######## design 1 ########
Figure 1. Wires at chosen ports, followed through buffers (design 1).
Bar = 20 µm.
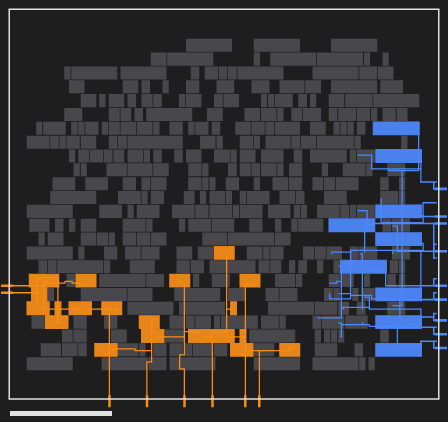
Figure 2. Track usage over the die (design 1).
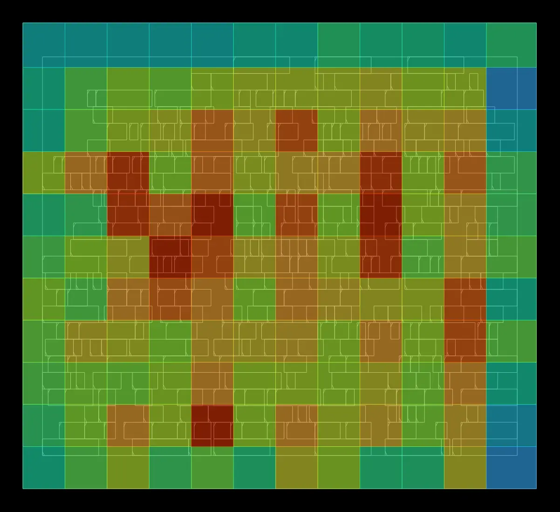
**src/rtl/booth_r8_pkg.sv**
```systemverilog
// Shared widths, digit magnitude encoding and radix-8 Booth recode for booth_r8_datapath.
package booth_r8_pkg;

  localparam logic [2:0] MAG_0 = 3'd0;
  localparam logic [2:0] MAG_1 = 3'd1;
  localparam logic [2:0] MAG_2 = 3'd2;
  localparam logic [2:0] MAG_3 = 3'd3;
  localparam logic [2:0] MAG_4 = 3'd4;

  typedef struct packed {
    logic       neg;
    logic [2:0] mag;
  } digit_t;

  function automatic int unsigned qw_of(input int unsigned n);
    return 3 * ((n + 3) / 3);
  endfunction

  function automatic int unsigned aw_of(input int unsigned n);
    return n + 3;
  endfunction

  // d = -4*q[2] + 2*q[1] + q[0] + g, returned as sign and magnitude
  function automatic digit_t recode(input logic [2:0] q3, input logic g);
    digit_t d;
    d = '{neg: 1'b0, mag: MAG_0};
    case ({q3, g})
      4'b0001, 4'b0010: d = '{neg: 1'b0, mag: MAG_1};
      4'b0011, 4'b0100: d = '{neg: 1'b0, mag: MAG_2};
      4'b0101, 4'b0110: d = '{neg: 1'b0, mag: MAG_3};
      4'b0111:          d = '{neg: 1'b0, mag: MAG_4};
      4'b1000:          d = '{neg: 1'b1, mag: MAG_4};
      4'b1001, 4'b1010: d = '{neg: 1'b1, mag: MAG_3};
      4'b1011, 4'b1100: d = '{neg: 1'b1, mag: MAG_2};
      4'b1101, 4'b1110: d = '{neg: 1'b1, mag: MAG_1};
      default:          d = '{neg: 1'b0, mag: MAG_0};
    endcase
    return d;
  endfunction

endpackage

```
**src/rtl/booth_r8_recode.sv**
```systemverilog
// Combinational radix-8 Booth digit recoder: sign, zero flag and magnitude code.
module booth_r8_recode
  import booth_r8_pkg::*;
(
  input  logic [2:0] q_i,
  input  logic       g_i,
  output logic       dneg_c_o,
  output logic       dzero_c_o,
  output logic [2:0] mag_c_o
);

  digit_t digit;

  always_comb begin
    digit     = recode(q_i, g_i);
    dneg_c_o  = digit.neg;
    dzero_c_o = (digit.mag == MAG_0);
    mag_c_o   = digit.mag;
  end

endmodule

```
**src/rtl/booth_r8_datapath.sv**
```systemverilog
// Radix-8 Booth multiplier datapath driven by Load/Add/Addc/Shift strobes.
module booth_r8_datapath
  import booth_r8_pkg::*;
#(
  parameter int unsigned n = 8
) (
  input  logic           Clock,
  input  logic           Reset,
  input  logic [n-1:0]   Mplier,
  input  logic [n-1:0]   Mplicand,
  input  logic           Load,
  input  logic           Add,
  input  logic           Addc,
  input  logic           Shift,
  output logic [2*n-1:0] Product,
  output logic [n:0]     A,
  output logic [n:0]     B,
  output logic [n:0]     C,
  output logic           Dneg,
  output logic           Dzero,
  output logic           Done
);

  localparam int unsigned QW = qw_of(n);
  localparam int unsigned AW = aw_of(n);
  localparam int unsigned ND = QW / 3;
  localparam int unsigned CW = $clog2(ND + 1);

  logic [n-1:0]     m_q,   m_d;
  logic [n+1:0]     m3_q,  m3_d;
  logic [AW-1:0]    acc_q, acc_d;
  logic [QW-1:0]    q_q,   q_d;
  logic             g_q,   g_d;
  logic [CW-1:0]    cnt_q, cnt_d;

  logic [2:0]       mag_code;
  logic [AW-1:0]    mag;
  logic [AW+QW-1:0] accq;

  booth_r8_recode u_recode (
    .q_i       (q_q[2:0]),
    .g_i       (g_q),
    .dneg_c_o  (Dneg),
    .dzero_c_o (Dzero),
    .mag_c_o   (mag_code)
  );

  assign Done    = (cnt_q == CW'(ND));
  assign accq    = {acc_q, q_q};
  assign Product = accq[2*n-1:0];
  assign A       = acc_q[n:0];
  assign B       = q_q[n:0];
  assign C       = m3_q[n:0];

  // Multiple of M selected by the current digit, zero-extended to the accumulator
  always_comb begin
    mag = '0;
    case (mag_code)
      MAG_1:   mag = AW'(m_q);
      MAG_2:   mag = AW'({m_q, 1'b0});
      MAG_3:   mag = AW'(m3_q);
      MAG_4:   mag = AW'({m_q, 2'b00});
      default: mag = '0;
    endcase
  end

  // Strobe priority Load > Add > Addc > Shift; Shift is ignored once Done
  always_comb begin
    m_d   = m_q;
    m3_d  = m3_q;
    acc_d = acc_q;
    q_d   = q_q;
    g_d   = g_q;
    cnt_d = cnt_q;
    if (Load) begin
      m_d   = Mplicand;
      m3_d  = (n+2)'(Mplicand) + (n+2)'({Mplicand, 1'b0});
      acc_d = '0;
      q_d   = QW'(Mplier);
      g_d   = 1'b0;
      cnt_d = '0;
    end else if (Add) begin
      acc_d = acc_q + mag;
    end else if (Addc) begin
      acc_d = acc_q + ~mag + AW'(1);
    end else if (Shift && !Done) begin
      acc_d = {{3{acc_q[AW-1]}}, acc_q[AW-1:3]};
      q_d   = {acc_q[2:0], q_q[QW-1:3]};
      g_d   = q_q[2];
      cnt_d = cnt_q + CW'(1);
    end
  end

  always_ff @(posedge Clock or negedge Reset) begin
    if (!Reset) begin
      m_q   <= '0;
      m3_q  <= '0;
      acc_q <= '0;
      q_q   <= '0;
      g_q   <= 1'b0;
      cnt_q <= '0;
    end else begin
      m_q   <= m_d;
      m3_q  <= m3_d;
      acc_q <= acc_d;
      q_q   <= q_d;
      g_q   <= g_d;
      cnt_q <= cnt_d;
    end
  end

endmodule

```
**config.mk**
```make
export PLATFORM = sky130hd
export DESIGN_NAME = booth_r8_datapath
export DESIGN_NICKNAME = d
export VERILOG_FILES = /design/src/rtl/booth_r8_pkg.sv /design/src/rtl/booth_r8_recode.sv /design/src/rtl/booth_r8_datapath.sv
export SDC_FILE = /design/constraint.sdc
export NUM_CORES = 1
export LEC_CHECK = 0
export CORE_ASPECT_RATIO = 0.9
export CORE_MARGIN = 3
export CORE_UTILIZATION = 65
export DETAILED_ROUTE_END_ITERATION = 10
export DONT_BUFFER_PORTS = 1
export GPL_TIMING_DRIVEN = 1
export PLACE_DENSITY_LB_ADDON = 0.15
export REMOVE_ABC_BUFFERS = 1
export SETUP_SLACK_MARGIN = 0.15
export SLEW_MARGIN = 30
export SYNTH_ARGS = -nofsm -noshare
export SYNTH_HDL_FRONTEND = slang
export SYNTH_SLANG_ARGS = --single-unit
```
**constraint.sdc**
```tcl
create_clock -name Clock -period 9.7 [get_ports Clock]
set_input_delay 1.94 -clock Clock [delete_from_list [all_inputs] [get_ports Clock]]
set_output_delay 1.94 -clock Clock [all_outputs]
set_load 0.03 [all_outputs]
```
==> Slide: Implementation Results <==
Physical Implementation Snapshot

Outcome
  • Status: completed

Cells and area
  • Number of non-clock inverters: 28
  • Syn-to-layout area delta: -3.68%
  • Layout cell share with drive strength beyond 1: 8.22%
  • Biggest register: acc_q
  • Max reg flops: 11
  • Most frequent cells in the layout: 40 x dfrtp_1, 34 x ha_1, 29 x nor2_1
  • Nets@finish: 411

Final timing
  • Hold Fails Final Rpt: 0
  • Clock Skews: 0.00432 ns
  • Worst-margin pin slew: 0.997 ns

Synth
  • Flip-flops with a built-in enable: 0
  • Syn. warnings: 0
  • Yosys simple share: 10.2%

Setup path
  • Startpoint type of the worst setup path: flip-flop
  • Crit path depth: 6
  • Crit-path slowest cell: nor3b_1
  • R2R Setup Slk: 5.25 ns
  • CP required: 7.76 ns
  • Critical Path Sink Type: output port

Global routing
  • Largest net degree at the start of global routing: 46
  • Total grt overflow: 0
  • Antenna violations before repair: 0
  • Vias in the first global route: 2,612

Run
  • Total of max-cap violations: 0

Die
  • Die Ht: 76.3 µm
  • Die W: 84.1 µm

Power and ir drop
  • Leakage: 1.59 nW
  • Cell Pwr Density: 242 nW/µm²

Clock tree
  • Clock slew at reported path FFs: 0.08 ns
  • Insertion Delay late pin: 0.30 ns

Drt
  • Total Wirelength: 6970 µm
Notes on Figure 1 above:
- Mplicand: orange (bits 8; direction input; edge 6 bottom, 2 left; end cells 21; buffers 0; wire 213 µm)
- B: blue (bits 9; direction output; edge right; end cells 9; buffers 0; wire 319 µm)
I/O Pins: 68
port buffer count: 0

Notes on Figure 2 above:
routing usage on met1: 30.0%
DR WL/cell: 16.7 µm
peak-usage layer in the global routing report: met2

## routing by layer
metal | vias to the layer above | track usage (%) | share of wire [%] | wire length (µm)
met3 | 18 | 5.41 | 6.3 | 438
li1 | 1271 | - | - | -
met2 | 65 | 37.1 | 46 | 3170
met1 | 1202 | 30.0 | 46 | 3210
met4 | 0 | 7.56 | 2.2 | 151
met5 | - | 0 | 0 | 0
## power by group
group	switching, W	internal (W)
Clock	0.0000608	0.0000908
Combinational	0.000195	0.000172
Sequential	0.000117	0.000194
Total	0.000373	0.000457

######## design 2 ########
Figure 3. Close-up of the layout (design 2).
Bar = 10 µm. Window x 10 to 35, y 10 to 35 µm. Cells in grey, sequential cells in the stronger grey; small squares are vias.
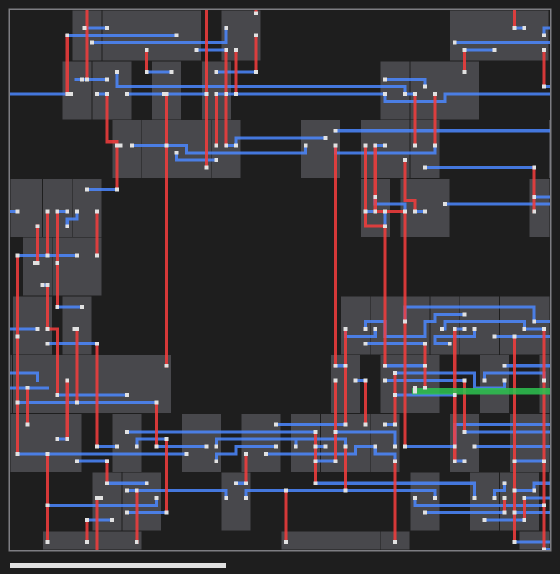
Figure 4. Wires at chosen ports, followed through buffers (design 2).
Bar = 20 µm.
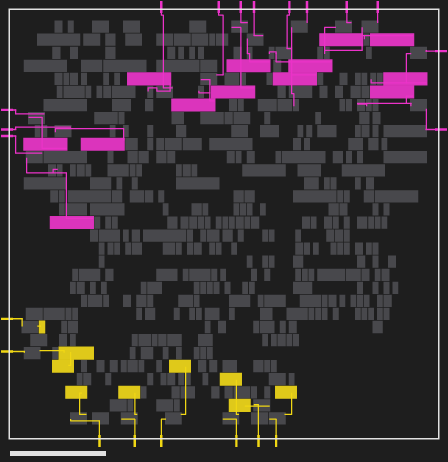
Figure 5. Logic cells by family (design 2).
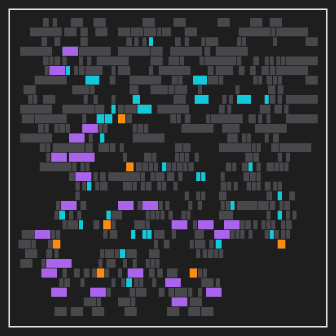
==> src/rtl/l1_acc_unit.sv <==
// Accumulates -sum|X-W| over KLEN streamed pairs and emits one signed result per window.
// Latency: o_valid rises one cycle after the final term is accepted; KLEN+1 cycles per window.
// Backpressure: result held in OUT until i_ready; o_ready is low in OUT and during reset.
module l1_acc_unit #(
    parameter int NBIT = 8,
    parameter int KLEN = 9,
    parameter int ACCW = NBIT + 1 + $clog2(KLEN)
) (
    input  logic                       i_clk,
    input  logic                       i_rst,
    input  logic                       i_valid,
    output logic                       o_ready,
    input  logic [NBIT-1:0]            i_X,
    input  logic [NBIT-1:0]            i_W,
    output logic                       o_valid,
    input  logic                       i_ready,
    output logic [ACCW-1:0]            o_Y,
    output logic [$clog2(KLEN+1)-1:0]  o_cnt
);

    localparam int CNTW = $clog2(KLEN + 1);

    typedef enum logic {ST_ACC, ST_OUT} state_t;

    state_t             state_q;
    state_t             state_d;
    logic [ACCW-1:0]    acc_q;
    logic signed [NBIT:0] diff;
    logic [NBIT:0]      abs_d;
    logic [ACCW-1:0]    acc_sum;
    logic               in_fire;
    logic               last_term;

    // One extra bit makes the difference exact; its magnitude then fits NBIT+1 unsigned bits.
    assign diff = $signed({i_X[NBIT-1], i_X}) - $signed({i_W[NBIT-1], i_W});

    always_comb begin
        abs_d = diff;
        if (diff[NBIT]) begin
            abs_d = -diff;
        end
    end

    assign acc_sum   = acc_q + ACCW'(abs_d);
    assign last_term = (o_cnt == CNTW'(KLEN - 1));
    assign in_fire   = i_valid & o_ready;

    always_comb begin
        state_d = state_q;
        o_ready = 1'b0;
        o_valid = 1'b0;
        case (state_q)
            ST_ACC: begin
                o_ready = ~i_rst;
                if (i_valid && !i_rst && last_term) begin
                    state_d = ST_OUT;
                end
            end
            ST_OUT: begin
                o_valid = 1'b1;
                if (i_ready) begin
                    state_d = ST_ACC;
                end
            end
            default: state_d = ST_ACC;
        endcase
    end

    always_ff @(posedge i_clk or posedge i_rst) begin
        if (i_rst) begin
            state_q <= ST_ACC;
        end else begin
            state_q <= state_d;
        end
    end

    always_ff @(posedge i_clk or posedge i_rst) begin
        if (i_rst) begin
            acc_q <= '0;
            o_cnt <= '0;
            o_Y   <= '0;
        end else if (in_fire) begin
            if (last_term) begin
                o_Y   <= -acc_sum;
                acc_q <= '0;
                o_cnt <= '0;
            end else begin
                acc_q <= acc_sum;
                o_cnt <= o_cnt + CNTW'(1);
            end
        end
    end

endmodule

==> config.mk <==
export PLATFORM = sky130hd
export DESIGN_NAME = l1_acc_unit
export DESIGN_NICKNAME = d
export VERILOG_FILES = /design/src/rtl/l1_acc_unit.sv
export SDC_FILE = /design/constraint.sdc
export NUM_CORES = 1
export LEC_CHECK = 0
export ABC_AREA = 1
export CAP_MARGIN = 30
export CELL_PAD_IN_SITES_DETAIL_PLACEMENT = 0
export CELL_PAD_IN_SITES_GLOBAL_PLACEMENT = 1
export CORE_MARGIN = 2
export CORE_UTILIZATION = 37
export CTS_CLUSTER_SIZE = 12
export DETAILED_ROUTE_END_ITERATION = 8
export PLACE_DENSITY = 0.75
export SLEW_MARGIN = 20
export SYNTH_ARGS = -nofsm -noshare
export SYNTH_HDL_FRONTEND = slang
export SYNTH_SLANG_ARGS = --single-unit
export TNS_END_PERCENT = 30
==> constraint.sdc <==
create_clock -name i_clk -period 5.6 [get_ports i_clk]
set_input_delay 1.68 -clock i_clk [delete_from_list [all_inputs] [get_ports i_clk]]
set_output_delay 1.68 -clock i_clk [all_outputs]
set_load 0.01 [all_outputs]
==> Slide: Implementation Results <==
Physical Implementation Snapshot

Cells and area
  • Diode count: 0
  • Fin util: 45.7%

Die
  • Total core area: 7140 µm²
  • FP Core Util: 37.6%

Final timing
  • Final worst slack: 0.362 ns
  • Max-slew headroom: 59.4%

Setup path
  • Crit. Startpoint: i_W[0]
  • Critical Path Sink Type: flip-flop
  • Worst Reg-to-Reg Cells: 12
  • R2R Setup Slk: 3.19 ns
  • Crit path DAT: 5.37 ns
  • CP delay by family, top: simple AND/OR/NAND/NOR gates
  • Crit path depth: 23
  • Worst R2R Start: acc_q[0]

Min path
  • Hold path startpoint: o_Y[1]

Synth
  • Aoi share: 9.00%
  • Cells in synth_stat.txt: 394
  • Top post-synthesis cells by area: dfrtp_1 29%, nand2_1 17%, ha_1 9.8%
  • Cell taking the most area after synthesis: dfrtp_1
  • Mux area share: 0%
  • Seq share, synth: 28.9%
  • Syn. warnings: 0
  • Fa+ha+maj area frac: 11.3%
  • Count leader, synth: nand2_1

Global routing
  • Met2 Use GR: 25.4%
  • Largest net degree at the start of global routing: 32

Place
  • Detailed placement HPWL: 4910 µm
  • Placed Cells: 529

Outcome
  • Status: completed

Power and ir drop
  • Leakage: 1.68 nW
  • Internal: 0.000838 W
  • Clock share of power: 9.7%
  • Power Clock: 0.000158 W

Run
  • Total of max-cap violations: 0

Clock tree
  • Longest Clk Path Bufs: 2

Drt
  • Post-route ant nets: 0
## Picture notes: Figure 3
- M2: red
- M1: blue
- M3: green
- cells with their middle in the window: 48
- most frequent: nand2_1 (15), inv_1 (8), nand3_1 (4)
- sequential cells in the window: 0

## Picture notes: Figure 4
- i_X: yellow (bits 8; direction input; edge 6 bottom, 2 left; end cells 9; buffers 8; wire 95.1 µm)
- o_Y: magenta (bits 13; direction output; edge 8 top, 3 left, 2 right; end cells 13; buffers 13; wire 306 µm)
I/O Pins: 39
port buffer count: 38

## Picture notes: Figure 5
- and/or cells: orange (cells 7)
- nor cells: cyan (cells 31)
- fa/ha/maj cells: purple (cells 23)

## area by class of cell
cell class                      instances  area share [%]
Tap cell                               99            3.80
Sequential cell                        31            23.8
Inverter                               71            8.17
Multi-Input combinational cell        288            49.7
Timing Repair Buffer                   41            12.4
Clock buffer                            6            2.22
## worst min-delay path, stage by stage (launching register included)
cell and delay, ns:
dfrtp_1 0.35, nand2_1 0.05, nand2_1 0.04
## metal layers
metal	vias up	share of wire, %
met3	2	3.9
met1	1134	50
li1	1328	-
met4	0	0.40
met2	36	46
met5	-	0

######## design 3 ########
## src/rtl/up_down_sweep_sequencer_pkg.sv

```systemverilog
// up_down_seq_pkg: shared state encoding and default widths for the sweep sequencer
package up_down_seq_pkg;
  localparam int DEF_WIDTH = 4;
  localparam int DEF_SWEEP_W = 4;
  typedef enum logic [2:0] {S_IDLE, S_SEEK, S_UP, S_DWELL_H, S_DOWN, S_DWELL_L} sweep_state_t;
endpackage

```

## src/rtl/up_down_sweep_sequencer_tick_timer.sv

```systemverilog
// seq_tick_timer: loadable down-counter that stops at zero and flags it
module seq_tick_timer #(
  parameter int W = 4
) (
  input  logic         clk,
  input  logic         rst_n,
  input  logic         load,
  input  logic [W-1:0] load_val,
  input  logic         dec,
  output logic         zero
);
  logic [W-1:0] cnt;
  always_ff @(posedge clk or negedge rst_n)
    if (!rst_n) cnt <= '0;
    else if (load) cnt <= load_val;
    else if (dec && cnt != '0) cnt <= cnt - 1'b1;
  assign zero = cnt == '0;
endmodule

```

## src/rtl/up_down_sweep_sequencer.sv

```systemverilog
// up_down_sweep_sequencer: triangle-sweep controller for an up/down counter; SWEEP_TIMEOUT_EN adds a stall watchdog
module up_down_sweep_sequencer
  import up_down_seq_pkg::*;
#(
  parameter int WIDTH = DEF_WIDTH,
  parameter int SWEEP_W = DEF_SWEEP_W,
  parameter int DWELL = 2,
  parameter int TMO_CYC = 8
) (
  input  logic               clk,
  input  logic               RST_N,
  input  logic               START,
  input  logic               ABORT,
  input  logic [WIDTH-1:0]   LO,
  input  logic [WIDTH-1:0]   HI,
  input  logic [SWEEP_W-1:0] NSWEEP,
  input  logic [WIDTH-1:0]   VALUE,
  output logic               CNT_EN,
  output logic               CNT_UPDN,
  output logic               BUSY,
  output logic               DONE,
  output logic               ERR,
  output logic [SWEEP_W-1:0] SWEEP_CNT
);
  localparam int DW = DWELL > 1 ? $clog2(DWELL) : 1;
  localparam logic [DW-1:0] DW_LOAD = DW'(DWELL > 0 ? DWELL - 1 : 0);
  sweep_state_t state;
  logic [WIDTH-1:0] lo_q, hi_q;
  logic [SWEEP_W-1:0] nsw_q, nxt_cnt;
  logic updn_q, at_lo, at_hi, seek_move, up_move, dn_move, dwell_zero, timeout;
  assign at_lo = VALUE == lo_q;
  assign at_hi = VALUE == hi_q;
  assign seek_move = state == S_SEEK && !at_lo;
  assign up_move = state == S_UP && !at_hi;
  assign dn_move = state == S_DOWN && !at_lo;
  assign nxt_cnt = SWEEP_CNT + 1'b1;
  assign CNT_EN = !ABORT && (seek_move || up_move || dn_move);
  assign CNT_UPDN = CNT_EN ? (up_move || (seek_move && VALUE < lo_q)) : updn_q;
  assign BUSY = state != S_IDLE;
  seq_tick_timer #(.W(DW)) u_dwell (
    .clk(clk), .rst_n(RST_N),
    .load((state == S_UP && at_hi) || (state == S_DOWN && at_lo)),
    .load_val(DW_LOAD),
    .dec(state == S_DWELL_H || state == S_DWELL_L),
    .zero(dwell_zero)
  );
`ifdef SWEEP_TIMEOUT_EN
  localparam int TW = TMO_CYC > 1 ? $clog2(TMO_CYC) : 1;
  localparam logic [TW-1:0] TMO_LOAD = TW'(TMO_CYC > 0 ? TMO_CYC - 1 : 0);
  logic [WIDTH-1:0] value_q;
  logic stall, wd_zero;
  assign stall = CNT_EN && VALUE == value_q;
  seq_tick_timer #(.W(TW)) u_wd (
    .clk(clk), .rst_n(RST_N), .load(!stall), .load_val(TMO_LOAD), .dec(stall), .zero(wd_zero)
  );
  assign timeout = stall && wd_zero;
  always_ff @(posedge clk or negedge RST_N)
    if (!RST_N) value_q <= '0;
    else value_q <= VALUE;
`else
  // watchdog absent: TMO_CYC has no effect, the expression is constant false
  assign timeout = TMO_CYC < 0;
`endif
  always_ff @(posedge clk or negedge RST_N) begin
    if (!RST_N) begin
      state <= S_IDLE;
      lo_q <= '0;
      hi_q <= '0;
      nsw_q <= '0;
      updn_q <= 1'b0;
      DONE <= 1'b0;
      ERR <= 1'b0;
      SWEEP_CNT <= '0;
    end else begin
      DONE <= 1'b0;
      updn_q <= CNT_UPDN;
      if (ABORT) state <= S_IDLE;
      else if (timeout) begin
        state <= S_IDLE;
        ERR <= 1'b1;
      end else
        case (state)
          S_IDLE: if (START) begin
            lo_q <= LO;
            hi_q <= HI;
            nsw_q <= NSWEEP;
            SWEEP_CNT <= '0;
            ERR <= LO > HI;
            state <= LO > HI ? S_IDLE : S_SEEK;
          end
          S_SEEK: if (at_lo) begin
            DONE <= nsw_q == '0;
            state <= nsw_q == '0 ? S_IDLE : S_UP;
          end
          S_UP: if (at_hi) state <= DWELL > 0 ? S_DWELL_H : S_DOWN;
          S_DWELL_H: if (dwell_zero) state <= S_DOWN;
          S_DOWN: if (at_lo) begin
            SWEEP_CNT <= nxt_cnt;
            DONE <= nxt_cnt == nsw_q;
            state <= nxt_cnt == nsw_q ? S_IDLE : DWELL > 0 ? S_DWELL_L : S_UP;
          end
          S_DWELL_L: if (dwell_zero) state <= S_UP;
          default: state <= S_IDLE;
        endcase
    end
  end
endmodule
```

## config.mk

```make
export PLATFORM = sky130hd
export DESIGN_NAME = up_down_sweep_sequencer
export DESIGN_NICKNAME = d
export VERILOG_FILES = /design/src/rtl/up_down_sweep_sequencer_pkg.sv /design/src/rtl/up_down_sweep_sequencer_tick_timer.sv /design/src/rtl/up_down_sweep_sequencer.sv
export SDC_FILE = /design/constraint.sdc
export NUM_CORES = 1
export LEC_CHECK = 0
export CAP_MARGIN = 20
export CORE_MARGIN = 1
export CORE_UTILIZATION = 54
export DETAILED_ROUTE_END_ITERATION = 7
export PLACE_DENSITY = 0.88
export RECOVER_POWER = 100
export SKIP_CTS_REPAIR_TIMING = 1
export SLEW_MARGIN = 20
export SYNTH_ARGS = -nofsm -noshare
export SYNTH_HDL_FRONTEND = slang
export SYNTH_SLANG_ARGS = --single-unit
```

## constraint.sdc

```tcl
create_clock -name clk -period 5.1 [get_ports clk]
set_input_delay 0.51 -clock clk [delete_from_list [all_inputs] [get_ports clk]]
set_output_delay 0.51 -clock clk [all_outputs]
set_load 0.01 [all_outputs]
```

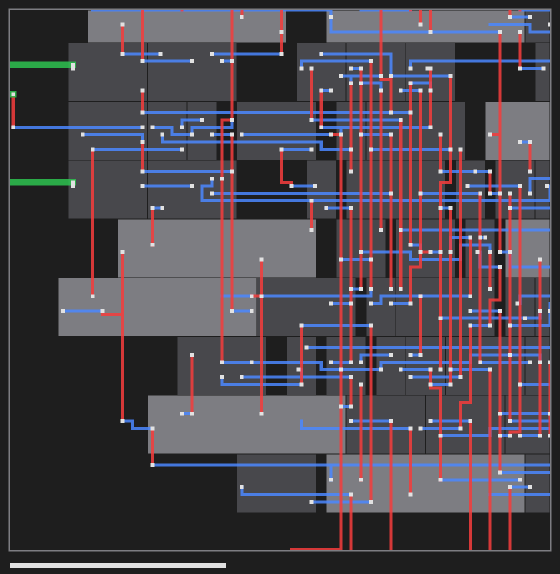
Figure 6: design 3, close-up of the layout.
Bar = 10 µm. Window x 1 to 26, y 1 to 26 µm. Cells in grey, sequential cells in the stronger grey; small squares are vias.
- M3: green
- M2: red
- M1: blue
- cells with their middle in the window: 44
- sequential cells in the window: 6
- most frequent: inv_1 (7), clkdlybuf4s50_1 (7), dfrtp_1 (6)
- netlist names of flops here include: lo_q (3)

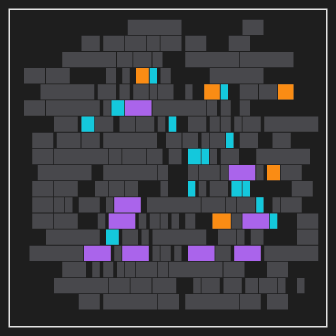
Figure 7: design 3, logic cells by family.
- nor cells: cyan (cells 14)
- fa/ha/maj cells: purple (cells 9)
- and/or cells: orange (cells 5)
fin cells: 205
multi-input logic portion of the cell area: 44.0%

==> Slide: Implementation Results <==
Physical Implementation Snapshot

Cells and area
  • Comb gate area: 757 µm²
  • Comb gates: 107
  • Nets@finish: 205
  • Number of non-clock inverters: 13
  • Diode count: 0

Die
  • Die Ht: 53.2 µm
  • FP Core Util: 57.2%
  • Total core area: 2480 µm²

Drt
  • DRT iter0 DRCs: 36
  • DR WL/cell: 15.1 µm
  • Uppermost layer routed: met4
  • Vias/cell: 5.96

Final timing
  • Final worst slack: 1.47 ns
  • Clock Skews: 0.00149 ns

Power and ir drop
  • Top Consumer: combinational logic
  • Combinational Power Share: 49.3%
  • Cell Pwr Density: 481 nW/µm²
  • Sequential Power Share: 40.3%
  • Combinational power: 0.000407 W

Place
  • RePlAce Congestion: 0.889

Global routing
  • Met2 Use GR: 44.0%
  • Total grt overflow: 0
  • Largest net degree at the start of global routing: 24

Outcome
  • Status: completed

Clock tree
  • H-Tree Depth: 1
  • Insertion Delay late pin: 0.31 ns
  • CTS Sinks: 23
  • Clock slew at reported path FFs: 0.13 ns

Synth
  • Flip-flops with a built-in enable: 0
  • Share of the synthesized area in the top cell type: 40.6%
  • Async SR Flop Fraction: 100%
  • Seq share, synth: 40.6%
  • Aoi share: 16.2%
  • Count leader, synth: dfrtp_1

Setup path
  • Startpoint type of the worst setup path: input pin
  • Worst Reg-to-Reg Cells: 7
  • R2R Path End: state[2]
  • Crit-path slowest cell: dlygate4sd3_1
  • Crit Path Class: in2out

Run
  • Total of max-cap violations: 0
==> sequential cells by signal, indices dropped and copies added (netlist names) <==
name,cells
SWEEP_CNT,4
hi_q,4
lo_q,4
nsw_q,4
state,3
DONE,1
ERR,1
u_dwell.cnt,1
updn_q,1
==> worst max-delay path: cells and delay by family <==
| kind | cells | cell delay [ns] |
|---|---|---|
| buffers and inverters | 4 | 1.33 |
| AND/OR/NAND/NOR | 2 | 0.62 |
| adder cells (fa/ha/maj) | 1 | 0.30 |
| AND-OR/OR-AND | 1 | 0.35 |

######## design 4 ########
Figure 8. Track usage over the die (design 4).
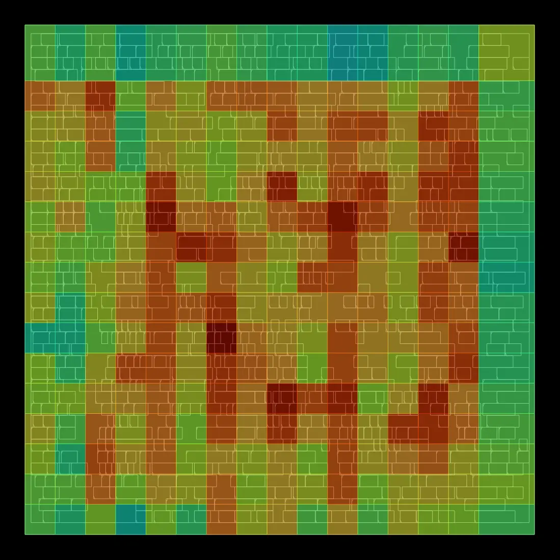
Figure 9. Where the registers sit (design 4).
Bar = 20 µm. Other sequential cells in the stronger grey, the rest of the logic in the fainter grey.
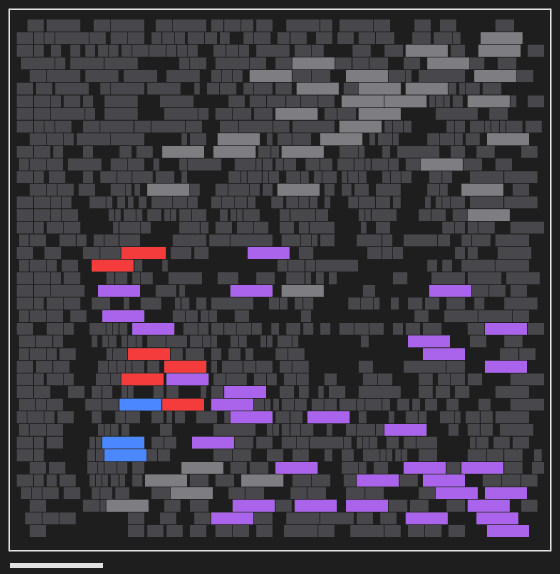
===== src/rtl/regbank_ctx_ctrl.sv =====
// Context-switch sequencer for the dual-bank register file: spill active bank, flip, refill.
// Latency: 2..67 busy cycles per request; no backpressure, ctx_req is ignored unless idle.
module regbank_ctx_ctrl #(
  parameter int DATA_WIDTH = 32,
  parameter int ADDR_WIDTH = 32
) (
  input  logic                  clk,
  input  logic                  rst_n,
  input  logic                  ctx_req,
  input  logic                  ctx_save,
  input  logic                  ctx_restore,
  input  logic [ADDR_WIDTH-1:0] save_base,
  input  logic [ADDR_WIDTH-1:0] restore_base,
  output logic                  busy,
  output logic                  ctx_done,
  output logic                  cur_bank,
  output logic [4:0]            rf_rd_reg,
  input  logic [DATA_WIDTH-1:0] rf_rd_data,
  output logic [4:0]            rf_wr_reg,
  output logic [DATA_WIDTH-1:0] rf_wr_data,
  output logic                  rf_wr_en,
  output logic [ADDR_WIDTH-1:0] mem_addr,
  output logic [DATA_WIDTH-1:0] mem_wdata,
  output logic                  mem_we,
  output logic                  mem_re,
  input  logic [DATA_WIDTH-1:0] mem_rdata
);

  typedef enum logic [2:0] {IDLE, SAVE, SWAP, RESTORE, DONE} state_t;

  state_t                state;
  logic [5:0]            idx;
  logic                  restoreFlag;
  logic [ADDR_WIDTH-1:0] saveBase;
  logic [ADDR_WIDTH-1:0] restoreBase;
  logic                  curBank;

  always_ff @(posedge clk or negedge rst_n) begin
    if (!rst_n) begin
      state       <= IDLE;
      idx         <= '0;
      restoreFlag <= 1'b0;
      saveBase    <= '0;
      restoreBase <= '0;
      curBank     <= 1'b0;
    end else begin
      case (state)
        IDLE: begin
          idx <= '0;
          if (ctx_req) begin
            restoreFlag <= ctx_restore;
            saveBase    <= save_base;
            restoreBase <= restore_base;
            state       <= ctx_save ? SAVE : SWAP;
          end
        end
        SAVE: begin
          if (idx == 6'd31) begin
            idx   <= '0;
            state <= SWAP;
          end else begin
            idx <= idx + 6'd1;
          end
        end
        SWAP: begin
          curBank <= ~curBank;
          idx     <= '0;
          state   <= restoreFlag ? RESTORE : DONE;
        end
        RESTORE: begin
          // One extra cycle drains the last memory read into r31.
          if (idx == 6'd32) begin
            idx   <= '0;
            state <= DONE;
          end else begin
            idx <= idx + 6'd1;
          end
        end
        DONE:    state <= IDLE;
        default: state <= IDLE;
      endcase
    end
  end

  logic inSave;
  logic restRd;
  logic restWr;

  assign inSave = (state == SAVE);
  assign restRd = (state == RESTORE) && !idx[5];
  assign restWr = (state == RESTORE) && (idx != 6'd0);

  assign busy     = (state != IDLE);
  assign ctx_done = (state == DONE);
  assign cur_bank = curBank;

  assign rf_rd_reg = inSave ? idx[4:0] : 5'd0;
  assign mem_we    = inSave;
  assign mem_wdata = inSave ? rf_rd_data : '0;
  assign mem_re    = restRd;
  assign mem_addr  = inSave ? saveBase + ADDR_WIDTH'(idx)
                   : restRd ? restoreBase + ADDR_WIDTH'(idx)
                   : '0;

  // Write side trails the read side by one cycle; r0 is hardwired and never written.
  assign rf_wr_reg  = restWr ? (idx[4:0] - 5'd1) : 5'd0;
  assign rf_wr_data = restWr ? mem_rdata : '0;
  assign rf_wr_en   = restWr && (idx != 6'd1);

endmodule


===== config.mk =====
export PLATFORM = sky130hd
export DESIGN_NAME = regbank_ctx_ctrl
export DESIGN_NICKNAME = d
export VERILOG_FILES = /design/src/rtl/regbank_ctx_ctrl.sv
export SDC_FILE = /design/constraint.sdc
export NUM_CORES = 1
export LEC_CHECK = 0
export CAP_MARGIN = 0
export CORE_UTILIZATION = 43
export CTS_CLUSTER_DIAMETER = 40
export DETAILED_ROUTE_END_ITERATION = 10
export GPL_TIMING_DRIVEN = 1
export PLACE_DENSITY = 0.82
export SLEW_MARGIN = 20
export SYNTH_ARGS = -nofsm -noshare
export SYNTH_HDL_FRONTEND = slang
export SYNTH_SLANG_ARGS = --single-unit

===== constraint.sdc =====
create_clock -name clk -period 4 [get_ports clk]
set_clock_uncertainty 0.15 [all_clocks]
set_input_delay 0.8 -clock clk [delete_from_list [all_inputs] [get_ports clk]]
set_output_delay 0.8 -clock clk [all_outputs]
set_load 0.05 [all_outputs]

==> Slide: Implementation Results <==
Physical Implementation Snapshot

Synth
  • Count leader, synth: dfrtp_1
  • Post-Synthesis Cells: 620

Cells and area
  • Most frequent cells in the layout: 175 x clkdlybuf4s50_1, 74 x dfrtp_1, 60 x mux2_2
  • Final Cell Area: 9140 µm²

Power and ir drop
  • Leakage: 3.70 nW
  • Tot Pwr: 0.00836 W

Final timing
  • Final number of setup-violating endpoints: 0
  • Slew Viols, Final: 0
  • RSZ-0062 raised after global routing: yes

Global routing
  • Antenna violations before repair: 0

Die
  • I/O Pins: 245

Drt
  • Vias: 5,823

Clock tree
  • CTS buffer count: 9

Outcome
  • Status: completed

Min path
  • Hold path startpoint: cur_bank
  • Worst min-delay path class: reg2reg
About Figure 8:
fin util: 72.2%
GR Util All Layers: 29.0%
DR WL/cell: 19.4 µm
routing usage on met1: 34.4%
peak-usage layer in the global routing report: met2

About Figure 9:
- idx: red (placed flops 6)
- restoreBase: purple (placed flops 32)
- state: blue (placed flops 3)
Flop+latch power: 0.00159 W
sequential share of cell area: 20.5%
Flop area: 1880 µm²

[power by group through the flow]
stage          Sequential [W]  Clock, W  Combinational [W]
2_1_floorplan         0.00145         0            0.00354
3_3_place_gp          0.00157         0            0.00592
3_5_place_dp          0.00159         0            0.00599
4_1_cts               0.00158  0.000760            0.00602
5_1_grt               0.00165  0.000794            0.00631
6_report              0.00159  0.000747            0.00602
[cell families after synthesis]
logic type	Yosys count	share of synthesized area (%)
adders and majority gates	18	4.28
DFF	75	33.5
buffers and inverters	64	4.30
muxes	67	13.3
and+or+nand+nor	236	23.4
AOI/OAI and AO/OA	117	14.5
xor gates and xnor gates	43	6.71

######## design 5 ########
**src/rtl/cpu_types_pkg.sv**
```systemverilog
// Shared types for the core's pipeline sequencing logic.
package cpu_types_pkg;

    // Hazard controller operating states.
    typedef enum logic [1:0] {
        RUN    = 2'd0,
        DWAIT  = 2'd1,
        HALTED = 2'd2
    } hazard_state_t;

    // Architectural register index.
    typedef logic [4:0] regbits_t;

    // Per-stage enables and flushes for the pipeline registers.
    typedef struct packed {
        logic pc_en;
        logic ifid_w;
        logic idex_w;
        logic exmem_w;
        logic memwb_w;
        logic ifid_rst;
        logic idex_rst;
        logic exmem_rst;
        logic memwb_rst;
    } pipe_ctrl_t;

endpackage

```
**src/rtl/hazard_detect.sv**
```systemverilog
// Load-use detector: a load in EX whose destination is a source of the
// instruction in ID. Writes to $0 never create a dependency.
module hazard_detect
    import cpu_types_pkg::*;
(
    input  logic     ex_mem_to_reg,
    input  regbits_t ex_rt,
    input  regbits_t id_rs,
    input  regbits_t id_rt,
    input  logic     id_uses_rt,
    output logic     load_use
);

    logic rs_match;
    logic rt_match;

    // Compare the load destination against both ID source fields.
    always_comb begin
        rs_match = (ex_rt == id_rs);
        rt_match = id_uses_rt && (ex_rt == id_rt);
        load_use = ex_mem_to_reg && (ex_rt != '0) && (rs_match || rt_match);
    end

endmodule

```
**src/rtl/hazard_ctrl.sv**
```systemverilog
// Pipeline sequencing controller: per-stage write enables and flushes,
// PC enable, sticky halt and a saturating stall-cycle counter.
module hazard_ctrl
    import cpu_types_pkg::*;
#(
    parameter int CNT_W = 16
) (
    input  logic             CLK,
    input  logic             RST,
    input  logic             ihit,
    input  logic             dhit,
    input  logic             memREN,
    input  logic             memWEN,
    input  logic             exMemToReg,
    input  regbits_t         exrt,
    input  regbits_t         idrs,
    input  regbits_t         idrt,
    input  logic             idUsesRt,
    input  logic             exBrTaken,
    input  logic             idJump,
    input  logic             wbHALT,
    output logic             pcEN,
    output logic             ifidW,
    output logic             idexW,
    output logic             exmemW,
    output logic             memwbW,
    output logic             ifidRST,
    output logic             idexRST,
    output logic             exmemRST,
    output logic             memwbRST,
    output logic             halted,
    output logic [CNT_W-1:0] stall_cnt
);

    hazard_state_t    state_q, state_d;
    logic [CNT_W-1:0] stall_cnt_q, stall_cnt_d;
    pipe_ctrl_t       ctrl;
    logic             dmiss;
    logic             load_use;

    hazard_detect u_detect (
        .ex_mem_to_reg (exMemToReg),
        .ex_rt         (exrt),
        .id_rs         (idrs),
        .id_rt         (idrt),
        .id_uses_rt    (idUsesRt),
        .load_use      (load_use)
    );

    // A memory-stage access that has not completed this cycle.
    always_comb begin
        dmiss = (memREN || memWEN) && !dhit;
    end

    // Prioritised pipeline control; a flushed stage never also loads.
    always_comb begin
        // NOTE: every field gets a default before any branch, so no path
        // leaves a signal unassigned and no latch is inferred.
        ctrl = '0;
        if (RST) begin
            ctrl.ifid_rst  = 1'b1;
            ctrl.idex_rst  = 1'b1;
            ctrl.exmem_rst = 1'b1;
            ctrl.memwb_rst = 1'b1;
        end else if (state_q != HALTED) begin
            if (dmiss) begin
                // Freeze everything and bubble WB so the MEM result is not
                // written twice.
                ctrl.memwb_rst = 1'b1;
            end else if (exBrTaken) begin
                // Redirect even on an icache miss; the wrong-path fetch is
                // flushed.
                ctrl.pc_en     = 1'b1;
                ctrl.ifid_rst  = 1'b1;
                ctrl.idex_rst  = 1'b1;
                ctrl.exmem_w   = 1'b1;
                ctrl.memwb_w   = 1'b1;
            end else if (load_use) begin
                // Hold IF/ID and PC, insert one bubble into EX.
                ctrl.idex_rst  = 1'b1;
                ctrl.exmem_w   = 1'b1;
                ctrl.memwb_w   = 1'b1;
            end else if (idJump) begin
                ctrl.pc_en     = ihit;
                ctrl.ifid_rst  = 1'b1;
                ctrl.idex_w    = 1'b1;
                ctrl.exmem_w   = 1'b1;
                ctrl.memwb_w   = 1'b1;
            end else if (!ihit) begin
                ctrl.ifid_rst  = 1'b1;
                ctrl.idex_w    = 1'b1;
                ctrl.exmem_w   = 1'b1;
                ctrl.memwb_w   = 1'b1;
            end else begin
                ctrl.pc_en     = 1'b1;
                ctrl.ifid_w    = 1'b1;
                ctrl.idex_w    = 1'b1;
                ctrl.exmem_w   = 1'b1;
                ctrl.memwb_w   = 1'b1;
            end
        end
    end

    // Next state: halt beats a data miss; DWAIT releases once dhit arrives.
    always_comb begin
        state_d = state_q;
        case (state_q)
            RUN, DWAIT: begin
                if (wbHALT)     state_d = HALTED;
                else if (dmiss) state_d = DWAIT;
                else            state_d = RUN;
            end
            HALTED:  state_d = HALTED;
            default: state_d = RUN;
        endcase
    end

    // Count cycles the PC was held while running; saturate instead of wrap.
    always_comb begin
        stall_cnt_d = stall_cnt_q;
        if ((state_q != HALTED) && !ctrl.pc_en && (stall_cnt_q != '1)) begin
            stall_cnt_d = stall_cnt_q + CNT_W'(1);
        end
    end

    // State and counter registers with synchronous reset.
    always_ff @(posedge CLK) begin
        // NOTE: sequential state uses non-blocking assignment so every flop
        // samples pre-edge values regardless of statement order.
        if (RST) begin
            state_q     <= RUN;
            stall_cnt_q <= '0;
        end else begin
            state_q     <= state_d;
            stall_cnt_q <= stall_cnt_d;
        end
    end

    assign pcEN      = ctrl.pc_en;
    assign ifidW     = ctrl.ifid_w;
    assign idexW     = ctrl.idex_w;
    assign exmemW    = ctrl.exmem_w;
    assign memwbW    = ctrl.memwb_w;
    assign ifidRST   = ctrl.ifid_rst;
    assign idexRST   = ctrl.idex_rst;
    assign exmemRST  = ctrl.exmem_rst;
    assign memwbRST  = ctrl.memwb_rst;
    assign halted    = (state_q == HALTED);
    assign stall_cnt = stall_cnt_q;

endmodule

```
**config.mk**
```make
export PLATFORM = sky130hd
export DESIGN_NAME = hazard_ctrl
export DESIGN_NICKNAME = d
export VERILOG_FILES = /design/src/rtl/cpu_types_pkg.sv /design/src/rtl/hazard_detect.sv /design/src/rtl/hazard_ctrl.sv
export SDC_FILE = /design/constraint.sdc
export NUM_CORES = 1
export LEC_CHECK = 0
export CELL_PAD_IN_SITES_DETAIL_PLACEMENT = 0
export CELL_PAD_IN_SITES_GLOBAL_PLACEMENT = 1
export CORE_MARGIN = 4
export CORE_UTILIZATION = 43
export CTS_CLUSTER_DIAMETER = 100
export CTS_CLUSTER_SIZE = 8
export DETAILED_ROUTE_END_ITERATION = 16
export DONT_BUFFER_PORTS = 1
export GPL_ROUTABILITY_DRIVEN = 0
export PLACE_DENSITY = 0.86
export SLEW_MARGIN = 20
export SYNTH_ARGS = -nofsm -noshare
export SYNTH_HDL_FRONTEND = slang
export SYNTH_SLANG_ARGS = --single-unit
export TNS_END_PERCENT = 1
```
**constraint.sdc**
```tcl
create_clock -name CLK -period 2.8 [get_ports CLK]
set_input_delay 0.42 -clock CLK [delete_from_list [all_inputs] [get_ports CLK]]
set_output_delay 0.42 -clock CLK [all_outputs]
set_load 0.02 [all_outputs]
```
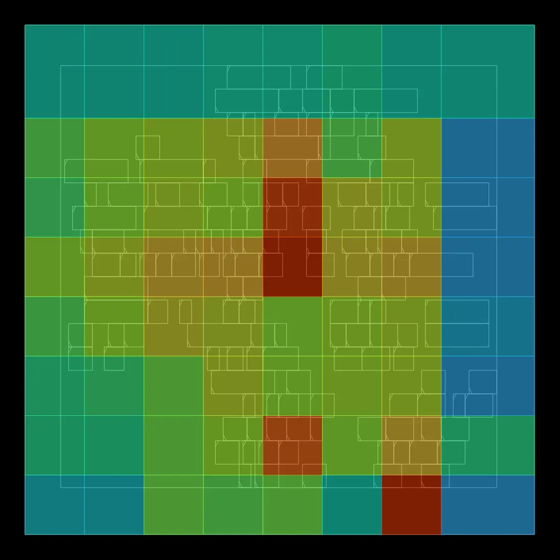
Figure 10: design 5, track usage over the die.
routing usage on met1: 16.9%
fin util: 48.9%
GRT met3 Usage: 9.15%
GR Util All Layers: 15.8%
met2 Use GR: 26.0%

==> Slide: Implementation Results <==
Physical Implementation Snapshot

Setup path
  • Worst R2R Start: stall_cnt[0]
  • Crit path depth: 7
  • Critical Path Sink Type: flip-flop
  • Crit Path Class: reg2reg
  • Crit. Startpoint: stall_cnt[0]

Cells and area
  • Syn-to-layout area delta: 7.79%
  • Layout cell share with drive strength beyond 1: 12.7%

Drt
  • Met3 Wirelength: 285 µm
  • Uppermost layer routed: met4

Final timing
  • Final number of setup-violating endpoints: 0

Clock tree
  • CTS tree: built

Power and ir drop
  • Tot Pwr: 0.000521 W

Place
  • Detailed placement HPWL: 1990 µm
  • Placed Cells: 168

Outcome
  • Status: completed

Run
  • OpenROAD warning count: 26

Synth
  • Main logic family after synthesis: simple AND/OR/NAND/NOR gates
  • Cells in synth_stat.txt: 137
  • Async SR Flop Fraction: 0%
  • Share of the synthesized area in the top cell type: 32.1%

Die
  • Full die area: 3490 µm²

Global routing
  • Antenna violations before repair: 0
## power breakdown
group | leakage, nW | internal (W) | switching (W)
clock | 0.0210 | 0.0000793 | 0.0000776
sequential | 0.146 | 0.000264 | 0.00000529
combinational | 0.274 | 0.0000364 | 0.0000583
## cell type report
type                    count  area share [%]
multi-input cells         106            57.0
flip-flops and latches     18            29.8
repair buffers              9            5.58
well taps                  30            3.10
clock buffers               4            3.00
inverters                   5            1.55
## state kept, by name (all words and copies together) (netlist names)
signal     count
state_q        2
stall_cnt     16

######## design 6 ########
[config.mk]
export PLATFORM = sky130hd
export DESIGN_NAME = id_ex_latch_flat
export DESIGN_NICKNAME = d
export VERILOG_FILES = /design/src/rtl/id_ex_if.sv /design/src/rtl/id_ex_latch.sv /design/src/flat_wrapper.sv
export SDC_FILE = /design/constraint.sdc
export NUM_CORES = 1
export LEC_CHECK = 0
export CELL_PAD_IN_SITES_DETAIL_PLACEMENT = 1
export CELL_PAD_IN_SITES_GLOBAL_PLACEMENT = 1
export CORE_UTILIZATION = 26
export CTS_CLUSTER_DIAMETER = 40
export DETAILED_ROUTE_END_ITERATION = 16
export GPL_ROUTABILITY_DRIVEN = 0
export GPL_TIMING_DRIVEN = 0
export PLACE_DENSITY = 0.71
export RECOVER_POWER = 25
export SYNTH_ARGS = -nofsm -noshare
export SYNTH_HDL_FRONTEND = slang
export SYNTH_SLANG_ARGS = --single-unit
[constraint.sdc]
create_clock -name CLK -period 2.8 [get_ports CLK]
set_input_delay 0.28 -clock CLK [delete_from_list [all_inputs] [get_ports CLK]]
set_output_delay 0.28 -clock CLK [all_outputs]
set_load 0.02 [all_outputs]
[src/rtl/id_ex_if.sv]
// ---------------------------------------------------------------------------
// id_ex_if -- bundle between the decode stage and the ID/EX pipeline latch.
//
// Signals:
//   en, flush           stage enable (0 = hold) and branch/jump squash
//   *_next              decode-stage results presented to the latch
//   nPC .. halt         registered fields presented to the execute stage
//   valid               1 = real instruction held, 0 = bubble
//   lu_stall            combinational load-use stall back to fetch/decode
//   bubble_cnt          bubble counter, present only with ID_EX_PERF_EN
//
// Modports:
//   master  decode / control side (drives *_next, en, flush)
//   slave   the ID/EX latch itself
// ---------------------------------------------------------------------------
interface id_ex_if;
    logic        en;
    logic        flush;

    logic [31:0] nPC_next;
    logic [4:0]  rs_next;
    logic [4:0]  rt_next;
    logic [4:0]  regDst_next;
    logic        dREN_next;
    logic        dWEN_next;
    logic        regWr_next;
    logic [1:0]  regSel_next;
    logic [1:0]  ALUSrc_next;
    logic [3:0]  ALUOp_next;
    logic [31:0] rdat1_next;
    logic [31:0] rdat2_next;
    logic [31:0] imm_next;
    logic [31:0] lui_next;
    logic [4:0]  shamt_next;
    logic        halt_next;

    logic [31:0] nPC;
    logic [4:0]  rs;
    logic [4:0]  rt;
    logic [4:0]  regDst;
    logic        dREN;
    logic        dWEN;
    logic        regWr;
    logic [1:0]  regSel;
    logic [1:0]  ALUSrc;
    logic [3:0]  ALUOp;
    logic [31:0] rdat1;
    logic [31:0] rdat2;
    logic [31:0] imm;
    logic [31:0] lui;
    logic [4:0]  shamt;
    logic        halt;
    logic        valid;
    logic        lu_stall;
`ifdef ID_EX_PERF_EN
    logic [15:0] bubble_cnt;
`endif

    modport master (
        output en, flush,
        output nPC_next, rs_next, rt_next, regDst_next, dREN_next, dWEN_next,
               regWr_next, regSel_next, ALUSrc_next, ALUOp_next, rdat1_next,
               rdat2_next, imm_next, lui_next, shamt_next, halt_next,
        input  nPC, rs, rt, regDst, dREN, dWEN, regWr, regSel, ALUSrc, ALUOp,
               rdat1, rdat2, imm, lui, shamt, halt, valid, lu_stall
`ifdef ID_EX_PERF_EN
        , input bubble_cnt
`endif
    );

    modport slave (
        input  en, flush,
        input  nPC_next, rs_next, rt_next, regDst_next, dREN_next, dWEN_next,
               regWr_next, regSel_next, ALUSrc_next, ALUOp_next, rdat1_next,
               rdat2_next, imm_next, lui_next, shamt_next, halt_next,
        output nPC, rs, rt, regDst, dREN, dWEN, regWr, regSel, ALUSrc, ALUOp,
               rdat1, rdat2, imm, lui, shamt, halt, valid, lu_stall
`ifdef ID_EX_PERF_EN
        , output bubble_cnt
`endif
    );
endinterface

[src/rtl/id_ex_latch.sv]
// ---------------------------------------------------------------------------
// id_ex_latch -- ID/EX pipeline register of the 5-stage CPU.
//
// Captures the decode-stage *_next results on each enabled cycle and
// presents them registered to EX. Detects load-use hazards against the
// instruction currently in EX, loads a single bubble and raises lu_stall
// so that fetch/decode freeze and re-present the dependent instruction.
//
// Ports:
//   CLK       system clock
//   RST       synchronous active-high reset (loads a bubble)
//   bus       id_ex_if.slave: en, flush, *_next in; registered fields,
//             valid, lu_stall (and bubble_cnt) out
//
// Parameters:
//   RESET_NPC value of nPC after reset, flush or bubble
//
// Optional feature macro: ID_EX_PERF_EN -- adds a saturating 16-bit
// bubble_cnt counting bubbles caused by lu_stall or flush.
// ---------------------------------------------------------------------------
module id_ex_latch #(
    parameter logic [31:0] RESET_NPC = 32'h0000_0000
) (
    input  logic CLK,
    input  logic RST,
    id_ex_if.slave bus
);

    typedef struct packed {
        logic [31:0] nPC;
        logic [4:0]  rs;
        logic [4:0]  rt;
        logic [4:0]  regDst;
        logic        dREN;
        logic        dWEN;
        logic        regWr;
        logic [1:0]  regSel;
        logic [1:0]  ALUSrc;
        logic [3:0]  ALUOp;
        logic [31:0] rdat1;
        logic [31:0] rdat2;
        logic [31:0] imm;
        logic [31:0] lui;
        logic [4:0]  shamt;
        logic        halt;
    } ex_fields_t;

    // Bubble: every control and data field cleared, nPC parked at RESET_NPC.
    function automatic ex_fields_t bubble_fields();
        ex_fields_t f;
        f     = '0;
        f.nPC = RESET_NPC;
        return f;
    endfunction

    ex_fields_t dec_p0;
    ex_fields_t ex_p1;
    logic       vld_p1;
    logic       lu_stall;

    // ---- stage p0: decode results as presented this cycle ----
    always_comb begin
        dec_p0        = '0;
        dec_p0.nPC    = bus.nPC_next;
        dec_p0.rs     = bus.rs_next;
        dec_p0.rt     = bus.rt_next;
        dec_p0.regDst = bus.regDst_next;
        dec_p0.dREN   = bus.dREN_next;
        dec_p0.dWEN   = bus.dWEN_next;
        dec_p0.regWr  = bus.regWr_next;
        dec_p0.regSel = bus.regSel_next;
        dec_p0.ALUSrc = bus.ALUSrc_next;
        dec_p0.ALUOp  = bus.ALUOp_next;
        dec_p0.rdat1  = bus.rdat1_next;
        dec_p0.rdat2  = bus.rdat2_next;
        dec_p0.imm    = bus.imm_next;
        dec_p0.lui    = bus.lui_next;
        dec_p0.shamt  = bus.shamt_next;
        dec_p0.halt   = bus.halt_next;
    end

    // Hazard: a real load in EX writing a non-$zero register that the
    // instruction in decode reads. A double match still yields one bubble,
    // and once the bubble is in EX valid=0 drops the request.
    always_comb begin
        lu_stall = ex_p1.dREN && vld_p1 && (ex_p1.regDst != 5'd0) &&
                   ((ex_p1.regDst == bus.rs_next) ||
                    (ex_p1.regDst == bus.rt_next));
    end

    // ---- stage p1: ID/EX register ----
    // flush outranks the hold so a squash is never lost to a memory stall.
    always_ff @(posedge CLK) begin
        if (RST || bus.flush) begin
            ex_p1  <= bubble_fields();
            vld_p1 <= 1'b0;
        end else if (!bus.en) begin
            ex_p1  <= ex_p1;
            vld_p1 <= vld_p1;
        end else if (lu_stall) begin
            ex_p1  <= bubble_fields();
            vld_p1 <= 1'b0;
        end else begin
            ex_p1  <= dec_p0;
            vld_p1 <= 1'b1;
        end
    end

`ifdef ID_EX_PERF_EN
    logic [15:0] bubble_cnt_p1;

    // Counts flush bubbles (even while held) and load-use bubbles (only when
    // enabled, since a held cycle loads nothing); RST bubbles are not counted.
    always_ff @(posedge CLK) begin
        if (RST) begin
            bubble_cnt_p1 <= 16'd0;
        end else if ((bus.flush || (bus.en && lu_stall)) &&
                     (bubble_cnt_p1 != 16'hFFFF)) begin
            bubble_cnt_p1 <= bubble_cnt_p1 + 16'd1;
        end
    end

    assign bus.bubble_cnt = bubble_cnt_p1;
`endif

    assign bus.nPC      = ex_p1.nPC;
    assign bus.rs       = ex_p1.rs;
    assign bus.rt       = ex_p1.rt;
    assign bus.regDst   = ex_p1.regDst;
    assign bus.dREN     = ex_p1.dREN;
    assign bus.dWEN     = ex_p1.dWEN;
    assign bus.regWr    = ex_p1.regWr;
    assign bus.regSel   = ex_p1.regSel;
    assign bus.ALUSrc   = ex_p1.ALUSrc;
    assign bus.ALUOp    = ex_p1.ALUOp;
    assign bus.rdat1    = ex_p1.rdat1;
    assign bus.rdat2    = ex_p1.rdat2;
    assign bus.imm      = ex_p1.imm;
    assign bus.lui      = ex_p1.lui;
    assign bus.shamt    = ex_p1.shamt;
    assign bus.halt     = ex_p1.halt;
    assign bus.valid    = vld_p1;
    assign bus.lu_stall = lu_stall;

endmodule

[src/flat_wrapper.sv]
// flat-port wrapper written by rule: the top's interface ports become plain ports
module id_ex_latch_flat 
#(
    parameter logic [31:0] RESET_NPC = 32'h0000_0000
)
  (CLK, RST, bus_en, bus_flush, bus_nPC_next, bus_rs_next, bus_rt_next, bus_regDst_next, bus_dREN_next, bus_dWEN_next, bus_regWr_next, bus_regSel_next, bus_ALUSrc_next, bus_ALUOp_next, bus_rdat1_next, bus_rdat2_next, bus_imm_next, bus_lui_next, bus_shamt_next, bus_halt_next, bus_nPC, bus_rs, bus_rt, bus_regDst, bus_dREN, bus_dWEN, bus_regWr, bus_regSel, bus_ALUSrc, bus_ALUOp, bus_rdat1, bus_rdat2, bus_imm, bus_lui, bus_shamt, bus_halt, bus_valid, bus_lu_stall);
  id_ex_if bus_i ();
  input  logic CLK;
  input  logic RST;
  input wire logic [$bits(bus_i.en)-1:0] bus_en;
  input wire logic [$bits(bus_i.flush)-1:0] bus_flush;
  input wire logic [$bits(bus_i.nPC_next)-1:0] bus_nPC_next;
  input wire logic [$bits(bus_i.rs_next)-1:0] bus_rs_next;
  input wire logic [$bits(bus_i.rt_next)-1:0] bus_rt_next;
  input wire logic [$bits(bus_i.regDst_next)-1:0] bus_regDst_next;
  input wire logic [$bits(bus_i.dREN_next)-1:0] bus_dREN_next;
  input wire logic [$bits(bus_i.dWEN_next)-1:0] bus_dWEN_next;
  input wire logic [$bits(bus_i.regWr_next)-1:0] bus_regWr_next;
  input wire logic [$bits(bus_i.regSel_next)-1:0] bus_regSel_next;
  input wire logic [$bits(bus_i.ALUSrc_next)-1:0] bus_ALUSrc_next;
  input wire logic [$bits(bus_i.ALUOp_next)-1:0] bus_ALUOp_next;
  input wire logic [$bits(bus_i.rdat1_next)-1:0] bus_rdat1_next;
  input wire logic [$bits(bus_i.rdat2_next)-1:0] bus_rdat2_next;
  input wire logic [$bits(bus_i.imm_next)-1:0] bus_imm_next;
  input wire logic [$bits(bus_i.lui_next)-1:0] bus_lui_next;
  input wire logic [$bits(bus_i.shamt_next)-1:0] bus_shamt_next;
  input wire logic [$bits(bus_i.halt_next)-1:0] bus_halt_next;
  output wire logic [$bits(bus_i.nPC)-1:0] bus_nPC;
  output wire logic [$bits(bus_i.rs)-1:0] bus_rs;
  output wire logic [$bits(bus_i.rt)-1:0] bus_rt;
  output wire logic [$bits(bus_i.regDst)-1:0] bus_regDst;
  output wire logic [$bits(bus_i.dREN)-1:0] bus_dREN;
  output wire logic [$bits(bus_i.dWEN)-1:0] bus_dWEN;
  output wire logic [$bits(bus_i.regWr)-1:0] bus_regWr;
  output wire logic [$bits(bus_i.regSel)-1:0] bus_regSel;
  output wire logic [$bits(bus_i.ALUSrc)-1:0] bus_ALUSrc;
  output wire logic [$bits(bus_i.ALUOp)-1:0] bus_ALUOp;
  output wire logic [$bits(bus_i.rdat1)-1:0] bus_rdat1;
  output wire logic [$bits(bus_i.rdat2)-1:0] bus_rdat2;
  output wire logic [$bits(bus_i.imm)-1:0] bus_imm;
  output wire logic [$bits(bus_i.lui)-1:0] bus_lui;
  output wire logic [$bits(bus_i.shamt)-1:0] bus_shamt;
  output wire logic [$bits(bus_i.halt)-1:0] bus_halt;
  output wire logic [$bits(bus_i.valid)-1:0] bus_valid;
  output wire logic [$bits(bus_i.lu_stall)-1:0] bus_lu_stall;
  assign bus_i.en = bus_en;
  assign bus_i.flush = bus_flush;
  assign bus_i.nPC_next = bus_nPC_next;
  assign bus_i.rs_next = bus_rs_next;
  assign bus_i.rt_next = bus_rt_next;
  assign bus_i.regDst_next = bus_regDst_next;
  assign bus_i.dREN_next = bus_dREN_next;
  assign bus_i.dWEN_next = bus_dWEN_next;
  assign bus_i.regWr_next = bus_regWr_next;
  assign bus_i.regSel_next = bus_regSel_next;
  assign bus_i.ALUSrc_next = bus_ALUSrc_next;
  assign bus_i.ALUOp_next = bus_ALUOp_next;
  assign bus_i.rdat1_next = bus_rdat1_next;
  assign bus_i.rdat2_next = bus_rdat2_next;
  assign bus_i.imm_next = bus_imm_next;
  assign bus_i.lui_next = bus_lui_next;
  assign bus_i.shamt_next = bus_shamt_next;
  assign bus_i.halt_next = bus_halt_next;
  assign bus_nPC = bus_i.nPC;
  assign bus_rs = bus_i.rs;
  assign bus_rt = bus_i.rt;
  assign bus_regDst = bus_i.regDst;
  assign bus_dREN = bus_i.dREN;
  assign bus_dWEN = bus_i.dWEN;
  assign bus_regWr = bus_i.regWr;
  assign bus_regSel = bus_i.regSel;
  assign bus_ALUSrc = bus_i.ALUSrc;
  assign bus_ALUOp = bus_i.ALUOp;
  assign bus_rdat1 = bus_i.rdat1;
  assign bus_rdat2 = bus_i.rdat2;
  assign bus_imm = bus_i.imm;
  assign bus_lui = bus_i.lui;
  assign bus_shamt = bus_i.shamt;
  assign bus_halt = bus_i.halt;
  assign bus_valid = bus_i.valid;
  assign bus_lu_stall = bus_i.lu_stall;
  id_ex_latch #(.RESET_NPC(RESET_NPC)) u_core (.CLK(CLK), .RST(RST), .bus(bus_i));
endmodule
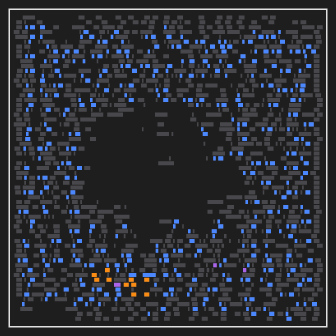
Figure 11: design 6, logic cells by family.
- xor and xnor cells: orange (cells 10)
- aoi and oai cells: blue (cells 388; where spread over the die)
- and/or cells: purple (cells 3)
most frequent logic cell in the layout: clkdlybuf4s50_1
fin cells: 1,711
multi-input logic portion of the cell area: 27.5%

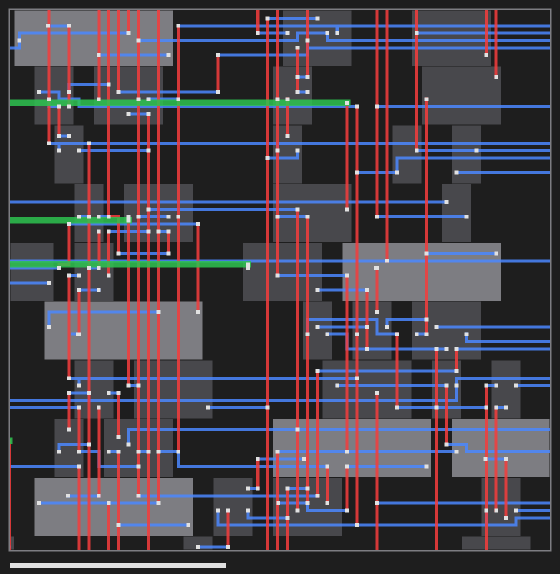
Figure 12: design 6, close-up of the layout.
Bar = 10 µm. Window x 32 to 57, y 32 to 57 µm. Cells in grey, sequential cells in the stronger grey; small squares are vias.
- M3: green
- M1: blue
- M2: red
- netlist names of flops here include: u_core.bus.nPC (3), u_core.bus.rt (2)
- most frequent: o21ai_0 (7)
- sequential cells in the window: 6
- cells with their middle in the window: 36

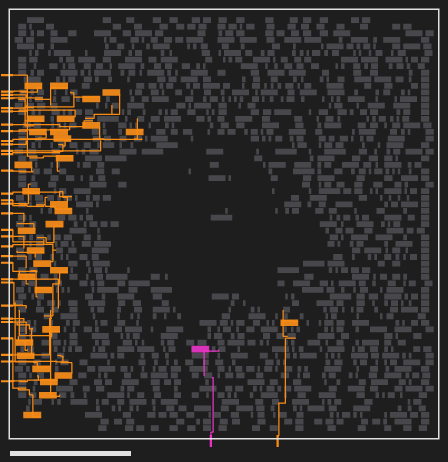
Figure 13: design 6, wires at chosen ports, followed through buffers.
Bar = 50 µm.
- bus_rdat1: orange (bits 32; direction output; edge 31 left, 1 bottom; end cells 32; buffers 32; wire 1,240 µm)
- bus_dREN: magenta (bits 1; direction output; edge bottom; end cells 1; buffers 1; wire 42.9 µm)
port buffer count: 389
I/O Pins: 390

==> Slide: Implementation Results <==
Physical Implementation Snapshot

Outcome
  • Status: completed

Clock tree
  • CTS buffer count: 17
  • CTS Sinks: 193
  • Longest Clk Path Bufs: 2
  • CTS Root Cell: clkbuf_16

Cells and area
  • Fill cell count: 3,497
  • Sequential share of cell area: 29.9%
  • Clock-cell share: 4.34%
  • Clkbuf count: 18
  • Most frequent cells in the layout: 292 x clkdlybuf4s50_1, 194 x nand2_1, 193 x o21ai_0, 193 x dfxtp_1, 192 x a32oi_1

Setup path
  • CP required: 2.52 ns
  • Crit Path Class: reg2out
  • Worst R2R Start: u_core.bus.regDst[4]

Synth
  • Syn Nets: 1,095
  • Cell taking the most area after synthesis: dfxtp_1
  • YS chip area: 7950 µm²
  • Mean Syn Cell Area: 8.85 µm²
  • Yosys simple share: 9.69%
  • Main logic family after synthesis: AND-OR/OR-AND gates
  • Seq share, synth: 48.6%
  • Mux area share: 0%
  • Flip-flops with a built-in enable: 0

Die
  • Tap Count: 390
  • Placement row count: 63

Run
  • Total of max-cap violations: 0

Final timing
  • Final number of setup-violating endpoints: 0
  • Hold Fails Final Rpt: 0
  • Max-slew headroom: 45.9%
  • Slew Viols, Final: 0
  • Fin crit share: 91.8%
  • Tmin final: 2.57 ns

Global routing
  • First-pass GRT wire length: 53,900 µm
  • Peak-usage layer in the global routing report: met2

Place
  • Pre-CTS WS: -0.338 ns
  • Placed cell areas: 12,300 µm²

Drt
  • Met3 Wirelength: 3170 µm
state kept, by name, summed over array words and instances, names as in the netlist, 5 cells and up:
signal / flops
u_core.bus.shamt: 5
u_core.bus.nPC: 32
u_core.bus.rt: 5
u_core.bus.rdat1: 32
u_core.bus.rdat2: 32
u_core.bus.imm: 32
u_core.bus.rs: 5
u_core.bus.regDst: 5
u_core.bus.lui: 32
report_power, final:
group	internal, W	total, W	leakage [nW]	switching, W
clock	0.00120	0.00244	0.277	0.00124
combinational	0.000637	0.00132	2.61	0.000680
sequential	0.00292	0.00303	1.59	0.000106

######## design 7 ########
**config.mk**
```make
export PLATFORM = sky130hd
export DESIGN_NAME = servo_xy_ramp_ctrl
export DESIGN_NICKNAME = d
export VERILOG_FILES = /design/src/rtl/servo_xy_ramp_ctrl.sv
export SDC_FILE = /design/constraint.sdc
export NUM_CORES = 1
export LEC_CHECK = 0
export CORE_MARGIN = 10
export CORE_UTILIZATION = 55
export DETAILED_ROUTE_END_ITERATION = 8
export GPL_TIMING_DRIVEN = 0
export HOLD_SLACK_MARGIN = 0.15
export PLACE_DENSITY_LB_ADDON = 0.15
export SLEW_MARGIN = 20
export SYNTH_ARGS = -nofsm -noshare
export SYNTH_HDL_FRONTEND = slang
export SYNTH_SLANG_ARGS = --single-unit
```
**constraint.sdc**
```tcl
create_clock -name clk_i -period 4.75 [get_ports clk_i]
set_input_delay 0.475 -clock clk_i [delete_from_list [all_inputs] [get_ports clk_i]]
set_output_delay 0.475 -clock clk_i [all_outputs]
set_load 0.05 [all_outputs]
```
**src/rtl/servo_xy_ramp_ctrl.sv**
```systemverilog
`timescale 1ns/1ps
// Two-channel servo setpoint controller: clamps width commands and slews each
// channel toward its target by at most STEP_TICKS, updating only at frame ends.
module servo_xy_ramp_ctrl #(
    parameter int CNT_WIDTH       = 20,
    parameter int FRAME_TICKS     = 1_000_000,
    parameter int PULSE_MIN_TICKS = 50_000,
    parameter int PULSE_MAX_TICKS = 100_000,
    parameter int STEP_TICKS      = 500
) (
    input  logic                 clk_i,
    input  logic                 reset_n_i,
    input  logic                 cmd_valid_i,
    output logic                 cmd_ready_o,
    input  logic                 cmd_chan_i,
    input  logic [CNT_WIDTH-1:0] cmd_width_i,
    output logic [CNT_WIDTH-1:0] width_x_o,
    output logic [CNT_WIDTH-1:0] width_y_o,
    output logic                 busy_x_o,
    output logic                 busy_y_o,
    output logic                 frame_tick_o,
    output logic                 clamp_o
);

    typedef enum logic [1:0] {HOLD, RAMP_UP, RAMP_DN} state_t;

    localparam logic [CNT_WIDTH-1:0] LAST     = CNT_WIDTH'(FRAME_TICKS - 1);
    localparam logic [CNT_WIDTH-1:0] BLACKOUT = CNT_WIDTH'(FRAME_TICKS - 2);
    localparam logic [CNT_WIDTH-1:0] W_MIN    = CNT_WIDTH'(PULSE_MIN_TICKS);
    localparam logic [CNT_WIDTH-1:0] W_MAX    = CNT_WIDTH'(PULSE_MAX_TICKS);
    localparam logic [CNT_WIDTH-1:0] STEP_N   = CNT_WIDTH'(STEP_TICKS);
    localparam logic [CNT_WIDTH:0]   STEP_W   = (CNT_WIDTH + 1)'(STEP_TICKS);

    logic [CNT_WIDTH-1:0] cnt;
    logic [CNT_WIDTH-1:0] cnt_next;
    logic                 ready_q;
    logic                 tick_q;
    logic                 accept;
    logic                 clamped;
    logic [CNT_WIDTH-1:0] width_clamped;

    logic [CNT_WIDTH-1:0] tgt      [2];
    logic [CNT_WIDTH-1:0] cur      [2];
    logic [CNT_WIDTH-1:0] cur_next [2];
    logic [CNT_WIDTH:0]   up_sum   [2];
    logic [CNT_WIDTH:0]   dn_floor [2];
    state_t               state      [2];
    state_t               state_next [2];

    assign cnt_next = (cnt == LAST) ? '0 : cnt + CNT_WIDTH'(1);

    // Ready and tick are registered from the next count so both read 0 in reset.
    always_ff @(posedge clk_i or negedge reset_n_i) begin
        if (!reset_n_i) begin
            cnt     <= '0;
            ready_q <= 1'b0;
            tick_q  <= 1'b0;
        end else begin
            // NOTE: non-blocking so every register samples pre-edge values.
            cnt     <= cnt_next;
            ready_q <= (cnt_next < BLACKOUT);
            tick_q  <= (cnt_next == LAST);
        end
    end

    always_comb begin
        // NOTE: defaults first so no path leaves a variable unassigned (no latch).
        clamped       = 1'b0;
        width_clamped = cmd_width_i;
        if (cmd_width_i < W_MIN) begin
            clamped       = 1'b1;
            width_clamped = W_MIN;
        end else if (cmd_width_i > W_MAX) begin
            clamped       = 1'b1;
            width_clamped = W_MAX;
        end
    end

    assign accept = cmd_valid_i & ready_q;

    always_comb begin
        for (int c = 0; c < 2; c++) begin
            up_sum[c]     = {1'b0, cur[c]} + STEP_W;
            dn_floor[c]   = {1'b0, tgt[c]} + STEP_W;
            state_next[c] = HOLD;
            if (tgt[c] > cur[c]) begin
                state_next[c] = RAMP_UP;
            end else if (tgt[c] < cur[c]) begin
                state_next[c] = RAMP_DN;
            end
            cur_next[c] = cur[c];
            case (state[c])
                RAMP_UP: cur_next[c] = (up_sum[c] > {1'b0, tgt[c]}) ? tgt[c]
                                                                    : up_sum[c][CNT_WIDTH-1:0];
                RAMP_DN: cur_next[c] = ({1'b0, cur[c]} >= dn_floor[c]) ? cur[c] - STEP_N
                                                                       : tgt[c];
                default: cur_next[c] = cur[c];
            endcase
        end
    end

    // Widths move only on the edge closing the frame-tick cycle.
    always_ff @(posedge clk_i or negedge reset_n_i) begin
        if (!reset_n_i) begin
            for (int c = 0; c < 2; c++) begin
                tgt[c]   <= W_MIN;
                cur[c]   <= W_MIN;
                state[c] <= HOLD;
            end
        end else begin
            for (int c = 0; c < 2; c++) begin
                state[c] <= state_next[c];
                if (tick_q) begin
                    cur[c] <= cur_next[c];
                end
                if (accept && (cmd_chan_i == 1'(c))) begin
                    tgt[c] <= width_clamped;
                end
            end
        end
    end

    assign cmd_ready_o  = ready_q;
    assign frame_tick_o = tick_q;
    assign clamp_o      = accept & clamped;
    assign width_x_o    = cur[0];
    assign width_y_o    = cur[1];
    assign busy_x_o     = (state[0] != HOLD);
    assign busy_y_o     = (state[1] != HOLD);

endmodule

```
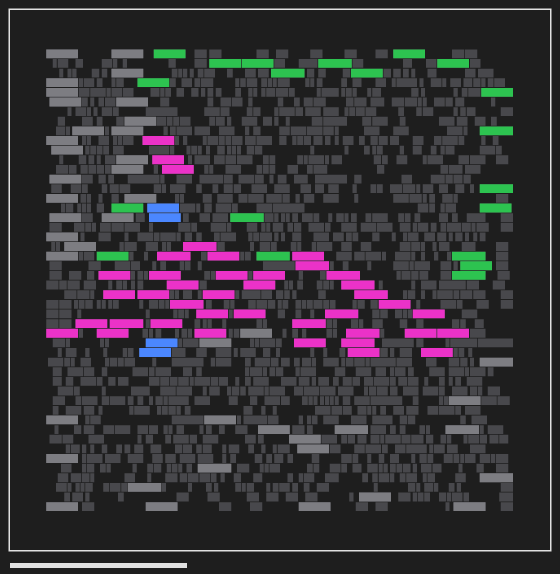
Figure 14: design 7, where the registers sit.
Bar = 50 µm. Other sequential cells in the stronger grey, the rest of the logic in the fainter grey.
- width_y_o: green (placed flops 20)
- tgt: magenta (placed flops 40)
- state: blue (placed flops 4; where left middle)
- not coloured: 42

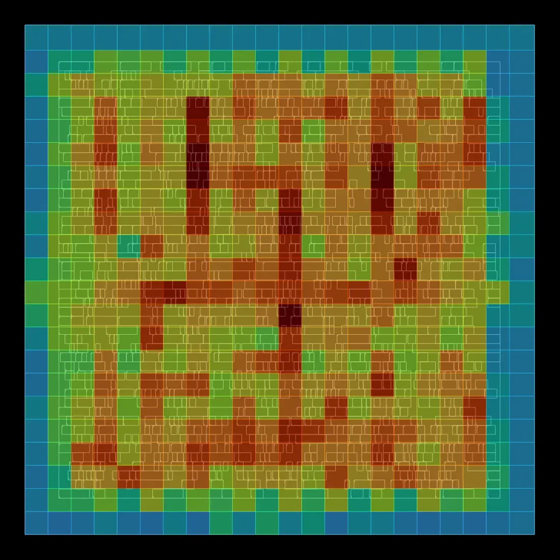
Figure 15: design 7, track usage over the die.
GRT met3 Usage: 6.86%
peak-usage layer in the global routing report: met1

==> Slide: Implementation Results <==
Physical Implementation Snapshot

Clock tree
  • Post-CTS setup buffer count: 2

Min path
  • Hold path startpoint: cnt[4]

Cells and area
  • Comb gates: 915
  • Fin util: 64.5%
  • Multi-input logic portion of the cell area: 58.2%
  • Sequential share of cell area: 24.1%
  • FFs & Latches: 106
  • Diode count: 0

Final timing
  • Clock Skews: 0.0195 ns
  • Max-slew headroom: 45.9%
  • Hold Fails Final Rpt: 0
  • Fin crit share: 97.0%
  • F_max: 217 MHz

Synth
  • Fa+ha+maj area frac: 16.5%
  • Flip-flops with a built-in enable: 0

Die
  • Die W: 152 µm
  • Total core area: 17,200 µm²

Global routing
  • Met2 Use GR: 37.3%

Setup path
  • Crit path depth: 17

Outcome
  • Status: completed

Power and ir drop
  • Power Clock: 0.000802 W
## worst max path at each step
stage,slack [ns],endpoint
floorplan,0.31,width_y_o[14]
global route,0.004,width_x_o[6]
global placement,-0.96,cnt[5]
finish,0.14,width_y_o[14]
detailed placement,-0.62,width_x_o[5]
CTS,0.02,width_x_o[7]
## state kept, by name, summed over array words and instances, names as in the netlist
| name | count |
|---|---|
| width_x_o | 20 |
| cnt | 20 |
| frame_tick_o | 1 |
| tgt | 40 |
| cmd_ready_o | 1 |
| state | 4 |
| width_y_o | 20 |

######## design 8 ########
Figure 16. Track usage over the die (design 8).
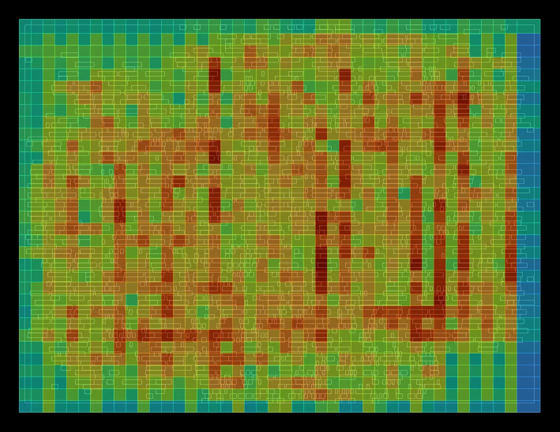
Figure 17. Wires at chosen ports, followed through buffers (design 8).
Bar = 100 µm.
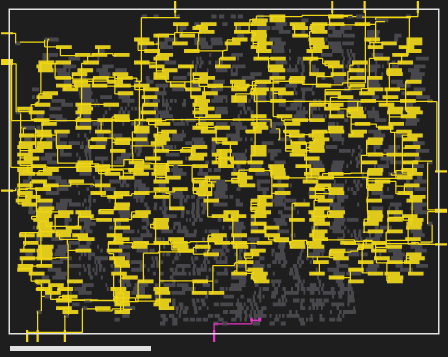
Figure 18. Close-up of the layout (design 8).
Bar = 10 µm. Window x 63 to 88, y 45 to 70 µm. Cells in grey, sequential cells in the stronger grey; small squares are vias.
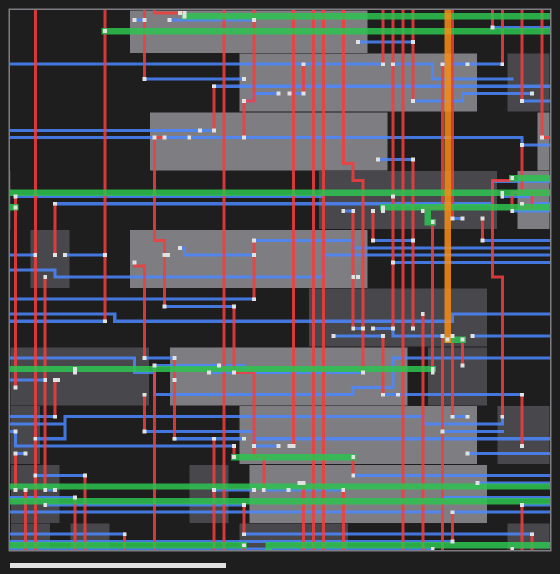
$ cat src/rtl/instr_feeder.sv
// Program sequencer: feeds stored instructions to the core over run/done.
// Optional watchdog abort when FEEDER_WATCHDOG_EN is defined.
module instr_feeder #(
  parameter int DEPTH = 32,
  parameter int AW    = 5
) (
  input  logic          clk_50MHz,
  input  logic          reset,
  input  logic          wr_en,
  input  logic [AW-1:0] wr_addr,
  input  logic [15:0]   wr_data,
  input  logic          start,
  input  logic [AW:0]   prog_len,
  input  logic          done,
  output logic [15:0]   DIN,
  output logic          run,
  output logic          busy,
  output logic          finished,
  output logic [AW:0]   pc
`ifdef FEEDER_WATCHDOG_EN
  ,
  output logic          error
`endif
);

  typedef enum logic [1:0] {
    S_IDLE,
    S_ISSUE,
    S_WAIT,
    S_FIN
  } state_t;

  localparam logic [AW:0] STEP1 = (AW+1)'(1);
  localparam logic [AW:0] STEP2 = (AW+1)'(2);

  state_t      state_q, state_d;
  logic [AW:0] pc_q, pc_d;
  logic [AW:0] len_q, len_d;
  logic        mvi_q, mvi_d;
  logic        fin_q, fin_d;
`ifdef FEEDER_WATCHDOG_EN
  logic [7:0]  wdog_q, wdog_d;
  logic        err_q, err_d;
`endif

  logic [15:0]   mem_q [DEPTH];
  logic [AW-1:0] ra0, ra1;
  logic [15:0]   rd0, rd1;

  always_ff @(posedge clk_50MHz) begin
    if (wr_en && !busy) mem_q[wr_addr] <= wr_data;
  end

  assign ra0 = pc_q[AW-1:0];
  assign ra1 = ra0 + AW'(1);
  assign rd0 = mem_q[ra0];
  assign rd1 = mem_q[ra1];

  always_comb begin
    state_d = state_q;
    pc_d    = pc_q;
    len_d   = len_q;
    mvi_d   = mvi_q;
    fin_d   = fin_q;
`ifdef FEEDER_WATCHDOG_EN
    wdog_d  = wdog_q;
    err_d   = err_q;
`endif
    DIN     = '0;
    run     = 1'b0;
    busy    = 1'b0;
    unique case (state_q)
      S_IDLE, S_FIN: begin
        if (state_q == S_FIN) state_d = S_IDLE;
        if (start) begin
`ifdef FEEDER_WATCHDOG_EN
          err_d = 1'b0;
`endif
          if (prog_len == '0) begin
            state_d = S_FIN;
            fin_d   = 1'b1;
          end else begin
            len_d   = prog_len;
            pc_d    = '0;
            fin_d   = 1'b0;
            state_d = S_ISSUE;
          end
        end
      end
      S_ISSUE: begin
        DIN     = rd0;
        run     = 1'b1;
        busy    = 1'b1;
        mvi_d   = (rd0[15:13] == 3'b001);
        state_d = S_WAIT;
`ifdef FEEDER_WATCHDOG_EN
        wdog_d  = '0;
`endif
      end
      S_WAIT: begin
        busy = 1'b1;
        DIN  = mvi_q ? rd1 : rd0;
        if (done) begin
          pc_d = pc_q + (mvi_q ? STEP2 : STEP1);
          if (pc_d >= len_q) begin
            state_d = S_FIN;
            fin_d   = 1'b1;
          end else begin
            state_d = S_ISSUE;
          end
        end
`ifdef FEEDER_WATCHDOG_EN
        // Abort after 255 WAIT cycles (counter values 0..254).
        else if (wdog_q == 8'd254) begin
          state_d = S_FIN;
          fin_d   = 1'b1;
          err_d   = 1'b1;
        end else begin
          wdog_d = wdog_q + 8'd1;
        end
`endif
      end
      default: state_d = S_IDLE;
    endcase
  end

  always_ff @(posedge clk_50MHz or posedge reset) begin
    if (reset) begin
      state_q <= S_IDLE;
      pc_q    <= '0;
      len_q   <= '0;
      mvi_q   <= 1'b0;
      fin_q   <= 1'b0;
`ifdef FEEDER_WATCHDOG_EN
      wdog_q  <= '0;
      err_q   <= 1'b0;
`endif
    end else begin
      state_q <= state_d;
      pc_q    <= pc_d;
      len_q   <= len_d;
      mvi_q   <= mvi_d;
      fin_q   <= fin_d;
`ifdef FEEDER_WATCHDOG_EN
      wdog_q  <= wdog_d;
      err_q   <= err_d;
`endif
    end
  end

  assign finished = fin_q;
  assign pc       = pc_q;
`ifdef FEEDER_WATCHDOG_EN
  assign error    = err_q;
`endif

endmodule

$ cat config.mk
export PLATFORM = sky130hd
export DESIGN_NAME = instr_feeder
export DESIGN_NICKNAME = d
export VERILOG_FILES = /design/src/rtl/instr_feeder.sv
export SDC_FILE = /design/constraint.sdc
export NUM_CORES = 1
export LEC_CHECK = 0
export ABC_AREA = 0
export CAP_MARGIN = 20
export CELL_PAD_IN_SITES_DETAIL_PLACEMENT = 1
export CELL_PAD_IN_SITES_GLOBAL_PLACEMENT = 1
export CORE_ASPECT_RATIO = 0.75
export CORE_MARGIN = 3
export CORE_UTILIZATION = 38
export CTS_BUF_LIST = sky130_fd_sc_hd__clkbuf_4 sky130_fd_sc_hd__clkbuf_8
export CTS_CLUSTER_DIAMETER = 100
export DETAILED_ROUTE_END_ITERATION = 10
export PLACE_DENSITY_LB_ADDON = 0.1
export SYNTH_ARGS = -nofsm -noshare
export SYNTH_HDL_FRONTEND = slang
export SYNTH_SLANG_ARGS = --single-unit
$ cat constraint.sdc
create_clock -name clk_50MHz -period 8.16 [get_ports clk_50MHz]
set_input_delay 0.816 -clock clk_50MHz [delete_from_list [all_inputs] [get_ports clk_50MHz]]
set_output_delay 0.816 -clock clk_50MHz [all_outputs]
set_load 0.1 [all_outputs]
==> Slide: Implementation Results <==
Physical Implementation Snapshot

Drt
  • Post-route ant nets: 0
  • DRT iter0 DRCs: 1,531
  • Vias: 14,554

Cells and area
  • Comb gates: 701
  • Layout cell share with drive strength beyond 1: 32.1%
  • Diode count: 0
  • Fin util: 44.3%
  • Clock-cell share: 5.96%
  • Max reg flops: 512
  • Number of non-clock inverters: 15

Final timing
  • Fin crit share: 77.1%
  • Fin Hold WS: 0.525 ns
  • Max-slew headroom: 22.6%
  • Clock Skews: 0.0274 ns

Die
  • Placement row count: 81
  • Total core area: 65,400 µm²

Synth
  • Yosys simple share: 5.52%
  • Main logic family after synthesis: multiplexers
  • Share of the synthesized area in the top cell type: 61.0%
  • Syn Nets: 1,382
  • Async SR Flop Fraction: 3.03%
  • Fa+ha+maj area frac: 0.675%

Global routing
  • Antenna violations before repair: 1
  • GR Util All Layers: 23.5%

Power and ir drop
  • Cell Pwr Density: 287 nW/µm²
  • Tot Pwr: 0.00832 W
  • Switching Fraction: 32.8%

Place
  • Placed cell areas: 27,000 µm²

Setup path
  • Crit Path Class: reg2out
  • Critical path cell sequence: buf_4 > buf_4 > nand2_1 > o22ai_4 > nand3_1 > nand4_1 > o21ai_0 > clkdlybuf4s50_1
  • Worst Reg-to-Reg Cells: 9
  • Most used cell, CP: buf_4

Outcome
  • Status: completed
About Figure 16:
GRT met3 Usage: 6.11%
peak-usage layer in the global routing report: met1

About Figure 17:
- wr_data: yellow (bits 16; direction input; edge 5 left, 4 top, 4 right, 3 bottom; end cells 512; buffers 31; wire 6,990 µm)
- done: magenta (bits 1; direction input; edge bottom; end cells 2; buffers 1; wire 38.3 µm)

About Figure 18:
- M1: blue
- M4: orange
- M2: red
- M3: green
- cells with their middle in the window: 15
- most frequent: edfxtp_1 (7), mux4_2 (2)
- sequential cells in the window: 7
- netlist names of flops here include: mem_q (7)

cell usage in the layout, fill, tap and decap left out, drive strengths merged, types with 7 or more instances in the layout:
cell and n:
a22oi 16, buf 64, clkbuf 133, clkdlybuf4s50 56
clkinv 27, dfrtp 16, edfxtp 512, ha 12
inv 18, mux2i 8, mux4 279, nand2 155
nand3 69, nand4 18, nor2 43, o21ai 34
o22ai 7
routing by layer:
metal  up-vias  track usage, %
met5         -               0
met1      7846            35.4
li1       5911               -
met4         2            6.71
met3       149            6.11
met2       646            33.8

######## design 9 ########
**config.mk**
```make
export PLATFORM = sky130hd
export DESIGN_NAME = regfile_read_sel
export DESIGN_NICKNAME = d
export VERILOG_FILES = /design/src/rtl/regfile_read_sel.sv
export SDC_FILE = /design/constraint.sdc
export NUM_CORES = 1
export LEC_CHECK = 0
export ABC_AREA = 1
export CAP_MARGIN = 20
export CELL_PAD_IN_SITES_DETAIL_PLACEMENT = 0
export CELL_PAD_IN_SITES_GLOBAL_PLACEMENT = 1
export CORE_AREA = 2 2 450 452
export DETAILED_ROUTE_END_ITERATION = 12
export DIE_AREA = 0 0 452 454
export PLACE_DENSITY_LB_ADDON = 0.1
export SLEW_MARGIN = 20
export SYNTH_ARGS = -nofsm -noshare
export SYNTH_HDL_FRONTEND = slang
export SYNTH_SLANG_ARGS = --single-unit
```
**constraint.sdc**
```tcl
create_clock -name clk -period 4 [get_ports clk]
set_input_delay 1.2 -clock clk [delete_from_list [all_inputs] [get_ports clk]]
set_output_delay 1.2 -clock clk [all_outputs]
set_load 0.01 [all_outputs]
```
**src/rtl/regfile_read_sel.sv**
```systemverilog
// Registered multi-port read stage for the pipeline register file.
// Define REGFILE_READ_SEL_BYPASS_EN to forward same-cycle write-back data into the read ports.
module regfile_read_sel #(
    parameter int unsigned DATA_W = 32,
    parameter int unsigned ADDR_W = 5,
    parameter int unsigned DEPTH  = 32,
    parameter int unsigned NPORTS = 2
) (
    input  logic                       clk,
    input  logic                       rst,
    input  logic [DEPTH*DATA_W-1:0]    idata,
    input  logic [NPORTS*ADDR_W-1:0]   raddr,
    input  logic                       rd_valid_in,
    input  logic                       stall,
    input  logic                       flush,
    input  logic                       wena,
    input  logic [ADDR_W-1:0]          waddr,
    input  logic [DATA_W-1:0]          wdata,
    output logic [NPORTS*DATA_W-1:0]   rdata,
    output logic                       rd_valid_out
);

    logic [NPORTS*DATA_W-1:0] rdata_d, rdata_q;
    logic                     rd_valid_d, rd_valid_q;

`ifdef REGFILE_READ_SEL_BYPASS_EN
    logic [NPORTS-1:0] bypass_hit;

    always_comb begin
        bypass_hit = '0;
        for (int p = 0; p < NPORTS; p++) begin
            bypass_hit[p] = wena && (waddr == raddr[p*ADDR_W +: ADDR_W]) &&
                            (waddr != '0) && (32'(waddr) < DEPTH);
        end
    end
`else
    logic unused_bypass;
    assign unused_bypass = ^{wena, waddr, wdata};
`endif

    // Register 0 and out-of-range addresses never match a word, so they read as zero.
    always_comb begin
        rdata_d = '0;
        for (int p = 0; p < NPORTS; p++) begin
            for (int k = 1; k < DEPTH; k++) begin
                if (raddr[p*ADDR_W +: ADDR_W] == ADDR_W'(k)) begin
                    rdata_d[p*DATA_W +: DATA_W] = idata[k*DATA_W +: DATA_W];
                end
            end
`ifdef REGFILE_READ_SEL_BYPASS_EN
            if (bypass_hit[p]) begin
                rdata_d[p*DATA_W +: DATA_W] = wdata;
            end
`endif
        end
    end

    assign rd_valid_d = rd_valid_in;

    always_ff @(posedge clk) begin
        if (rst) begin
            rdata_q    <= '0;
            rd_valid_q <= 1'b0;
        end else if (flush) begin
            rd_valid_q <= 1'b0;
        end else if (!stall) begin
            rd_valid_q <= rd_valid_d;
            if (rd_valid_in) begin
                rdata_q <= rdata_d;
            end
        end
    end

    assign rdata        = rdata_q;
    assign rd_valid_out = rd_valid_q;

endmodule

```
==> Slide: Implementation Results <==
Physical Implementation Snapshot

Clock tree
  • CTS tree: built
  • Insertion Delay late pin: 0.37 ns

Drt
  • Uppermost layer routed: met5

Power and ir drop
  • Tot Pwr: 0.00541 W
  • Switching Fraction: 46.0%
  • Top Consumer: combinational logic
  • Sequential Power Share: 12.9%

Setup path
  • Critical path cell sequence: buf_12 > buf_8 > inv_4 > nor2_4 > nand2_2 > nor2_4 > buf_6 > buf_6 > a21oi_2 > nand4_1 > nand2_1 > nand4_1 > nor2_2 > nand4_1 > nor2_2 > nand4_1 > nor2_2 > nand4_1 > nor2_1 > nand4_1 > nor2_1 > nand4_1 > nand2_1 > a21oi_1

Synth
  • Mean Syn Cell Area: 4.44 µm²

Run
  • Total of max-cap violations: 0

Die
  • Placement row count: 165
  • I/O Pins: 1,142

Final timing
  • Final number of setup-violating endpoints: 41
  • Final worst slack: -0.322 ns
  • Slew Viols, Final: 0

Outcome
  • Failing checks: setup timing
  • Status: complete, but fails checks

Cells and area
  • Most frequent cells in the layout: 1,536 x nand2_1, 1,051 x clkdlybuf4s50_1, 523 x nor2_1
-- per-stage QoR --
stage	setup WS [ns]	std cells	area, µm²
finish	-0.322	8344	40600
global route	-0.443	8326	40500
CTS	-0.444	8248	39200
detailed placement	-1.75	8164	36600
global placement	-1.77	8164	36600
floorplan	0.853	4066	18100
-- critical path, delay by kind of cell --
| kind | cells | cell delay, ns |
|---|---|---|
| buffers and inverters | 5 | 0.59 |
| AND/OR/NAND/NOR | 17 | 2.60 |
| AND-OR/OR-AND | 2 | 0.17 |
-- flip-flops by register name, indices dropped and copies added, names as in the netlist --
name	flops
rd_valid_out	1
rdata	64
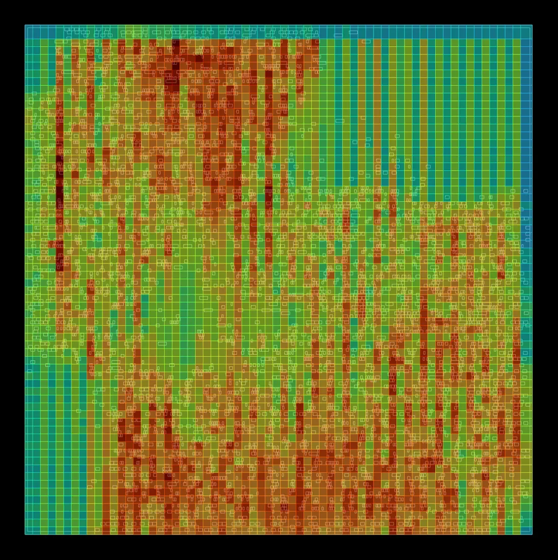
Figure 19: design 9, track usage over the die.
routing usage on met1: 26.4%
peak-usage layer in the global routing report: met2
fin util: 20.2%


######## design 10 ########
==> src/rtl/atm_pkg.sv <==
// Shared types and default constants for the ATM cash dispense controller.
// Latency: n/a (declarations only).
// Backpressure: n/a.
package atm_pkg;

  // Controller states; encodings are visible on the debug state port.
  typedef enum logic [3:0] {
    ST_IDLE      = 4'd0,
    ST_CALC      = 4'd1,
    ST_CHECK     = 4'd2,
    ST_FEED      = 4'd3,
    ST_WAIT_NOTE = 4'd4,
    ST_PRESENT   = 4'd5,
    ST_RETRACT   = 4'd6,
    ST_DONE      = 4'd7
  } stateT;

  // Completion status reported alongside the done pulse.
  typedef enum logic [2:0] {
    STAT_OK         = 3'd0,
    STAT_BAD_AMOUNT = 3'd1,
    STAT_NO_CASH    = 3'd2,
    STAT_JAM        = 3'd3,
    STAT_RETRACTED  = 3'd4
  } statusT;

  localparam int DEF_NOTE_VALUE      = 20;
  localparam int DEF_MAX_NOTES       = 40;
  localparam int DEF_FEED_TIMEOUT    = 8;
  localparam int DEF_PRESENT_TIMEOUT = 64;

endpackage

==> src/rtl/atm_cash_dispense_ctrl_if.sv <==
// Bundle of request, mechanism and status signals of the cash dispenser.
// Latency: n/a (wiring only).
// Backpressure: none; the controller ignores requests while busy.
interface atm_cash_dispense_ctrl_if #(
  parameter int AMT_W = 16,
  parameter int INV_W = 12
);
  logic             dispense_req;
  logic [AMT_W-1:0] amount;
  logic             load_notes;
  logic [INV_W-1:0] load_count;
  logic             note_sensed;
  logic             money_taken;
  logic             note_feed;
  logic             shutter_open;
  logic             retract;
  logic             busy;
  logic             done;
  logic [2:0]       status;
  logic             jammed;
  logic [INV_W-1:0] inventory;
  logic [INV_W-1:0] notes_out;
  logic [3:0]       state;

  // Main FSM / mechanism side: drives requests and sensor inputs.
  modport master (
    output dispense_req, amount, load_notes, load_count, note_sensed, money_taken,
    input  note_feed, shutter_open, retract, busy, done, status, jammed,
           inventory, notes_out, state
  );

  // Dispense controller side.
  modport slave (
    input  dispense_req, amount, load_notes, load_count, note_sensed, money_taken,
    output note_feed, shutter_open, retract, busy, done, status, jammed,
           inventory, notes_out, state
  );
endinterface

==> src/rtl/atm_timeout_timer.sv <==
// Loadable down-counter shared by the note-wait and shutter-present windows.
// Latency: expired rises in the Nth enabled cycle after loading N.
// Backpressure: none; load has priority over counting.
module atm_timeout_timer #(
  parameter int W = 7
)(
  input  logic         clk,
  input  logic         rst_n,
  input  logic         load,
  input  logic [W-1:0] loadVal,
  input  logic         en,
  output logic         expired
);
  logic [W-1:0] cnt;

  // Reload on request, otherwise count down while enabled and stop at zero.
  always_ff @(posedge clk or negedge rst_n) begin
    if (!rst_n) begin
      cnt <= '0;
    end else if (load) begin
      cnt <= loadVal;
    end else if (en && (cnt != '0)) begin
      cnt <= cnt - W'(1);
    end
  end

  // The last cycle of the window is the one where the count still reads 1.
  assign expired = en && (cnt == W'(1));
endmodule

==> src/rtl/atm_cash_dispense_ctrl.sv <==
// ATM note dispenser: amount -> note count, per-note feed/sense, present/retract; option JAM_RETRY_EN.
// Latency: CALC up to MAX_NOTES+1 cycles, then 2 cycles/note minimum plus present window; done is 1 cycle.
// Backpressure: dispense_req/load_notes are only honoured in IDLE and ignored while busy.
module atm_cash_dispense_ctrl
  import atm_pkg::*;
#(
  parameter int NOTE_VALUE      = DEF_NOTE_VALUE,
  parameter int AMT_W           = 16,
  parameter int INV_W           = 12,
  parameter int MAX_NOTES       = DEF_MAX_NOTES,
  parameter int FEED_TIMEOUT    = DEF_FEED_TIMEOUT,
  parameter int PRESENT_TIMEOUT = DEF_PRESENT_TIMEOUT
)(
  input  logic                   clk,
  input  logic                   rst_n,
  atm_cash_dispense_ctrl_if.slave bus
);
  localparam int TMR_MAX = (FEED_TIMEOUT > PRESENT_TIMEOUT) ? FEED_TIMEOUT : PRESENT_TIMEOUT;
  localparam int TMR_W   = $clog2(TMR_MAX + 1);

  stateT            curState, nextState;
  statusT           statusReg, statusNext;
  logic             statusWr;
  logic [AMT_W-1:0] remAmt;
  logic [INV_W-1:0] needCnt, invCnt, notesCnt;
  logic [INV_W:0]   invSum;
  logic             jamFlag;
  logic             loadAccept, acceptReq, calcStep, noteEvt, setJam;
  logic             timerLoad, timerEn, timerExpired;
  logic [TMR_W-1:0] timerLoadVal;
`ifdef JAM_RETRY_EN
  logic             retryFlag, retrySet;
`endif

  atm_timeout_timer #(.W(TMR_W)) uTimer (
    .clk     (clk),
    .rst_n   (rst_n),
    .load    (timerLoad),
    .loadVal (timerLoadVal),
    .en      (timerEn),
    .expired (timerExpired)
  );

  assign loadAccept = (curState == ST_IDLE) && bus.load_notes;
  assign invSum     = {1'b0, invCnt} + {1'b0, bus.load_count};
  assign timerEn    = (curState == ST_WAIT_NOTE) || (curState == ST_PRESENT);

  // State register.
  always_ff @(posedge clk or negedge rst_n) begin
    if (!rst_n) begin
      curState <= ST_IDLE;
    end else begin
      curState <= nextState;
    end
  end

  // Next-state decode plus datapath strobes for the current state.
  always_comb begin
    nextState    = curState;
    statusNext   = statusReg;
    statusWr     = 1'b0;
    timerLoad    = 1'b0;
    timerLoadVal = TMR_W'(FEED_TIMEOUT);
    acceptReq    = 1'b0;
    calcStep     = 1'b0;
    noteEvt      = 1'b0;
    setJam       = 1'b0;
`ifdef JAM_RETRY_EN
    retrySet     = 1'b0;
`endif
    case (curState)
      ST_IDLE: begin
        if (bus.dispense_req) begin
          acceptReq = 1'b1;
          // A refill in the same cycle clears the jam before the request is judged.
          if (jamFlag && !bus.load_notes) begin
            nextState  = ST_DONE;
            statusNext = STAT_JAM;
            statusWr   = 1'b1;
          end else begin
            nextState = ST_CALC;
          end
        end
      end
      ST_CALC: begin
        if (remAmt >= AMT_W'(NOTE_VALUE)) begin
          // Another note would exceed the per-transaction cap: abort early.
          if (needCnt >= INV_W'(MAX_NOTES)) begin
            nextState  = ST_DONE;
            statusNext = STAT_BAD_AMOUNT;
            statusWr   = 1'b1;
          end else begin
            calcStep = 1'b1;
          end
        end else if ((remAmt != '0) || (needCnt == '0)) begin
          nextState  = ST_DONE;
          statusNext = STAT_BAD_AMOUNT;
          statusWr   = 1'b1;
        end else begin
          nextState = ST_CHECK;
        end
      end
      ST_CHECK: begin
        if (needCnt > invCnt) begin
          nextState  = ST_DONE;
          statusNext = STAT_NO_CASH;
          statusWr   = 1'b1;
        end else begin
          nextState = ST_FEED;
        end
      end
      ST_FEED: begin
        timerLoad    = 1'b1;
        timerLoadVal = TMR_W'(FEED_TIMEOUT);
        nextState    = ST_WAIT_NOTE;
      end
      ST_WAIT_NOTE: begin
        // A sensed note beats a coincident timeout.
        if (bus.note_sensed) begin
          noteEvt = 1'b1;
          if ((notesCnt + INV_W'(1)) == needCnt) begin
            nextState    = ST_PRESENT;
            timerLoad    = 1'b1;
            timerLoadVal = TMR_W'(PRESENT_TIMEOUT);
          end else begin
            nextState = ST_FEED;
          end
        end else if (timerExpired) begin
`ifdef JAM_RETRY_EN
          if (!retryFlag) begin
            retrySet  = 1'b1;
            nextState = ST_FEED;
          end else begin
            setJam     = 1'b1;
            nextState  = ST_DONE;
            statusNext = STAT_JAM;
            statusWr   = 1'b1;
          end
`else
          setJam     = 1'b1;
          nextState  = ST_DONE;
          statusNext = STAT_JAM;
          statusWr   = 1'b1;
`endif
        end
      end
      ST_PRESENT: begin
        // Cash taken in the final window cycle still counts as collected.
        if (bus.money_taken) begin
          nextState  = ST_DONE;
          statusNext = STAT_OK;
          statusWr   = 1'b1;
        end else if (timerExpired) begin
          nextState = ST_RETRACT;
        end
      end
      ST_RETRACT: begin
        nextState  = ST_DONE;
        statusNext = STAT_RETRACTED;
        statusWr   = 1'b1;
      end
      ST_DONE: begin
        nextState = ST_IDLE;
      end
      default: begin
        nextState = ST_IDLE;
      end
    endcase
  end

  // Amount, note counters, inventory, jam flag and reported status.
  always_ff @(posedge clk or negedge rst_n) begin
    if (!rst_n) begin
      remAmt    <= '0;
      needCnt   <= '0;
      notesCnt  <= '0;
      invCnt    <= '0;
      jamFlag   <= 1'b0;
      statusReg <= STAT_OK;
    end else begin
      if (loadAccept) begin
        invCnt  <= invSum[INV_W] ? {INV_W{1'b1}} : invSum[INV_W-1:0];
        jamFlag <= 1'b0;
      end
      if (acceptReq) begin
        remAmt   <= bus.amount;
        needCnt  <= '0;
        notesCnt <= '0;
      end
      if (calcStep) begin
        remAmt  <= remAmt - AMT_W'(NOTE_VALUE);
        needCnt <= needCnt + INV_W'(1);
      end
      // CHECK has already guaranteed need <= inventory, so this cannot wrap.
      if (noteEvt) begin
        invCnt   <= invCnt - INV_W'(1);
        notesCnt <= notesCnt + INV_W'(1);
      end
      if (setJam) begin
        jamFlag <= 1'b1;
      end
      if (statusWr) begin
        statusReg <= statusNext;
      end
    end
  end

`ifdef JAM_RETRY_EN
  // One retry per note: armed by the first timeout, cleared by a sensed note or a new request.
  always_ff @(posedge clk or negedge rst_n) begin
    if (!rst_n) begin
      retryFlag <= 1'b0;
    end else if (acceptReq || noteEvt) begin
      retryFlag <= 1'b0;
    end else if (retrySet) begin
      retryFlag <= 1'b1;
    end
  end
`endif

  assign bus.note_feed    = (curState == ST_FEED);
  assign bus.shutter_open = (curState == ST_PRESENT);
  assign bus.retract      = (curState == ST_RETRACT);
  assign bus.busy         = (curState != ST_IDLE);
  assign bus.done         = (curState == ST_DONE);
  assign bus.status       = statusReg;
  assign bus.jammed       = jamFlag;
  assign bus.inventory    = invCnt;
  assign bus.notes_out    = notesCnt;
  assign bus.state        = curState;
endmodule

==> src/flat_wrapper.sv <==
// flat-port wrapper written by rule: the top's interface ports become plain ports
module atm_cash_dispense_ctrl_flat import atm_pkg::*;
#(
  parameter int NOTE_VALUE      = DEF_NOTE_VALUE,
  parameter int AMT_W           = 16,
  parameter int INV_W           = 12,
  parameter int MAX_NOTES       = DEF_MAX_NOTES,
  parameter int FEED_TIMEOUT    = DEF_FEED_TIMEOUT,
  parameter int PRESENT_TIMEOUT = DEF_PRESENT_TIMEOUT
)
  (clk, rst_n, bus_dispense_req, bus_amount, bus_load_notes, bus_load_count, bus_note_sensed, bus_money_taken, bus_note_feed, bus_shutter_open, bus_retract, bus_busy, bus_done, bus_status, bus_jammed, bus_inventory, bus_notes_out, bus_state);
  atm_cash_dispense_ctrl_if #(.AMT_W(AMT_W), .INV_W(INV_W)) bus_i ();
  input  logic clk;
  input  logic rst_n;
  input wire logic [$bits(bus_i.dispense_req)-1:0] bus_dispense_req;
  input wire logic [$bits(bus_i.amount)-1:0] bus_amount;
  input wire logic [$bits(bus_i.load_notes)-1:0] bus_load_notes;
  input wire logic [$bits(bus_i.load_count)-1:0] bus_load_count;
  input wire logic [$bits(bus_i.note_sensed)-1:0] bus_note_sensed;
  input wire logic [$bits(bus_i.money_taken)-1:0] bus_money_taken;
  output wire logic [$bits(bus_i.note_feed)-1:0] bus_note_feed;
  output wire logic [$bits(bus_i.shutter_open)-1:0] bus_shutter_open;
  output wire logic [$bits(bus_i.retract)-1:0] bus_retract;
  output wire logic [$bits(bus_i.busy)-1:0] bus_busy;
  output wire logic [$bits(bus_i.done)-1:0] bus_done;
  output wire logic [$bits(bus_i.status)-1:0] bus_status;
  output wire logic [$bits(bus_i.jammed)-1:0] bus_jammed;
  output wire logic [$bits(bus_i.inventory)-1:0] bus_inventory;
  output wire logic [$bits(bus_i.notes_out)-1:0] bus_notes_out;
  output wire logic [$bits(bus_i.state)-1:0] bus_state;
  assign bus_i.dispense_req = bus_dispense_req;
  assign bus_i.amount = bus_amount;
  assign bus_i.load_notes = bus_load_notes;
  assign bus_i.load_count = bus_load_count;
  assign bus_i.note_sensed = bus_note_sensed;
  assign bus_i.money_taken = bus_money_taken;
  assign bus_note_feed = bus_i.note_feed;
  assign bus_shutter_open = bus_i.shutter_open;
  assign bus_retract = bus_i.retract;
  assign bus_busy = bus_i.busy;
  assign bus_done = bus_i.done;
  assign bus_status = bus_i.status;
  assign bus_jammed = bus_i.jammed;
  assign bus_inventory = bus_i.inventory;
  assign bus_notes_out = bus_i.notes_out;
  assign bus_state = bus_i.state;
  atm_cash_dispense_ctrl #(.NOTE_VALUE(NOTE_VALUE), .AMT_W(AMT_W), .INV_W(INV_W), .MAX_NOTES(MAX_NOTES), .FEED_TIMEOUT(FEED_TIMEOUT), .PRESENT_TIMEOUT(PRESENT_TIMEOUT)) u_core (.clk(clk), .rst_n(rst_n), .bus(bus_i));
endmodule
==> config.mk <==
export PLATFORM = sky130hd
export DESIGN_NAME = atm_cash_dispense_ctrl_flat
export DESIGN_NICKNAME = d
export VERILOG_FILES = /design/src/rtl/atm_pkg.sv /design/src/rtl/atm_cash_dispense_ctrl_if.sv /design/src/rtl/atm_timeout_timer.sv /design/src/rtl/atm_cash_dispense_ctrl.sv /design/src/flat_wrapper.sv
export SDC_FILE = /design/constraint.sdc
export NUM_CORES = 1
export LEC_CHECK = 0
export ABC_AREA = 1
export CAP_MARGIN = 10
export CELL_PAD_IN_SITES_DETAIL_PLACEMENT = 1
export CELL_PAD_IN_SITES_GLOBAL_PLACEMENT = 1
export CORE_MARGIN = 2
export CORE_UTILIZATION = 43
export DETAILED_ROUTE_END_ITERATION = 10
export PLACE_DENSITY_LB_ADDON = 0.05
export REMOVE_ABC_BUFFERS = 1
export SLEW_MARGIN = 20
export SYNTH_ARGS = -nofsm -noshare
export SYNTH_HDL_FRONTEND = slang
export SYNTH_HIERARCHICAL = 1
export SYNTH_SLANG_ARGS = --single-unit
==> constraint.sdc <==
create_clock -name clk -period 6.25 [get_ports clk]
set_clock_uncertainty 0.2 [all_clocks]
set_input_delay 1.5625 -clock clk [delete_from_list [all_inputs] [get_ports clk]]
set_output_delay 1.5625 -clock clk [all_outputs]
set_load 0.03 [all_outputs]
==> Slide: Implementation Results <==
Physical Implementation Snapshot

Outcome
  • Status: completed

Synth
  • Count leader, synth: nand2_1
  • Post-Synthesis Cells: 700
  • Commonest cells in the netlist: 169 x nand2_1, 91 x inv_1, 68 x nor2_1
  • Cell taking the most area after synthesis: dfrtp_1
  • Cell area after synthesis: 4970 µm²

Cells and area
  • Multi-input logic portion of the cell area: 47.7%
  • Sequential share of cell area: 27.2%
  • Comb gates: 528
  • Nonclk buf count: 70
  • Fill cell count: 1,462
  • Fin util: 53.7%

Min path
  • Worst Hold End: u_core/remAmt[1]

Setup path
  • R2R Path End: u_core/uTimer/cnt[3]
  • CP required: 6.30 ns
  • Worst Reg-to-Reg Cells: 17
  • R2R Setup Slk: 2.80 ns

Place
  • Placed Cells: 907

Drt
  • DRT iter0 DRCs: 161

Clock tree
  • CTS Sinks: 66
  • Post-CTS Hold Fix Bufs: 0

Final timing
  • RSZ-0062 raised after global routing: no
  • Final worst slack: 1.80 ns

Global routing
  • GR Util All Layers: 25.2%

Die
  • Die Ht: 111 µm
  • Die W: 111 µm

Power and ir drop
  • Sequential Power Share: 25.6%
  • Tot Pwr: 0.00317 W
  • Flop+latch power: 0.000813 W
  • Leakage: 2.93 nW
[worst max-delay path, stage by stage]
cell             delay (ns)
clkdlybuf4s50_1        0.52
inv_1                  0.06
nor2_1                 0.64
inv_1                  0.58
nand2_1                0.55
inv_2                  0.18
a31oi_1                0.19
o21ai_0                0.12
o21ai_0                0.09
[cells by family after synthesis]
kind of cell,after synthesis,share of synthesized area (%)
AND/OR/NAND/NOR,359,32.6
flip-flops,66,33.3
AND-OR/OR-AND,109,12.8
other,1,0.0755
buffers and inverters,111,8.77
adder cells (fa/ha/maj),34,8.72
XOR/XNOR,20,3.80
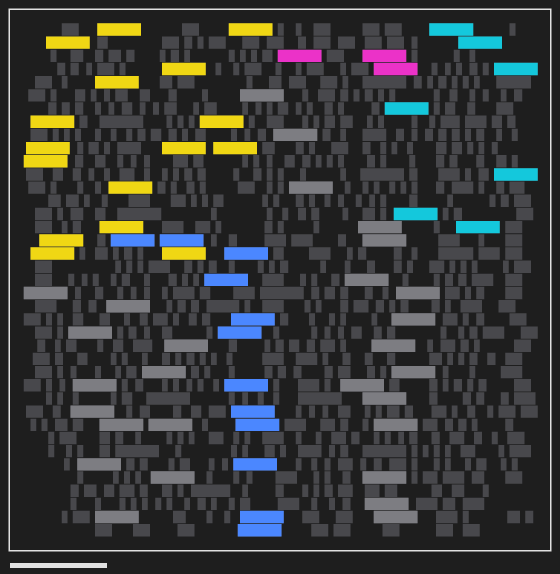
Figure 20: design 10, where the registers sit.
Bar = 20 µm. Other sequential cells in the stronger grey, the rest of the logic in the fainter grey.
- u_core/remAmt: yellow (placed flops 16)
- u_core/bus.status: magenta (placed flops 3)
- u_core/needCnt: blue (placed flops 12)
- u_core/uTimer/cnt: cyan (placed flops 7; where top right)


######## design 11 ########
**config.mk**
```make
export PLATFORM = sky130hd
export DESIGN_NAME = if_bpu_pre_dec
export DESIGN_NICKNAME = d
export VERILOG_FILES = /design/src/rtl/if_bpu_pre_dec.sv
export SDC_FILE = /design/constraint.sdc
export NUM_CORES = 1
export LEC_CHECK = 0
export CAP_MARGIN = 20
export CORE_UTILIZATION = 58
export DETAILED_ROUTE_END_ITERATION = 10
export PLACE_DENSITY = 0.88
export SYNTH_ARGS = -nofsm -noshare
export SYNTH_HDL_FRONTEND = slang
export SYNTH_SLANG_ARGS = --single-unit
```
**constraint.sdc**
```tcl
create_clock -name clk -period 9.15 [get_ports clk]
set_clock_uncertainty 0.15 [all_clocks]
set_input_delay 0.915 -clock clk [delete_from_list [all_inputs] [get_ports clk]]
set_output_delay 0.915 -clock clk [all_outputs]
set_load 0.1 [all_outputs]
```
**src/rtl/if_bpu_pre_dec.sv**
```systemverilog
`default_nettype none
// +----------------------------------------------------------------------+
// | Module : if_bpu_pre_dec                                              |
// | IF pre-decoder with 2-bit BHT predictor; RAS under IF_BPU_RAS_EN.    |
// | Rev    : 1.0                                                         |
// +----------------------------------------------------------------------+
module if_bpu_pre_dec #(
    parameter int unsigned XLEN      = 32,
    parameter int unsigned BHT_DEPTH = 64,
    parameter int unsigned RAS_DEPTH = 4
) (
    input  logic            clk,
    input  logic            rst_n,
    input  logic            if_vld_i,
    input  logic            if_stall_i,
    input  logic [XLEN-1:0] if_pc_i,
    input  logic [31:0]     if_instr_i,
    input  logic            ex_upd_vld_i,
    input  logic [XLEN-1:0] ex_upd_pc_i,
    input  logic            ex_upd_taken_i,
    input  logic            ex_flush_i,
    output logic            bpu_jal_o,
    output logic            bpu_jalr_o,
    output logic            bpu_branch_o,
    output logic [4:0]      bpu_rs1_idx_o,
    output logic [XLEN-1:0] bpu_imm_o,
    output logic            bpu_pred_taken_o,
    output logic [XLEN-1:0] bpu_pred_target_o
);

    localparam int unsigned C_BHT_IW  = $clog2(BHT_DEPTH);
    localparam logic [6:0]  C_OP_JAL  = 7'b1101111;
    localparam logic [6:0]  C_OP_JALR = 7'b1100111;
    localparam logic [6:0]  C_OP_BR   = 7'b1100011;

    logic            w_is_jal;
    logic            w_is_jalr;
    logic            w_is_br;
    logic [XLEN-1:0] w_imm_j;
    logic [XLEN-1:0] w_imm_i;
    logic [XLEN-1:0] w_imm_b;
    logic [XLEN-1:0] w_imm;
    logic [XLEN-1:0] w_rel_target;
    logic            w_ras_pred;
    logic [XLEN-1:0] w_ras_target;
    logic            unused_inputs;

    assign w_is_jal  = if_vld_i && (if_instr_i[6:0] == C_OP_JAL);
    assign w_is_jalr = if_vld_i && (if_instr_i[6:0] == C_OP_JALR);
    assign w_is_br   = if_vld_i && (if_instr_i[6:0] == C_OP_BR);

    assign w_imm_j = {{(XLEN-20){if_instr_i[31]}}, if_instr_i[19:12], if_instr_i[20],
                      if_instr_i[30:21], 1'b0};
    assign w_imm_i = {{(XLEN-12){if_instr_i[31]}}, if_instr_i[31:20]};
    assign w_imm_b = {{(XLEN-12){if_instr_i[31]}}, if_instr_i[7], if_instr_i[30:25],
                      if_instr_i[11:8], 1'b0};

    always_comb begin
        w_imm = '0;
        if (w_is_jal)       w_imm = w_imm_j;
        else if (w_is_jalr) w_imm = w_imm_i;
        else if (w_is_br)   w_imm = w_imm_b;
    end

    assign w_rel_target  = if_pc_i + w_imm;
    assign bpu_jal_o     = w_is_jal;
    assign bpu_jalr_o    = w_is_jalr;
    assign bpu_branch_o  = w_is_br;
    assign bpu_rs1_idx_o = if_vld_i ? if_instr_i[19:15] : 5'd0;
    assign bpu_imm_o     = w_imm;

    // ------------------------------------------------------------------
    // Branch history table: lookup reads the registered value only, so a
    // same-cycle update of the same entry is seen one cycle later.
    // ------------------------------------------------------------------
    logic [1:0]          bht_q [BHT_DEPTH];
    logic [1:0]          bht_d [BHT_DEPTH];
    logic [C_BHT_IW-1:0] w_lk_idx;
    logic [C_BHT_IW-1:0] w_upd_idx;
    logic [1:0]          w_upd_ctr;
    logic                w_bht_taken;

    assign w_lk_idx    = if_pc_i[C_BHT_IW+1:2];
    assign w_upd_idx   = ex_upd_pc_i[C_BHT_IW+1:2];
    assign w_upd_ctr   = bht_q[w_upd_idx];
    assign w_bht_taken = bht_q[w_lk_idx][1];

    always_comb begin
        bht_d = bht_q;
        if (ex_upd_vld_i) begin
            if (ex_upd_taken_i && (w_upd_ctr != 2'b11))
                bht_d[w_upd_idx] = w_upd_ctr + 2'b01;
            else if (!ex_upd_taken_i && (w_upd_ctr != 2'b00))
                bht_d[w_upd_idx] = w_upd_ctr - 2'b01;
        end
    end

    always_ff @(posedge clk or negedge rst_n) begin
        if (!rst_n) begin
            for (int unsigned i = 0; i < BHT_DEPTH; i++) bht_q[i] <= 2'b01;
        end else begin
            bht_q <= bht_d;
        end
    end

`ifdef IF_BPU_RAS_EN
    localparam int unsigned         C_RAS_PW   = $clog2(RAS_DEPTH);
    localparam logic [C_RAS_PW-1:0] C_PTR_ONE  = C_RAS_PW'(1);
    localparam logic [C_RAS_PW:0]   C_CNT_ONE  = (C_RAS_PW+1)'(1);
    localparam logic [C_RAS_PW:0]   C_CNT_FULL = (C_RAS_PW+1)'(RAS_DEPTH);
    localparam logic [XLEN-1:0]     C_FOUR     = XLEN'(4);

    logic [XLEN-1:0]     ras_q [RAS_DEPTH];
    logic [XLEN-1:0]     ras_d [RAS_DEPTH];
    logic [C_RAS_PW-1:0] ras_ptr_q;
    logic [C_RAS_PW-1:0] ras_ptr_d;
    logic [C_RAS_PW:0]   ras_cnt_q;
    logic [C_RAS_PW:0]   ras_cnt_d;
    logic                w_rd_link;
    logic                w_rs1_link;
    logic                w_push;
    logic                w_pop;
    logic                w_nonempty;
    logic [C_RAS_PW-1:0] w_top_ptr;
    logic [XLEN-1:0]     w_link_addr;

    assign w_rd_link   = (if_instr_i[11:7] == 5'd1) || (if_instr_i[11:7] == 5'd5);
    assign w_rs1_link  = (if_instr_i[19:15] == 5'd1) || (if_instr_i[19:15] == 5'd5);
    assign w_push      = (w_is_jal || w_is_jalr) && w_rd_link;
    assign w_pop       = w_is_jalr && w_rs1_link &&
                         (!w_rd_link || (if_instr_i[19:15] != if_instr_i[11:7]));
    assign w_nonempty  = (ras_cnt_q != '0);
    // ptr names the next free slot; the top entry sits just below it
    assign w_top_ptr   = ras_ptr_q - C_PTR_ONE;
    assign w_link_addr = if_pc_i + C_FOUR;
    assign w_ras_pred  = w_pop && w_nonempty;
    assign w_ras_target = {ras_q[w_top_ptr][XLEN-1:1], 1'b0};
    assign unused_inputs = ^ex_upd_pc_i;

    always_comb begin
        ras_d     = ras_q;
        ras_ptr_d = ras_ptr_q;
        ras_cnt_d = ras_cnt_q;
        if (ex_flush_i) begin
            ras_cnt_d = '0;
        end else if (if_vld_i && !if_stall_i) begin
            if (w_pop && w_push && w_nonempty) begin
                ras_d[w_top_ptr] = w_link_addr;
            end else begin
                if (w_pop && w_nonempty) begin
                    ras_ptr_d = w_top_ptr;
                    ras_cnt_d = ras_cnt_q - C_CNT_ONE;
                end
                if (w_push) begin
                    ras_d[ras_ptr_q] = w_link_addr;
                    ras_ptr_d        = ras_ptr_q + C_PTR_ONE;
                    if (ras_cnt_q != C_CNT_FULL) ras_cnt_d = ras_cnt_q + C_CNT_ONE;
                end
            end
        end
    end

    always_ff @(posedge clk or negedge rst_n) begin
        if (!rst_n) begin
            for (int unsigned i = 0; i < RAS_DEPTH; i++) ras_q[i] <= '0;
            ras_ptr_q <= '0;
            ras_cnt_q <= '0;
        end else begin
            ras_q     <= ras_d;
            ras_ptr_q <= ras_ptr_d;
            ras_cnt_q <= ras_cnt_d;
        end
    end
`else
    assign w_ras_pred    = 1'b0;
    assign w_ras_target  = '0;
    assign unused_inputs = ^{ex_upd_pc_i, if_stall_i, ex_flush_i, (RAS_DEPTH != 0)};
`endif

    always_comb begin
        bpu_pred_taken_o  = 1'b0;
        bpu_pred_target_o = '0;
        if (w_is_jal || (w_is_br && w_bht_taken)) begin
            bpu_pred_taken_o  = 1'b1;
            bpu_pred_target_o = w_rel_target;
        end else if (w_ras_pred) begin
            bpu_pred_taken_o  = 1'b1;
            bpu_pred_target_o = w_ras_target;
        end
    end

endmodule
`default_nettype wire

```
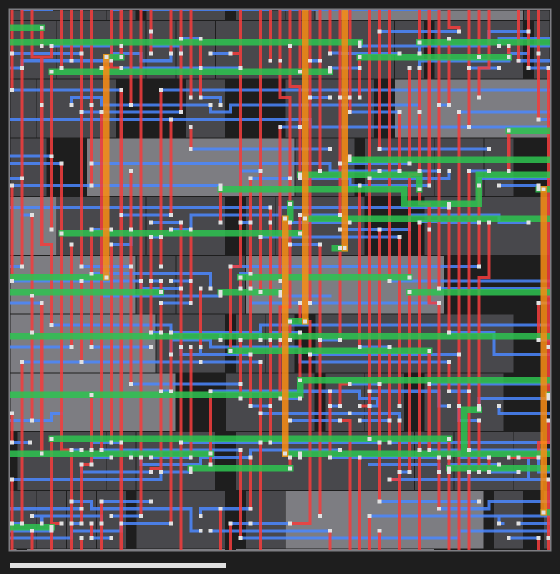
Figure 21: design 11, close-up of the layout.
Bar = 10 µm. Window x 19 to 44, y 19 to 44 µm. Cells in grey, sequential cells in the stronger grey; small squares are vias.
- M2: red
- M1: blue
- M4: orange
- M3: green
- netlist names of flops here include: bht_q (4)
- cells with their middle in the window: 50
- most frequent: nor2_1 (7), mux2_2 (7), nand2_1 (5)
- sequential cells in the window: 7

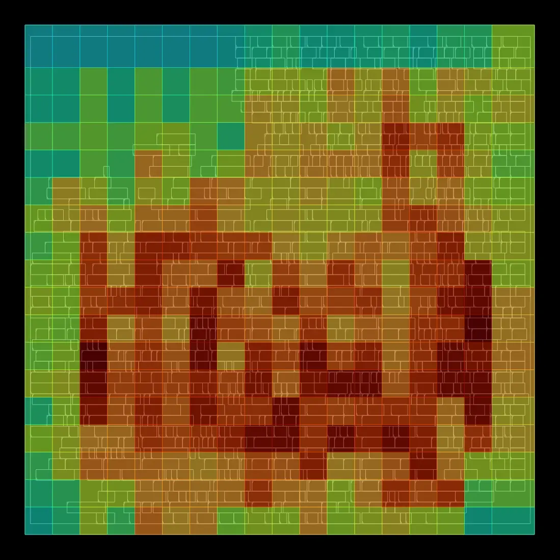
Figure 22: design 11, track usage over the die.
GR Util All Layers: 33.3%
fin util: 73.0%

==> Slide: Implementation Results <==
Physical Implementation Snapshot

Die
  • Full die area: 16,400 µm²
  • Total core area: 15,400 µm²

Place
  • Detailed placement HPWL: 18,200 µm
  • Placed Cells: 1,210

Cells and area
  • Fin cells: 1,243
  • Clock-cell share: 5.34%
  • Sequential share of cell area: 29.2%

Synth
  • Flip-flops with a built-in enable: 0
  • Seq share, synth: 35.7%
  • Fa+ha+maj area frac: 5.65%
  • Main logic family after synthesis: multiplexers
  • Post-synth top flop: dfstp_2
  • Mean Syn Cell Area: 10.2 µm²
  • Post-Synthesis Cells: 905

Run
  • OpenROAD warning count: 62

Final timing
  • Final worst slack: 1.58 ns
  • Fin Hold WS: 0.364 ns

Power and ir drop
  • Clock share of power: 38.6%
  • Combinational Power Share: 20.1%

Outcome
  • Status: completed

Drt
  • Vias/cell: 6.42

Min path
  • Worst Hold End: bht_q[123]

Setup path
  • Startpoint type of the worst setup path: input pin
  • CP delay by family, top: AND-OR/OR-AND gates
  • CP max FO: 24

Global routing
  • Vias in the first global route: 7,831
  • Routing usage on met1: 40.6%

Clock tree
  • Longest Clk Path Bufs: 2
  • Post-CTS setup buffer count: 0
  • Clock slew at reported path FFs: 0.06 ns
-- cells in the final DEF (no fill, tap or decap), drive strengths merged, types with 16 or more instances in the layout --
master | Yosys | final
a21oi | 48 | 48
a22oi | 16 | 16
and2 | 19 | 19
clkbuf | 17 | 20
clkdlybuf4s50 | 0 | 143
dfrtp | 64 | 64
dfstp | 64 | 64
ha | 40 | 40
inv | 15 | 17
mux2 | 135 | 135
mux2i | 21 | 21
mux4 | 24 | 24
nand2 | 46 | 46
nand3 | 25 | 25
nor2 | 131 | 131
o21ai | 26 | 26
xnor2 | 17 | 17

######## design 12 ########
Figure 23. Wires at chosen ports, followed through buffers (design 12).
Bar = 20 µm.
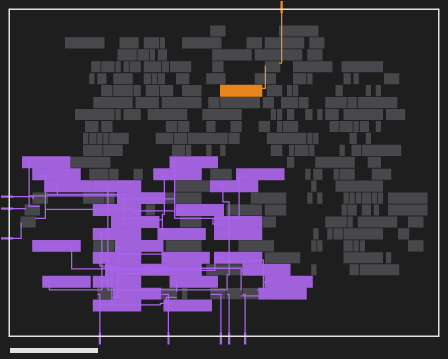
Figure 24. Where the registers sit (design 12).
Bar = 20 µm. Other sequential cells in the stronger grey, the rest of the logic in the fainter grey.
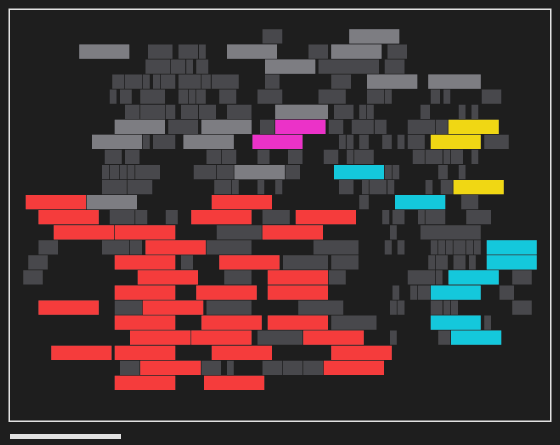
Figure 25. Close-up of the layout (design 12).
Bar = 10 µm. Window x 12 to 37, y 6 to 31 µm. Cells in grey, sequential cells in the stronger grey; small squares are vias.
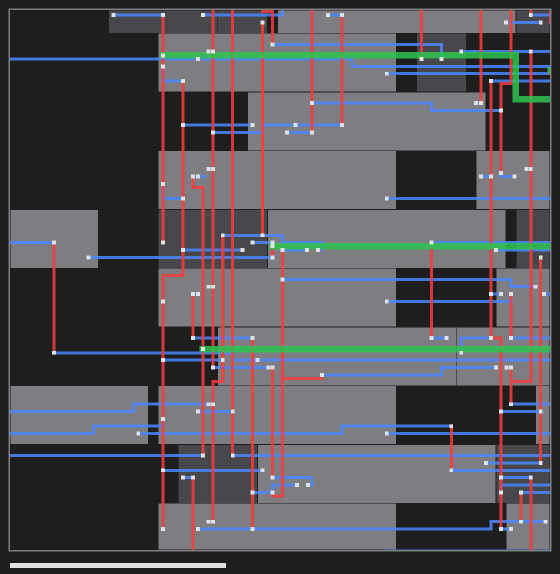
### src/rtl/spi_sender_buffer_pkg.sv
// Shared definitions for the SPI transmit buffer: FSM encoding, default frame width
// and the sender flag layout consumed by the status combiner.
package spi_sender_buffer_pkg;

    localparam int unsigned DATA_W_DEF = 8;

    typedef enum logic [1:0] {
        ST_IDLE  = 2'd0,
        ST_LOAD  = 2'd1,
        ST_SHIFT = 2'd2,
        ST_GAP   = 2'd3
    } state_e;

    // Bit positions of the sender flags inside the status word.
    localparam int unsigned FLAG_EMPTY_BIT    = 0;
    localparam int unsigned FLAG_FULL_BIT     = 1;
    localparam int unsigned FLAG_BUF_FULL_BIT = 2;
    localparam int unsigned FLAG_W            = 3;

    typedef struct packed {
        logic buffer_full;
        logic full;
        logic empty;
    } sender_flags_t;

endpackage

### src/rtl/spi_sender_buffer_if.sv
// Host push port plus SPI pins and sender flags of the transmit buffer.
interface spi_sender_buffer_if #(
    parameter int unsigned DATA_W = spi_sender_buffer_pkg::DATA_W_DEF
);
    logic              SENDER_WRITE;
    logic [DATA_W-1:0] DATA_IN;
    logic              SCK;
    logic              MOSI;
    logic              CS_N;
    logic              SENDER_EMPTY_STATE;
    logic              SENDER_FULL_STATE;
    logic              SENDER_BUFFER_FULL_STATE;
    logic              WRITE_DROPPED;

    modport master (
        output SENDER_WRITE, DATA_IN,
        input  SCK, MOSI, CS_N, SENDER_EMPTY_STATE, SENDER_FULL_STATE,
               SENDER_BUFFER_FULL_STATE, WRITE_DROPPED
    );

    modport slave (
        input  SENDER_WRITE, DATA_IN,
        output SCK, MOSI, CS_N, SENDER_EMPTY_STATE, SENDER_FULL_STATE,
               SENDER_BUFFER_FULL_STATE, WRITE_DROPPED
    );
endinterface

### src/rtl/spi_sync_fifo.sv
// Single-clock byte FIFO; a push into a full FIFO is taken only when a pop
// happens in the same cycle.
module spi_sync_fifo #(
    parameter int unsigned DATA_W = 8,
    parameter int unsigned DEPTH  = 4
) (
    input  logic                     clk_i,
    input  logic                     rst_ni,
    input  logic                     push_i,
    input  logic [DATA_W-1:0]        data_i,
    input  logic                     pop_i,
    output logic [DATA_W-1:0]        rdata_c,
    output logic [$clog2(DEPTH):0]   count_nxt_c,
    output logic                     full_c,
    output logic                     empty_c
);
    localparam int unsigned PTR_W = $clog2(DEPTH);
    localparam int unsigned CNT_W = PTR_W + 1;

    logic [DATA_W-1:0] mem_q [DEPTH];
    logic [PTR_W-1:0]  wptr_q, wptr_d;
    logic [PTR_W-1:0]  rptr_q, rptr_d;
    logic [CNT_W-1:0]  count_q, count_d;
    logic              do_push, do_pop;

    // Pointers wrap naturally since DEPTH is a power of two.
    always_comb begin
        do_pop  = pop_i && (count_q != '0);
        do_push = push_i && ((count_q < CNT_W'(DEPTH)) || do_pop);
        wptr_d  = wptr_q;
        rptr_d  = rptr_q;
        count_d = count_q;
        if (do_push) wptr_d = wptr_q + PTR_W'(1);
        if (do_pop)  rptr_d = rptr_q + PTR_W'(1);
        if (do_push && !do_pop)      count_d = count_q + CNT_W'(1);
        else if (!do_push && do_pop) count_d = count_q - CNT_W'(1);
    end

    always_ff @(posedge clk_i or negedge rst_ni) begin
        if (!rst_ni) begin
            wptr_q  <= '0;
            rptr_q  <= '0;
            count_q <= '0;
        end else begin
            wptr_q  <= wptr_d;
            rptr_q  <= rptr_d;
            count_q <= count_d;
        end
    end

    // Storage needs no reset: flushing is done by the pointers and count.
    always_ff @(posedge clk_i) begin
        if (do_push) mem_q[wptr_q] <= data_i;
    end

    assign rdata_c     = mem_q[rptr_q];
    assign count_nxt_c = count_d;
    assign full_c      = (count_q == CNT_W'(DEPTH));
    assign empty_c     = (count_q == '0);

endmodule

### src/rtl/spi_sender_buffer.sv
// SPI master transmit side: byte FIFO feeding a mode-0, MSB-first shift engine
// with back-to-back frames and registered sender flags.
module spi_sender_buffer
    import spi_sender_buffer_pkg::*;
#(
    parameter int unsigned DATA_W  = DATA_W_DEF,
    parameter int unsigned DEPTH   = 4,
    parameter int unsigned CLK_DIV = 2
) (
    input  logic              S_CLK,
    input  logic              CLR_N,
    spi_sender_buffer_if.slave bus
);
    localparam int unsigned CNT_W = $clog2(DEPTH) + 1;
    localparam int unsigned DIV_W = (CLK_DIV > 1) ? $clog2(CLK_DIV) : 1;
    localparam int unsigned BIT_W = (DATA_W > 1) ? $clog2(DATA_W) : 1;

    state_e            state_q, state_d;
    logic [DIV_W-1:0]  div_q, div_d;
    logic [BIT_W-1:0]  bit_q, bit_d;
    logic [DATA_W-1:0] sh_q, sh_d;
    logic              sck_q, sck_d;
    logic              cs_n_q, cs_n_d;
    logic              drop_q, drop_d;
    sender_flags_t     flags_q, flags_d;

    logic              pop;
    logic              div_wrap;
    logic [DATA_W-1:0] fifo_rdata_c;
    logic [CNT_W-1:0]  fifo_count_nxt_c;
    logic              fifo_full_c;
    logic              fifo_empty_c;

    spi_sync_fifo #(
        .DATA_W (DATA_W),
        .DEPTH  (DEPTH)
    ) u_fifo (
        .clk_i       (S_CLK),
        .rst_ni      (CLR_N),
        .push_i      (bus.SENDER_WRITE),
        .data_i      (bus.DATA_IN),
        .pop_i       (pop),
        .rdata_c     (fifo_rdata_c),
        .count_nxt_c (fifo_count_nxt_c),
        .full_c      (fifo_full_c),
        .empty_c     (fifo_empty_c)
    );

    // Next-state, divider and shift logic; MOSI is the shift register MSB.
    always_comb begin
        state_d  = state_q;
        div_d    = div_q;
        bit_d    = bit_q;
        sh_d     = sh_q;
        sck_d    = sck_q;
        cs_n_d   = cs_n_q;
        pop      = 1'b0;
        div_wrap = (div_q == DIV_W'(CLK_DIV - 1));

        unique case (state_q)
            ST_IDLE: begin
                if (!fifo_empty_c) state_d = ST_LOAD;
            end
            ST_LOAD: begin
                pop     = 1'b1;
                sh_d    = fifo_rdata_c;
                cs_n_d  = 1'b0;
                sck_d   = 1'b0;
                bit_d   = '0;
                div_d   = '0;
                state_d = ST_SHIFT;
            end
            ST_SHIFT: begin
                div_d = div_wrap ? '0 : div_q + DIV_W'(1);
                if (div_wrap) begin
                    sck_d = ~sck_q;
                    // Data only moves on the falling SCK edge.
                    if (sck_q) begin
                        sh_d  = {sh_q[DATA_W-2:0], 1'b0};
                        bit_d = bit_q + BIT_W'(1);
                        if (bit_q == BIT_W'(DATA_W - 1)) begin
                            if (!fifo_empty_c) begin
                                state_d = ST_LOAD;
                            end else begin
                                state_d = ST_GAP;
                                cs_n_d  = 1'b1;
                            end
                        end
                    end
                end
            end
            ST_GAP: begin
                cs_n_d = 1'b1;
                sck_d  = 1'b0;
                div_d  = div_wrap ? '0 : div_q + DIV_W'(1);
                if (div_wrap) state_d = ST_IDLE;
            end
            default: state_d = ST_IDLE;
        endcase

        drop_d              = bus.SENDER_WRITE && fifo_full_c && !pop;
        flags_d.empty       = (fifo_count_nxt_c == '0) && (state_d == ST_IDLE);
        flags_d.full        = (fifo_count_nxt_c == CNT_W'(DEPTH));
        flags_d.buffer_full = (state_d != ST_IDLE);
    end

    always_ff @(posedge S_CLK or negedge CLR_N) begin
        if (!CLR_N) begin
            state_q <= ST_IDLE;
            div_q   <= '0;
            bit_q   <= '0;
            sh_q    <= '0;
            sck_q   <= 1'b0;
            cs_n_q  <= 1'b1;
            drop_q  <= 1'b0;
            flags_q <= '{buffer_full: 1'b0, full: 1'b0, empty: 1'b1};
        end else begin
            state_q <= state_d;
            div_q   <= div_d;
            bit_q   <= bit_d;
            sh_q    <= sh_d;
            sck_q   <= sck_d;
            cs_n_q  <= cs_n_d;
            drop_q  <= drop_d;
            flags_q <= flags_d;
        end
    end

    assign bus.SCK                      = sck_q;
    assign bus.MOSI                     = sh_q[DATA_W-1];
    assign bus.CS_N                     = cs_n_q;
    assign bus.SENDER_EMPTY_STATE       = flags_q.empty;
    assign bus.SENDER_FULL_STATE        = flags_q.full;
    assign bus.SENDER_BUFFER_FULL_STATE = flags_q.buffer_full;
    assign bus.WRITE_DROPPED            = drop_q;

endmodule
### src/flat_wrapper.sv
// flat-port wrapper written by rule: the top's interface ports become plain ports
module spi_sender_buffer_flat import spi_sender_buffer_pkg::*;
#(
    parameter int unsigned DATA_W  = DATA_W_DEF,
    parameter int unsigned DEPTH   = 4,
    parameter int unsigned CLK_DIV = 2
)
  (S_CLK, CLR_N, bus_SENDER_WRITE, bus_DATA_IN, bus_SCK, bus_MOSI, bus_CS_N, bus_SENDER_EMPTY_STATE, bus_SENDER_FULL_STATE, bus_SENDER_BUFFER_FULL_STATE, bus_WRITE_DROPPED);
  spi_sender_buffer_if #(.DATA_W(DATA_W)) bus_i ();
  input  logic S_CLK;
  input  logic CLR_N;
  input wire logic [$bits(bus_i.SENDER_WRITE)-1:0] bus_SENDER_WRITE;
  input wire logic [$bits(bus_i.DATA_IN)-1:0] bus_DATA_IN;
  output wire logic [$bits(bus_i.SCK)-1:0] bus_SCK;
  output wire logic [$bits(bus_i.MOSI)-1:0] bus_MOSI;
  output wire logic [$bits(bus_i.CS_N)-1:0] bus_CS_N;
  output wire logic [$bits(bus_i.SENDER_EMPTY_STATE)-1:0] bus_SENDER_EMPTY_STATE;
  output wire logic [$bits(bus_i.SENDER_FULL_STATE)-1:0] bus_SENDER_FULL_STATE;
  output wire logic [$bits(bus_i.SENDER_BUFFER_FULL_STATE)-1:0] bus_SENDER_BUFFER_FULL_STATE;
  output wire logic [$bits(bus_i.WRITE_DROPPED)-1:0] bus_WRITE_DROPPED;
  assign bus_i.SENDER_WRITE = bus_SENDER_WRITE;
  assign bus_i.DATA_IN = bus_DATA_IN;
  assign bus_SCK = bus_i.SCK;
  assign bus_MOSI = bus_i.MOSI;
  assign bus_CS_N = bus_i.CS_N;
  assign bus_SENDER_EMPTY_STATE = bus_i.SENDER_EMPTY_STATE;
  assign bus_SENDER_FULL_STATE = bus_i.SENDER_FULL_STATE;
  assign bus_SENDER_BUFFER_FULL_STATE = bus_i.SENDER_BUFFER_FULL_STATE;
  assign bus_WRITE_DROPPED = bus_i.WRITE_DROPPED;
  spi_sender_buffer #(.DATA_W(DATA_W), .DEPTH(DEPTH), .CLK_DIV(CLK_DIV)) u_core (.S_CLK(S_CLK), .CLR_N(CLR_N), .bus(bus_i));
endmodule
### config.mk
export PLATFORM = sky130hd
export DESIGN_NAME = spi_sender_buffer_flat
export DESIGN_NICKNAME = d
export VERILOG_FILES = /design/src/rtl/spi_sender_buffer_pkg.sv /design/src/rtl/spi_sender_buffer_if.sv /design/src/rtl/spi_sync_fifo.sv /design/src/rtl/spi_sender_buffer.sv /design/src/flat_wrapper.sv
export SDC_FILE = /design/constraint.sdc
export NUM_CORES = 1
export LEC_CHECK = 0
export ABC_AREA = 0
export CORE_ASPECT_RATIO = 0.75
export CORE_MARGIN = 2
export CORE_UTILIZATION = 40
export CTS_CLUSTER_DIAMETER = 80
export CTS_CLUSTER_SIZE = 40
export DETAILED_ROUTE_END_ITERATION = 10
export HOLD_SLACK_MARGIN = 0.08
export PLACE_DENSITY_LB_ADDON = 0.15
export SLEW_MARGIN = 10
export SYNTH_ARGS = -nofsm -noshare
export SYNTH_HDL_FRONTEND = slang
export SYNTH_SLANG_ARGS = --single-unit
### constraint.sdc
create_clock -name S_CLK -period 2 [get_ports S_CLK]
set_input_delay 0.3 -clock S_CLK [delete_from_list [all_inputs] [get_ports S_CLK]]
set_output_delay 0.3 -clock S_CLK [all_outputs]
set_load 0.02 [all_outputs]
==> Slide: Implementation Results <==
Physical Implementation Snapshot

Outcome
  • Status: completed

Synth
  • Syn Nets: 214
  • Mean Syn Cell Area: 13.5 µm²
  • Flip-flops with a built-in enable: 32
  • Commonest cells in the netlist: 32 x edfxtp_1, 27 x nand2_1, 25 x dfrtp_1
  • Xor/xnor share: 1.67%
  • Count leader, synth: edfxtp_1
  • Main logic family after synthesis: simple AND/OR/NAND/NOR gates

Final timing
  • RSZ-0062 raised after global routing: no

Cells and area
  • Sequential share of cell area: 52.7%
  • Comb gate area: 888 µm²
  • Buffer share of cell area: 7.40%
  • Syn-to-layout area delta: 18.6%
  • Largest registers: u_core.u_fifo.mem_q (32), u_core.sh_q (8)
  • Max reg flops: 32

Power and ir drop
  • Switching Fraction: 22.3%
  • Clock share of power: 42.8%
  • Max VDD drop: 0.401 mV

Drt
  • Vias: 1,541
  • DRC viols: 0
  • Met2 wire len: 2060 µm

Die
  • FP Core Util: 41.5%

Setup path
  • CP max FO: 2
  • Crit Path Class: reg2out

Clock tree
  • Longest Clk Path Bufs: 2
## Picture notes: Figure 23
- bus_DATA_IN: purple (bits 8; direction input; edge 5 bottom, 3 left; end cells 32; buffers 8; wire 555 µm)
- bus_SENDER_EMPTY_STATE: orange (bits 1; direction output; edge top; end cells 1; buffers 1; wire 18.2 µm)

## Picture notes: Figure 24
- u_core.bit_q: yellow (placed flops 3)
- u_core.state_q: magenta (placed flops 2)
- u_core.sh_q: cyan (placed flops 8)
- u_core.u_fifo.mem_q: red (placed flops 32)
- not coloured: 14

## Picture notes: Figure 25
- M1: blue
- M3: green
- M2: red
- cells with their middle in the window: 14
- most frequent: edfxtp_1 (10), clkdlybuf4s50_1 (2)
- sequential cells in the window: 10
- netlist names of flops here include: u_core.u_fifo.mem_q (10)

cell families after synthesis:
family          after synthesis
compound gates               28
xor+xnor                      5
fa+ha+maj                     9
buf+inv                      19
flops                        59
mux                          11
simple gates                 63
per-stage QoR:
stage | util [%] | total power [W] | area [µm²] | setup slack, ns | instances
finish | 49.3 | 0.00271 | 3110 | 0.250 | 307
global route | 49.3 | 0.00282 | 3110 | 0.155 | 307
CTS | 49.3 | 0.00274 | 3110 | 0.228 | 307
detailed placement | 45.8 | 0.00158 | 2900 | 0.101 | 291
global placement | 45.8 | 0.00157 | 2900 | 0.166 | 291
floorplan | - | 0.00149 | 2620 | 0.388 | 194

######## design 13 ########
## src/rtl/fp_pkg.sv

```systemverilog
// Shared FSM encoding and width helpers for the fixed-point accumulate/round/saturate stages.
package fp_pkg;

  typedef enum logic [1:0] {
    IDLE = 2'd0,
    ACC  = 2'd1,
    HOLD = 2'd2
  } state_t;

  localparam int NB_IN_DEF   = 9;
  localparam int NBF_IN_DEF  = 8;
  localparam int LOG2_N_DEF  = 3;
  localparam int NB_OUT_DEF  = 9;
  localparam int NBF_OUT_DEF = 6;

  localparam int NB_ACC  = NB_IN_DEF + LOG2_N_DEF;
  localparam int NB_DROP = NBF_IN_DEF - NBF_OUT_DEF;

  // Summing 2^log2_n samples grows the magnitude by at most log2_n bits.
  function automatic int acc_width(input int nb_in, input int log2_n);
    return nb_in + log2_n;
  endfunction

  function automatic int drop_width(input int nbf_in, input int nbf_out);
    return nbf_in - nbf_out;
  endfunction

endpackage

```

## src/rtl/fp_round_sat.sv

```systemverilog
// Combinational round-half-up and saturate from a wide signed value to S(NB_OUT, *).
module fp_round_sat #(
  parameter int NB_ACC  = 12,
  parameter int NB_DROP = 2,
  parameter int NB_OUT  = 9
) (
  input  logic signed [NB_ACC-1:0] acc,
  output logic        [NB_OUT-1:0] value,
  output logic                     sat
);

  localparam int NB_RND = NB_ACC + 1 - NB_DROP;
  localparam logic signed [NB_ACC:0] HALF = (NB_ACC + 1)'(1) << (NB_DROP - 1);

  logic signed [NB_ACC:0]   biased;
  logic signed [NB_RND-1:0] rounded;

  // One extra bit keeps the half-LSB bias from overflowing at the positive limit.
  always_comb begin
    biased  = $signed({acc[NB_ACC-1], acc}) + HALF;
    rounded = NB_RND'(biased >>> NB_DROP);
  end

  generate
    if (NB_RND > NB_OUT) begin : g_clamp
      localparam logic signed [NB_RND-1:0] MAX_V = NB_RND'((1 << (NB_OUT - 1)) - 1);
      localparam logic signed [NB_RND-1:0] MIN_V = ~MAX_V;

      always_comb begin
        value = rounded[NB_OUT-1:0];
        sat   = 1'b0;
        if (rounded > MAX_V) begin
          value = {1'b0, {(NB_OUT - 1){1'b1}}};
          sat   = 1'b1;
        end else if (rounded < MIN_V) begin
          value = {1'b1, {(NB_OUT - 1){1'b0}}};
          sat   = 1'b1;
        end
      end
    end else begin : g_fits
      always_comb begin
        value = NB_OUT'(rounded);
        sat   = 1'b0;
      end
    end
  endgenerate

endmodule

```

## src/rtl/fp_accum_sat.sv

```systemverilog
// Block accumulator: sums 2^LOG2_N samples, then rounds and saturates the block sum.
// Optional o_sat flag output is enabled by defining FP_ACCUM_SAT_FLAG_EN.
module fp_accum_sat
  import fp_pkg::*;
#(
  parameter int NB_IN   = NB_IN_DEF,
  parameter int NBF_IN  = NBF_IN_DEF,
  parameter int LOG2_N  = LOG2_N_DEF,
  parameter int NB_OUT  = NB_OUT_DEF,
  parameter int NBF_OUT = NBF_OUT_DEF
) (
  input  logic              clk,
  input  logic              i_rst_n,
  input  logic              i_clear,
  input  logic [NB_IN-1:0]  i_data,
  input  logic              i_valid,
  output logic              o_ready,
  output logic [NB_OUT-1:0] o_data,
  output logic              o_valid,
`ifdef FP_ACCUM_SAT_FLAG_EN
  output logic              o_sat,
`endif
  input  logic              i_ready
);

  localparam int ACC_W  = acc_width(NB_IN, LOG2_N);
  localparam int DROP_W = drop_width(NBF_IN, NBF_OUT);
  localparam logic [LOG2_N-1:0] LAST = '1;

  state_t                    state, state_next;
  logic signed [ACC_W-1:0]   acc, acc_next, sample, sum;
  logic        [LOG2_N-1:0]  count, count_next;
  logic                      accept, load_out;
  logic        [NB_OUT-1:0]  rs_value;
  logic                      rs_sat;

  assign o_ready = (state != HOLD);
  assign o_valid = (state == HOLD);
  assign accept  = i_valid && o_ready && !i_clear;
  assign sample  = ACC_W'($signed(i_data));
  assign sum     = acc + sample;

  fp_round_sat #(
    .NB_ACC  (ACC_W),
    .NB_DROP (DROP_W),
    .NB_OUT  (NB_OUT)
  ) u_round_sat (
    .acc   (sum),
    .value (rs_value),
    .sat   (rs_sat)
  );

  always_ff @(posedge clk or negedge i_rst_n) begin
    if (!i_rst_n) begin
      state <= IDLE;
      acc   <= '0;
      count <= '0;
    end else begin
      state <= state_next;
      acc   <= acc_next;
      count <= count_next;
    end
  end

  // The rounder sees acc + current sample, so the final sum is captured on the Nth accept.
  always_comb begin
    state_next = state;
    acc_next   = acc;
    count_next = count;
    load_out   = 1'b0;
    if (i_clear) begin
      state_next = IDLE;
      acc_next   = '0;
      count_next = '0;
    end else begin
      unique case (state)
        IDLE: begin
          if (accept) begin
            state_next = ACC;
            acc_next   = sample;
            count_next = LOG2_N'(1);
          end
        end
        ACC: begin
          if (accept) begin
            if (count == LAST) begin
              state_next = HOLD;
              acc_next   = '0;
              count_next = '0;
              load_out   = 1'b1;
            end else begin
              acc_next   = sum;
              count_next = count + LOG2_N'(1);
            end
          end
        end
        HOLD: begin
          if (i_ready) state_next = IDLE;
        end
        default: begin
          state_next = IDLE;
          acc_next   = '0;
          count_next = '0;
        end
      endcase
    end
  end

  always_ff @(posedge clk or negedge i_rst_n) begin
    if (!i_rst_n) o_data <= '0;
    else if (load_out) o_data <= rs_value;
  end

`ifdef FP_ACCUM_SAT_FLAG_EN
  always_ff @(posedge clk or negedge i_rst_n) begin
    if (!i_rst_n) o_sat <= 1'b0;
    else if (load_out) o_sat <= rs_sat;
  end
`else
  logic unused_sat;
  assign unused_sat = rs_sat;
`endif

endmodule

```

## config.mk

```make
export PLATFORM = sky130hd
export DESIGN_NAME = fp_accum_sat
export DESIGN_NICKNAME = d
export VERILOG_FILES = /design/src/rtl/fp_pkg.sv /design/src/rtl/fp_round_sat.sv /design/src/rtl/fp_accum_sat.sv
export SDC_FILE = /design/constraint.sdc
export NUM_CORES = 1
export LEC_CHECK = 0
export ABC_AREA = 1
export CAP_MARGIN = 40
export CORE_AREA = 8 8 84 86
export CTS_CLUSTER_SIZE = 30
export DETAILED_ROUTE_END_ITERATION = 10
export DIE_AREA = 0 0 92 94
export HOLD_SLACK_MARGIN = 0.1
export SLEW_MARGIN = 10
export SYNTH_ARGS = -nofsm -noshare
export SYNTH_HDL_FRONTEND = slang
export SYNTH_HIERARCHICAL = 1
export SYNTH_SLANG_ARGS = --single-unit
export TNS_END_PERCENT = 100
```

## constraint.sdc

```tcl
create_clock -name clk -period 3.3 [get_ports clk]
set_clock_uncertainty 0.05 [all_clocks]
set_input_delay 0.66 -clock clk [delete_from_list [all_inputs] [get_ports clk]]
set_output_delay 0.66 -clock clk [all_outputs]
set_load 0.02 [all_outputs]
```

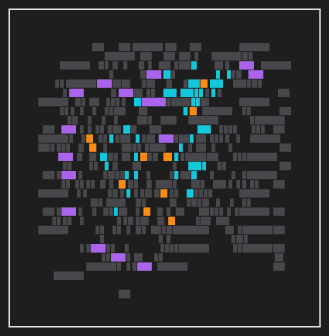
Figure 26: design 13, logic cells by family.
- nor cells: cyan (cells 34)
- and/or cells: orange (cells 10; where middle)
- fa/ha/maj cells: purple (cells 15)

==> Slide: Implementation Results <==
Physical Implementation Snapshot

Final timing
  • Fin Hold WS: 0.435 ns
  • F_max: 326 MHz

Power and ir drop
  • Net switching power: 0.000369 W
  • Internal: 0.000673 W
  • Switching Fraction: 35.4%
  • Tot Pwr: 0.00104 W

Outcome
  • Status: completed

Setup path
  • Crit-path slowest cell: clkdlybuf4s50_1
  • Crit path buffers/inverters: 3
  • Crit path DAT: 3.23 ns
  • CP peak stage delay: 0.48 ns

Global routing
  • GR Util All Layers: 11.9%
  • Vias in the first global route: 1,932

Cells and area
  • Diode count: 0
  • Flop area: 651 µm²
  • Comb gate area: 1440 µm²

Drt
  • Vias: 2,070

Clock tree
  • CTS tree: built

Die
  • Total core area: 5750 µm²

Run
  • OpenROAD warning count: 26
## worst paths after layout
check / endpoint / slack [ns] / from / depth (start not counted)
max: o_data[5] / 0.24 / i_data[0] / 19
max in group asynchronous: acc[6] / 2.23 / i_rst_n / 2
min in group asynchronous: count[2] / 0.71 / i_rst_n / 2
max reg2reg: o_data[5] / 0.74 / acc[0] / 18
min reg2reg: o_data[6] / 0.44 / o_data[6] / 2
min: o_data[6] / 0.44 / o_data[6] / 2
## routing by layer
metal	vias to the layer above	track usage [%]
met4	0	2.82
met2	25	19.1
met1	914	16.4
li1	1127	-
met3	4	1.84
met5	-	0

######## design 14 ########
Figure 27. Wires at chosen ports, followed through buffers (design 14).
Bar = 20 µm.
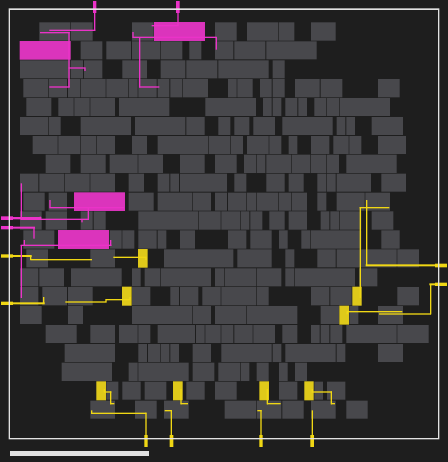
Figure 28. Logic cells by family (design 14).
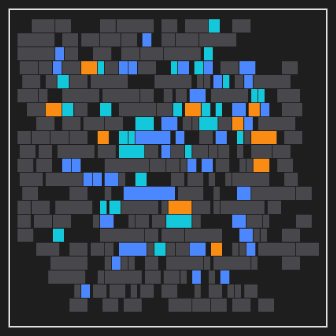
--- config.mk ---
export PLATFORM = sky130hd
export DESIGN_NAME = control_unit_flat
export DESIGN_NICKNAME = d
export VERILOG_FILES = /design/src/rtl/control_unit_if.sv /design/src/rtl/control_unit.sv /design/src/flat_wrapper.sv
export SDC_FILE = /design/constraint.sdc
export NUM_CORES = 1
export LEC_CHECK = 0
export CORE_UTILIZATION = 45
export DETAILED_ROUTE_END_ITERATION = 10
export GPL_TIMING_DRIVEN = 0
export PLACE_DENSITY = 0.81
export SYNTH_ARGS = -nofsm -noshare
export SYNTH_HDL_FRONTEND = slang
export SYNTH_SLANG_ARGS = --single-unit
--- constraint.sdc ---
create_clock -name clk_i -period 1.9 [get_ports clk_i]
set_input_delay 0.475 -clock clk_i [delete_from_list [all_inputs] [get_ports clk_i]]
set_output_delay 0.475 -clock clk_i [all_outputs]
set_load 0.03 [all_outputs]
--- src/rtl/control_unit_if.sv ---
// Bus bundle between the control unit and its instruction memory,
// data memory and combinational ALU. The control unit is the master.
interface control_unit_if #(
    parameter int ALU_BIT_WIDTH        = 4,
    parameter int OPERATION_CODE_WIDTH = 3
);
    // Instruction memory port
    logic [ALU_BIT_WIDTH-1:0]        pc_o;
    logic                            imem_req_o;
    logic                            imem_ack_i;
    logic [ALU_BIT_WIDTH+3:0]        instr_i;

    // Data memory port
    logic                            dmem_req_o;
    logic                            dmem_we_o;
    logic [ALU_BIT_WIDTH-1:0]        dmem_addr_o;
    logic [ALU_BIT_WIDTH-1:0]        dmem_wdata_o;
    logic                            dmem_ack_i;
    logic [ALU_BIT_WIDTH-1:0]        dmem_rdata_i;

    // ALU port
    logic [ALU_BIT_WIDTH-1:0]        alu_a_o;
    logic [ALU_BIT_WIDTH-1:0]        alu_b_o;
    logic [OPERATION_CODE_WIDTH-1:0] alu_oc_o;
    logic [ALU_BIT_WIDTH-1:0]        alu_result_i;
    logic                            alu_carry_i;

    modport master (
        output pc_o, imem_req_o,
        input  imem_ack_i, instr_i,
        output dmem_req_o, dmem_we_o, dmem_addr_o, dmem_wdata_o,
        input  dmem_ack_i, dmem_rdata_i,
        output alu_a_o, alu_b_o, alu_oc_o,
        input  alu_result_i, alu_carry_i
    );

    modport slave (
        input  pc_o, imem_req_o,
        output imem_ack_i, instr_i,
        input  dmem_req_o, dmem_we_o, dmem_addr_o, dmem_wdata_o,
        output dmem_ack_i, dmem_rdata_i,
        input  alu_a_o, alu_b_o, alu_oc_o,
        output alu_result_i, alu_carry_i
    );
endinterface

--- src/rtl/control_unit.sv ---
// Sequencer for the 4-bit CPU: fetch, decode, data-memory access and
// execute, one instruction at a time. The ALU is combinational and is
// sampled only in EXEC.
//
// Handshake: a request (imem_req_o / dmem_req_o) is held high, with its
// address and write data stable, until the matching ack is seen on a
// rising edge; the transfer completes on that edge and the request drops
// the next cycle. Acks seen while the matching request is low are ignored.
module control_unit #(
    parameter int ALU_BIT_WIDTH        = 4,
    parameter int OPERATION_CODE_WIDTH = 3
) (
    input  logic                     clk_i,
    input  logic                     rst_ni,
    control_unit_if.master           bus,
    output logic [ALU_BIT_WIDTH-1:0] acc_o,
    output logic                     carry_o,
    output logic                     halted_o,
    output logic [2:0]               state_o
);
    localparam int W = ALU_BIT_WIDTH;

    localparam logic [3:0] OP_NOP  = 4'b0000;
    localparam logic [3:0] OP_XOR  = 4'b0001;
    localparam logic [3:0] OP_AND  = 4'b0010;
    localparam logic [3:0] OP_OR   = 4'b0011;
    localparam logic [3:0] OP_ADD  = 4'b0100;
    localparam logic [3:0] OP_ADD1 = 4'b0101;
    localparam logic [3:0] OP_SUB1 = 4'b0110;
    localparam logic [3:0] OP_SUB  = 4'b0111;
    localparam logic [3:0] OP_LDA  = 4'b1000;
    localparam logic [3:0] OP_STA  = 4'b1001;
    localparam logic [3:0] OP_JMP  = 4'b1010;
    localparam logic [3:0] OP_JC   = 4'b1011;
    localparam logic [3:0] OP_HLT  = 4'b1111;

    typedef enum logic [2:0] {
        S_FETCH  = 3'd0,
        S_DECODE = 3'd1,
        S_MEM    = 3'd2,
        S_EXEC   = 3'd3,
        S_HALT   = 3'd4
    } state_t;

    state_t         state;
    logic [W-1:0]   pc;
    logic [W+3:0]   ir;
    logic [W-1:0]   operand;
    logic [W-1:0]   acc;
    logic           carry;
    logic           imem_req;
    logic           dmem_req;
    logic           dmem_we;
    logic           halted;

    logic [3:0]     opcode;
    logic [W-1:0]   ir_arg;
    logic           needs_mem;

    assign opcode = ir[W+3:W];
    assign ir_arg = ir[W-1:0];
    assign needs_mem = (opcode == OP_XOR) || (opcode == OP_AND) ||
                       (opcode == OP_OR)  || (opcode == OP_ADD) ||
                       (opcode == OP_SUB) || (opcode == OP_LDA) ||
                       (opcode == OP_STA);

    // Sequencer: state, architectural registers and registered requests
    always_ff @(posedge clk_i) begin
        if (!rst_ni) begin
            state    <= S_FETCH;
            pc       <= '0;
            ir       <= '0;
            operand  <= '0;
            acc      <= '0;
            carry    <= 1'b0;
            imem_req <= 1'b1;
            dmem_req <= 1'b0;
            dmem_we  <= 1'b0;
            halted   <= 1'b0;
        end else begin
            case (state)
                S_FETCH: begin
                    if (bus.imem_ack_i) begin
                        ir       <= bus.instr_i;
                        pc       <= pc + 1'b1;
                        imem_req <= 1'b0;
                        state    <= S_DECODE;
                    end
                end
                S_DECODE: begin
                    if (needs_mem) begin
                        dmem_req <= 1'b1;
                        dmem_we  <= (opcode == OP_STA);
                        state    <= S_MEM;
                    end else if (opcode == OP_HLT) begin
                        halted   <= 1'b1;
                        state    <= S_HALT;
                    end else begin
                        state    <= S_EXEC;
                    end
                end
                S_MEM: begin
                    if (bus.dmem_ack_i) begin
                        dmem_req <= 1'b0;
                        dmem_we  <= 1'b0;
                        if (opcode == OP_STA) begin
                            imem_req <= 1'b1;
                            state    <= S_FETCH;
                        end else begin
                            operand  <= bus.dmem_rdata_i;
                            state    <= S_EXEC;
                        end
                    end
                end
                S_EXEC: begin
                    // ALU ops are 0001-0111; only 01xx touch the carry flag
                    if (!opcode[3] && (opcode != OP_NOP)) begin
                        acc <= bus.alu_result_i;
                        if (opcode[3:2] == 2'b01) begin
                            carry <= bus.alu_carry_i;
                        end
                    end else if (opcode == OP_LDA) begin
                        acc <= operand;
                    end else if (opcode == OP_JMP) begin
                        pc <= ir_arg;
                    end else if ((opcode == OP_JC) && carry) begin
                        pc <= ir_arg;
                    end
                    imem_req <= 1'b1;
                    state    <= S_FETCH;
                end
                S_HALT: begin
                    state <= S_HALT;
                end
                default: begin
                    imem_req <= 1'b1;
                    dmem_req <= 1'b0;
                    dmem_we  <= 1'b0;
                    state    <= S_FETCH;
                end
            endcase
        end
    end

    // Bus and status outputs; ALU operands are live in every state
    always_comb begin
        bus.pc_o         = pc;
        bus.imem_req_o   = imem_req;
        bus.dmem_req_o   = dmem_req;
        bus.dmem_we_o    = dmem_we;
        bus.dmem_addr_o  = ir_arg;
        bus.dmem_wdata_o = acc;
        bus.alu_a_o      = acc;
        bus.alu_b_o      = ((opcode == OP_ADD1) || (opcode == OP_SUB1)) ?
                           {{(W-1){1'b0}}, 1'b1} : operand;
        bus.alu_oc_o     = ir[W +: OPERATION_CODE_WIDTH];
        acc_o            = acc;
        carry_o          = carry;
        halted_o         = halted;
        state_o          = state;
    end
endmodule

--- src/flat_wrapper.sv ---
// flat-port wrapper written by rule: the top's interface ports become plain ports
module control_unit_flat 
#(
    parameter int ALU_BIT_WIDTH        = 4,
    parameter int OPERATION_CODE_WIDTH = 3
)
  (clk_i, rst_ni, acc_o, carry_o, halted_o, state_o, bus_pc_o, bus_imem_req_o, bus_imem_ack_i, bus_instr_i, bus_dmem_req_o, bus_dmem_we_o, bus_dmem_addr_o, bus_dmem_wdata_o, bus_dmem_ack_i, bus_dmem_rdata_i, bus_alu_a_o, bus_alu_b_o, bus_alu_oc_o, bus_alu_result_i, bus_alu_carry_i);
  control_unit_if #(.ALU_BIT_WIDTH(ALU_BIT_WIDTH), .OPERATION_CODE_WIDTH(OPERATION_CODE_WIDTH)) bus_i ();
  input  logic clk_i;
  input  logic rst_ni;
  output logic [ALU_BIT_WIDTH-1:0] acc_o;
  output logic carry_o;
  output logic halted_o;
  output logic [2:0] state_o;
  output wire logic [$bits(bus_i.pc_o)-1:0] bus_pc_o;
  output wire logic [$bits(bus_i.imem_req_o)-1:0] bus_imem_req_o;
  input wire logic [$bits(bus_i.imem_ack_i)-1:0] bus_imem_ack_i;
  input wire logic [$bits(bus_i.instr_i)-1:0] bus_instr_i;
  output wire logic [$bits(bus_i.dmem_req_o)-1:0] bus_dmem_req_o;
  output wire logic [$bits(bus_i.dmem_we_o)-1:0] bus_dmem_we_o;
  output wire logic [$bits(bus_i.dmem_addr_o)-1:0] bus_dmem_addr_o;
  output wire logic [$bits(bus_i.dmem_wdata_o)-1:0] bus_dmem_wdata_o;
  input wire logic [$bits(bus_i.dmem_ack_i)-1:0] bus_dmem_ack_i;
  input wire logic [$bits(bus_i.dmem_rdata_i)-1:0] bus_dmem_rdata_i;
  output wire logic [$bits(bus_i.alu_a_o)-1:0] bus_alu_a_o;
  output wire logic [$bits(bus_i.alu_b_o)-1:0] bus_alu_b_o;
  output wire logic [$bits(bus_i.alu_oc_o)-1:0] bus_alu_oc_o;
  input wire logic [$bits(bus_i.alu_result_i)-1:0] bus_alu_result_i;
  input wire logic [$bits(bus_i.alu_carry_i)-1:0] bus_alu_carry_i;
  assign bus_pc_o = bus_i.pc_o;
  assign bus_imem_req_o = bus_i.imem_req_o;
  assign bus_i.imem_ack_i = bus_imem_ack_i;
  assign bus_i.instr_i = bus_instr_i;
  assign bus_dmem_req_o = bus_i.dmem_req_o;
  assign bus_dmem_we_o = bus_i.dmem_we_o;
  assign bus_dmem_addr_o = bus_i.dmem_addr_o;
  assign bus_dmem_wdata_o = bus_i.dmem_wdata_o;
  assign bus_i.dmem_ack_i = bus_dmem_ack_i;
  assign bus_i.dmem_rdata_i = bus_dmem_rdata_i;
  assign bus_alu_a_o = bus_i.alu_a_o;
  assign bus_alu_b_o = bus_i.alu_b_o;
  assign bus_alu_oc_o = bus_i.alu_oc_o;
  assign bus_i.alu_result_i = bus_alu_result_i;
  assign bus_i.alu_carry_i = bus_alu_carry_i;
  control_unit #(.ALU_BIT_WIDTH(ALU_BIT_WIDTH), .OPERATION_CODE_WIDTH(OPERATION_CODE_WIDTH)) u_core (.clk_i(clk_i), .rst_ni(rst_ni), .bus(bus_i), .acc_o(acc_o), .carry_o(carry_o), .halted_o(halted_o), .state_o(state_o));
endmodule
==> Slide: Implementation Results <==
Physical Implementation Snapshot

Outcome
  • Status: completed

Synth
  • Syn. warnings: 0
  • Mux area share: 5.64%
  • Xor/xnor share: 0.549%
  • Top post-synthesis cells by area: dfxtp_1 35%, buf_4 7.1%, nand2_1 6.1%
  • Main logic family after synthesis: simple AND/OR/NAND/NOR gates
  • Cells in synth_stat.txt: 191
  • Aoi share: 20.1%

Setup path
  • Worst Reg-to-Reg Cells: 6
  • Crit-path slowest cell: clkdlybuf4s50_1
  • Crit path DAT: 1.36 ns

Power and ir drop
  • Combinational power: 0.000543 W
  • Combinational Power Share: 36.9%
  • Tot Pwr: 0.00147 W
  • Power Clock: 0.000257 W
  • Cell Pwr Density: 633 nW/µm²

Min path
  • WHS Path Cells: 2
  • Worst min-delay path class: reg2reg

Drt
  • DRC viols: 0
  • Initial DRT Pass Iterations: 4

Clock tree
  • CTS buffer count: 3
  • Post-CTS Hold Fix Bufs: 0
  • Longest Clk Path Bufs: 2

Cells and area
  • Nonclk buf count: 87
  • Syn-to-layout area delta: 45.6%
  • Fill cell count: 299
  • Final Cell Area: 2320 µm²

Final timing
  • Fin crit share: 96.8%

Global routing
  • Total grt overflow: 0
  • Routing usage on met1: 29.5%

Place
  • Port buffer count: 55
## Picture notes: Figure 27
- acc_o: magenta (bits 4; direction output; edge 2 top, 2 left; end cells 4; buffers 4; wire 115 µm)
- bus_instr_i: yellow (bits 8; direction input; edge 4 bottom, 2 right, 2 left; end cells 8; buffers 8; wire 128 µm)

## Picture notes: Figure 28
- and/or cells: orange (cells 10)
- nor cells: cyan (cells 27)
- aoi and oai cells: blue (cells 38)

[cell usage after synthesis, drive strengths merged, types with 2 or more instances]
cell / instances
nand3: 5
dfxtp: 28
a31oi: 2
nor3: 7
o21ai: 8
nand2b: 2
nand3b: 3
a21boi: 4
nor2b: 8
and3: 2
a21oi: 15
and2: 4
a31o: 2
buf: 19
nand2: 26
nand4: 2
nor2: 11
mux2i: 9
clkbuf: 8
inv: 4
[timing repair]
item                       4_1_cts  5_1_grt
gates resized                   66       13
setup endpoints to repair       25       14
buffers inserted                 7        1
pin swaps                        2        3

######## design 15 ########
Figure 29. Track usage over the die (design 15).
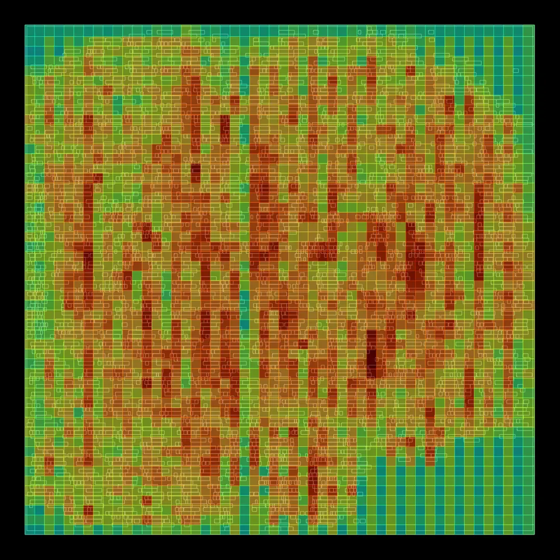
--- src/rtl/bpu_btb_bht.sv ---
// bpu_btb_bht: direct-mapped BTB with 2-bit direction counters, IF lookup and EX training.
// Optional BPU_STATS_EN adds saturating lookup/hit/mispredict counters.
module bpu_btb_bht #(
    parameter int ENTRIES = 16,
    parameter int XLEN    = 32
) (
    input  logic            clk,
    input  logic            rst,
    input  logic            fetch_req_valid,
    input  logic            fetch_req_ready,
    input  logic [XLEN-1:0] fetch_addr,
    input  logic            upd_valid,
    input  logic [XLEN-1:0] upd_pc,
    input  logic            upd_is_cond,
    input  logic            upd_taken,
    input  logic [XLEN-1:0] upd_target,
    input  logic            mispredict,
    input  logic [XLEN-1:0] redirect_pc,
    input  logic            btb_flush,
    output logic [XLEN-1:0] next_pc,
    output logic            pred_taken,
    output logic            pred_hit
`ifdef BPU_STATS_EN
    ,
    output logic [31:0]     stat_lookups,
    output logic [31:0]     stat_hits,
    output logic [31:0]     stat_mispredicts
`endif
);
    localparam int IDX_W = $clog2(ENTRIES);
    localparam int TAG_W = XLEN - IDX_W - 2;

    logic             valid_q [ENTRIES];
    logic [TAG_W-1:0] tag_q   [ENTRIES];
    logic [XLEN-1:0]  tgt_q   [ENTRIES];
    logic             unc_q   [ENTRIES];
    logic [1:0]       ctr_q   [ENTRIES];

    logic [IDX_W-1:0] f_idx, u_idx;
    logic [TAG_W-1:0] f_tag, u_tag;
    logic [XLEN-1:0]  seq_pc;
    logic             f_hit, f_take, u_hit, u_taken;

    assign f_idx   = fetch_addr[IDX_W+1:2];
    assign f_tag   = fetch_addr[XLEN-1:IDX_W+2];
    assign u_idx   = upd_pc[IDX_W+1:2];
    assign u_tag   = upd_pc[XLEN-1:IDX_W+2];
    assign seq_pc  = fetch_addr + XLEN'(4);
    // rst forces a miss so lookups during reset never see stale entries
    assign f_hit   = !rst && valid_q[f_idx] && tag_q[f_idx] == f_tag;
    assign f_take  = f_hit && (unc_q[f_idx] || ctr_q[f_idx][1]);
    assign u_hit   = valid_q[u_idx] && tag_q[u_idx] == u_tag;
    assign u_taken = upd_taken || !upd_is_cond;

    assign next_pc    = mispredict ? redirect_pc : f_take ? tgt_q[f_idx] : seq_pc;
    assign pred_taken = !mispredict && f_take && tgt_q[f_idx] != seq_pc;
    assign pred_hit   = !mispredict && f_hit;

    always_ff @(posedge clk) begin
        if (rst) begin
            for (int i = 0; i < ENTRIES; i++) begin
                valid_q[i] <= 1'b0;
                tag_q[i]   <= '0;
                tgt_q[i]   <= '0;
                unc_q[i]   <= 1'b0;
                ctr_q[i]   <= 2'b01;
            end
        end else if (btb_flush) begin
            for (int i = 0; i < ENTRIES; i++)
                valid_q[i] <= 1'b0;
        end else if (upd_valid && u_hit) begin
            ctr_q[u_idx] <= !upd_is_cond ? 2'b11 :
                            upd_taken ? (ctr_q[u_idx] == 2'b11 ? 2'b11 : ctr_q[u_idx] + 2'b01) :
                                        (ctr_q[u_idx] == 2'b00 ? 2'b00 : ctr_q[u_idx] - 2'b01);
            unc_q[u_idx] <= !upd_is_cond;
            if (u_taken)
                tgt_q[u_idx] <= upd_target;
        end else if (upd_valid && u_taken) begin
            valid_q[u_idx] <= 1'b1;
            tag_q[u_idx]   <= u_tag;
            tgt_q[u_idx]   <= upd_target;
            unc_q[u_idx]   <= !upd_is_cond;
            ctr_q[u_idx]   <= upd_is_cond ? 2'b10 : 2'b11;
        end
    end

`ifdef BPU_STATS_EN
    logic acc;
    assign acc = fetch_req_valid && fetch_req_ready;

    always_ff @(posedge clk) begin
        if (rst) begin
            stat_lookups     <= '0;
            stat_hits        <= '0;
            stat_mispredicts <= '0;
        end else begin
            stat_lookups     <= stat_lookups + 32'(acc && stat_lookups != '1);
            stat_hits        <= stat_hits + 32'(acc && pred_hit && stat_hits != '1);
            stat_mispredicts <= stat_mispredicts + 32'(mispredict && stat_mispredicts != '1);
        end
    end

    logic unused_bits;
    assign unused_bits = ^{fetch_addr[1:0], upd_pc[1:0]};
`else
    logic unused_bits;
    assign unused_bits = ^{fetch_addr[1:0], upd_pc[1:0], fetch_req_valid, fetch_req_ready};
`endif
endmodule

--- config.mk ---
export PLATFORM = sky130hd
export DESIGN_NAME = bpu_btb_bht
export DESIGN_NICKNAME = d
export VERILOG_FILES = /design/src/rtl/bpu_btb_bht.sv
export SDC_FILE = /design/constraint.sdc
export NUM_CORES = 2
export LEC_CHECK = 0
export ABC_CLOCK_PERIOD_IN_PS = 9200
export CORE_UTILIZATION = 40
export DETAILED_ROUTE_END_ITERATION = 12
export PLACE_DENSITY_LB_ADDON = 0.08
export SLEW_MARGIN = 5
export SYNTH_ARGS = -nofsm -noshare
export SYNTH_HDL_FRONTEND = slang
export SYNTH_SLANG_ARGS = --single-unit
--- constraint.sdc ---
create_clock -name clk -period 9.2 [get_ports clk]
set_input_delay 0.92 -clock clk [delete_from_list [all_inputs] [get_ports clk]]
set_output_delay 0.92 -clock clk [all_outputs]
set_load 0.05 [all_outputs]
==> Slide: Implementation Results <==
Physical Implementation Snapshot

Die
  • I/O Pins: 171
  • Die Ht: 360 µm

Min path
  • Worst Hold End: valid_q[13]

Drt
  • Vias/cell: 6.04
  • Post-route ant nets: 0

Setup path
  • Critical Path Sink Type: output port
  • Crit Path Class: in2out
  • Crit-path slowest cell: clkdlybuf4s50_1

Final timing
  • Worst-margin pin slew: 1.13 ns
  • Slew Viols, Final: 0

Run
  • Total of max-cap violations: 0
  • OpenROAD warning count: 30

Clock tree
  • CTS Sinks: 992
  • Clock slew at reported path FFs: 0.06 ns
  • H-Tree Depth: 3

Outcome
  • Status: completed

Synth
  • YS chip area: 51,300 µm²
  • Synth unique cells: 73
  • Fa+ha+maj area frac: 0.0439%

Cells and area
  • Max reg flops: 512
  • Most frequent logic cell in the layout: edfxtp_1
  • Biggest register: tgt_q

Global routing
  • Largest net degree at the start of global routing: 70

Power and ir drop
  • Combinational Power Share: 11.9%
  • Clock share of power: 40.2%
About Figure 29:
routing usage on met1: 36.7%
met2 Use GR: 48.5%
peak-usage layer in the global routing report: met2
DR WL/cell: 34.6 µm

[routing by layer]
layer	share of wire, %	GRT usage (%)
met5	0.015	0
met1	40	36.7
met2	50	48.5
met3	7.5	4.43
met4	3.1	8.92
[worst max path at each step]
stage             startpoint         end  depth (start not counted)  slack, ns
6_report       fetch_addr[2]  pred_taken                         12       1.76
5_1_grt        fetch_addr[2]  pred_taken                         12       1.67
4_1_cts        fetch_addr[2]  pred_taken                         12       1.91
3_5_place_dp   fetch_addr[2]  pred_taken                         12       1.96
3_3_place_gp   fetch_addr[2]  pred_taken                         12       1.87
2_1_floorplan  fetch_addr[3]  pred_taken                         11       3.36

######## design 16 ########
Figure 30. Where the registers sit (design 16).
Bar = 20 µm. Other cells in grey.
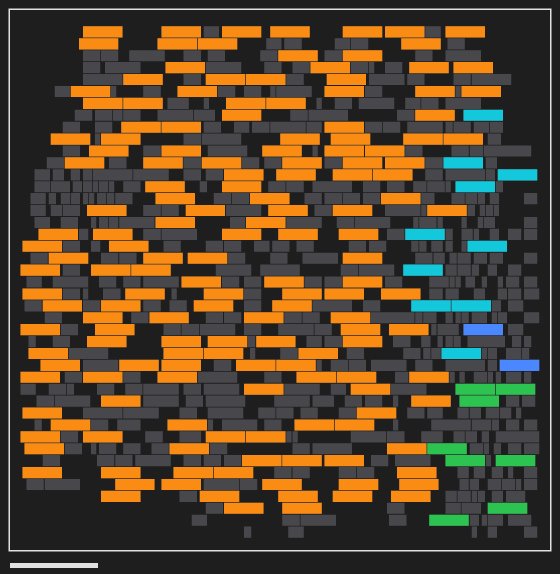
Figure 31. Track usage over the die (design 16).
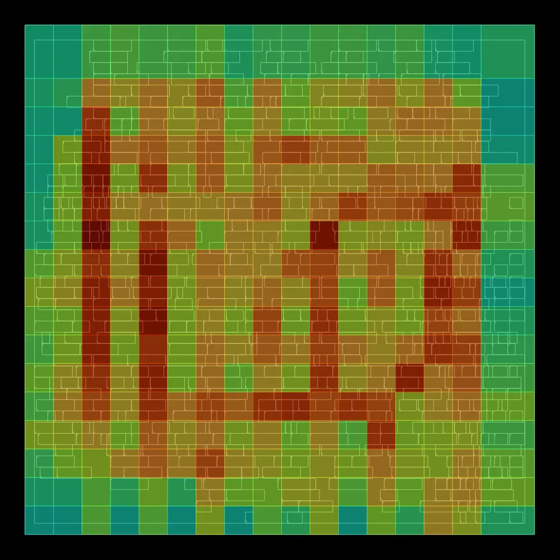
--- src/rtl/pc_unit_pkg.sv ---
`default_nettype none
// ==========================================================================
// pc_unit_pkg : shared processor types and defaults for the PC unit | rev 1.0
// ==========================================================================
package pc_unit_pkg;

  localparam int DEF_PC_WIDTH  = 10;
  localparam int DEF_LUT_DEPTH = 16;

  typedef enum logic [1:0] {
    ST_IDLE = 2'd0,
    ST_RUN  = 2'd1,
    ST_HALT = 2'd2
  } pc_state_t;

  function automatic logic [7:0] sat_inc8(input logic [7:0] val);
    return (val == 8'hFF) ? val : val + 8'd1;
  endfunction

endpackage : pc_unit_pkg
`default_nettype wire

--- src/rtl/pc_unit_if.sv ---
`default_nettype none
// ==========================================================================
// pc_unit_if : control, branch, LUT-load and status bundle of pc_unit | rev 1.0
// ==========================================================================
interface pc_unit_if
  import pc_unit_pkg::*;
#(
  parameter int PC_WIDTH  = DEF_PC_WIDTH,
  parameter int LUT_DEPTH = DEF_LUT_DEPTH
);
  localparam int IDX_W = $clog2(LUT_DEPTH);

  logic                start;
  logic                stall;
  logic                halt_req;
  logic                branch;
  logic [7:0]          branch_val;
  logic [IDX_W-1:0]    lut_idx;
  logic                lut_we;
  logic [IDX_W-1:0]    lut_waddr;
  logic [PC_WIDTH-1:0] lut_wdata;
  logic [PC_WIDTH-1:0] pc;
  logic                running;
  logic                done;
  logic [7:0]          taken_cnt;

  modport master (
    output start, stall, halt_req, branch, branch_val, lut_idx,
           lut_we, lut_waddr, lut_wdata,
    input  pc, running, done, taken_cnt
  );

  modport slave (
    input  start, stall, halt_req, branch, branch_val, lut_idx,
           lut_we, lut_waddr, lut_wdata,
    output pc, running, done, taken_cnt
  );

endinterface : pc_unit_if
`default_nettype wire

--- src/rtl/pc_unit_branch_lut.sv ---
`default_nettype none
// ==========================================================================
// branch_lut : branch-target table, synchronous write / asynchronous read | rev 1.0
// ==========================================================================
module branch_lut #(
  parameter int DATA_WIDTH = 10,
  parameter int DEPTH      = 16,
  parameter int IDX_W      = $clog2(DEPTH)
) (
  input  wire logic                  clk,
  input  wire logic                  rst_n,
  input  wire logic                  we,
  input  wire logic [IDX_W-1:0]      waddr,
  input  wire logic [DATA_WIDTH-1:0] wdata,
  input  wire logic [IDX_W-1:0]      raddr,
  output logic      [DATA_WIDTH-1:0] rdata
);

  logic [DATA_WIDTH-1:0] r_mem [DEPTH];

  for (genvar g = 0; g < DEPTH; g++) begin : g_entry
    always_ff @(posedge clk or negedge rst_n) begin
      if (!rst_n) begin
        r_mem[g] <= '0;
      end else if (we && (waddr == IDX_W'(g))) begin
        r_mem[g] <= wdata;
      end
    end
  end

  // Read is combinational, so a same-cycle write is only seen next cycle.
  assign rdata = r_mem[raddr];

endmodule : branch_lut
`default_nettype wire

--- src/rtl/pc_unit.sv ---
`default_nettype none
// ==========================================================================
// pc_unit : program counter with IDLE/RUN/HALT control and branch LUT | rev 1.0
// ==========================================================================
module pc_unit
  import pc_unit_pkg::*;
#(
  parameter int                  PC_WIDTH   = DEF_PC_WIDTH,
  parameter int                  LUT_DEPTH  = DEF_LUT_DEPTH,
  parameter logic [PC_WIDTH-1:0] START_ADDR = '0
) (
  input  wire logic clk,
  input  wire logic rst_n,
  pc_unit_if.slave  bus
);

  localparam int IDX_W = $clog2(LUT_DEPTH);
  localparam logic [PC_WIDTH-1:0] c_pc_one = {{(PC_WIDTH-1){1'b0}}, 1'b1};

  pc_state_t           r_state;
  pc_state_t           w_state_next;
  logic [PC_WIDTH-1:0] r_pc;
  logic [PC_WIDTH-1:0] w_pc_next;
  logic [7:0]          r_taken_cnt;
  logic [7:0]          w_cnt_next;
  logic [PC_WIDTH-1:0] w_lut_target;
  logic                w_taken;
  logic                w_advance;
  logic                w_unused_val_bits;

  branch_lut #(
    .DATA_WIDTH (PC_WIDTH),
    .DEPTH      (LUT_DEPTH),
    .IDX_W      (IDX_W)
  ) u_lut (
    .clk   (clk),
    .rst_n (rst_n),
    .we    (bus.lut_we),
    .waddr (bus.lut_waddr),
    .wdata (bus.lut_wdata),
    .raddr (bus.lut_idx),
    .rdata (w_lut_target)
  );

  // Only the condition bit of the execute result steers the branch.
  assign w_taken           = bus.branch & bus.branch_val[0];
  assign w_unused_val_bits = ^bus.branch_val[7:1];
  assign w_advance         = (r_state == ST_RUN) && !bus.stall && !bus.halt_req;

  always_ff @(posedge clk or negedge rst_n) begin
    if (!rst_n) begin
      r_state <= ST_IDLE;
    end else begin
      r_state <= w_state_next;
    end
  end

  always_comb begin
    w_state_next = r_state;
    case (r_state)
      ST_IDLE: if (bus.start) w_state_next = ST_RUN;
      ST_RUN:  if (!bus.stall && bus.halt_req) w_state_next = ST_HALT;
      ST_HALT: if (bus.start) w_state_next = ST_RUN;
      default: w_state_next = ST_IDLE;
    endcase
  end

  always_comb begin
    bus.running = (r_state == ST_RUN);
    bus.done    = (r_state == ST_HALT);
  end

  always_comb begin
    w_pc_next  = r_pc;
    w_cnt_next = r_taken_cnt;
    case (r_state)
      ST_IDLE, ST_HALT: begin
        if (bus.start) begin
          w_pc_next  = START_ADDR;
          w_cnt_next = 8'd0;
        end
      end
      ST_RUN: begin
        if (w_advance) begin
          if (w_taken) begin
            w_pc_next  = w_lut_target;
            w_cnt_next = sat_inc8(r_taken_cnt);
          end else begin
            w_pc_next  = r_pc + c_pc_one;
          end
        end
      end
      default: begin
        w_pc_next  = START_ADDR;
        w_cnt_next = 8'd0;
      end
    endcase
  end

  always_ff @(posedge clk or negedge rst_n) begin
    if (!rst_n) begin
      r_pc        <= START_ADDR;
      r_taken_cnt <= 8'd0;
    end else begin
      r_pc        <= w_pc_next;
      r_taken_cnt <= w_cnt_next;
    end
  end

  assign bus.pc        = r_pc;
  assign bus.taken_cnt = r_taken_cnt;

endmodule : pc_unit
`default_nettype wire
--- src/flat_wrapper.sv ---
// flat-port wrapper written by rule: the top's interface ports become plain ports
module pc_unit_flat import pc_unit_pkg::*;
#(
  parameter int                  PC_WIDTH   = DEF_PC_WIDTH,
  parameter int                  LUT_DEPTH  = DEF_LUT_DEPTH,
  parameter logic [PC_WIDTH-1:0] START_ADDR = '0
)
  (clk, rst_n, bus_start, bus_stall, bus_halt_req, bus_branch, bus_branch_val, bus_lut_idx, bus_lut_we, bus_lut_waddr, bus_lut_wdata, bus_pc, bus_running, bus_done, bus_taken_cnt);
  pc_unit_if #(.PC_WIDTH(PC_WIDTH), .LUT_DEPTH(LUT_DEPTH)) bus_i ();
  input  wire logic clk;
  input  wire logic rst_n;
  input wire logic [$bits(bus_i.start)-1:0] bus_start;
  input wire logic [$bits(bus_i.stall)-1:0] bus_stall;
  input wire logic [$bits(bus_i.halt_req)-1:0] bus_halt_req;
  input wire logic [$bits(bus_i.branch)-1:0] bus_branch;
  input wire logic [$bits(bus_i.branch_val)-1:0] bus_branch_val;
  input wire logic [$bits(bus_i.lut_idx)-1:0] bus_lut_idx;
  input wire logic [$bits(bus_i.lut_we)-1:0] bus_lut_we;
  input wire logic [$bits(bus_i.lut_waddr)-1:0] bus_lut_waddr;
  input wire logic [$bits(bus_i.lut_wdata)-1:0] bus_lut_wdata;
  output wire logic [$bits(bus_i.pc)-1:0] bus_pc;
  output wire logic [$bits(bus_i.running)-1:0] bus_running;
  output wire logic [$bits(bus_i.done)-1:0] bus_done;
  output wire logic [$bits(bus_i.taken_cnt)-1:0] bus_taken_cnt;
  assign bus_i.start = bus_start;
  assign bus_i.stall = bus_stall;
  assign bus_i.halt_req = bus_halt_req;
  assign bus_i.branch = bus_branch;
  assign bus_i.branch_val = bus_branch_val;
  assign bus_i.lut_idx = bus_lut_idx;
  assign bus_i.lut_we = bus_lut_we;
  assign bus_i.lut_waddr = bus_lut_waddr;
  assign bus_i.lut_wdata = bus_lut_wdata;
  assign bus_pc = bus_i.pc;
  assign bus_running = bus_i.running;
  assign bus_done = bus_i.done;
  assign bus_taken_cnt = bus_i.taken_cnt;
  pc_unit #(.PC_WIDTH(PC_WIDTH), .LUT_DEPTH(LUT_DEPTH), .START_ADDR(START_ADDR)) u_core (.clk(clk), .rst_n(rst_n), .bus(bus_i));
endmodule
--- config.mk ---
export PLATFORM = sky130hd
export DESIGN_NAME = pc_unit_flat
export DESIGN_NICKNAME = d
export VERILOG_FILES = /design/src/rtl/pc_unit_pkg.sv /design/src/rtl/pc_unit_if.sv /design/src/rtl/pc_unit_branch_lut.sv /design/src/rtl/pc_unit.sv /design/src/flat_wrapper.sv
export SDC_FILE = /design/constraint.sdc
export NUM_CORES = 1
export LEC_CHECK = 0
export CAP_MARGIN = 20
export CORE_MARGIN = 2
export CORE_UTILIZATION = 59
export DETAILED_ROUTE_END_ITERATION = 8
export GPL_TIMING_DRIVEN = 0
export PLACE_DENSITY = 0.79
export SLEW_MARGIN = 25
export SYNTH_ARGS = -nofsm -noshare
export SYNTH_HDL_FRONTEND = slang
export SYNTH_SLANG_ARGS = --single-unit
--- constraint.sdc ---
create_clock -name clk -period 2.05 [get_ports clk]
set_input_delay 0.41 -clock clk [delete_from_list [all_inputs] [get_ports clk]]
set_output_delay 0.41 -clock clk [all_outputs]
set_load 0.05 [all_outputs]
==> Slide: Implementation Results <==
Physical Implementation Snapshot

Outcome
  • Status: complete, but fails checks
  • Failing checks: setup timing

Drt
  • DR WL/cell: 22.9 µm
  • DRC viols: 0

Final timing
  • Final worst slack: -0.0136 ns
  • Final number of setup-violating endpoints: 10
  • Hold Fails Final Rpt: 0

Run
  • Total of max-cap violations: 0

Die
  • Tap Count: 180

Synth
  • YS chip area: 8400 µm²

Place
  • Pre-CTS WS: -0.912 ns

Cells and area
  • Biggest Area Class: registers
  • Fin util: 70.0%

Clock tree
  • H-Tree Depth: 4

Setup path
  • Crit Path Class: in2reg
About Figure 30:
- u_core.u_lut.r_mem: orange (placed flops 160)
- u_core.bus.taken_cnt: green (placed flops 8; where bottom right)
- u_core.r_state: blue (placed flops 2)
- u_core.bus.pc: cyan (placed flops 10; where right middle)

About Figure 31:
routing usage on met1: 35.3%
GR Util All Layers: 26.7%
met2 Use GR: 43.5%

## cell families (layout without fill, tap and decap cells)
| family | after synthesis | count (layout) | synth area share, % |
|---|---|---|---|
| XOR/XNOR | 2 | 2 | 0.209 |
| buffers and inverters | 38 | 109 | 1.97 |
| flip-flops | 180 | 180 | 53.6 |
| adder cells (fa/ha/maj) | 2 | 2 | 0.298 |
| multiplexers | 219 | 219 | 34.9 |
| AND/OR/NAND/NOR | 85 | 85 | 5.42 |
| AND-OR/OR-AND | 39 | 39 | 3.54 |

######## design 17 ########
Figure 32. Logic cells by family (design 17).
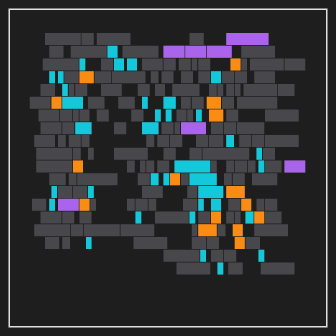
Figure 33. Wires at chosen ports, followed through buffers (design 17).
Bar = 20 µm.
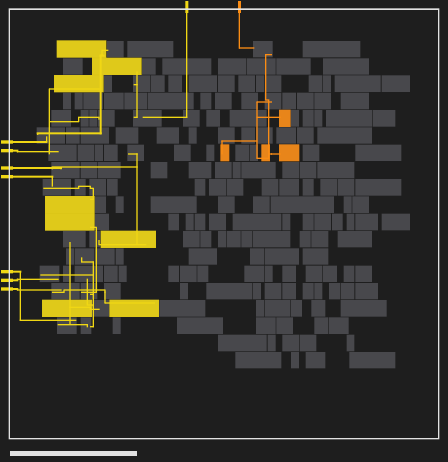
File: src/rtl/pll_rst_ctrl_pkg.sv
// Shared types and constants for the PLL-driven reset sequencer.
package pll_rst_ctrl_pkg;

    typedef enum logic [1:0] {
        WAIT_LOCK   = 2'd0,
        STABLE      = 2'd1,
        PERIPH_ONLY = 2'd2,
        RUN         = 2'd3
    } rst_state_e;

    localparam int LOSS_CNT_W = 8;

endpackage : pll_rst_ctrl_pkg

File: src/rtl/bit_sync.sv
// Single-bit clock-domain-crossing synchronizer: a chain of STAGES flops
// with a synchronous active-high clear.
module bit_sync #(
    parameter int STAGES = 2
) (
    input  logic clk,
    input  logic reset,
    input  logic d_i,
    output logic q_o
);

    logic [STAGES-1:0] chain_q;

    always_ff @(posedge clk) begin
        if (reset) begin
            chain_q <= '0;
        end else begin
            chain_q <= {chain_q[STAGES-2:0], d_i};
        end
    end

    assign q_o = chain_q[STAGES-1];

endmodule : bit_sync

File: src/rtl/pll_rst_ctrl.sv
// Reset sequencer behind the fabric PLL: waits for a stable lock, releases the
// peripheral reset, then the core reset, and re-asserts both on lock loss or
// a software request.
module pll_rst_ctrl
    import pll_rst_ctrl_pkg::*;
#(
    parameter int SYNC_STAGES           = 2,
    parameter int LOCK_STABLE_CYCLES    = 1024,
    parameter int PERIPH_TO_CORE_CYCLES = 16
) (
    input  logic                  clk,
    input  logic                  reset,
    input  logic                  pll_lock_i,
    input  logic                  sw_rst_req_i,
    output logic                  periph_rst_o,
    output logic                  core_rst_o,
    output logic                  ready_o,
    output logic [LOSS_CNT_W-1:0] lock_loss_cnt_o
);

    localparam int MAX_CYCLES = (LOCK_STABLE_CYCLES > PERIPH_TO_CORE_CYCLES) ?
                                LOCK_STABLE_CYCLES : PERIPH_TO_CORE_CYCLES;
    localparam int CNT_W = (MAX_CYCLES > 1) ? $clog2(MAX_CYCLES) : 1;
    localparam logic [CNT_W-1:0] STABLE_LAST = CNT_W'(LOCK_STABLE_CYCLES - 1);
    localparam logic [CNT_W-1:0] CORE_LAST   = CNT_W'(PERIPH_TO_CORE_CYCLES - 1);

    logic                  lock_s;
    rst_state_e            state_q, state_d;
    logic [CNT_W-1:0]      cnt_q, cnt_d;
    logic [LOSS_CNT_W-1:0] loss_q, loss_d;
    logic                  periph_rst_q, periph_rst_d;
    logic                  core_rst_q, core_rst_d;
    logic                  ready_q, ready_d;
    logic                  loss_event;

    bit_sync #(
        .STAGES (SYNC_STAGES)
    ) u_lock_sync (
        .clk   (clk),
        .reset (reset),
        .d_i   (pll_lock_i),
        .q_o   (lock_s)
    );

    // One counter is shared: it times the lock-stable window in STABLE and
    // the peripheral-to-core gap in PERIPH_ONLY.
    always_comb begin
        state_d    = state_q;
        cnt_d      = cnt_q;
        loss_event = 1'b0;

        case (state_q)
            WAIT_LOCK: begin
                if (lock_s) begin
                    state_d = STABLE;
                    cnt_d   = '0;
                end
            end
            STABLE: begin
                if (!lock_s) begin
                    state_d = WAIT_LOCK;
                    cnt_d   = '0;
                end else if (sw_rst_req_i) begin
                    cnt_d = '0;
                end else if (cnt_q == STABLE_LAST) begin
                    state_d = PERIPH_ONLY;
                    cnt_d   = '0;
                end else begin
                    cnt_d = cnt_q + 1'b1;
                end
            end
            PERIPH_ONLY: begin
                if (!lock_s) begin
                    state_d    = WAIT_LOCK;
                    cnt_d      = '0;
                    loss_event = 1'b1;
                end else if (sw_rst_req_i) begin
                    state_d = STABLE;
                    cnt_d   = '0;
                end else if (cnt_q == CORE_LAST) begin
                    state_d = RUN;
                    cnt_d   = '0;
                end else begin
                    cnt_d = cnt_q + 1'b1;
                end
            end
            RUN: begin
                if (!lock_s) begin
                    state_d    = WAIT_LOCK;
                    cnt_d      = '0;
                    loss_event = 1'b1;
                end else if (sw_rst_req_i) begin
                    state_d = STABLE;
                    cnt_d   = '0;
                end
            end
            default: begin
                state_d = WAIT_LOCK;
                cnt_d   = '0;
            end
        endcase

        loss_d = loss_q;
        if (loss_event && (loss_q != {LOSS_CNT_W{1'b1}})) begin
            loss_d = loss_q + 1'b1;
        end

        // Outputs follow the next state so they move on the same edge.
        periph_rst_d = (state_d == WAIT_LOCK) || (state_d == STABLE);
        core_rst_d   = (state_d != RUN);
        ready_d      = (state_d == RUN);
    end

    always_ff @(posedge clk) begin
        if (reset) begin
            state_q      <= WAIT_LOCK;
            cnt_q        <= '0;
            loss_q       <= '0;
            periph_rst_q <= 1'b1;
            core_rst_q   <= 1'b1;
            ready_q      <= 1'b0;
        end else begin
            state_q      <= state_d;
            cnt_q        <= cnt_d;
            loss_q       <= loss_d;
            periph_rst_q <= periph_rst_d;
            core_rst_q   <= core_rst_d;
            ready_q      <= ready_d;
        end
    end

    assign periph_rst_o    = periph_rst_q;
    assign core_rst_o      = core_rst_q;
    assign ready_o         = ready_q;
    assign lock_loss_cnt_o = loss_q;

endmodule : pll_rst_ctrl
File: config.mk
export PLATFORM = sky130hd
export DESIGN_NAME = pll_rst_ctrl
export DESIGN_NICKNAME = d
export VERILOG_FILES = /design/src/rtl/pll_rst_ctrl_pkg.sv /design/src/rtl/bit_sync.sv /design/src/rtl/pll_rst_ctrl.sv
export SDC_FILE = /design/constraint.sdc
export NUM_CORES = 1
export LEC_CHECK = 0
export CORE_MARGIN = 4
export CORE_UTILIZATION = 37
export CTS_BUF_LIST = sky130_fd_sc_hd__clkbuf_4
export DETAILED_ROUTE_END_ITERATION = 16
export HOLD_SLACK_MARGIN = 0.08
export PLACE_DENSITY = 0.59
export SLEW_MARGIN = 10
export SYNTH_ARGS = -nofsm -noshare
export SYNTH_HDL_FRONTEND = slang
export SYNTH_SLANG_ARGS = --single-unit
File: constraint.sdc
create_clock -name clk -period 1.8 [get_ports clk]
set_clock_uncertainty 0.05 [all_clocks]
set_input_delay 0.54 -clock clk [delete_from_list [all_inputs] [get_ports clk]]
set_output_delay 0.54 -clock clk [all_outputs]
set_load 0.005 [all_outputs]
==> Slide: Implementation Results <==
Physical Implementation Snapshot

Cells and area
  • Comb gates: 117
  • Fill cell count: 334
  • Buffer share of cell area: 22.6%
  • Max reg flops: 10
  • Sequential share of cell area: 27.0%
  • Number of non-clock inverters: 5

Global routing
  • Largest net degree at the start of global routing: 15
  • GRT met3 Usage: 3.99%
  • Antenna violations before repair: 0
  • Met2 Use GR: 27.2%

Drt
  • Vias: 1,288
  • DR WL/cell: 13.7 µm

Synth
  • Synth unique cells: 42
  • Async SR Flop Fraction: 0%
  • Aoi share: 13.9%
  • Seq share, synth: 38.4%
  • Fa+ha+maj area frac: 6.72%
  • Flip-flops with a built-in enable: 0
  • Ys flops: 25
  • Xor/xnor share: 6.05%
  • Mean Syn Cell Area: 8.69 µm²
  • Cell area after synthesis: 1300 µm²

Power and ir drop
  • Cell Pwr Density: 463 nW/µm²
  • Max VDD drop: 0.271 mV
  • Tot Pwr: 0.000890 W

Setup path
  • CP required: 1.98 ns
  • Crit-path slowest cell: or4_4
  • Critical Path Sink Type: flip-flop
  • Critical path cell sequence: or4_4 > nor4_4 > or4_4 > a21oi_4 > mux2_4
  • Crit path buffers/inverters: 0

Outcome
  • Failing checks: setup timing
  • Status: complete, but fails checks

Final timing
  • Fin Hold WS: 0.413 ns
  • Final worst slack: -0.0916 ns
  • Final number of setup-violating endpoints: 3
  • Fin crit share: 105%

Die
  • Total core area: 3360 µm²

Clock tree
  • CTS buffer count: 3

Min path
  • Hold path startpoint: u_lock_sync.chain_q[0]
## Picture notes: Figure 32
- fa/ha/maj cells: purple (cells 7)
- and/or cells: orange (cells 15)
- nor cells: cyan (cells 36)
most frequent logic cell in the layout: buf_4
multi-input logic portion of the cell area: 44.9%
fin cells: 248

## Picture notes: Figure 33
- sw_rst_req_i: orange (bits 1; direction input; edge top; end cells 4; buffers 2; wire 51.7 µm)
- lock_loss_cnt_o: yellow (bits 8; direction output; edge 7 left, 1 top; end cells 8; buffers 10; wire 274 µm)
I/O Pins: 15
port buffer count: 14

## logic make-up after synthesis
| kind of cell | Yosys count |
|---|---|
| AOI/OAI and AO/OA | 27 |
| buffers and inverters | 8 |
| and+or+nand+nor | 72 |
| adders and majority gates | 7 |
| xor gates and xnor gates | 9 |
| muxes | 2 |
| DFF | 25 |
## report_power, final
group | leakage (nW) | total [W] | internal (W) | switching (W)
logic | 0.642 | 0.0000779 | 0.0000376 | 0.0000402
registers | 0.208 | 0.000556 | 0.000554 | 0.00000213
clock network | 0.0177 | 0.000257 | 0.0000834 | 0.000173

######## design 18 ########
Figure 34. Logic cells by family (design 18).
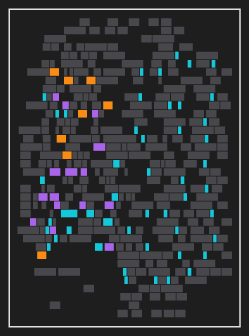
Figure 35. Wires at chosen ports, followed through buffers (design 18).
Bar = 20 µm.
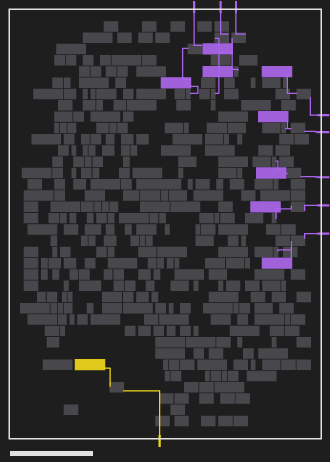
Figure 36. Where the registers sit (design 18).
Bar = 20 µm. Other sequential cells in the stronger grey, the rest of the logic in the fainter grey.
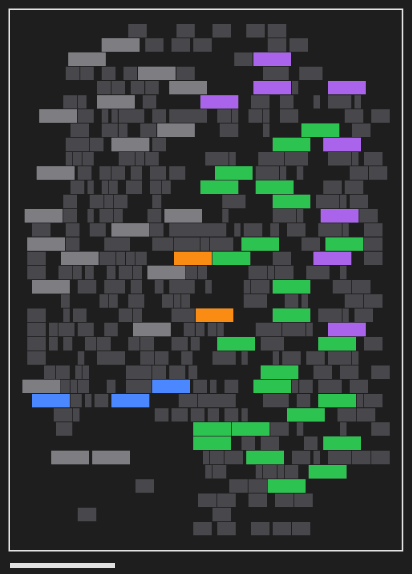
## src/rtl/dmem_dump_reader.sv

```systemverilog
// Debug-side data-memory dumper: reads words 0..N_WORDS-1 through a read port and
// streams each word MSB-first as four bytes over a start/done UART handshake.
module dmem_dump_reader #(
  parameter int unsigned NB_DATA = 32,
  parameter int unsigned NB_ADDR = 8,
  parameter int unsigned N_WORDS = 256
) (
  input  logic               clk,
  input  logic               i_reset,
  input  logic               i_start,
  output logic               o_rd_en,
  output logic [NB_ADDR-1:0] o_rd_addr,
  input  logic [NB_DATA-1:0] i_rd_data,
  output logic [7:0]         o_tx_data,
  output logic               o_tx_start,
  input  logic               i_tx_done,
  output logic               o_busy,
  output logic               o_done
);

  localparam int unsigned NB_BYTE = 8;
  localparam int unsigned NB_BCNT = 2;
  localparam logic [NB_ADDR-1:0] LAST_IDX = NB_ADDR'(N_WORDS - 1);
  localparam logic [NB_BCNT-1:0] LAST_BYTE = NB_BCNT'(3);

  typedef enum logic [2:0] {
    IDLE,
    READ,
    LATCH,
    SEND,
    WAIT_TX,
    DONE
  } state_t;

  state_t             state;
  logic [NB_ADDR-1:0] word_idx;
  logic [NB_BCNT-1:0] byte_cnt;
  logic [NB_DATA-1:0] shift;

  // Outputs are loaded on the transition into the state that presents them,
  // so they line up with the state register without extra decode delay.
  always_ff @(posedge clk) begin
    if (!i_reset) begin
      state      <= IDLE;
      word_idx   <= '0;
      byte_cnt   <= '0;
      shift      <= '0;
      o_rd_en    <= 1'b0;
      o_rd_addr  <= '0;
      o_tx_data  <= '0;
      o_tx_start <= 1'b0;
      o_busy     <= 1'b0;
      o_done     <= 1'b0;
    end else begin
      o_rd_en    <= 1'b0;
      o_tx_start <= 1'b0;
      o_done     <= 1'b0;
      case (state)
        IDLE: begin
          if (i_start) begin
            state     <= READ;
            o_rd_en   <= 1'b1;
            o_rd_addr <= word_idx;
            o_busy    <= 1'b1;
          end
        end
        READ: state <= LATCH;
        LATCH: begin
          shift      <= i_rd_data;
          byte_cnt   <= '0;
          o_tx_data  <= i_rd_data[NB_DATA-1 -: NB_BYTE];
          o_tx_start <= 1'b1;
          state      <= SEND;
        end
        SEND: state <= WAIT_TX;
        WAIT_TX: begin
          if (i_tx_done) begin
            if (byte_cnt != LAST_BYTE) begin
              shift      <= {shift[NB_DATA-NB_BYTE-1:0], NB_BYTE'(0)};
              byte_cnt   <= byte_cnt + NB_BCNT'(1);
              o_tx_data  <= shift[NB_DATA-NB_BYTE-1 -: NB_BYTE];
              o_tx_start <= 1'b1;
              state      <= SEND;
            end else if (word_idx == LAST_IDX) begin
              o_done <= 1'b1;
              state  <= DONE;
            end else begin
              word_idx  <= word_idx + NB_ADDR'(1);
              o_rd_en   <= 1'b1;
              o_rd_addr <= word_idx + NB_ADDR'(1);
              state     <= READ;
            end
          end
        end
        DONE: begin
          word_idx <= '0;
          o_busy   <= 1'b0;
          state    <= IDLE;
        end
        default: state <= IDLE;
      endcase
    end
  end

endmodule

```

## config.mk

```make
export PLATFORM = sky130hd
export DESIGN_NAME = dmem_dump_reader
export DESIGN_NICKNAME = d
export VERILOG_FILES = /design/src/rtl/dmem_dump_reader.sv
export SDC_FILE = /design/constraint.sdc
export NUM_CORES = 1
export LEC_CHECK = 0
export CAP_MARGIN = 20
export CORE_ASPECT_RATIO = 1.4
export CORE_MARGIN = 2
export CORE_UTILIZATION = 40
export DETAILED_ROUTE_END_ITERATION = 10
export PLACE_DENSITY_LB_ADDON = 0.3
export SLEW_MARGIN = 20
export SYNTH_ARGS = -nofsm -noshare
export SYNTH_HDL_FRONTEND = slang
export SYNTH_SLANG_ARGS = --single-unit
```

## constraint.sdc

```tcl
create_clock -name clk -period 2.5 [get_ports clk]
set_clock_uncertainty 0.1 [all_clocks]
set_input_delay 0.375 -clock clk [delete_from_list [all_inputs] [get_ports clk]]
set_output_delay 0.375 -clock clk [all_outputs]
set_load 0.01 [all_outputs]
```

==> Slide: Implementation Results <==
Physical Implementation Snapshot

Clock tree
  • Longest Clk Path Bufs: 2

Place
  • Detailed placement HPWL: 4370 µm

Die
  • Placement row count: 36
  • FP Core Util: 40.8%

Cells and area
  • Final Cell Area: 3620 µm²
  • Fill cell count: 676
  • Diode count: 0

Final timing
  • Max-slew headroom: 58.0%
  • Fin crit share: 84.4%

Global routing
  • Total grt overflow: 0
  • GRT met3 Usage: 4.94%
  • First-pass GRT wire length: 10,200 µm
  • Antenna violations before repair: 0
  • Routing usage on met1: 19.9%
  • Largest net degree at the start of global routing: 49

Outcome
  • Status: completed

Drt
  • DR WL/cell: 14.4 µm
  • DRT iter0 DRCs: 125
  • Met3 Wirelength: 244 µm

Synth
  • Ys flops: 57
  • YS chip area: 2810 µm²
  • Xor/xnor share: 2.49%
  • Aoi share: 24.1%
  • Syn Nets: 334
  • Yosys simple share: 16.2%

Power and ir drop
  • Top Consumer: registers

Run
  • OpenROAD warning count: 26

Setup path
  • Crit path buffers/inverters: 1
About Figure 34:
- nor cells: cyan (cells 48)
- xor and xnor cells: orange (cells 8)
- and/or cells: purple (cells 15)

About Figure 35:
- o_rd_en: yellow (bits 1; direction output; edge bottom; end cells 1; buffers 1; wire 25.6 µm)
- o_tx_data: purple (bits 8; direction output; edge 5 right, 3 top; end cells 8; buffers 8; wire 124 µm)
I/O Pins: 56
port buffer count: 55

About Figure 36:
- o_tx_data: purple (placed flops 8; where top right)
- shift: green (placed flops 24)
- state: blue (placed flops 3)
- byte_cnt: orange (placed flops 2)
- not coloured: 20

flip-flops by register name, summed over array words and instances (netlist names):
| register | count |
|---|---|
| shift | 24 |
| o_rd_addr | 8 |
| o_tx_data | 8 |
| word_idx | 8 |
| state | 3 |
| byte_cnt | 2 |
| o_busy | 1 |
| o_done | 1 |
| o_rd_en | 1 |
| o_tx_start | 1 |
layout make-up:
type	instances	area, µm²	share of cell area, %
multi-input combinational	206	1490	41.2
clock buffer	13	149	4.11
inverter	2	7.51	0.207
clock inverter	3	40.0	1.11
tap	95	119	3.28
sequential	57	1140	31.5
timing repair buffer	68	673	18.6

######## design 19 ########
## src/rtl/issue_pair_select_if.sv

```systemverilog
// Bundle between the instruction queue / issue stage and issue_pair_select.
// The slave modport is the pairing unit's view; master is the surrounding
// pipeline (queue head, flush sources, issue stage).
// Optional ID_PAIR_PERF_EN adds the three 32-bit performance counters.
interface issue_pair_select_if #(
  parameter int CKPT_W = 8,
  parameter int EXC_W  = 5
);
  logic                  SBA_flush_w_i;
  logic                  CP0_excOccur_w_i;
  logic [1:0]            IQ_supplyValid_i;
  logic [63:0]           IQ_inst_p_i;
  logic [63:0]           IQ_VAddr_p_i;
  logic [1:0]            IQ_hasException_p_i;
  logic [2*EXC_W-1:0]    IQ_ExcCode_p_i;
  logic [1:0]            IQ_isRefill_p_i;
  logic [63:0]           IQ_predDest_p_i;
  logic [1:0]            IQ_predTake_p_i;
  logic [2*CKPT_W-1:0]   IQ_checkPoint_p_i;
  logic                  IS_ready_i;

  logic [1:0]            ID_upDateMode_o;
  logic [1:0]            ID_valid_o;
  logic [63:0]           ID_inst_p_o;
  logic [63:0]           ID_VAddr_p_o;
  logic [1:0]            ID_hasException_p_o;
  logic [2*EXC_W-1:0]    ID_ExcCode_p_o;
  logic [1:0]            ID_isRefill_p_o;
  logic [63:0]           ID_predDest_p_o;
  logic [1:0]            ID_predTake_p_o;
  logic [2*CKPT_W-1:0]   ID_checkPoint_p_o;
  logic [1:0]            ID_isBranch_p_o;
`ifdef ID_PAIR_PERF_EN
  logic [31:0]           ID_dualCnt_o;
  logic [31:0]           ID_singleCnt_o;
  logic [31:0]           ID_stallCnt_o;
`endif

  modport slave (
    input  SBA_flush_w_i, CP0_excOccur_w_i, IQ_supplyValid_i, IQ_inst_p_i,
           IQ_VAddr_p_i, IQ_hasException_p_i, IQ_ExcCode_p_i, IQ_isRefill_p_i,
           IQ_predDest_p_i, IQ_predTake_p_i, IQ_checkPoint_p_i, IS_ready_i,
    output ID_upDateMode_o, ID_valid_o, ID_inst_p_o, ID_VAddr_p_o,
           ID_hasException_p_o, ID_ExcCode_p_o, ID_isRefill_p_o,
           ID_predDest_p_o, ID_predTake_p_o, ID_checkPoint_p_o, ID_isBranch_p_o
`ifdef ID_PAIR_PERF_EN
    , output ID_dualCnt_o, ID_singleCnt_o, ID_stallCnt_o
`endif
  );

  modport master (
    output SBA_flush_w_i, CP0_excOccur_w_i, IQ_supplyValid_i, IQ_inst_p_i,
           IQ_VAddr_p_i, IQ_hasException_p_i, IQ_ExcCode_p_i, IQ_isRefill_p_i,
           IQ_predDest_p_i, IQ_predTake_p_i, IQ_checkPoint_p_i, IS_ready_i,
    input  ID_upDateMode_o, ID_valid_o, ID_inst_p_o, ID_VAddr_p_o,
           ID_hasException_p_o, ID_ExcCode_p_o, ID_isRefill_p_o,
           ID_predDest_p_o, ID_predTake_p_o, ID_checkPoint_p_o, ID_isBranch_p_o
`ifdef ID_PAIR_PERF_EN
    , input ID_dualCnt_o, ID_singleCnt_o, ID_stallCnt_o
`endif
  );
endinterface

```

## src/rtl/issue_pair_select.sv

```systemverilog
// ID-stage issue pairing: decides how many of the two queue-head instructions
// issue this cycle (0/1/2), returns that as the dequeue count and latches the
// pair into the ID/IS register. Keeps a branch together with its delay slot.
// Optional ID_PAIR_PERF_EN adds dual/single/stall issue counters.
module issue_pair_select #(
  parameter int CKPT_W = 8,
  parameter int EXC_W  = 5
) (
  input logic clk,
  input logic rst,
  issue_pair_select_if.slave bus
);

  typedef enum logic {NORMAL = 1'b0, WAIT_DS = 1'b1} state_t;

  localparam logic [1:0] MODE_NONE = 2'b00;
  localparam logic [1:0] MODE_ONE  = 2'b01;
  localparam logic [1:0] MODE_TWO  = 2'b11;

  typedef struct packed {
    logic       br;
    logic       mem;
    logic       priv;
    logic [4:0] dest;    // 0 means no destination
    logic [4:0] rs;
    logic [4:0] rt;
    logic       use_rt;
  } dec_t;

  function automatic dec_t decode(input logic [31:0] inst);
    dec_t       d;
    logic [5:0] op;
    logic [5:0] fn;
    op       = inst[31:26];
    fn       = inst[5:0];
    d        = '0;
    d.rs     = inst[25:21];
    d.rt     = inst[20:16];
    d.br     = (op == 6'h00 && (fn == 6'h08 || fn == 6'h09)) || op == 6'h01 ||
               (op >= 6'h02 && op <= 6'h07) || (op >= 6'h14 && op <= 6'h17);
    d.mem    = op >= 6'h20 && op <= 6'h2B;
    d.priv   = op == 6'h10 || (op == 6'h00 && (fn == 6'h0C || fn == 6'h0D));
    if (op == 6'h00)
      d.dest = inst[15:11];
    else if ((op >= 6'h08 && op <= 6'h0F) || (op >= 6'h20 && op <= 6'h25))
      d.dest = inst[20:16];
    else if (op == 6'h03 || (op == 6'h01 && (inst[20:16] == 5'h10 || inst[20:16] == 5'h11)))
      d.dest = 5'd31;
    d.use_rt = op == 6'h00 || op == 6'h04 || op == 6'h05 || (op >= 6'h28 && op <= 6'h2B);
    return d;
  endfunction

  state_t     state;
  state_t     state_nxt;
  logic [1:0] mode;
  dec_t       dec0;
  dec_t       dec1;
  logic       flush;
  logic       adv;
  logic       go;
  logic       supply_any;
  logic       supply_two;
  logic       raw_hazard;
  logic       single_only;

  assign dec0       = decode(bus.IQ_inst_p_i[31:0]);
  assign dec1       = decode(bus.IQ_inst_p_i[63:32]);
  assign flush      = bus.SBA_flush_w_i | bus.CP0_excOccur_w_i;
  // 2'b10 is not a legal queue head and is read as empty
  assign supply_any = bus.IQ_supplyValid_i[0];
  assign supply_two = bus.IQ_supplyValid_i == 2'b11;
  assign adv        = (bus.ID_valid_o == 2'b00) | bus.IS_ready_i;
  assign go         = adv & ~flush & ~rst;

  assign raw_hazard  = (dec0.dest != 5'd0) &&
                       (dec1.rs == dec0.dest || (dec1.use_rt && dec1.rt == dec0.dest));
  assign single_only = dec1.br | (|bus.IQ_hasException_p_i) | dec0.priv | dec1.priv |
                       (dec0.mem & dec1.mem) | raw_hazard;

  // State register: flush and reset both return to NORMAL
  always_ff @(posedge clk) begin
    // NOTE: sequential state uses non-blocking assignments so every register
    // samples pre-edge values regardless of block evaluation order.
    if (rst || flush) state <= NORMAL;
    else              state <= state_nxt;
  end

  // Next state: enter WAIT_DS on a lone branch, leave once its slot arrives
  always_comb begin
    // NOTE: default assignment first so no path leaves state_nxt unassigned
    // (which would infer a latch).
    state_nxt = state;
    if (go) begin
      case (state)
        NORMAL:  if (supply_any && dec0.br && !supply_two) state_nxt = WAIT_DS;
        WAIT_DS: if ((supply_any && bus.IQ_hasException_p_i[0]) || supply_two)
                   state_nxt = NORMAL;
        default: state_nxt = NORMAL;
      endcase
    end
  end

  // Output decode: dequeue count for the queue head
  always_comb begin
    mode = MODE_NONE;
    if (go) begin
      case (state)
        NORMAL: begin
          if (supply_any) begin
            if (dec0.br)          mode = supply_two ? MODE_TWO : MODE_NONE;
            else if (!supply_two) mode = MODE_ONE;
            else                  mode = single_only ? MODE_ONE : MODE_TWO;
          end
        end
        WAIT_DS: begin
          // A faulting branch goes alone; the exception outranks pairing
          if (supply_any && bus.IQ_hasException_p_i[0]) mode = MODE_ONE;
          else if (supply_two)                          mode = MODE_TWO;
        end
        default: mode = MODE_NONE;
      endcase
    end
  end

  assign bus.ID_upDateMode_o = mode;

  // ID/IS register: load both slots on advance, kill validity on flush
  always_ff @(posedge clk) begin
    // NOTE: the payload is reset too so downstream sees zeros, not X, after
    // reset; it is a handful of flops, not a memory array.
    if (rst) begin
      bus.ID_valid_o          <= 2'b00;
      bus.ID_inst_p_o         <= '0;
      bus.ID_VAddr_p_o        <= '0;
      bus.ID_hasException_p_o <= '0;
      bus.ID_ExcCode_p_o      <= '0;
      bus.ID_isRefill_p_o     <= '0;
      bus.ID_predDest_p_o     <= '0;
      bus.ID_predTake_p_o     <= '0;
      bus.ID_checkPoint_p_o   <= '0;
      bus.ID_isBranch_p_o     <= 2'b00;
    end else if (flush) begin
      bus.ID_valid_o <= 2'b00;
    end else if (adv) begin
      bus.ID_valid_o          <= mode;
      bus.ID_inst_p_o         <= bus.IQ_inst_p_i;
      bus.ID_VAddr_p_o        <= bus.IQ_VAddr_p_i;
      bus.ID_hasException_p_o <= bus.IQ_hasException_p_i;
      bus.ID_ExcCode_p_o      <= bus.IQ_ExcCode_p_i;
      bus.ID_isRefill_p_o     <= bus.IQ_isRefill_p_i;
      bus.ID_predDest_p_o     <= bus.IQ_predDest_p_i;
      bus.ID_predTake_p_o     <= bus.IQ_predTake_p_i;
      bus.ID_checkPoint_p_o   <= bus.IQ_checkPoint_p_i;
      bus.ID_isBranch_p_o     <= {dec1.br, dec0.br};
    end
  end

`ifdef ID_PAIR_PERF_EN
  // Performance counters: free-running, wrap at 2^32, ignore flush
  always_ff @(posedge clk) begin
    if (rst) begin
      bus.ID_dualCnt_o   <= '0;
      bus.ID_singleCnt_o <= '0;
      bus.ID_stallCnt_o  <= '0;
    end else begin
      if (mode == MODE_TWO)                bus.ID_dualCnt_o   <= bus.ID_dualCnt_o + 32'd1;
      if (mode == MODE_ONE)                bus.ID_singleCnt_o <= bus.ID_singleCnt_o + 32'd1;
      if (supply_any && mode == MODE_NONE) bus.ID_stallCnt_o  <= bus.ID_stallCnt_o + 32'd1;
    end
  end
`endif

endmodule

```

## src/flat_wrapper.sv

```systemverilog
// flat-port wrapper written by rule: the top's interface ports become plain ports
module issue_pair_select_flat 
#(
  parameter int CKPT_W = 8,
  parameter int EXC_W  = 5
)
  (clk, rst, bus_SBA_flush_w_i, bus_CP0_excOccur_w_i, bus_IQ_supplyValid_i, bus_IQ_inst_p_i, bus_IQ_VAddr_p_i, bus_IQ_hasException_p_i, bus_IQ_ExcCode_p_i, bus_IQ_isRefill_p_i, bus_IQ_predDest_p_i, bus_IQ_predTake_p_i, bus_IQ_checkPoint_p_i, bus_IS_ready_i, bus_ID_upDateMode_o, bus_ID_valid_o, bus_ID_inst_p_o, bus_ID_VAddr_p_o, bus_ID_hasException_p_o, bus_ID_ExcCode_p_o, bus_ID_isRefill_p_o, bus_ID_predDest_p_o, bus_ID_predTake_p_o, bus_ID_checkPoint_p_o, bus_ID_isBranch_p_o);
  issue_pair_select_if #(.CKPT_W(CKPT_W), .EXC_W(EXC_W)) bus_i ();
  input logic clk;
  input logic rst;
  input wire logic [$bits(bus_i.SBA_flush_w_i)-1:0] bus_SBA_flush_w_i;
  input wire logic [$bits(bus_i.CP0_excOccur_w_i)-1:0] bus_CP0_excOccur_w_i;
  input wire logic [$bits(bus_i.IQ_supplyValid_i)-1:0] bus_IQ_supplyValid_i;
  input wire logic [$bits(bus_i.IQ_inst_p_i)-1:0] bus_IQ_inst_p_i;
  input wire logic [$bits(bus_i.IQ_VAddr_p_i)-1:0] bus_IQ_VAddr_p_i;
  input wire logic [$bits(bus_i.IQ_hasException_p_i)-1:0] bus_IQ_hasException_p_i;
  input wire logic [$bits(bus_i.IQ_ExcCode_p_i)-1:0] bus_IQ_ExcCode_p_i;
  input wire logic [$bits(bus_i.IQ_isRefill_p_i)-1:0] bus_IQ_isRefill_p_i;
  input wire logic [$bits(bus_i.IQ_predDest_p_i)-1:0] bus_IQ_predDest_p_i;
  input wire logic [$bits(bus_i.IQ_predTake_p_i)-1:0] bus_IQ_predTake_p_i;
  input wire logic [$bits(bus_i.IQ_checkPoint_p_i)-1:0] bus_IQ_checkPoint_p_i;
  input wire logic [$bits(bus_i.IS_ready_i)-1:0] bus_IS_ready_i;
  output wire logic [$bits(bus_i.ID_upDateMode_o)-1:0] bus_ID_upDateMode_o;
  output wire logic [$bits(bus_i.ID_valid_o)-1:0] bus_ID_valid_o;
  output wire logic [$bits(bus_i.ID_inst_p_o)-1:0] bus_ID_inst_p_o;
  output wire logic [$bits(bus_i.ID_VAddr_p_o)-1:0] bus_ID_VAddr_p_o;
  output wire logic [$bits(bus_i.ID_hasException_p_o)-1:0] bus_ID_hasException_p_o;
  output wire logic [$bits(bus_i.ID_ExcCode_p_o)-1:0] bus_ID_ExcCode_p_o;
  output wire logic [$bits(bus_i.ID_isRefill_p_o)-1:0] bus_ID_isRefill_p_o;
  output wire logic [$bits(bus_i.ID_predDest_p_o)-1:0] bus_ID_predDest_p_o;
  output wire logic [$bits(bus_i.ID_predTake_p_o)-1:0] bus_ID_predTake_p_o;
  output wire logic [$bits(bus_i.ID_checkPoint_p_o)-1:0] bus_ID_checkPoint_p_o;
  output wire logic [$bits(bus_i.ID_isBranch_p_o)-1:0] bus_ID_isBranch_p_o;
  assign bus_i.SBA_flush_w_i = bus_SBA_flush_w_i;
  assign bus_i.CP0_excOccur_w_i = bus_CP0_excOccur_w_i;
  assign bus_i.IQ_supplyValid_i = bus_IQ_supplyValid_i;
  assign bus_i.IQ_inst_p_i = bus_IQ_inst_p_i;
  assign bus_i.IQ_VAddr_p_i = bus_IQ_VAddr_p_i;
  assign bus_i.IQ_hasException_p_i = bus_IQ_hasException_p_i;
  assign bus_i.IQ_ExcCode_p_i = bus_IQ_ExcCode_p_i;
  assign bus_i.IQ_isRefill_p_i = bus_IQ_isRefill_p_i;
  assign bus_i.IQ_predDest_p_i = bus_IQ_predDest_p_i;
  assign bus_i.IQ_predTake_p_i = bus_IQ_predTake_p_i;
  assign bus_i.IQ_checkPoint_p_i = bus_IQ_checkPoint_p_i;
  assign bus_i.IS_ready_i = bus_IS_ready_i;
  assign bus_ID_upDateMode_o = bus_i.ID_upDateMode_o;
  assign bus_ID_valid_o = bus_i.ID_valid_o;
  assign bus_ID_inst_p_o = bus_i.ID_inst_p_o;
  assign bus_ID_VAddr_p_o = bus_i.ID_VAddr_p_o;
  assign bus_ID_hasException_p_o = bus_i.ID_hasException_p_o;
  assign bus_ID_ExcCode_p_o = bus_i.ID_ExcCode_p_o;
  assign bus_ID_isRefill_p_o = bus_i.ID_isRefill_p_o;
  assign bus_ID_predDest_p_o = bus_i.ID_predDest_p_o;
  assign bus_ID_predTake_p_o = bus_i.ID_predTake_p_o;
  assign bus_ID_checkPoint_p_o = bus_i.ID_checkPoint_p_o;
  assign bus_ID_isBranch_p_o = bus_i.ID_isBranch_p_o;
  issue_pair_select #(.CKPT_W(CKPT_W), .EXC_W(EXC_W)) u_core (.clk(clk), .rst(rst), .bus(bus_i));
endmodule
```

## config.mk

```make
export PLATFORM = sky130hd
export DESIGN_NAME = issue_pair_select_flat
export DESIGN_NICKNAME = d
export VERILOG_FILES = /design/src/rtl/issue_pair_select_if.sv /design/src/rtl/issue_pair_select.sv /design/src/flat_wrapper.sv
export SDC_FILE = /design/constraint.sdc
export NUM_CORES = 1
export LEC_CHECK = 0
export ABC_AREA = 0
export ABC_CLOCK_PERIOD_IN_PS = 3700
export CORE_AREA = 2 2 178 180
export CTS_CLUSTER_DIAMETER = 50
export CTS_CLUSTER_SIZE = 24
export DETAILED_ROUTE_END_ITERATION = 8
export DIE_AREA = 0 0 180 182
export SLEW_MARGIN = 20
export SYNTH_ARGS = -nofsm -noshare
export SYNTH_HDL_FRONTEND = slang
export SYNTH_SLANG_ARGS = --single-unit
```

## constraint.sdc

```tcl
create_clock -name clk -period 3.7 [get_ports clk]
set_input_delay 0.74 -clock clk [delete_from_list [all_inputs] [get_ports clk]]
set_output_delay 0.74 -clock clk [all_outputs]
set_load 0.02 [all_outputs]
```

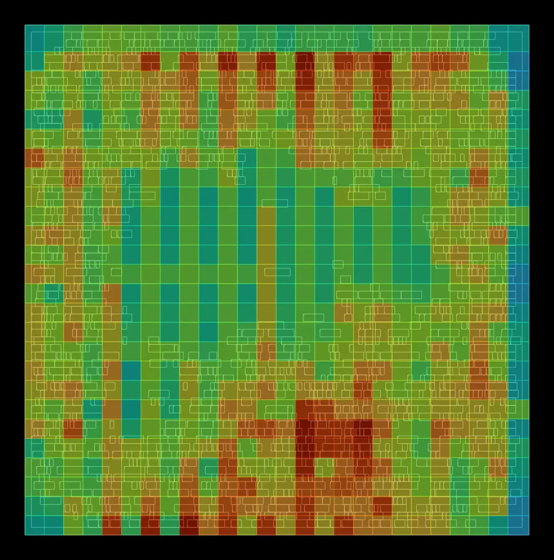
Figure 37: design 19, track usage over the die.
peak-usage layer in the global routing report: met2
GRT met3 Usage: 4.81%
DR WL/cell: 15.9 µm
routing usage on met1: 22.4%
GR Util All Layers: 18.4%

==> Slide: Implementation Results <==
Physical Implementation Snapshot

Setup path
  • Crit path buffers/inverters: 3
  • Critical path cell sequence: clkdlybuf4s50_1 > nor4b_4 > buf_4 > o211a_4 > a31oi_2 > o32ai_1 > or4_4 > o41ai_4 > a21oi_2 > buf_6
  • Worst R2R Start: u_core.bus.ID_valid_o[0]
  • Crit. Startpoint: bus_IQ_inst_p_i[20]

Drt
  • Initial DRT Pass Iterations: 7

Clock tree
  • Longest Clk Path Bufs: 3
  • CTS tree: built
  • Clock slew at reported path FFs: 0.06 ns

Place
  • Detailed placement HPWL: 22,600 µm

Power and ir drop
  • Combinational power: 0.00104 W
  • Internal: 0.00492 W

Cells and area
  • Multi-input logic portion of the cell area: 24.8%
  • Final Cell Area: 15,000 µm²
  • Largest registers: u_core.bus.ID_VAddr_p_o (64), u_core.bus.ID_inst_p_o (64), u_core.bus.ID_predDest_p_o (64)

Outcome
  • Status: completed

Synth
  • Commonest cells in the netlist: 458 x nand2_1, 232 x a21oi_1, 229 x dfxtp_1
==> timing repair <==
item / CTS / global route
buffers inserted: 0 / 0
setup endpoints to repair: 2 / 2
gates resized: 17 / 21
pin swaps: 3 / 8
==> layer usage <==
metal | GRT usage, % | vias to the layer above | share of wire, %
li1 | - | 4555 | -
met2 | 31.2 | 319 | 48
met5 | 0 | - | 0
met3 | 4.81 | 66 | 6.8
met1 | 22.4 | 4133 | 42
met4 | 6.73 | 0 | 3.2
==> worst register-to-register path, delay by kind of cell (launching register included) <==
kind	cells	cell delay, ns
compound gates	2	0.33
buf+inv	1	0.65
flops	1	0.37
simple gates	2	0.54

######## design 20 ########
## src/rtl/fdiv_prog_pkg.sv

```systemverilog
// Shared constants for the programmable clock divider.
package fdiv_prog_pkg;

  localparam int FDIV_WIDTH_DEF = 16;

endpackage

```

## src/rtl/fdiv_prog_if.sv

```systemverilog
// Control and observation bundle for fdiv_prog; the divider itself sits on the slave side.
interface fdiv_prog_if
  import fdiv_prog_pkg::*;
#(
  parameter int WIDTH = FDIV_WIDTH_DEF
);

  logic             en;
  logic             sync;
  logic             div_load;
  logic [WIDTH-1:0] div_in;
  logic             tick;
  logic             fout;
  logic [WIDTH-1:0] div_q;
  logic [WIDTH-1:0] count_q;

  modport master (
    output en, sync, div_load, div_in,
    input  tick, fout, div_q, count_q
  );

  modport slave (
    input  en, sync, div_load, div_in,
    output tick, fout, div_q, count_q
  );

endinterface

```

## src/rtl/fdiv_prog.sv

```systemverilog
// Runtime-programmable divider: one-cycle tick every div_q enabled cycles, fout toggles per tick.
// Priority per edge is sync > div_load > en > hold; a zero divisor is clamped to 1.
module fdiv_prog
  import fdiv_prog_pkg::*;
#(
  parameter int WIDTH       = FDIV_WIDTH_DEF,
  parameter int DEFAULT_DIV = 1
) (
  input  logic        clk,
  input  logic        reset,
  fdiv_prog_if.slave  bus
);

  logic [WIDTH-1:0] count_q, count_d;
  logic [WIDTH-1:0] div_q, div_d;
  logic             tick_q, tick_d;
  logic             fout_q, fout_d;
  logic [WIDTH-1:0] div_clamped;
  logic             term;

  assign div_clamped = (bus.div_in == '0) ? WIDTH'(1) : bus.div_in;
  // div_q is never 0, so div_q-1 cannot wrap
  assign term        = bus.en && (count_q == (div_q - WIDTH'(1)));

  always_comb begin
    count_d = count_q;
    div_d   = div_q;
    tick_d  = 1'b0;
    fout_d  = fout_q;
    if (bus.sync) begin
      count_d = '0;
      fout_d  = 1'b0;
      if (bus.div_load) div_d = div_clamped;
    end else if (bus.div_load) begin
      count_d = '0;
      div_d   = div_clamped;
    end else if (bus.en) begin
      if (term) begin
        count_d = '0;
        tick_d  = 1'b1;
        fout_d  = ~fout_q;
      end else begin
        count_d = count_q + WIDTH'(1);
      end
    end
  end

  always_ff @(posedge clk or negedge reset) begin
    if (!reset) begin
      count_q <= '0;
      div_q   <= WIDTH'(DEFAULT_DIV);
      tick_q  <= 1'b0;
      fout_q  <= 1'b0;
    end else begin
      count_q <= count_d;
      div_q   <= div_d;
      tick_q  <= tick_d;
      fout_q  <= fout_d;
    end
  end

  assign bus.tick    = tick_q;
  assign bus.fout    = fout_q;
  assign bus.div_q   = div_q;
  assign bus.count_q = count_q;

endmodule

```

## src/flat_wrapper.sv

```systemverilog
// flat-port wrapper written by rule: the top's interface ports become plain ports
module fdiv_prog_flat import fdiv_prog_pkg::*;
#(
  parameter int WIDTH       = FDIV_WIDTH_DEF,
  parameter int DEFAULT_DIV = 1
)
  (clk, reset, bus_en, bus_sync, bus_div_load, bus_div_in, bus_tick, bus_fout, bus_div_q, bus_count_q);
  fdiv_prog_if #(.WIDTH(WIDTH)) bus_i ();
  input  logic clk;
  input  logic reset;
  input wire logic [$bits(bus_i.en)-1:0] bus_en;
  input wire logic [$bits(bus_i.sync)-1:0] bus_sync;
  input wire logic [$bits(bus_i.div_load)-1:0] bus_div_load;
  input wire logic [$bits(bus_i.div_in)-1:0] bus_div_in;
  output wire logic [$bits(bus_i.tick)-1:0] bus_tick;
  output wire logic [$bits(bus_i.fout)-1:0] bus_fout;
  output wire logic [$bits(bus_i.div_q)-1:0] bus_div_q;
  output wire logic [$bits(bus_i.count_q)-1:0] bus_count_q;
  assign bus_i.en = bus_en;
  assign bus_i.sync = bus_sync;
  assign bus_i.div_load = bus_div_load;
  assign bus_i.div_in = bus_div_in;
  assign bus_tick = bus_i.tick;
  assign bus_fout = bus_i.fout;
  assign bus_div_q = bus_i.div_q;
  assign bus_count_q = bus_i.count_q;
  fdiv_prog #(.WIDTH(WIDTH), .DEFAULT_DIV(DEFAULT_DIV)) u_core (.clk(clk), .reset(reset), .bus(bus_i));
endmodule
```

## config.mk

```make
export PLATFORM = sky130hd
export DESIGN_NAME = fdiv_prog_flat
export DESIGN_NICKNAME = d
export VERILOG_FILES = /design/src/rtl/fdiv_prog_pkg.sv /design/src/rtl/fdiv_prog_if.sv /design/src/rtl/fdiv_prog.sv /design/src/flat_wrapper.sv
export SDC_FILE = /design/constraint.sdc
export NUM_CORES = 1
export LEC_CHECK = 0
export CAP_MARGIN = 0
export CORE_MARGIN = 2
export CORE_UTILIZATION = 53
export DETAILED_ROUTE_END_ITERATION = 7
export GPL_TIMING_DRIVEN = 0
export HOLD_SLACK_MARGIN = 0.1
export PLACE_DENSITY = 0.89
export SLEW_MARGIN = 20
export SYNTH_ARGS = -nofsm -noshare
export SYNTH_HDL_FRONTEND = slang
export SYNTH_SLANG_ARGS = --single-unit
```

## constraint.sdc

```tcl
create_clock -name clk -period 6.4 [get_ports clk]
set_input_delay 1.6 -clock clk [delete_from_list [all_inputs] [get_ports clk]]
set_output_delay 1.6 -clock clk [all_outputs]
set_load 0.02 [all_outputs]
```

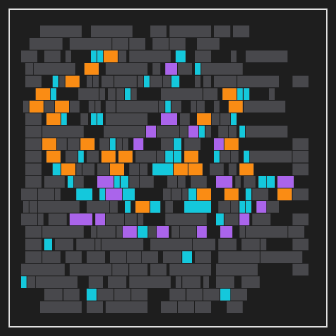
Figure 38: design 20, logic cells by family.
- nor cells: cyan (cells 49)
- and/or cells: purple (cells 18)
- xor and xnor cells: orange (cells 26)
most frequent logic cell in the layout: clkdlybuf4s50_1
multi-input logic portion of the cell area: 43.6%

==> Slide: Implementation Results <==
Physical Implementation Snapshot

Setup path
  • Critical path cell sequence: inv_1 > ha_1 > or4b_4 > buf_6 > nor3_1 > mux2_2 > o21ai_0 > o21ai_2 > o21ai_1 > buf_2 > nor2_1
  • CP peak stage delay: 0.48 ns
  • Worst R2R Start: u_core.bus.div_q[1]

Cells and area
  • Clkbuf count: 7
  • Fin cells: 351

Clock tree
  • CTS Root Cell: clkbuf_8
  • Insertion Delay late pin: 0.29 ns

Die
  • Die Ht: 68.6 µm

Min path
  • Worst min-delay path class: reg2reg

Synth
  • Flip-flops with a built-in enable: 0
  • Synth unique cells: 51

Final timing
  • Worst-margin pin slew: 0.625 ns

Outcome
  • Status: completed

Power and ir drop
  • Power Clock: 0.000166 W
  • Combinational Power Share: 22.7%
  • Top Consumer: registers
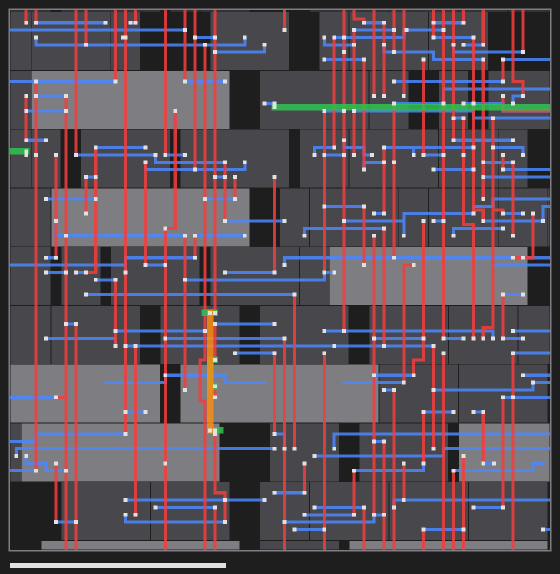
Figure 39: design 20, close-up of the layout.
Bar = 10 µm. Window x 5 to 30, y 5 to 30 µm. Cells in grey, sequential cells in the stronger grey; small squares are vias.
- M2: red
- M1: blue
- M3: green
- M4: orange
- netlist names of flops here include: u_core.bus.div_q (6)
- most frequent: clkdlybuf4s50_1 (11), mux2_2 (7), dfrtp_1 (5)
- sequential cells in the window: 6
- cells with their middle in the window: 51

[layer usage]
metal	wire [µm]	share of wire (%)	up-vias	GRT usage [%]
met5	0	0	-	0
met4	56	1.0	0	6.00
met3	309	5.8	9	4.55
met2	2650	50	69	42.7
met1	2340	44	1002	33.8
li1	-	-	996	-
[worst reg2reg max path, delay by kind of cell (launching register included)]
kind	cells	cell delay (ns)
flip-flops	1	0.41
adder cells (fa/ha/maj)	1	0.23
multiplexers	1	0.37
AND-OR/OR-AND	3	0.75
AND/OR/NAND/NOR	3	0.84
buffers and inverters	3	0.51

######## design 21 ########
File: config.mk
export PLATFORM = sky130hd
export DESIGN_NAME = layer_input_fetch_flat
export DESIGN_NICKNAME = d
export VERILOG_FILES = /design/src/rtl/layer_input_fetch_if.sv /design/src/rtl/layer_input_fetch.sv /design/src/flat_wrapper.sv
export SDC_FILE = /design/constraint.sdc
export NUM_CORES = 1
export LEC_CHECK = 0
export CORE_ASPECT_RATIO = 1.4
export CORE_UTILIZATION = 30
export CTS_CLUSTER_DIAMETER = 150
export CTS_CLUSTER_SIZE = 24
export DETAILED_ROUTE_END_ITERATION = 8
export SYNTH_ARGS = -nofsm -noshare
export SYNTH_HDL_FRONTEND = slang
export SYNTH_SLANG_ARGS = --single-unit
export TNS_END_PERCENT = 1
File: constraint.sdc
create_clock -name clk -period 3.05 [get_ports clk]
set_input_delay 0.7625 -clock clk [delete_from_list [all_inputs] [get_ports clk]]
set_output_delay 0.7625 -clock clk [all_outputs]
set_load 0.01 [all_outputs]
File: src/rtl/layer_input_fetch_if.sv
// Bundle of the fetch unit's control, RAM read port and CNN data stream.
// master = the fetch unit, slave = the surrounding system (controller, RAM, CNN).
interface layer_input_fetch_if #(
    parameter int AW = 16,
    parameter int DW = 16
);
    logic          Start;
    logic [AW-1:0] BaseAddress;
    logic [15:0]   WordCount;
    logic          Layer;
    logic [AW-1:0] AddressLayerInput;
    logic          RamReadEn;
    logic [DW-1:0] RamData;
    logic [DW-1:0] DataOut;
    logic          DataValid;
    logic          DataReady;
    logic          Busy;
    logic          Done;

    modport master (
        input  Start, BaseAddress, WordCount, RamData, DataReady,
        output Layer, AddressLayerInput, RamReadEn, DataOut, DataValid, Busy, Done
    );

    modport slave (
        output Start, BaseAddress, WordCount, RamData, DataReady,
        input  Layer, AddressLayerInput, RamReadEn, DataOut, DataValid, Busy, Done
    );
endinterface

File: src/rtl/layer_input_fetch.sv
// Streams WordCount words from RAM starting at BaseAddress into a small FIFO
// feeding the CNN; reads are throttled so the FIFO can never overflow.
module layer_input_fetch #(
    parameter int DEPTH = 4,
    parameter int AW    = 16,
    parameter int DW    = 16
) (
    input logic                 clk,
    input logic                 rst_n,
    layer_input_fetch_if.master bus
);
    localparam int PW = $clog2(DEPTH);
    localparam int CW = $clog2(DEPTH) + 1;
    localparam logic [CW-1:0] DEPTH_C = CW'(DEPTH);

    typedef enum logic [1:0] {IDLE, FETCH, DRAIN, FINISH} state_t;

    state_t        state, stateNext;
    logic [AW-1:0] addr;
    logic [15:0]   remaining;
    logic          inFlight;
    logic [DW-1:0] mem [DEPTH];
    logic [PW-1:0] wrPtr, rdPtr;
    logic [CW-1:0] count;
    logic [CW-1:0] occupancy;
    logic          issue, push, pop, empty;

    assign empty     = (count == '0);
    assign occupancy = count + CW'(inFlight);
    // RAM latency is one cycle, so the read strobe delayed once marks valid RamData
    assign push      = inFlight;
    assign pop       = !empty && bus.DataReady;

    always_comb begin
        stateNext = state;
        issue     = 1'b0;
        case (state)
            IDLE: begin
                if (bus.Start)
                    stateNext = (bus.WordCount == 16'd0) ? FINISH : FETCH;
            end
            FETCH: begin
                if (occupancy < DEPTH_C) begin
                    issue = 1'b1;
                    if (remaining == 16'd1)
                        stateNext = DRAIN;
                end
            end
            DRAIN: begin
                if (!inFlight && empty)
                    stateNext = FINISH;
            end
            FINISH:  stateNext = IDLE;
            default: stateNext = IDLE;
        endcase
    end

    always_ff @(posedge clk or negedge rst_n) begin
        if (!rst_n)
            state <= IDLE;
        else
            state <= stateNext;
    end

    // Address only moves on a real fetch start or an issued read, so it stays put while RamReadEn is low
    always_ff @(posedge clk or negedge rst_n) begin
        if (!rst_n) begin
            addr      <= '0;
            remaining <= '0;
            inFlight  <= 1'b0;
        end else begin
            inFlight <= issue;
            if (state == IDLE && bus.Start && bus.WordCount != 16'd0) begin
                addr      <= bus.BaseAddress;
                remaining <= bus.WordCount;
            end else if (issue) begin
                addr      <= addr + AW'(1);
                remaining <= remaining - 16'd1;
            end
        end
    end

    always_ff @(posedge clk or negedge rst_n) begin
        if (!rst_n) begin
            wrPtr <= '0;
            rdPtr <= '0;
            count <= '0;
        end else begin
            if (push) wrPtr <= wrPtr + PW'(1);
            if (pop)  rdPtr <= rdPtr + PW'(1);
            count <= count + CW'(push) - CW'(pop);
        end
    end

    always_ff @(posedge clk) begin
        if (push)
            mem[wrPtr] <= bus.RamData;
    end

    assign bus.AddressLayerInput = addr;
    assign bus.RamReadEn         = issue;
    assign bus.DataValid         = !empty;
    assign bus.DataOut           = empty ? '0 : mem[rdPtr];
    assign bus.Layer             = (state != IDLE);
    assign bus.Busy              = (state != IDLE);
    assign bus.Done              = (state == FINISH);
endmodule

File: src/flat_wrapper.sv
// flat-port wrapper written by rule: the top's interface ports become plain ports
module layer_input_fetch_flat 
#(
    parameter int DEPTH = 4,
    parameter int AW    = 16,
    parameter int DW    = 16
)
  (clk, rst_n, bus_Start, bus_BaseAddress, bus_WordCount, bus_RamData, bus_DataReady, bus_Layer, bus_AddressLayerInput, bus_RamReadEn, bus_DataOut, bus_DataValid, bus_Busy, bus_Done);
  layer_input_fetch_if #(.AW(AW), .DW(DW)) bus_i ();
  input logic clk;
  input logic rst_n;
  input wire logic [$bits(bus_i.Start)-1:0] bus_Start;
  input wire logic [$bits(bus_i.BaseAddress)-1:0] bus_BaseAddress;
  input wire logic [$bits(bus_i.WordCount)-1:0] bus_WordCount;
  input wire logic [$bits(bus_i.RamData)-1:0] bus_RamData;
  input wire logic [$bits(bus_i.DataReady)-1:0] bus_DataReady;
  output wire logic [$bits(bus_i.Layer)-1:0] bus_Layer;
  output wire logic [$bits(bus_i.AddressLayerInput)-1:0] bus_AddressLayerInput;
  output wire logic [$bits(bus_i.RamReadEn)-1:0] bus_RamReadEn;
  output wire logic [$bits(bus_i.DataOut)-1:0] bus_DataOut;
  output wire logic [$bits(bus_i.DataValid)-1:0] bus_DataValid;
  output wire logic [$bits(bus_i.Busy)-1:0] bus_Busy;
  output wire logic [$bits(bus_i.Done)-1:0] bus_Done;
  assign bus_i.Start = bus_Start;
  assign bus_i.BaseAddress = bus_BaseAddress;
  assign bus_i.WordCount = bus_WordCount;
  assign bus_i.RamData = bus_RamData;
  assign bus_i.DataReady = bus_DataReady;
  assign bus_Layer = bus_i.Layer;
  assign bus_AddressLayerInput = bus_i.AddressLayerInput;
  assign bus_RamReadEn = bus_i.RamReadEn;
  assign bus_DataOut = bus_i.DataOut;
  assign bus_DataValid = bus_i.DataValid;
  assign bus_Busy = bus_i.Busy;
  assign bus_Done = bus_i.Done;
  layer_input_fetch #(.DEPTH(DEPTH), .AW(AW), .DW(DW)) u_core (.clk(clk), .rst_n(rst_n), .bus(bus_i));
endmodule
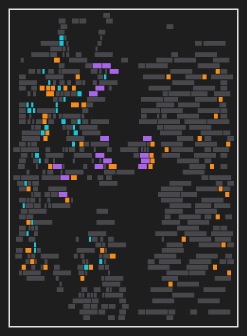
Figure 40: design 21, logic cells by family.
- and/or cells: orange (cells 50)
- nor cells: cyan (cells 32)
- fa/ha/maj cells: purple (cells 16)

==> Slide: Implementation Results <==
Physical Implementation Snapshot

Outcome
  • Status: completed

Clock tree
  • CTS buffer count: 9
  • Longest Clk Path Bufs: 2

Min path
  • Worst min-delay path class: reg2reg

Setup path
  • CP delay by family, top: buffers and inverters
  • CP max FO: 6

Die
  • Placement row count: 55
  • Die Ht: 154 µm

Synth
  • Mux area share: 7.93%
  • Syn Nets: 448
  • Commonest cells in the netlist: 64 x edfxtp_1, 42 x dfrtp_1, 32 x nand2_1
  • Post-synth top flop: edfxtp_1
  • Cell area after synthesis: 4920 µm²

Power and ir drop
  • Cell Pwr Density: 934 nW/µm²
  • Combinational power: 0.00254 W

Final timing
  • Final number of setup-violating endpoints: 0

Cells and area
  • Flop area: 2970 µm²

Run
  • Total of max-cap violations: 0

Place
  • Pre-CTS WS: 0.145 ns
## what timing repair did
item	CTS	global route
cloned	0	0
resized	1	3
endpoints found under the hold margin	0	0
setup endpoints to repair	1	8
buffers inserted	0	0
## routing by layer
| layer | share of wire [%] | global-route usage (%) | vias to the layer above |
|---|---|---|---|
| met5 | 0 | 0 | - |
| met4 | 2.7 | 6.64 | 0 |
| met3 | 4.6 | 1.99 | 19 |
| met2 | 53 | 25.4 | 96 |
| met1 | 40 | 14.9 | 1632 |
| li1 | - | - | 1583 |

######## design 22 ########
**src/rtl/accum_feed_ctrl.sv**
```systemverilog
// Feed/control stage for the accumulator register stage.
// Forms accum_fb +/- operand per batch and captures the final sum.
module accum_feed_ctrl #(
  parameter int                    DATA_WIDTH = 32,
  parameter logic [DATA_WIDTH-1:0] ACCUM_INIT = '0,
  parameter int                    CNT_WIDTH  = 8
) (
  input  logic                  clk,
  input  logic                  rst_n,
  input  logic                  start,
  input  logic [CNT_WIDTH-1:0]  num_terms,
  input  logic                  clear,
  input  logic                  op_valid,
  input  logic [DATA_WIDTH-1:0] op_data,
  input  logic                  op_sub,
  output logic                  op_ready,
  input  logic [DATA_WIDTH-1:0] accum_fb,
  output logic [DATA_WIDTH-1:0] sum_out,
  output logic                  stg_en,
  output logic                  busy,
  output logic                  done,
  output logic [DATA_WIDTH-1:0] result,
  output logic                  result_ovf
);

  typedef enum logic [1:0] {
    IDLE  = 2'd0,
    ACCUM = 2'd1,
    DONE  = 2'd2
  } state_t;

  state_t                state, state_nx;
  logic [CNT_WIDTH-1:0]  remaining, remaining_nx;
  logic                  ovf_acc, ovf_acc_nx;
  logic                  hs;
  logic                  step_ovf;
  logic [DATA_WIDTH-1:0] sum_raw;
  logic                  sa, sb, ss;

  assign op_ready = (state == ACCUM) & ~clear;
  assign hs       = op_valid & op_ready;
  assign stg_en   = (state == ACCUM) | (state == DONE);
  assign busy     = (state != IDLE);

  assign sum_raw = op_sub ? (accum_fb - op_data)
                          : (accum_fb + op_data);
  assign sum_out = hs ? sum_raw : accum_fb;

  // Subtract overflows when signs differ and the result leaves a's sign.
  assign sa = accum_fb[DATA_WIDTH-1];
  assign sb = op_data[DATA_WIDTH-1];
  assign ss = sum_raw[DATA_WIDTH-1];
  assign step_ovf = op_sub ? ((sa != sb) & (ss != sa))
                           : ((sa == sb) & (ss != sa));

  always_comb begin
    state_nx     = state;
    remaining_nx = remaining;
    ovf_acc_nx   = ovf_acc;
    if (clear) begin
      state_nx     = IDLE;
      remaining_nx = '0;
      ovf_acc_nx   = 1'b0;
    end else begin
      unique case (state)
        IDLE: begin
          if (start) begin
            ovf_acc_nx = 1'b0;
            if (num_terms != '0) begin
              state_nx     = ACCUM;
              remaining_nx = num_terms;
            end else begin
              state_nx = DONE;
            end
          end
        end
        ACCUM: begin
          if (hs) begin
            remaining_nx = remaining - CNT_WIDTH'(1);
            ovf_acc_nx   = ovf_acc | step_ovf;
            if (remaining == CNT_WIDTH'(1))
              state_nx = DONE;
          end
        end
        DONE: begin
          state_nx = IDLE;
        end
        default: begin
          state_nx = IDLE;
        end
      endcase
    end
  end

  always_ff @(posedge clk or negedge rst_n) begin
    if (!rst_n) begin
      state     <= IDLE;
      remaining <= '0;
      ovf_acc   <= 1'b0;
    end else begin
      state     <= state_nx;
      remaining <= remaining_nx;
      ovf_acc   <= ovf_acc_nx;
    end
  end

  always_ff @(posedge clk or negedge rst_n) begin
    if (!rst_n) begin
      done       <= 1'b0;
      result     <= ACCUM_INIT;
      result_ovf <= 1'b0;
    end else begin
      done <= (state == DONE) & ~clear;
      if ((state == DONE) && !clear) begin
        result     <= accum_fb;
        result_ovf <= ovf_acc;
      end
    end
  end

endmodule
```
**config.mk**
```make
export PLATFORM = sky130hd
export DESIGN_NAME = accum_feed_ctrl
export DESIGN_NICKNAME = d
export VERILOG_FILES = /design/src/rtl/accum_feed_ctrl.sv
export SDC_FILE = /design/constraint.sdc
export NUM_CORES = 1
export LEC_CHECK = 0
export CORE_MARGIN = 2
export CORE_UTILIZATION = 44
export CTS_BUF_LIST = sky130_fd_sc_hd__clkbuf_2 sky130_fd_sc_hd__clkbuf_4 sky130_fd_sc_hd__clkbuf_8
export DETAILED_ROUTE_END_ITERATION = 6
export PLACE_DENSITY = 0.77
export SYNTH_ARGS = -nofsm -noshare
export SYNTH_HDL_FRONTEND = slang
export SYNTH_SLANG_ARGS = --single-unit
```
**constraint.sdc**
```tcl
create_clock -name clk -period 7.7 [get_ports clk]
set_input_delay 1.54 -clock clk [delete_from_list [all_inputs] [get_ports clk]]
set_output_delay 1.54 -clock clk [all_outputs]
set_load 0.01 [all_outputs]
```
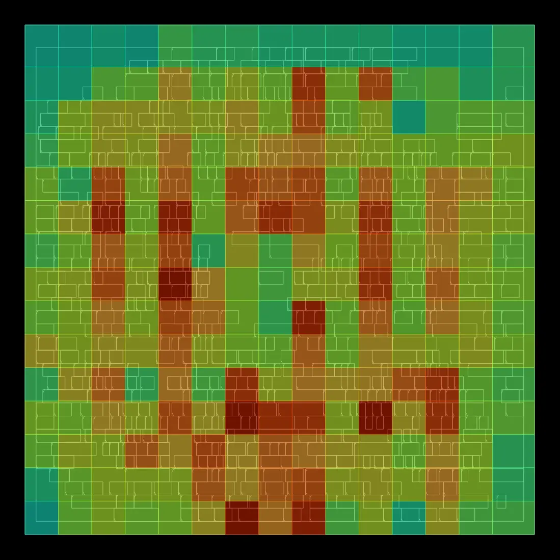
Figure 41: design 22, track usage over the die.
fin util: 63.9%
routing usage on met1: 29.0%

==> Slide: Implementation Results <==
Physical Implementation Snapshot

Final timing
  • Final number of setup-violating endpoints: 0
  • Fin crit share: 97.3%
  • Slew Viols, Final: 0

Setup path
  • Crit. Startpoint: op_data[4]
  • R2R Path End: remaining[3]
  • Crit Path Class: in2out
  • Startpoint type of the worst setup path: input pin
  • Crit-path slowest cell: clkdlybuf4s50_1
  • CP max FO: 5
  • Worst Reg-to-Reg Cells: 7

Power and ir drop
  • Max VDD drop: 0.146 mV
  • Internal: 0.000930 W
  • Top Consumer: combinational logic
  • Sequential Power Share: 26.9%
  • Net switching power: 0.000592 W
  • Power Clock: 0.000198 W

Min path
  • WHS Path Cells: 2

Die
  • Full die area: 11,100 µm²
  • I/O Pins: 147
  • Placement row count: 36
  • Die Ht: 105 µm

Cells and area
  • Most frequent cells in the layout: 143 x clkdlybuf4s50_1, 61 x nand2_1, 55 x o21ai_0
  • Most frequent logic cell in the layout: clkdlybuf4s50_1
  • Layout cell share with drive strength beyond 1: 10.0%
  • Nets@finish: 815

Synth
  • Share of the synthesized area in the top cell type: 25.0%
  • Cell area after synthesis: 4510 µm²
  • Syn Nets: 675
  • Post-Synthesis Cells: 559
  • Cell taking the most area after synthesis: dfrtp_1

Place
  • RePlAce Congestion: 0.870

Drt
  • Initial DRT Pass Iterations: 5
  • Total Wirelength: 13,300 µm
  • DR WL/cell: 15.9 µm
  • DRC viols: 0
  • Post-route ant nets: 0

Outcome
  • Status: completed

Global routing
  • Vias in the first global route: 4,692
  • Largest net degree at the start of global routing: 67

Clock tree
  • CTS tree: built
  • Post-CTS Hold Fix Bufs: 0

Run
  • OpenROAD warning count: 29
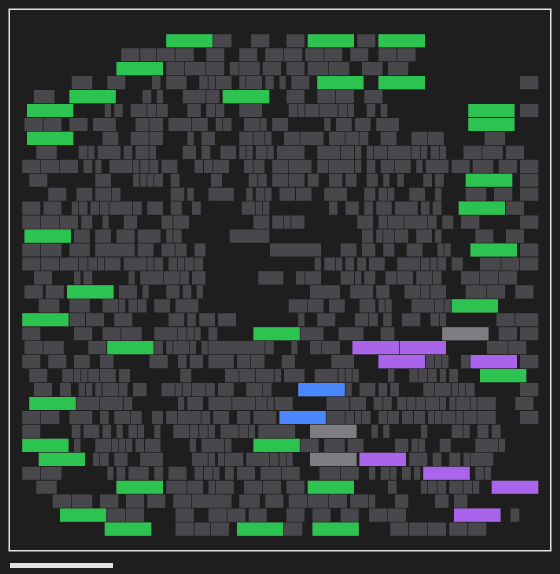
Figure 42: design 22, where the registers sit.
Bar = 20 µm. Other sequential cells in the stronger grey, the rest of the logic in the fainter grey.
- result: green (placed flops 32; where spread over the die)
- remaining: purple (placed flops 8; where bottom right)
- state: blue (placed flops 2)
- not coloured: 3
Flop area: 1130 µm²
sequential share of cell area: 17.9%
Flop+latch power: 0.000409 W

-- layer usage --
layer	routed length [µm]	global-route usage, %	up-vias
li1	-	-	2266
met1	5750	29.0	2183
met2	6390	40.7	173
met3	805	4.70	25
met4	337	9.33	0
met5	0	0	-
-- final cells by class --
type / instances / area, µm² / share of cell area (%)
Inverter: 24 / 90.1 / 1.43
Clock inverter: 3 / 47.5 / 0.754
Timing Repair Buffer: 154 / 1520 / 24.1
Sequential cell: 45 / 1130 / 17.9
Clock buffer: 5 / 68.8 / 1.09
Multi-Input combinational cell: 469 / 3290 / 52.1
Tap cell: 133 / 166 / 2.64

######## design 23 ########
===== src/rtl/cache_pkg.sv =====
// cache_pkg: shared definitions for the set-associative read cache.
// Holds the default parameter values, the controller state type and helpers
// that split a word address into tag / set index / word offset.
package cache_pkg;

  localparam int DEF_WORD_SIZE  = 32;
  localparam int DEF_WORD_COUNT = 4;
  localparam int DEF_ADDR_WIDTH = 15;
  localparam int DEF_SETS       = 8;
  localparam int DEF_WAYS       = 2;
  localparam int DEF_CNT_WIDTH  = 14;

  typedef enum logic [1:0] {
    IDLE   = 2'd0,
    LOOKUP = 2'd1,
    MISS   = 2'd2,
    RESP   = 2'd3
  } state_t;

  // ob = offset bits, ib = index bits; callers truncate to the field width.
  function automatic int unsigned addr_offset(input int unsigned addr, input int ob);
    return addr & ((32'd1 << ob) - 32'd1);
  endfunction

  function automatic int unsigned addr_index(input int unsigned addr, input int ob,
                                             input int ib);
    return (addr >> ob) & ((32'd1 << ib) - 32'd1);
  endfunction

  function automatic int unsigned addr_tag(input int unsigned addr, input int ob,
                                           input int ib);
    return addr >> (ob + ib);
  endfunction

endpackage


===== src/rtl/cache_lru.sv =====
// cache_lru: per-set age-based LRU state.
// Ports:
//   clk, rst      clock, asynchronous active-low reset
//   flush         restore every set's ages to the way index
//   set_idx       set being looked up / updated
//   valid         valid bits of the ways in set_idx
//   way           way being touched (hit or fill)
//   update        apply the age update for (set_idx, way)
//   victim        way to fill on a miss in set_idx
module cache_lru
  import cache_pkg::*;
#(
  parameter int SETS = DEF_SETS,
  parameter int WAYS = DEF_WAYS
) (
  input  logic                    clk,
  input  logic                    rst,
  input  logic                    flush,
  input  logic [$clog2(SETS)-1:0] set_idx,
  input  logic [WAYS-1:0]         valid,
  input  logic [$clog2(WAYS)-1:0] way,
  input  logic                    update,
  output logic [$clog2(WAYS)-1:0] victim
);

  localparam int WB = $clog2(WAYS);

  logic [WB-1:0] age [SETS][WAYS];
  logic [WB-1:0] cur_age;
  logic          found;

  assign cur_age = age[set_idx][way];

  // Lowest invalid way first; otherwise the oldest way. Ages are a
  // permutation of 0..WAYS-1, so the oldest way carries the all-ones age.
  always_comb begin
    victim = '0;
    found  = 1'b0;
    for (int w = 0; w < WAYS; w++) begin
      if (!valid[w] && !found) begin
        victim = WB'(w);
        found  = 1'b1;
      end
    end
    if (!found) begin
      for (int w = 0; w < WAYS; w++) begin
        if (age[set_idx][w] == '1) victim = WB'(w);
      end
    end
  end

  always_ff @(posedge clk or negedge rst) begin
    if (!rst) begin
      for (int s = 0; s < SETS; s++)
        for (int w = 0; w < WAYS; w++)
          age[s][w] <= WB'(w);
    end else if (flush) begin
      for (int s = 0; s < SETS; s++)
        for (int w = 0; w < WAYS; w++)
          age[s][w] <= WB'(w);
    end else if (update) begin
      for (int w = 0; w < WAYS; w++) begin
        if (WB'(w) == way)
          age[set_idx][w] <= '0;
        else if (age[set_idx][w] < cur_age)
          age[set_idx][w] <= age[set_idx][w] + 1'b1;
      end
    end
  end

endmodule


===== src/rtl/set_assoc_cache.sv =====
// set_assoc_cache: N-way set-associative word read cache with LRU fill.
// Ports:
//   clk, rst                  clock, asynchronous active-low reset
//   req_valid/req_ready       request handshake, req_addr = word address
//   resp_valid/data/hit       one-cycle response strobe, word, hit flag
//   flush                     invalidate all lines (taken in IDLE only)
//   mem_read/mem_addr         line fetch request, line-aligned address
//   mem_ready/mem_data        fetched line, accepted only while missing
//   access_count/hit_count    saturating statistics
//
// state  | meaning
// IDLE   | ready for a request or flush
// LOOKUP | compare all ways of the registered set
// MISS   | line fetch outstanding, waiting for mem_ready
// RESP   | response strobe cycle
module set_assoc_cache
  import cache_pkg::*;
#(
  parameter int WORD_SIZE  = DEF_WORD_SIZE,
  parameter int WORD_COUNT = DEF_WORD_COUNT,
  parameter int ADDR_WIDTH = DEF_ADDR_WIDTH,
  parameter int SETS       = DEF_SETS,
  parameter int WAYS       = DEF_WAYS,
  parameter int CNT_WIDTH  = DEF_CNT_WIDTH
) (
  input  logic                            clk,
  input  logic                            rst,
  input  logic                            req_valid,
  output logic                            req_ready,
  input  logic [ADDR_WIDTH-1:0]           req_addr,
  output logic                            resp_valid,
  output logic [WORD_SIZE-1:0]            resp_data,
  output logic                            resp_hit,
  input  logic                            flush,
  output logic                            mem_read,
  output logic [ADDR_WIDTH-1:0]           mem_addr,
  input  logic                            mem_ready,
  input  logic [WORD_COUNT*WORD_SIZE-1:0] mem_data,
  output logic [CNT_WIDTH-1:0]            access_count,
  output logic [CNT_WIDTH-1:0]            hit_count
);

  localparam int OB   = $clog2(WORD_COUNT);
  localparam int IB   = $clog2(SETS);
  localparam int WB   = $clog2(WAYS);
  localparam int TB   = ADDR_WIDTH - OB - IB;
  localparam int LINE = WORD_COUNT * WORD_SIZE;

  state_t state, state_nxt;

  logic [ADDR_WIDTH-1:0] addr_q;
  logic [TB-1:0]         tag_req;
  logic [IB-1:0]         idx_req;
  logic [OB-1:0]         off_req;

  logic [WAYS-1:0] valid_q [SETS];
  logic [TB-1:0]   tag_q   [SETS][WAYS];
  logic [LINE-1:0] data_q  [SETS][WAYS];

  logic          hit;
  logic [WB-1:0] hit_way;
  logic [WB-1:0] victim;
  logic [WB-1:0] lru_way;
  logic          lru_update;
  logic          accept;
  logic          flush_take;
  logic          fill;
  logic          hit_q;
  logic [WORD_SIZE-1:0] resp_data_q;

  assign tag_req = TB'(addr_tag(32'(addr_q), OB, IB));
  assign idx_req = IB'(addr_index(32'(addr_q), OB, IB));
  assign off_req = OB'(addr_offset(32'(addr_q), OB));

  assign accept     = (state == IDLE) && req_valid && !flush;
  assign flush_take = (state == IDLE) && flush;
  assign fill       = (state == MISS) && mem_ready;

  always_comb begin
    hit     = 1'b0;
    hit_way = '0;
    for (int w = 0; w < WAYS; w++) begin
      if (valid_q[idx_req][w] && (tag_q[idx_req][w] == tag_req)) begin
        hit     = 1'b1;
        hit_way = WB'(w);
      end
    end
  end

  assign lru_way    = (state == LOOKUP) ? hit_way : victim;
  assign lru_update = ((state == LOOKUP) && hit) || fill;

  cache_lru #(
    .SETS (SETS),
    .WAYS (WAYS)
  ) u_lru (
    .clk     (clk),
    .rst     (rst),
    .flush   (flush_take),
    .set_idx (idx_req),
    .valid   (valid_q[idx_req]),
    .way     (lru_way),
    .update  (lru_update),
    .victim  (victim)
  );

  // FSM: state register
  always_ff @(posedge clk or negedge rst) begin
    if (!rst) state <= IDLE;
    else      state <= state_nxt;
  end

  // FSM: next state
  always_comb begin
    state_nxt = state;
    case (state)
      IDLE:    if (accept)    state_nxt = LOOKUP;
      LOOKUP:  state_nxt = hit ? RESP : MISS;
      MISS:    if (mem_ready) state_nxt = RESP;
      RESP:    state_nxt = IDLE;
      default: state_nxt = IDLE;
    endcase
  end

  // FSM: outputs
  always_comb begin
    req_ready  = (state == IDLE) && !flush;
    resp_valid = (state == RESP);
    resp_hit   = (state == RESP) && hit_q;
    mem_read   = (state == MISS);
  end

  assign resp_data = resp_data_q;
  assign mem_addr  = {addr_q[ADDR_WIDTH-1:OB], {OB{1'b0}}};

  always_ff @(posedge clk or negedge rst) begin
    if (!rst) begin
      addr_q      <= '0;
      hit_q       <= 1'b0;
      resp_data_q <= '0;
    end else begin
      if (accept) addr_q <= req_addr;
      if ((state == LOOKUP) && hit) begin
        hit_q       <= 1'b1;
        resp_data_q <= data_q[idx_req][hit_way][off_req*WORD_SIZE +: WORD_SIZE];
      end else if (fill) begin
        hit_q       <= 1'b0;
        resp_data_q <= mem_data[off_req*WORD_SIZE +: WORD_SIZE];
      end
    end
  end

  always_ff @(posedge clk or negedge rst) begin
    if (!rst) begin
      for (int s = 0; s < SETS; s++) valid_q[s] <= '0;
    end else if (flush_take) begin
      for (int s = 0; s < SETS; s++) valid_q[s] <= '0;
    end else if (fill) begin
      valid_q[idx_req][victim] <= 1'b1;
    end
  end

  // Tag/data contents are qualified by the valid bits, so no reset needed.
  always_ff @(posedge clk) begin
    if (fill) begin
      tag_q[idx_req][victim]  <= tag_req;
      data_q[idx_req][victim] <= mem_data;
    end
  end

  always_ff @(posedge clk or negedge rst) begin
    if (!rst) begin
      access_count <= '0;
      hit_count    <= '0;
    end else begin
      if (accept && (access_count != '1))
        access_count <= access_count + 1'b1;
      if ((state == LOOKUP) && hit && (hit_count != '1))
        hit_count <= hit_count + 1'b1;
    end
  end

endmodule


===== config.mk =====
export PLATFORM = sky130hd
export DESIGN_NAME = set_assoc_cache
export DESIGN_NICKNAME = d
export VERILOG_FILES = /design/src/rtl/cache_pkg.sv /design/src/rtl/cache_lru.sv /design/src/rtl/set_assoc_cache.sv
export SDC_FILE = /design/constraint.sdc
export NUM_CORES = 2
export LEC_CHECK = 0
export ABC_AREA = 1
export ABC_CLOCK_PERIOD_IN_PS = 33100
export CAP_MARGIN = 20
export CORE_UTILIZATION = 30
export CTS_CLUSTER_DIAMETER = 60
export CTS_CLUSTER_SIZE = 14
export DETAILED_ROUTE_END_ITERATION = 10
export GPL_ROUTABILITY_DRIVEN = 0
export GPL_TIMING_DRIVEN = 1
export SLEW_MARGIN = 20
export SYNTH_ARGS = -nofsm -noshare
export SYNTH_HDL_FRONTEND = slang
export SYNTH_SLANG_ARGS = --single-unit

===== constraint.sdc =====
create_clock -name clk -period 33.1 [get_ports clk]
set_input_delay 8.275 -clock clk [delete_from_list [all_inputs] [get_ports clk]]
set_output_delay 8.275 -clock clk [all_outputs]
set_load 0.01 [all_outputs]

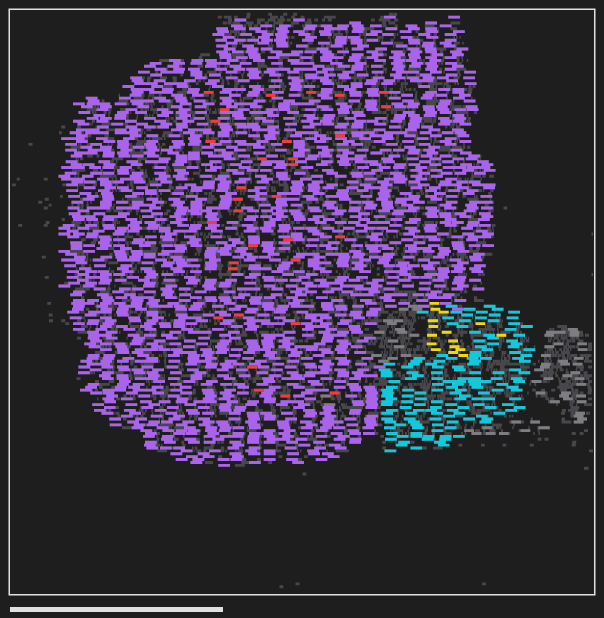
Figure 43: design 23, where the registers sit.
Bar = 200 µm. Other sequential cells in the stronger grey, the rest of the logic in the fainter grey.
- tag_q: cyan (placed flops 160)
- data_q: purple (placed flops 2,048)
- resp_data: red (placed flops 32)
- valid_q: yellow (placed flops 16; where right middle)

==> Slide: Implementation Results <==
Physical Implementation Snapshot

Cells and area
  • Biggest Area Class: registers
  • Number of non-clock inverters: 301
  • Flop area: 69,100 µm²
  • Sequential share of cell area: 67.5%
  • Layout cell share with drive strength beyond 1: 6.22%

Clock tree
  • Clock slew at reported path FFs: 0.07 ns
  • Post-CTS sizing: 0

Min path
  • WHS Path Cells: 2

Place
  • Detailed placement HPWL: 154,000 µm

Drt
  • Initial DRT Pass Iterations: 6
  • DRC viols: 0
  • Uppermost layer routed: met5
  • Met1 WL: 114,000 µm

Setup path
  • Worst R2R Start: addr_q[3]
  • CP required: 24.82 ns
  • Crit path DAT: 9.47 ns

Synth
  • Cells in synth_stat.txt: 6,575
  • Xor/xnor share: 0.273%
  • Main logic family after synthesis: simple AND/OR/NAND/NOR gates

Final timing
  • Final worst slack: 15.36 ns
  • Hold Fails Final Rpt: 0
  • Worst-margin pin slew: 1.21 ns

Die
  • Placement row count: 200
  • FP Core Util: 30.2%

Global routing
  • Peak-usage layer in the global routing report: met2
  • Routing usage on met1: 24.7%

Outcome
  • Status: completed
critical path, stage by stage:
cell and delay [ns]:
clkdlybuf4s50_1 0.45, nor2_1 0.18, clkdlybuf4s50_1 0.57
how the worst max path moves through the flow:
stage | start | end | cells after the start
2_1_floorplan | mem_ready | data_q[5][128] | 2
3_3_place_gp | flush | req_ready | 3
3_5_place_dp | flush | req_ready | 3
4_1_cts | flush | req_ready | 3
5_1_grt | flush | req_ready | 3
6_report | flush | req_ready | 3


==> gallery <==
Close-up of the layout.
image #1
Bar = 10 µm. Window x 10 to 35, y 11 to 36 µm. Cells in grey, sequential cells in the stronger grey; small squares are vias.
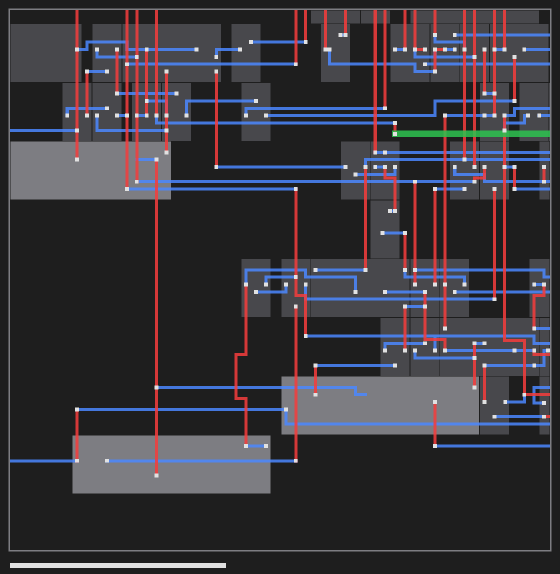
image #2
Bar = 10 µm. Window x 3 to 28, y 3 to 28 µm. Cells in grey, sequential cells in the stronger grey; small squares are vias.
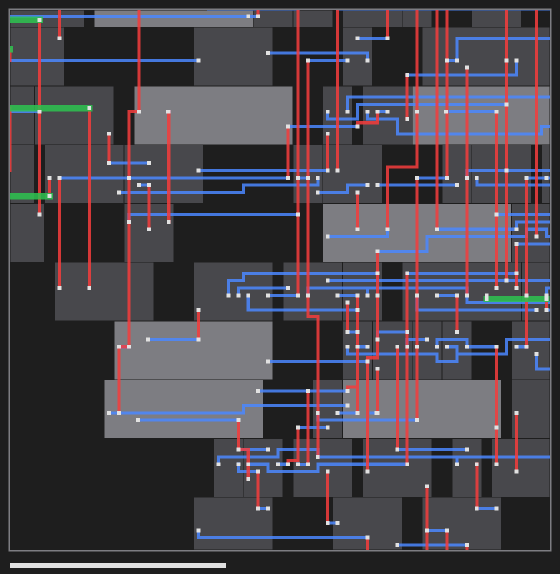
image #3
Bar = 10 µm. Window x 125 to 150, y 125 to 150 µm. Cells in grey, sequential cells in the stronger grey; small squares are vias.
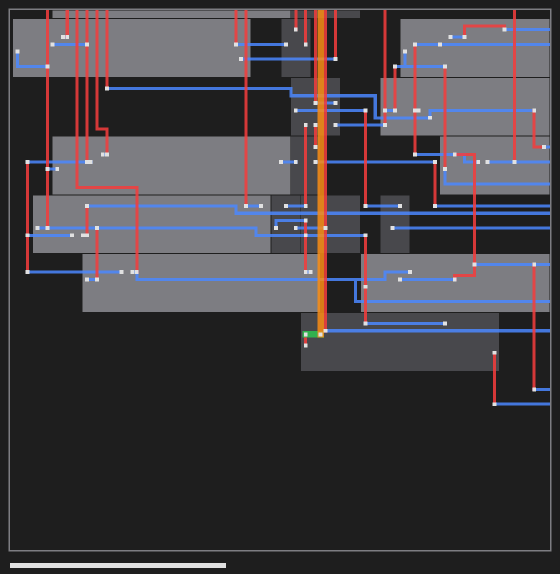
image #4
Bar = 10 µm. Window x 18 to 43, y 18 to 43 µm. Cells in grey, sequential cells in the stronger grey; small squares are vias.
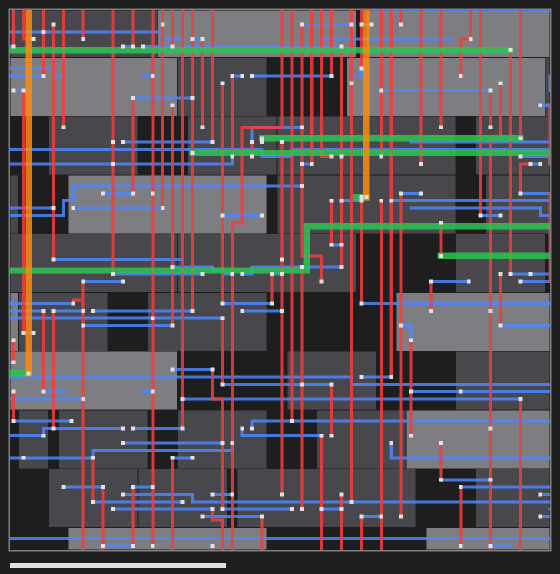
image #5
Bar = 10 µm. Window x 14 to 39, y 14 to 39 µm. Cells in grey, sequential cells in the stronger grey; small squares are vias.
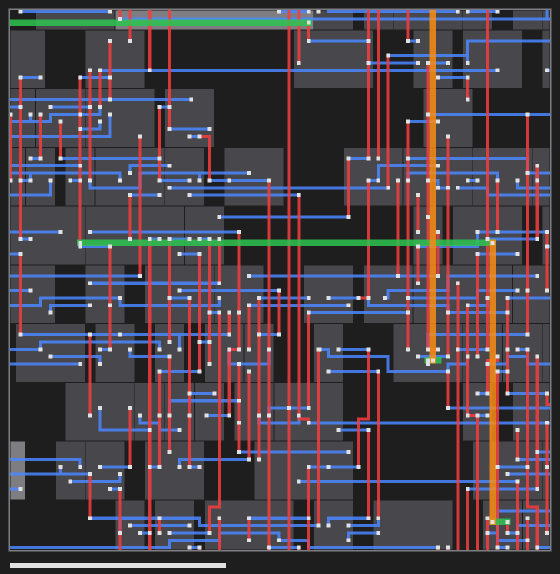
image #6
Bar = 10 µm. Window x 15 to 40, y 15 to 40 µm. Cells in grey, sequential cells in the stronger grey; small squares are vias.
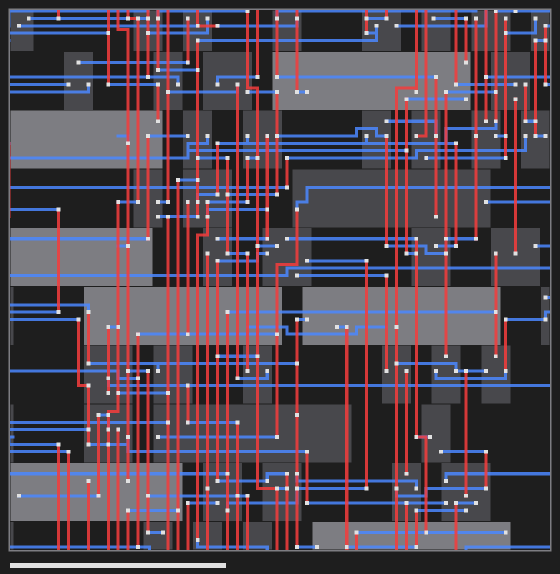
design 22: image #5
design 13: image #1
design 16: image #4
design 23: image #3
design 14: image #2
design 10: image #6
The one with the smallest die is image #2.


## Gallery

Where the registers sit.
Bar = 20 µm. Other sequential cells in the stronger grey, the rest of the logic in the fainter grey.
Plate I
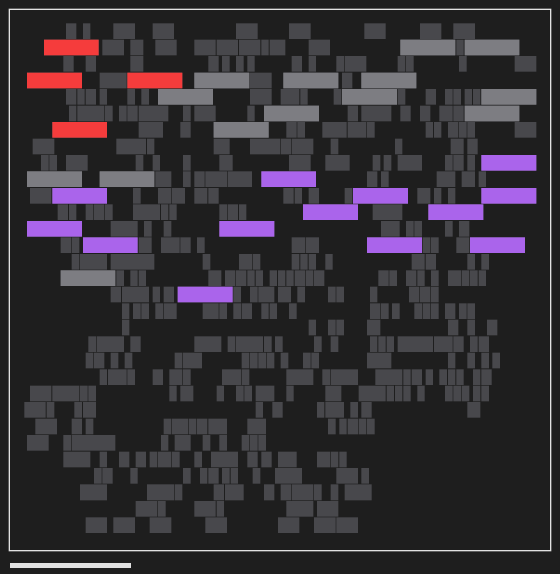
Plate II
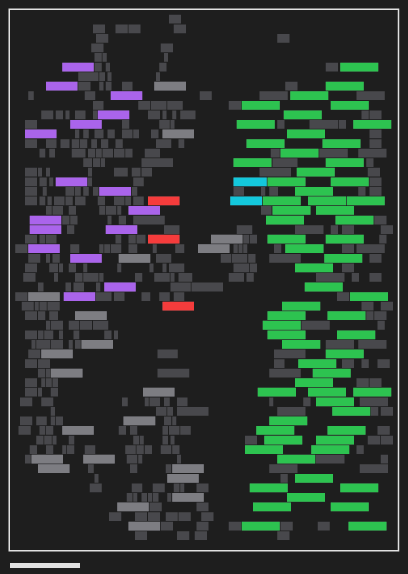
Plate III
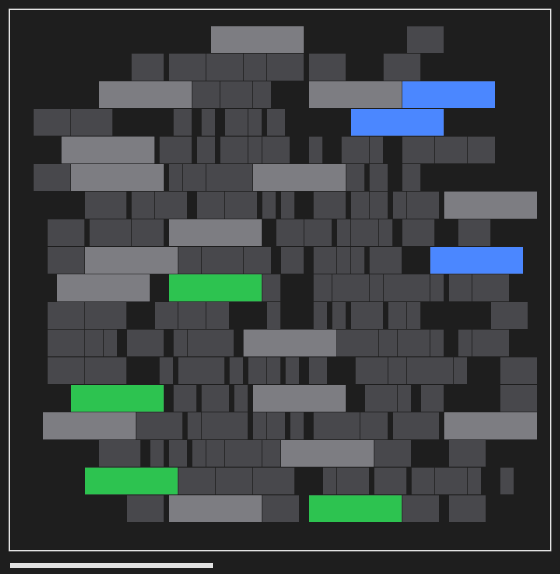
Plate IV
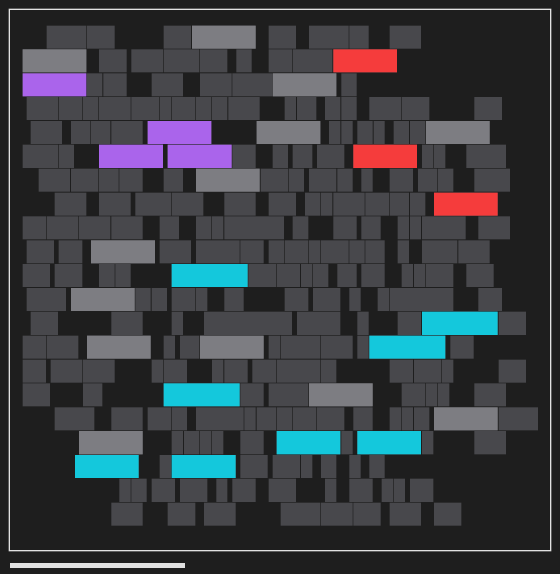
Plate V
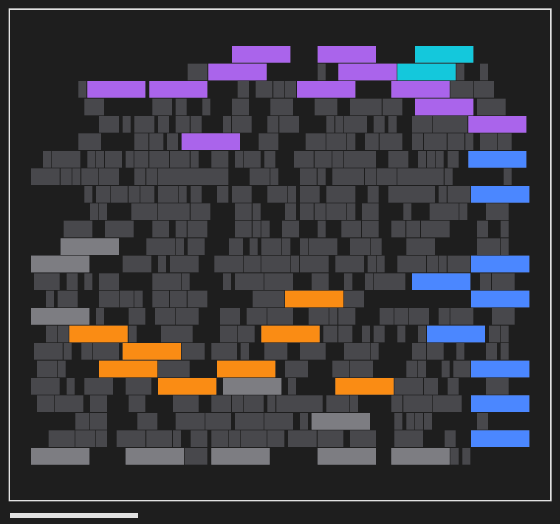
Plate VI
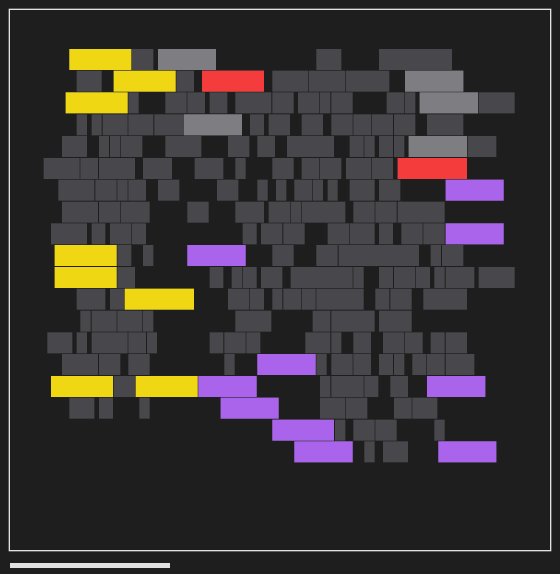
| picture | from |
|---|---|
| Plate III | design 3 |
| Plate II | design 21 |
| Plate VI | design 17 |
| Plate I | design 2 |
| Plate V | design 1 |
| Plate IV | design 14 |
The one with the fewest cells is Plate III.
The one with the smallest die is Plate III.

Power is estimated from default activity; no workload was simulated.
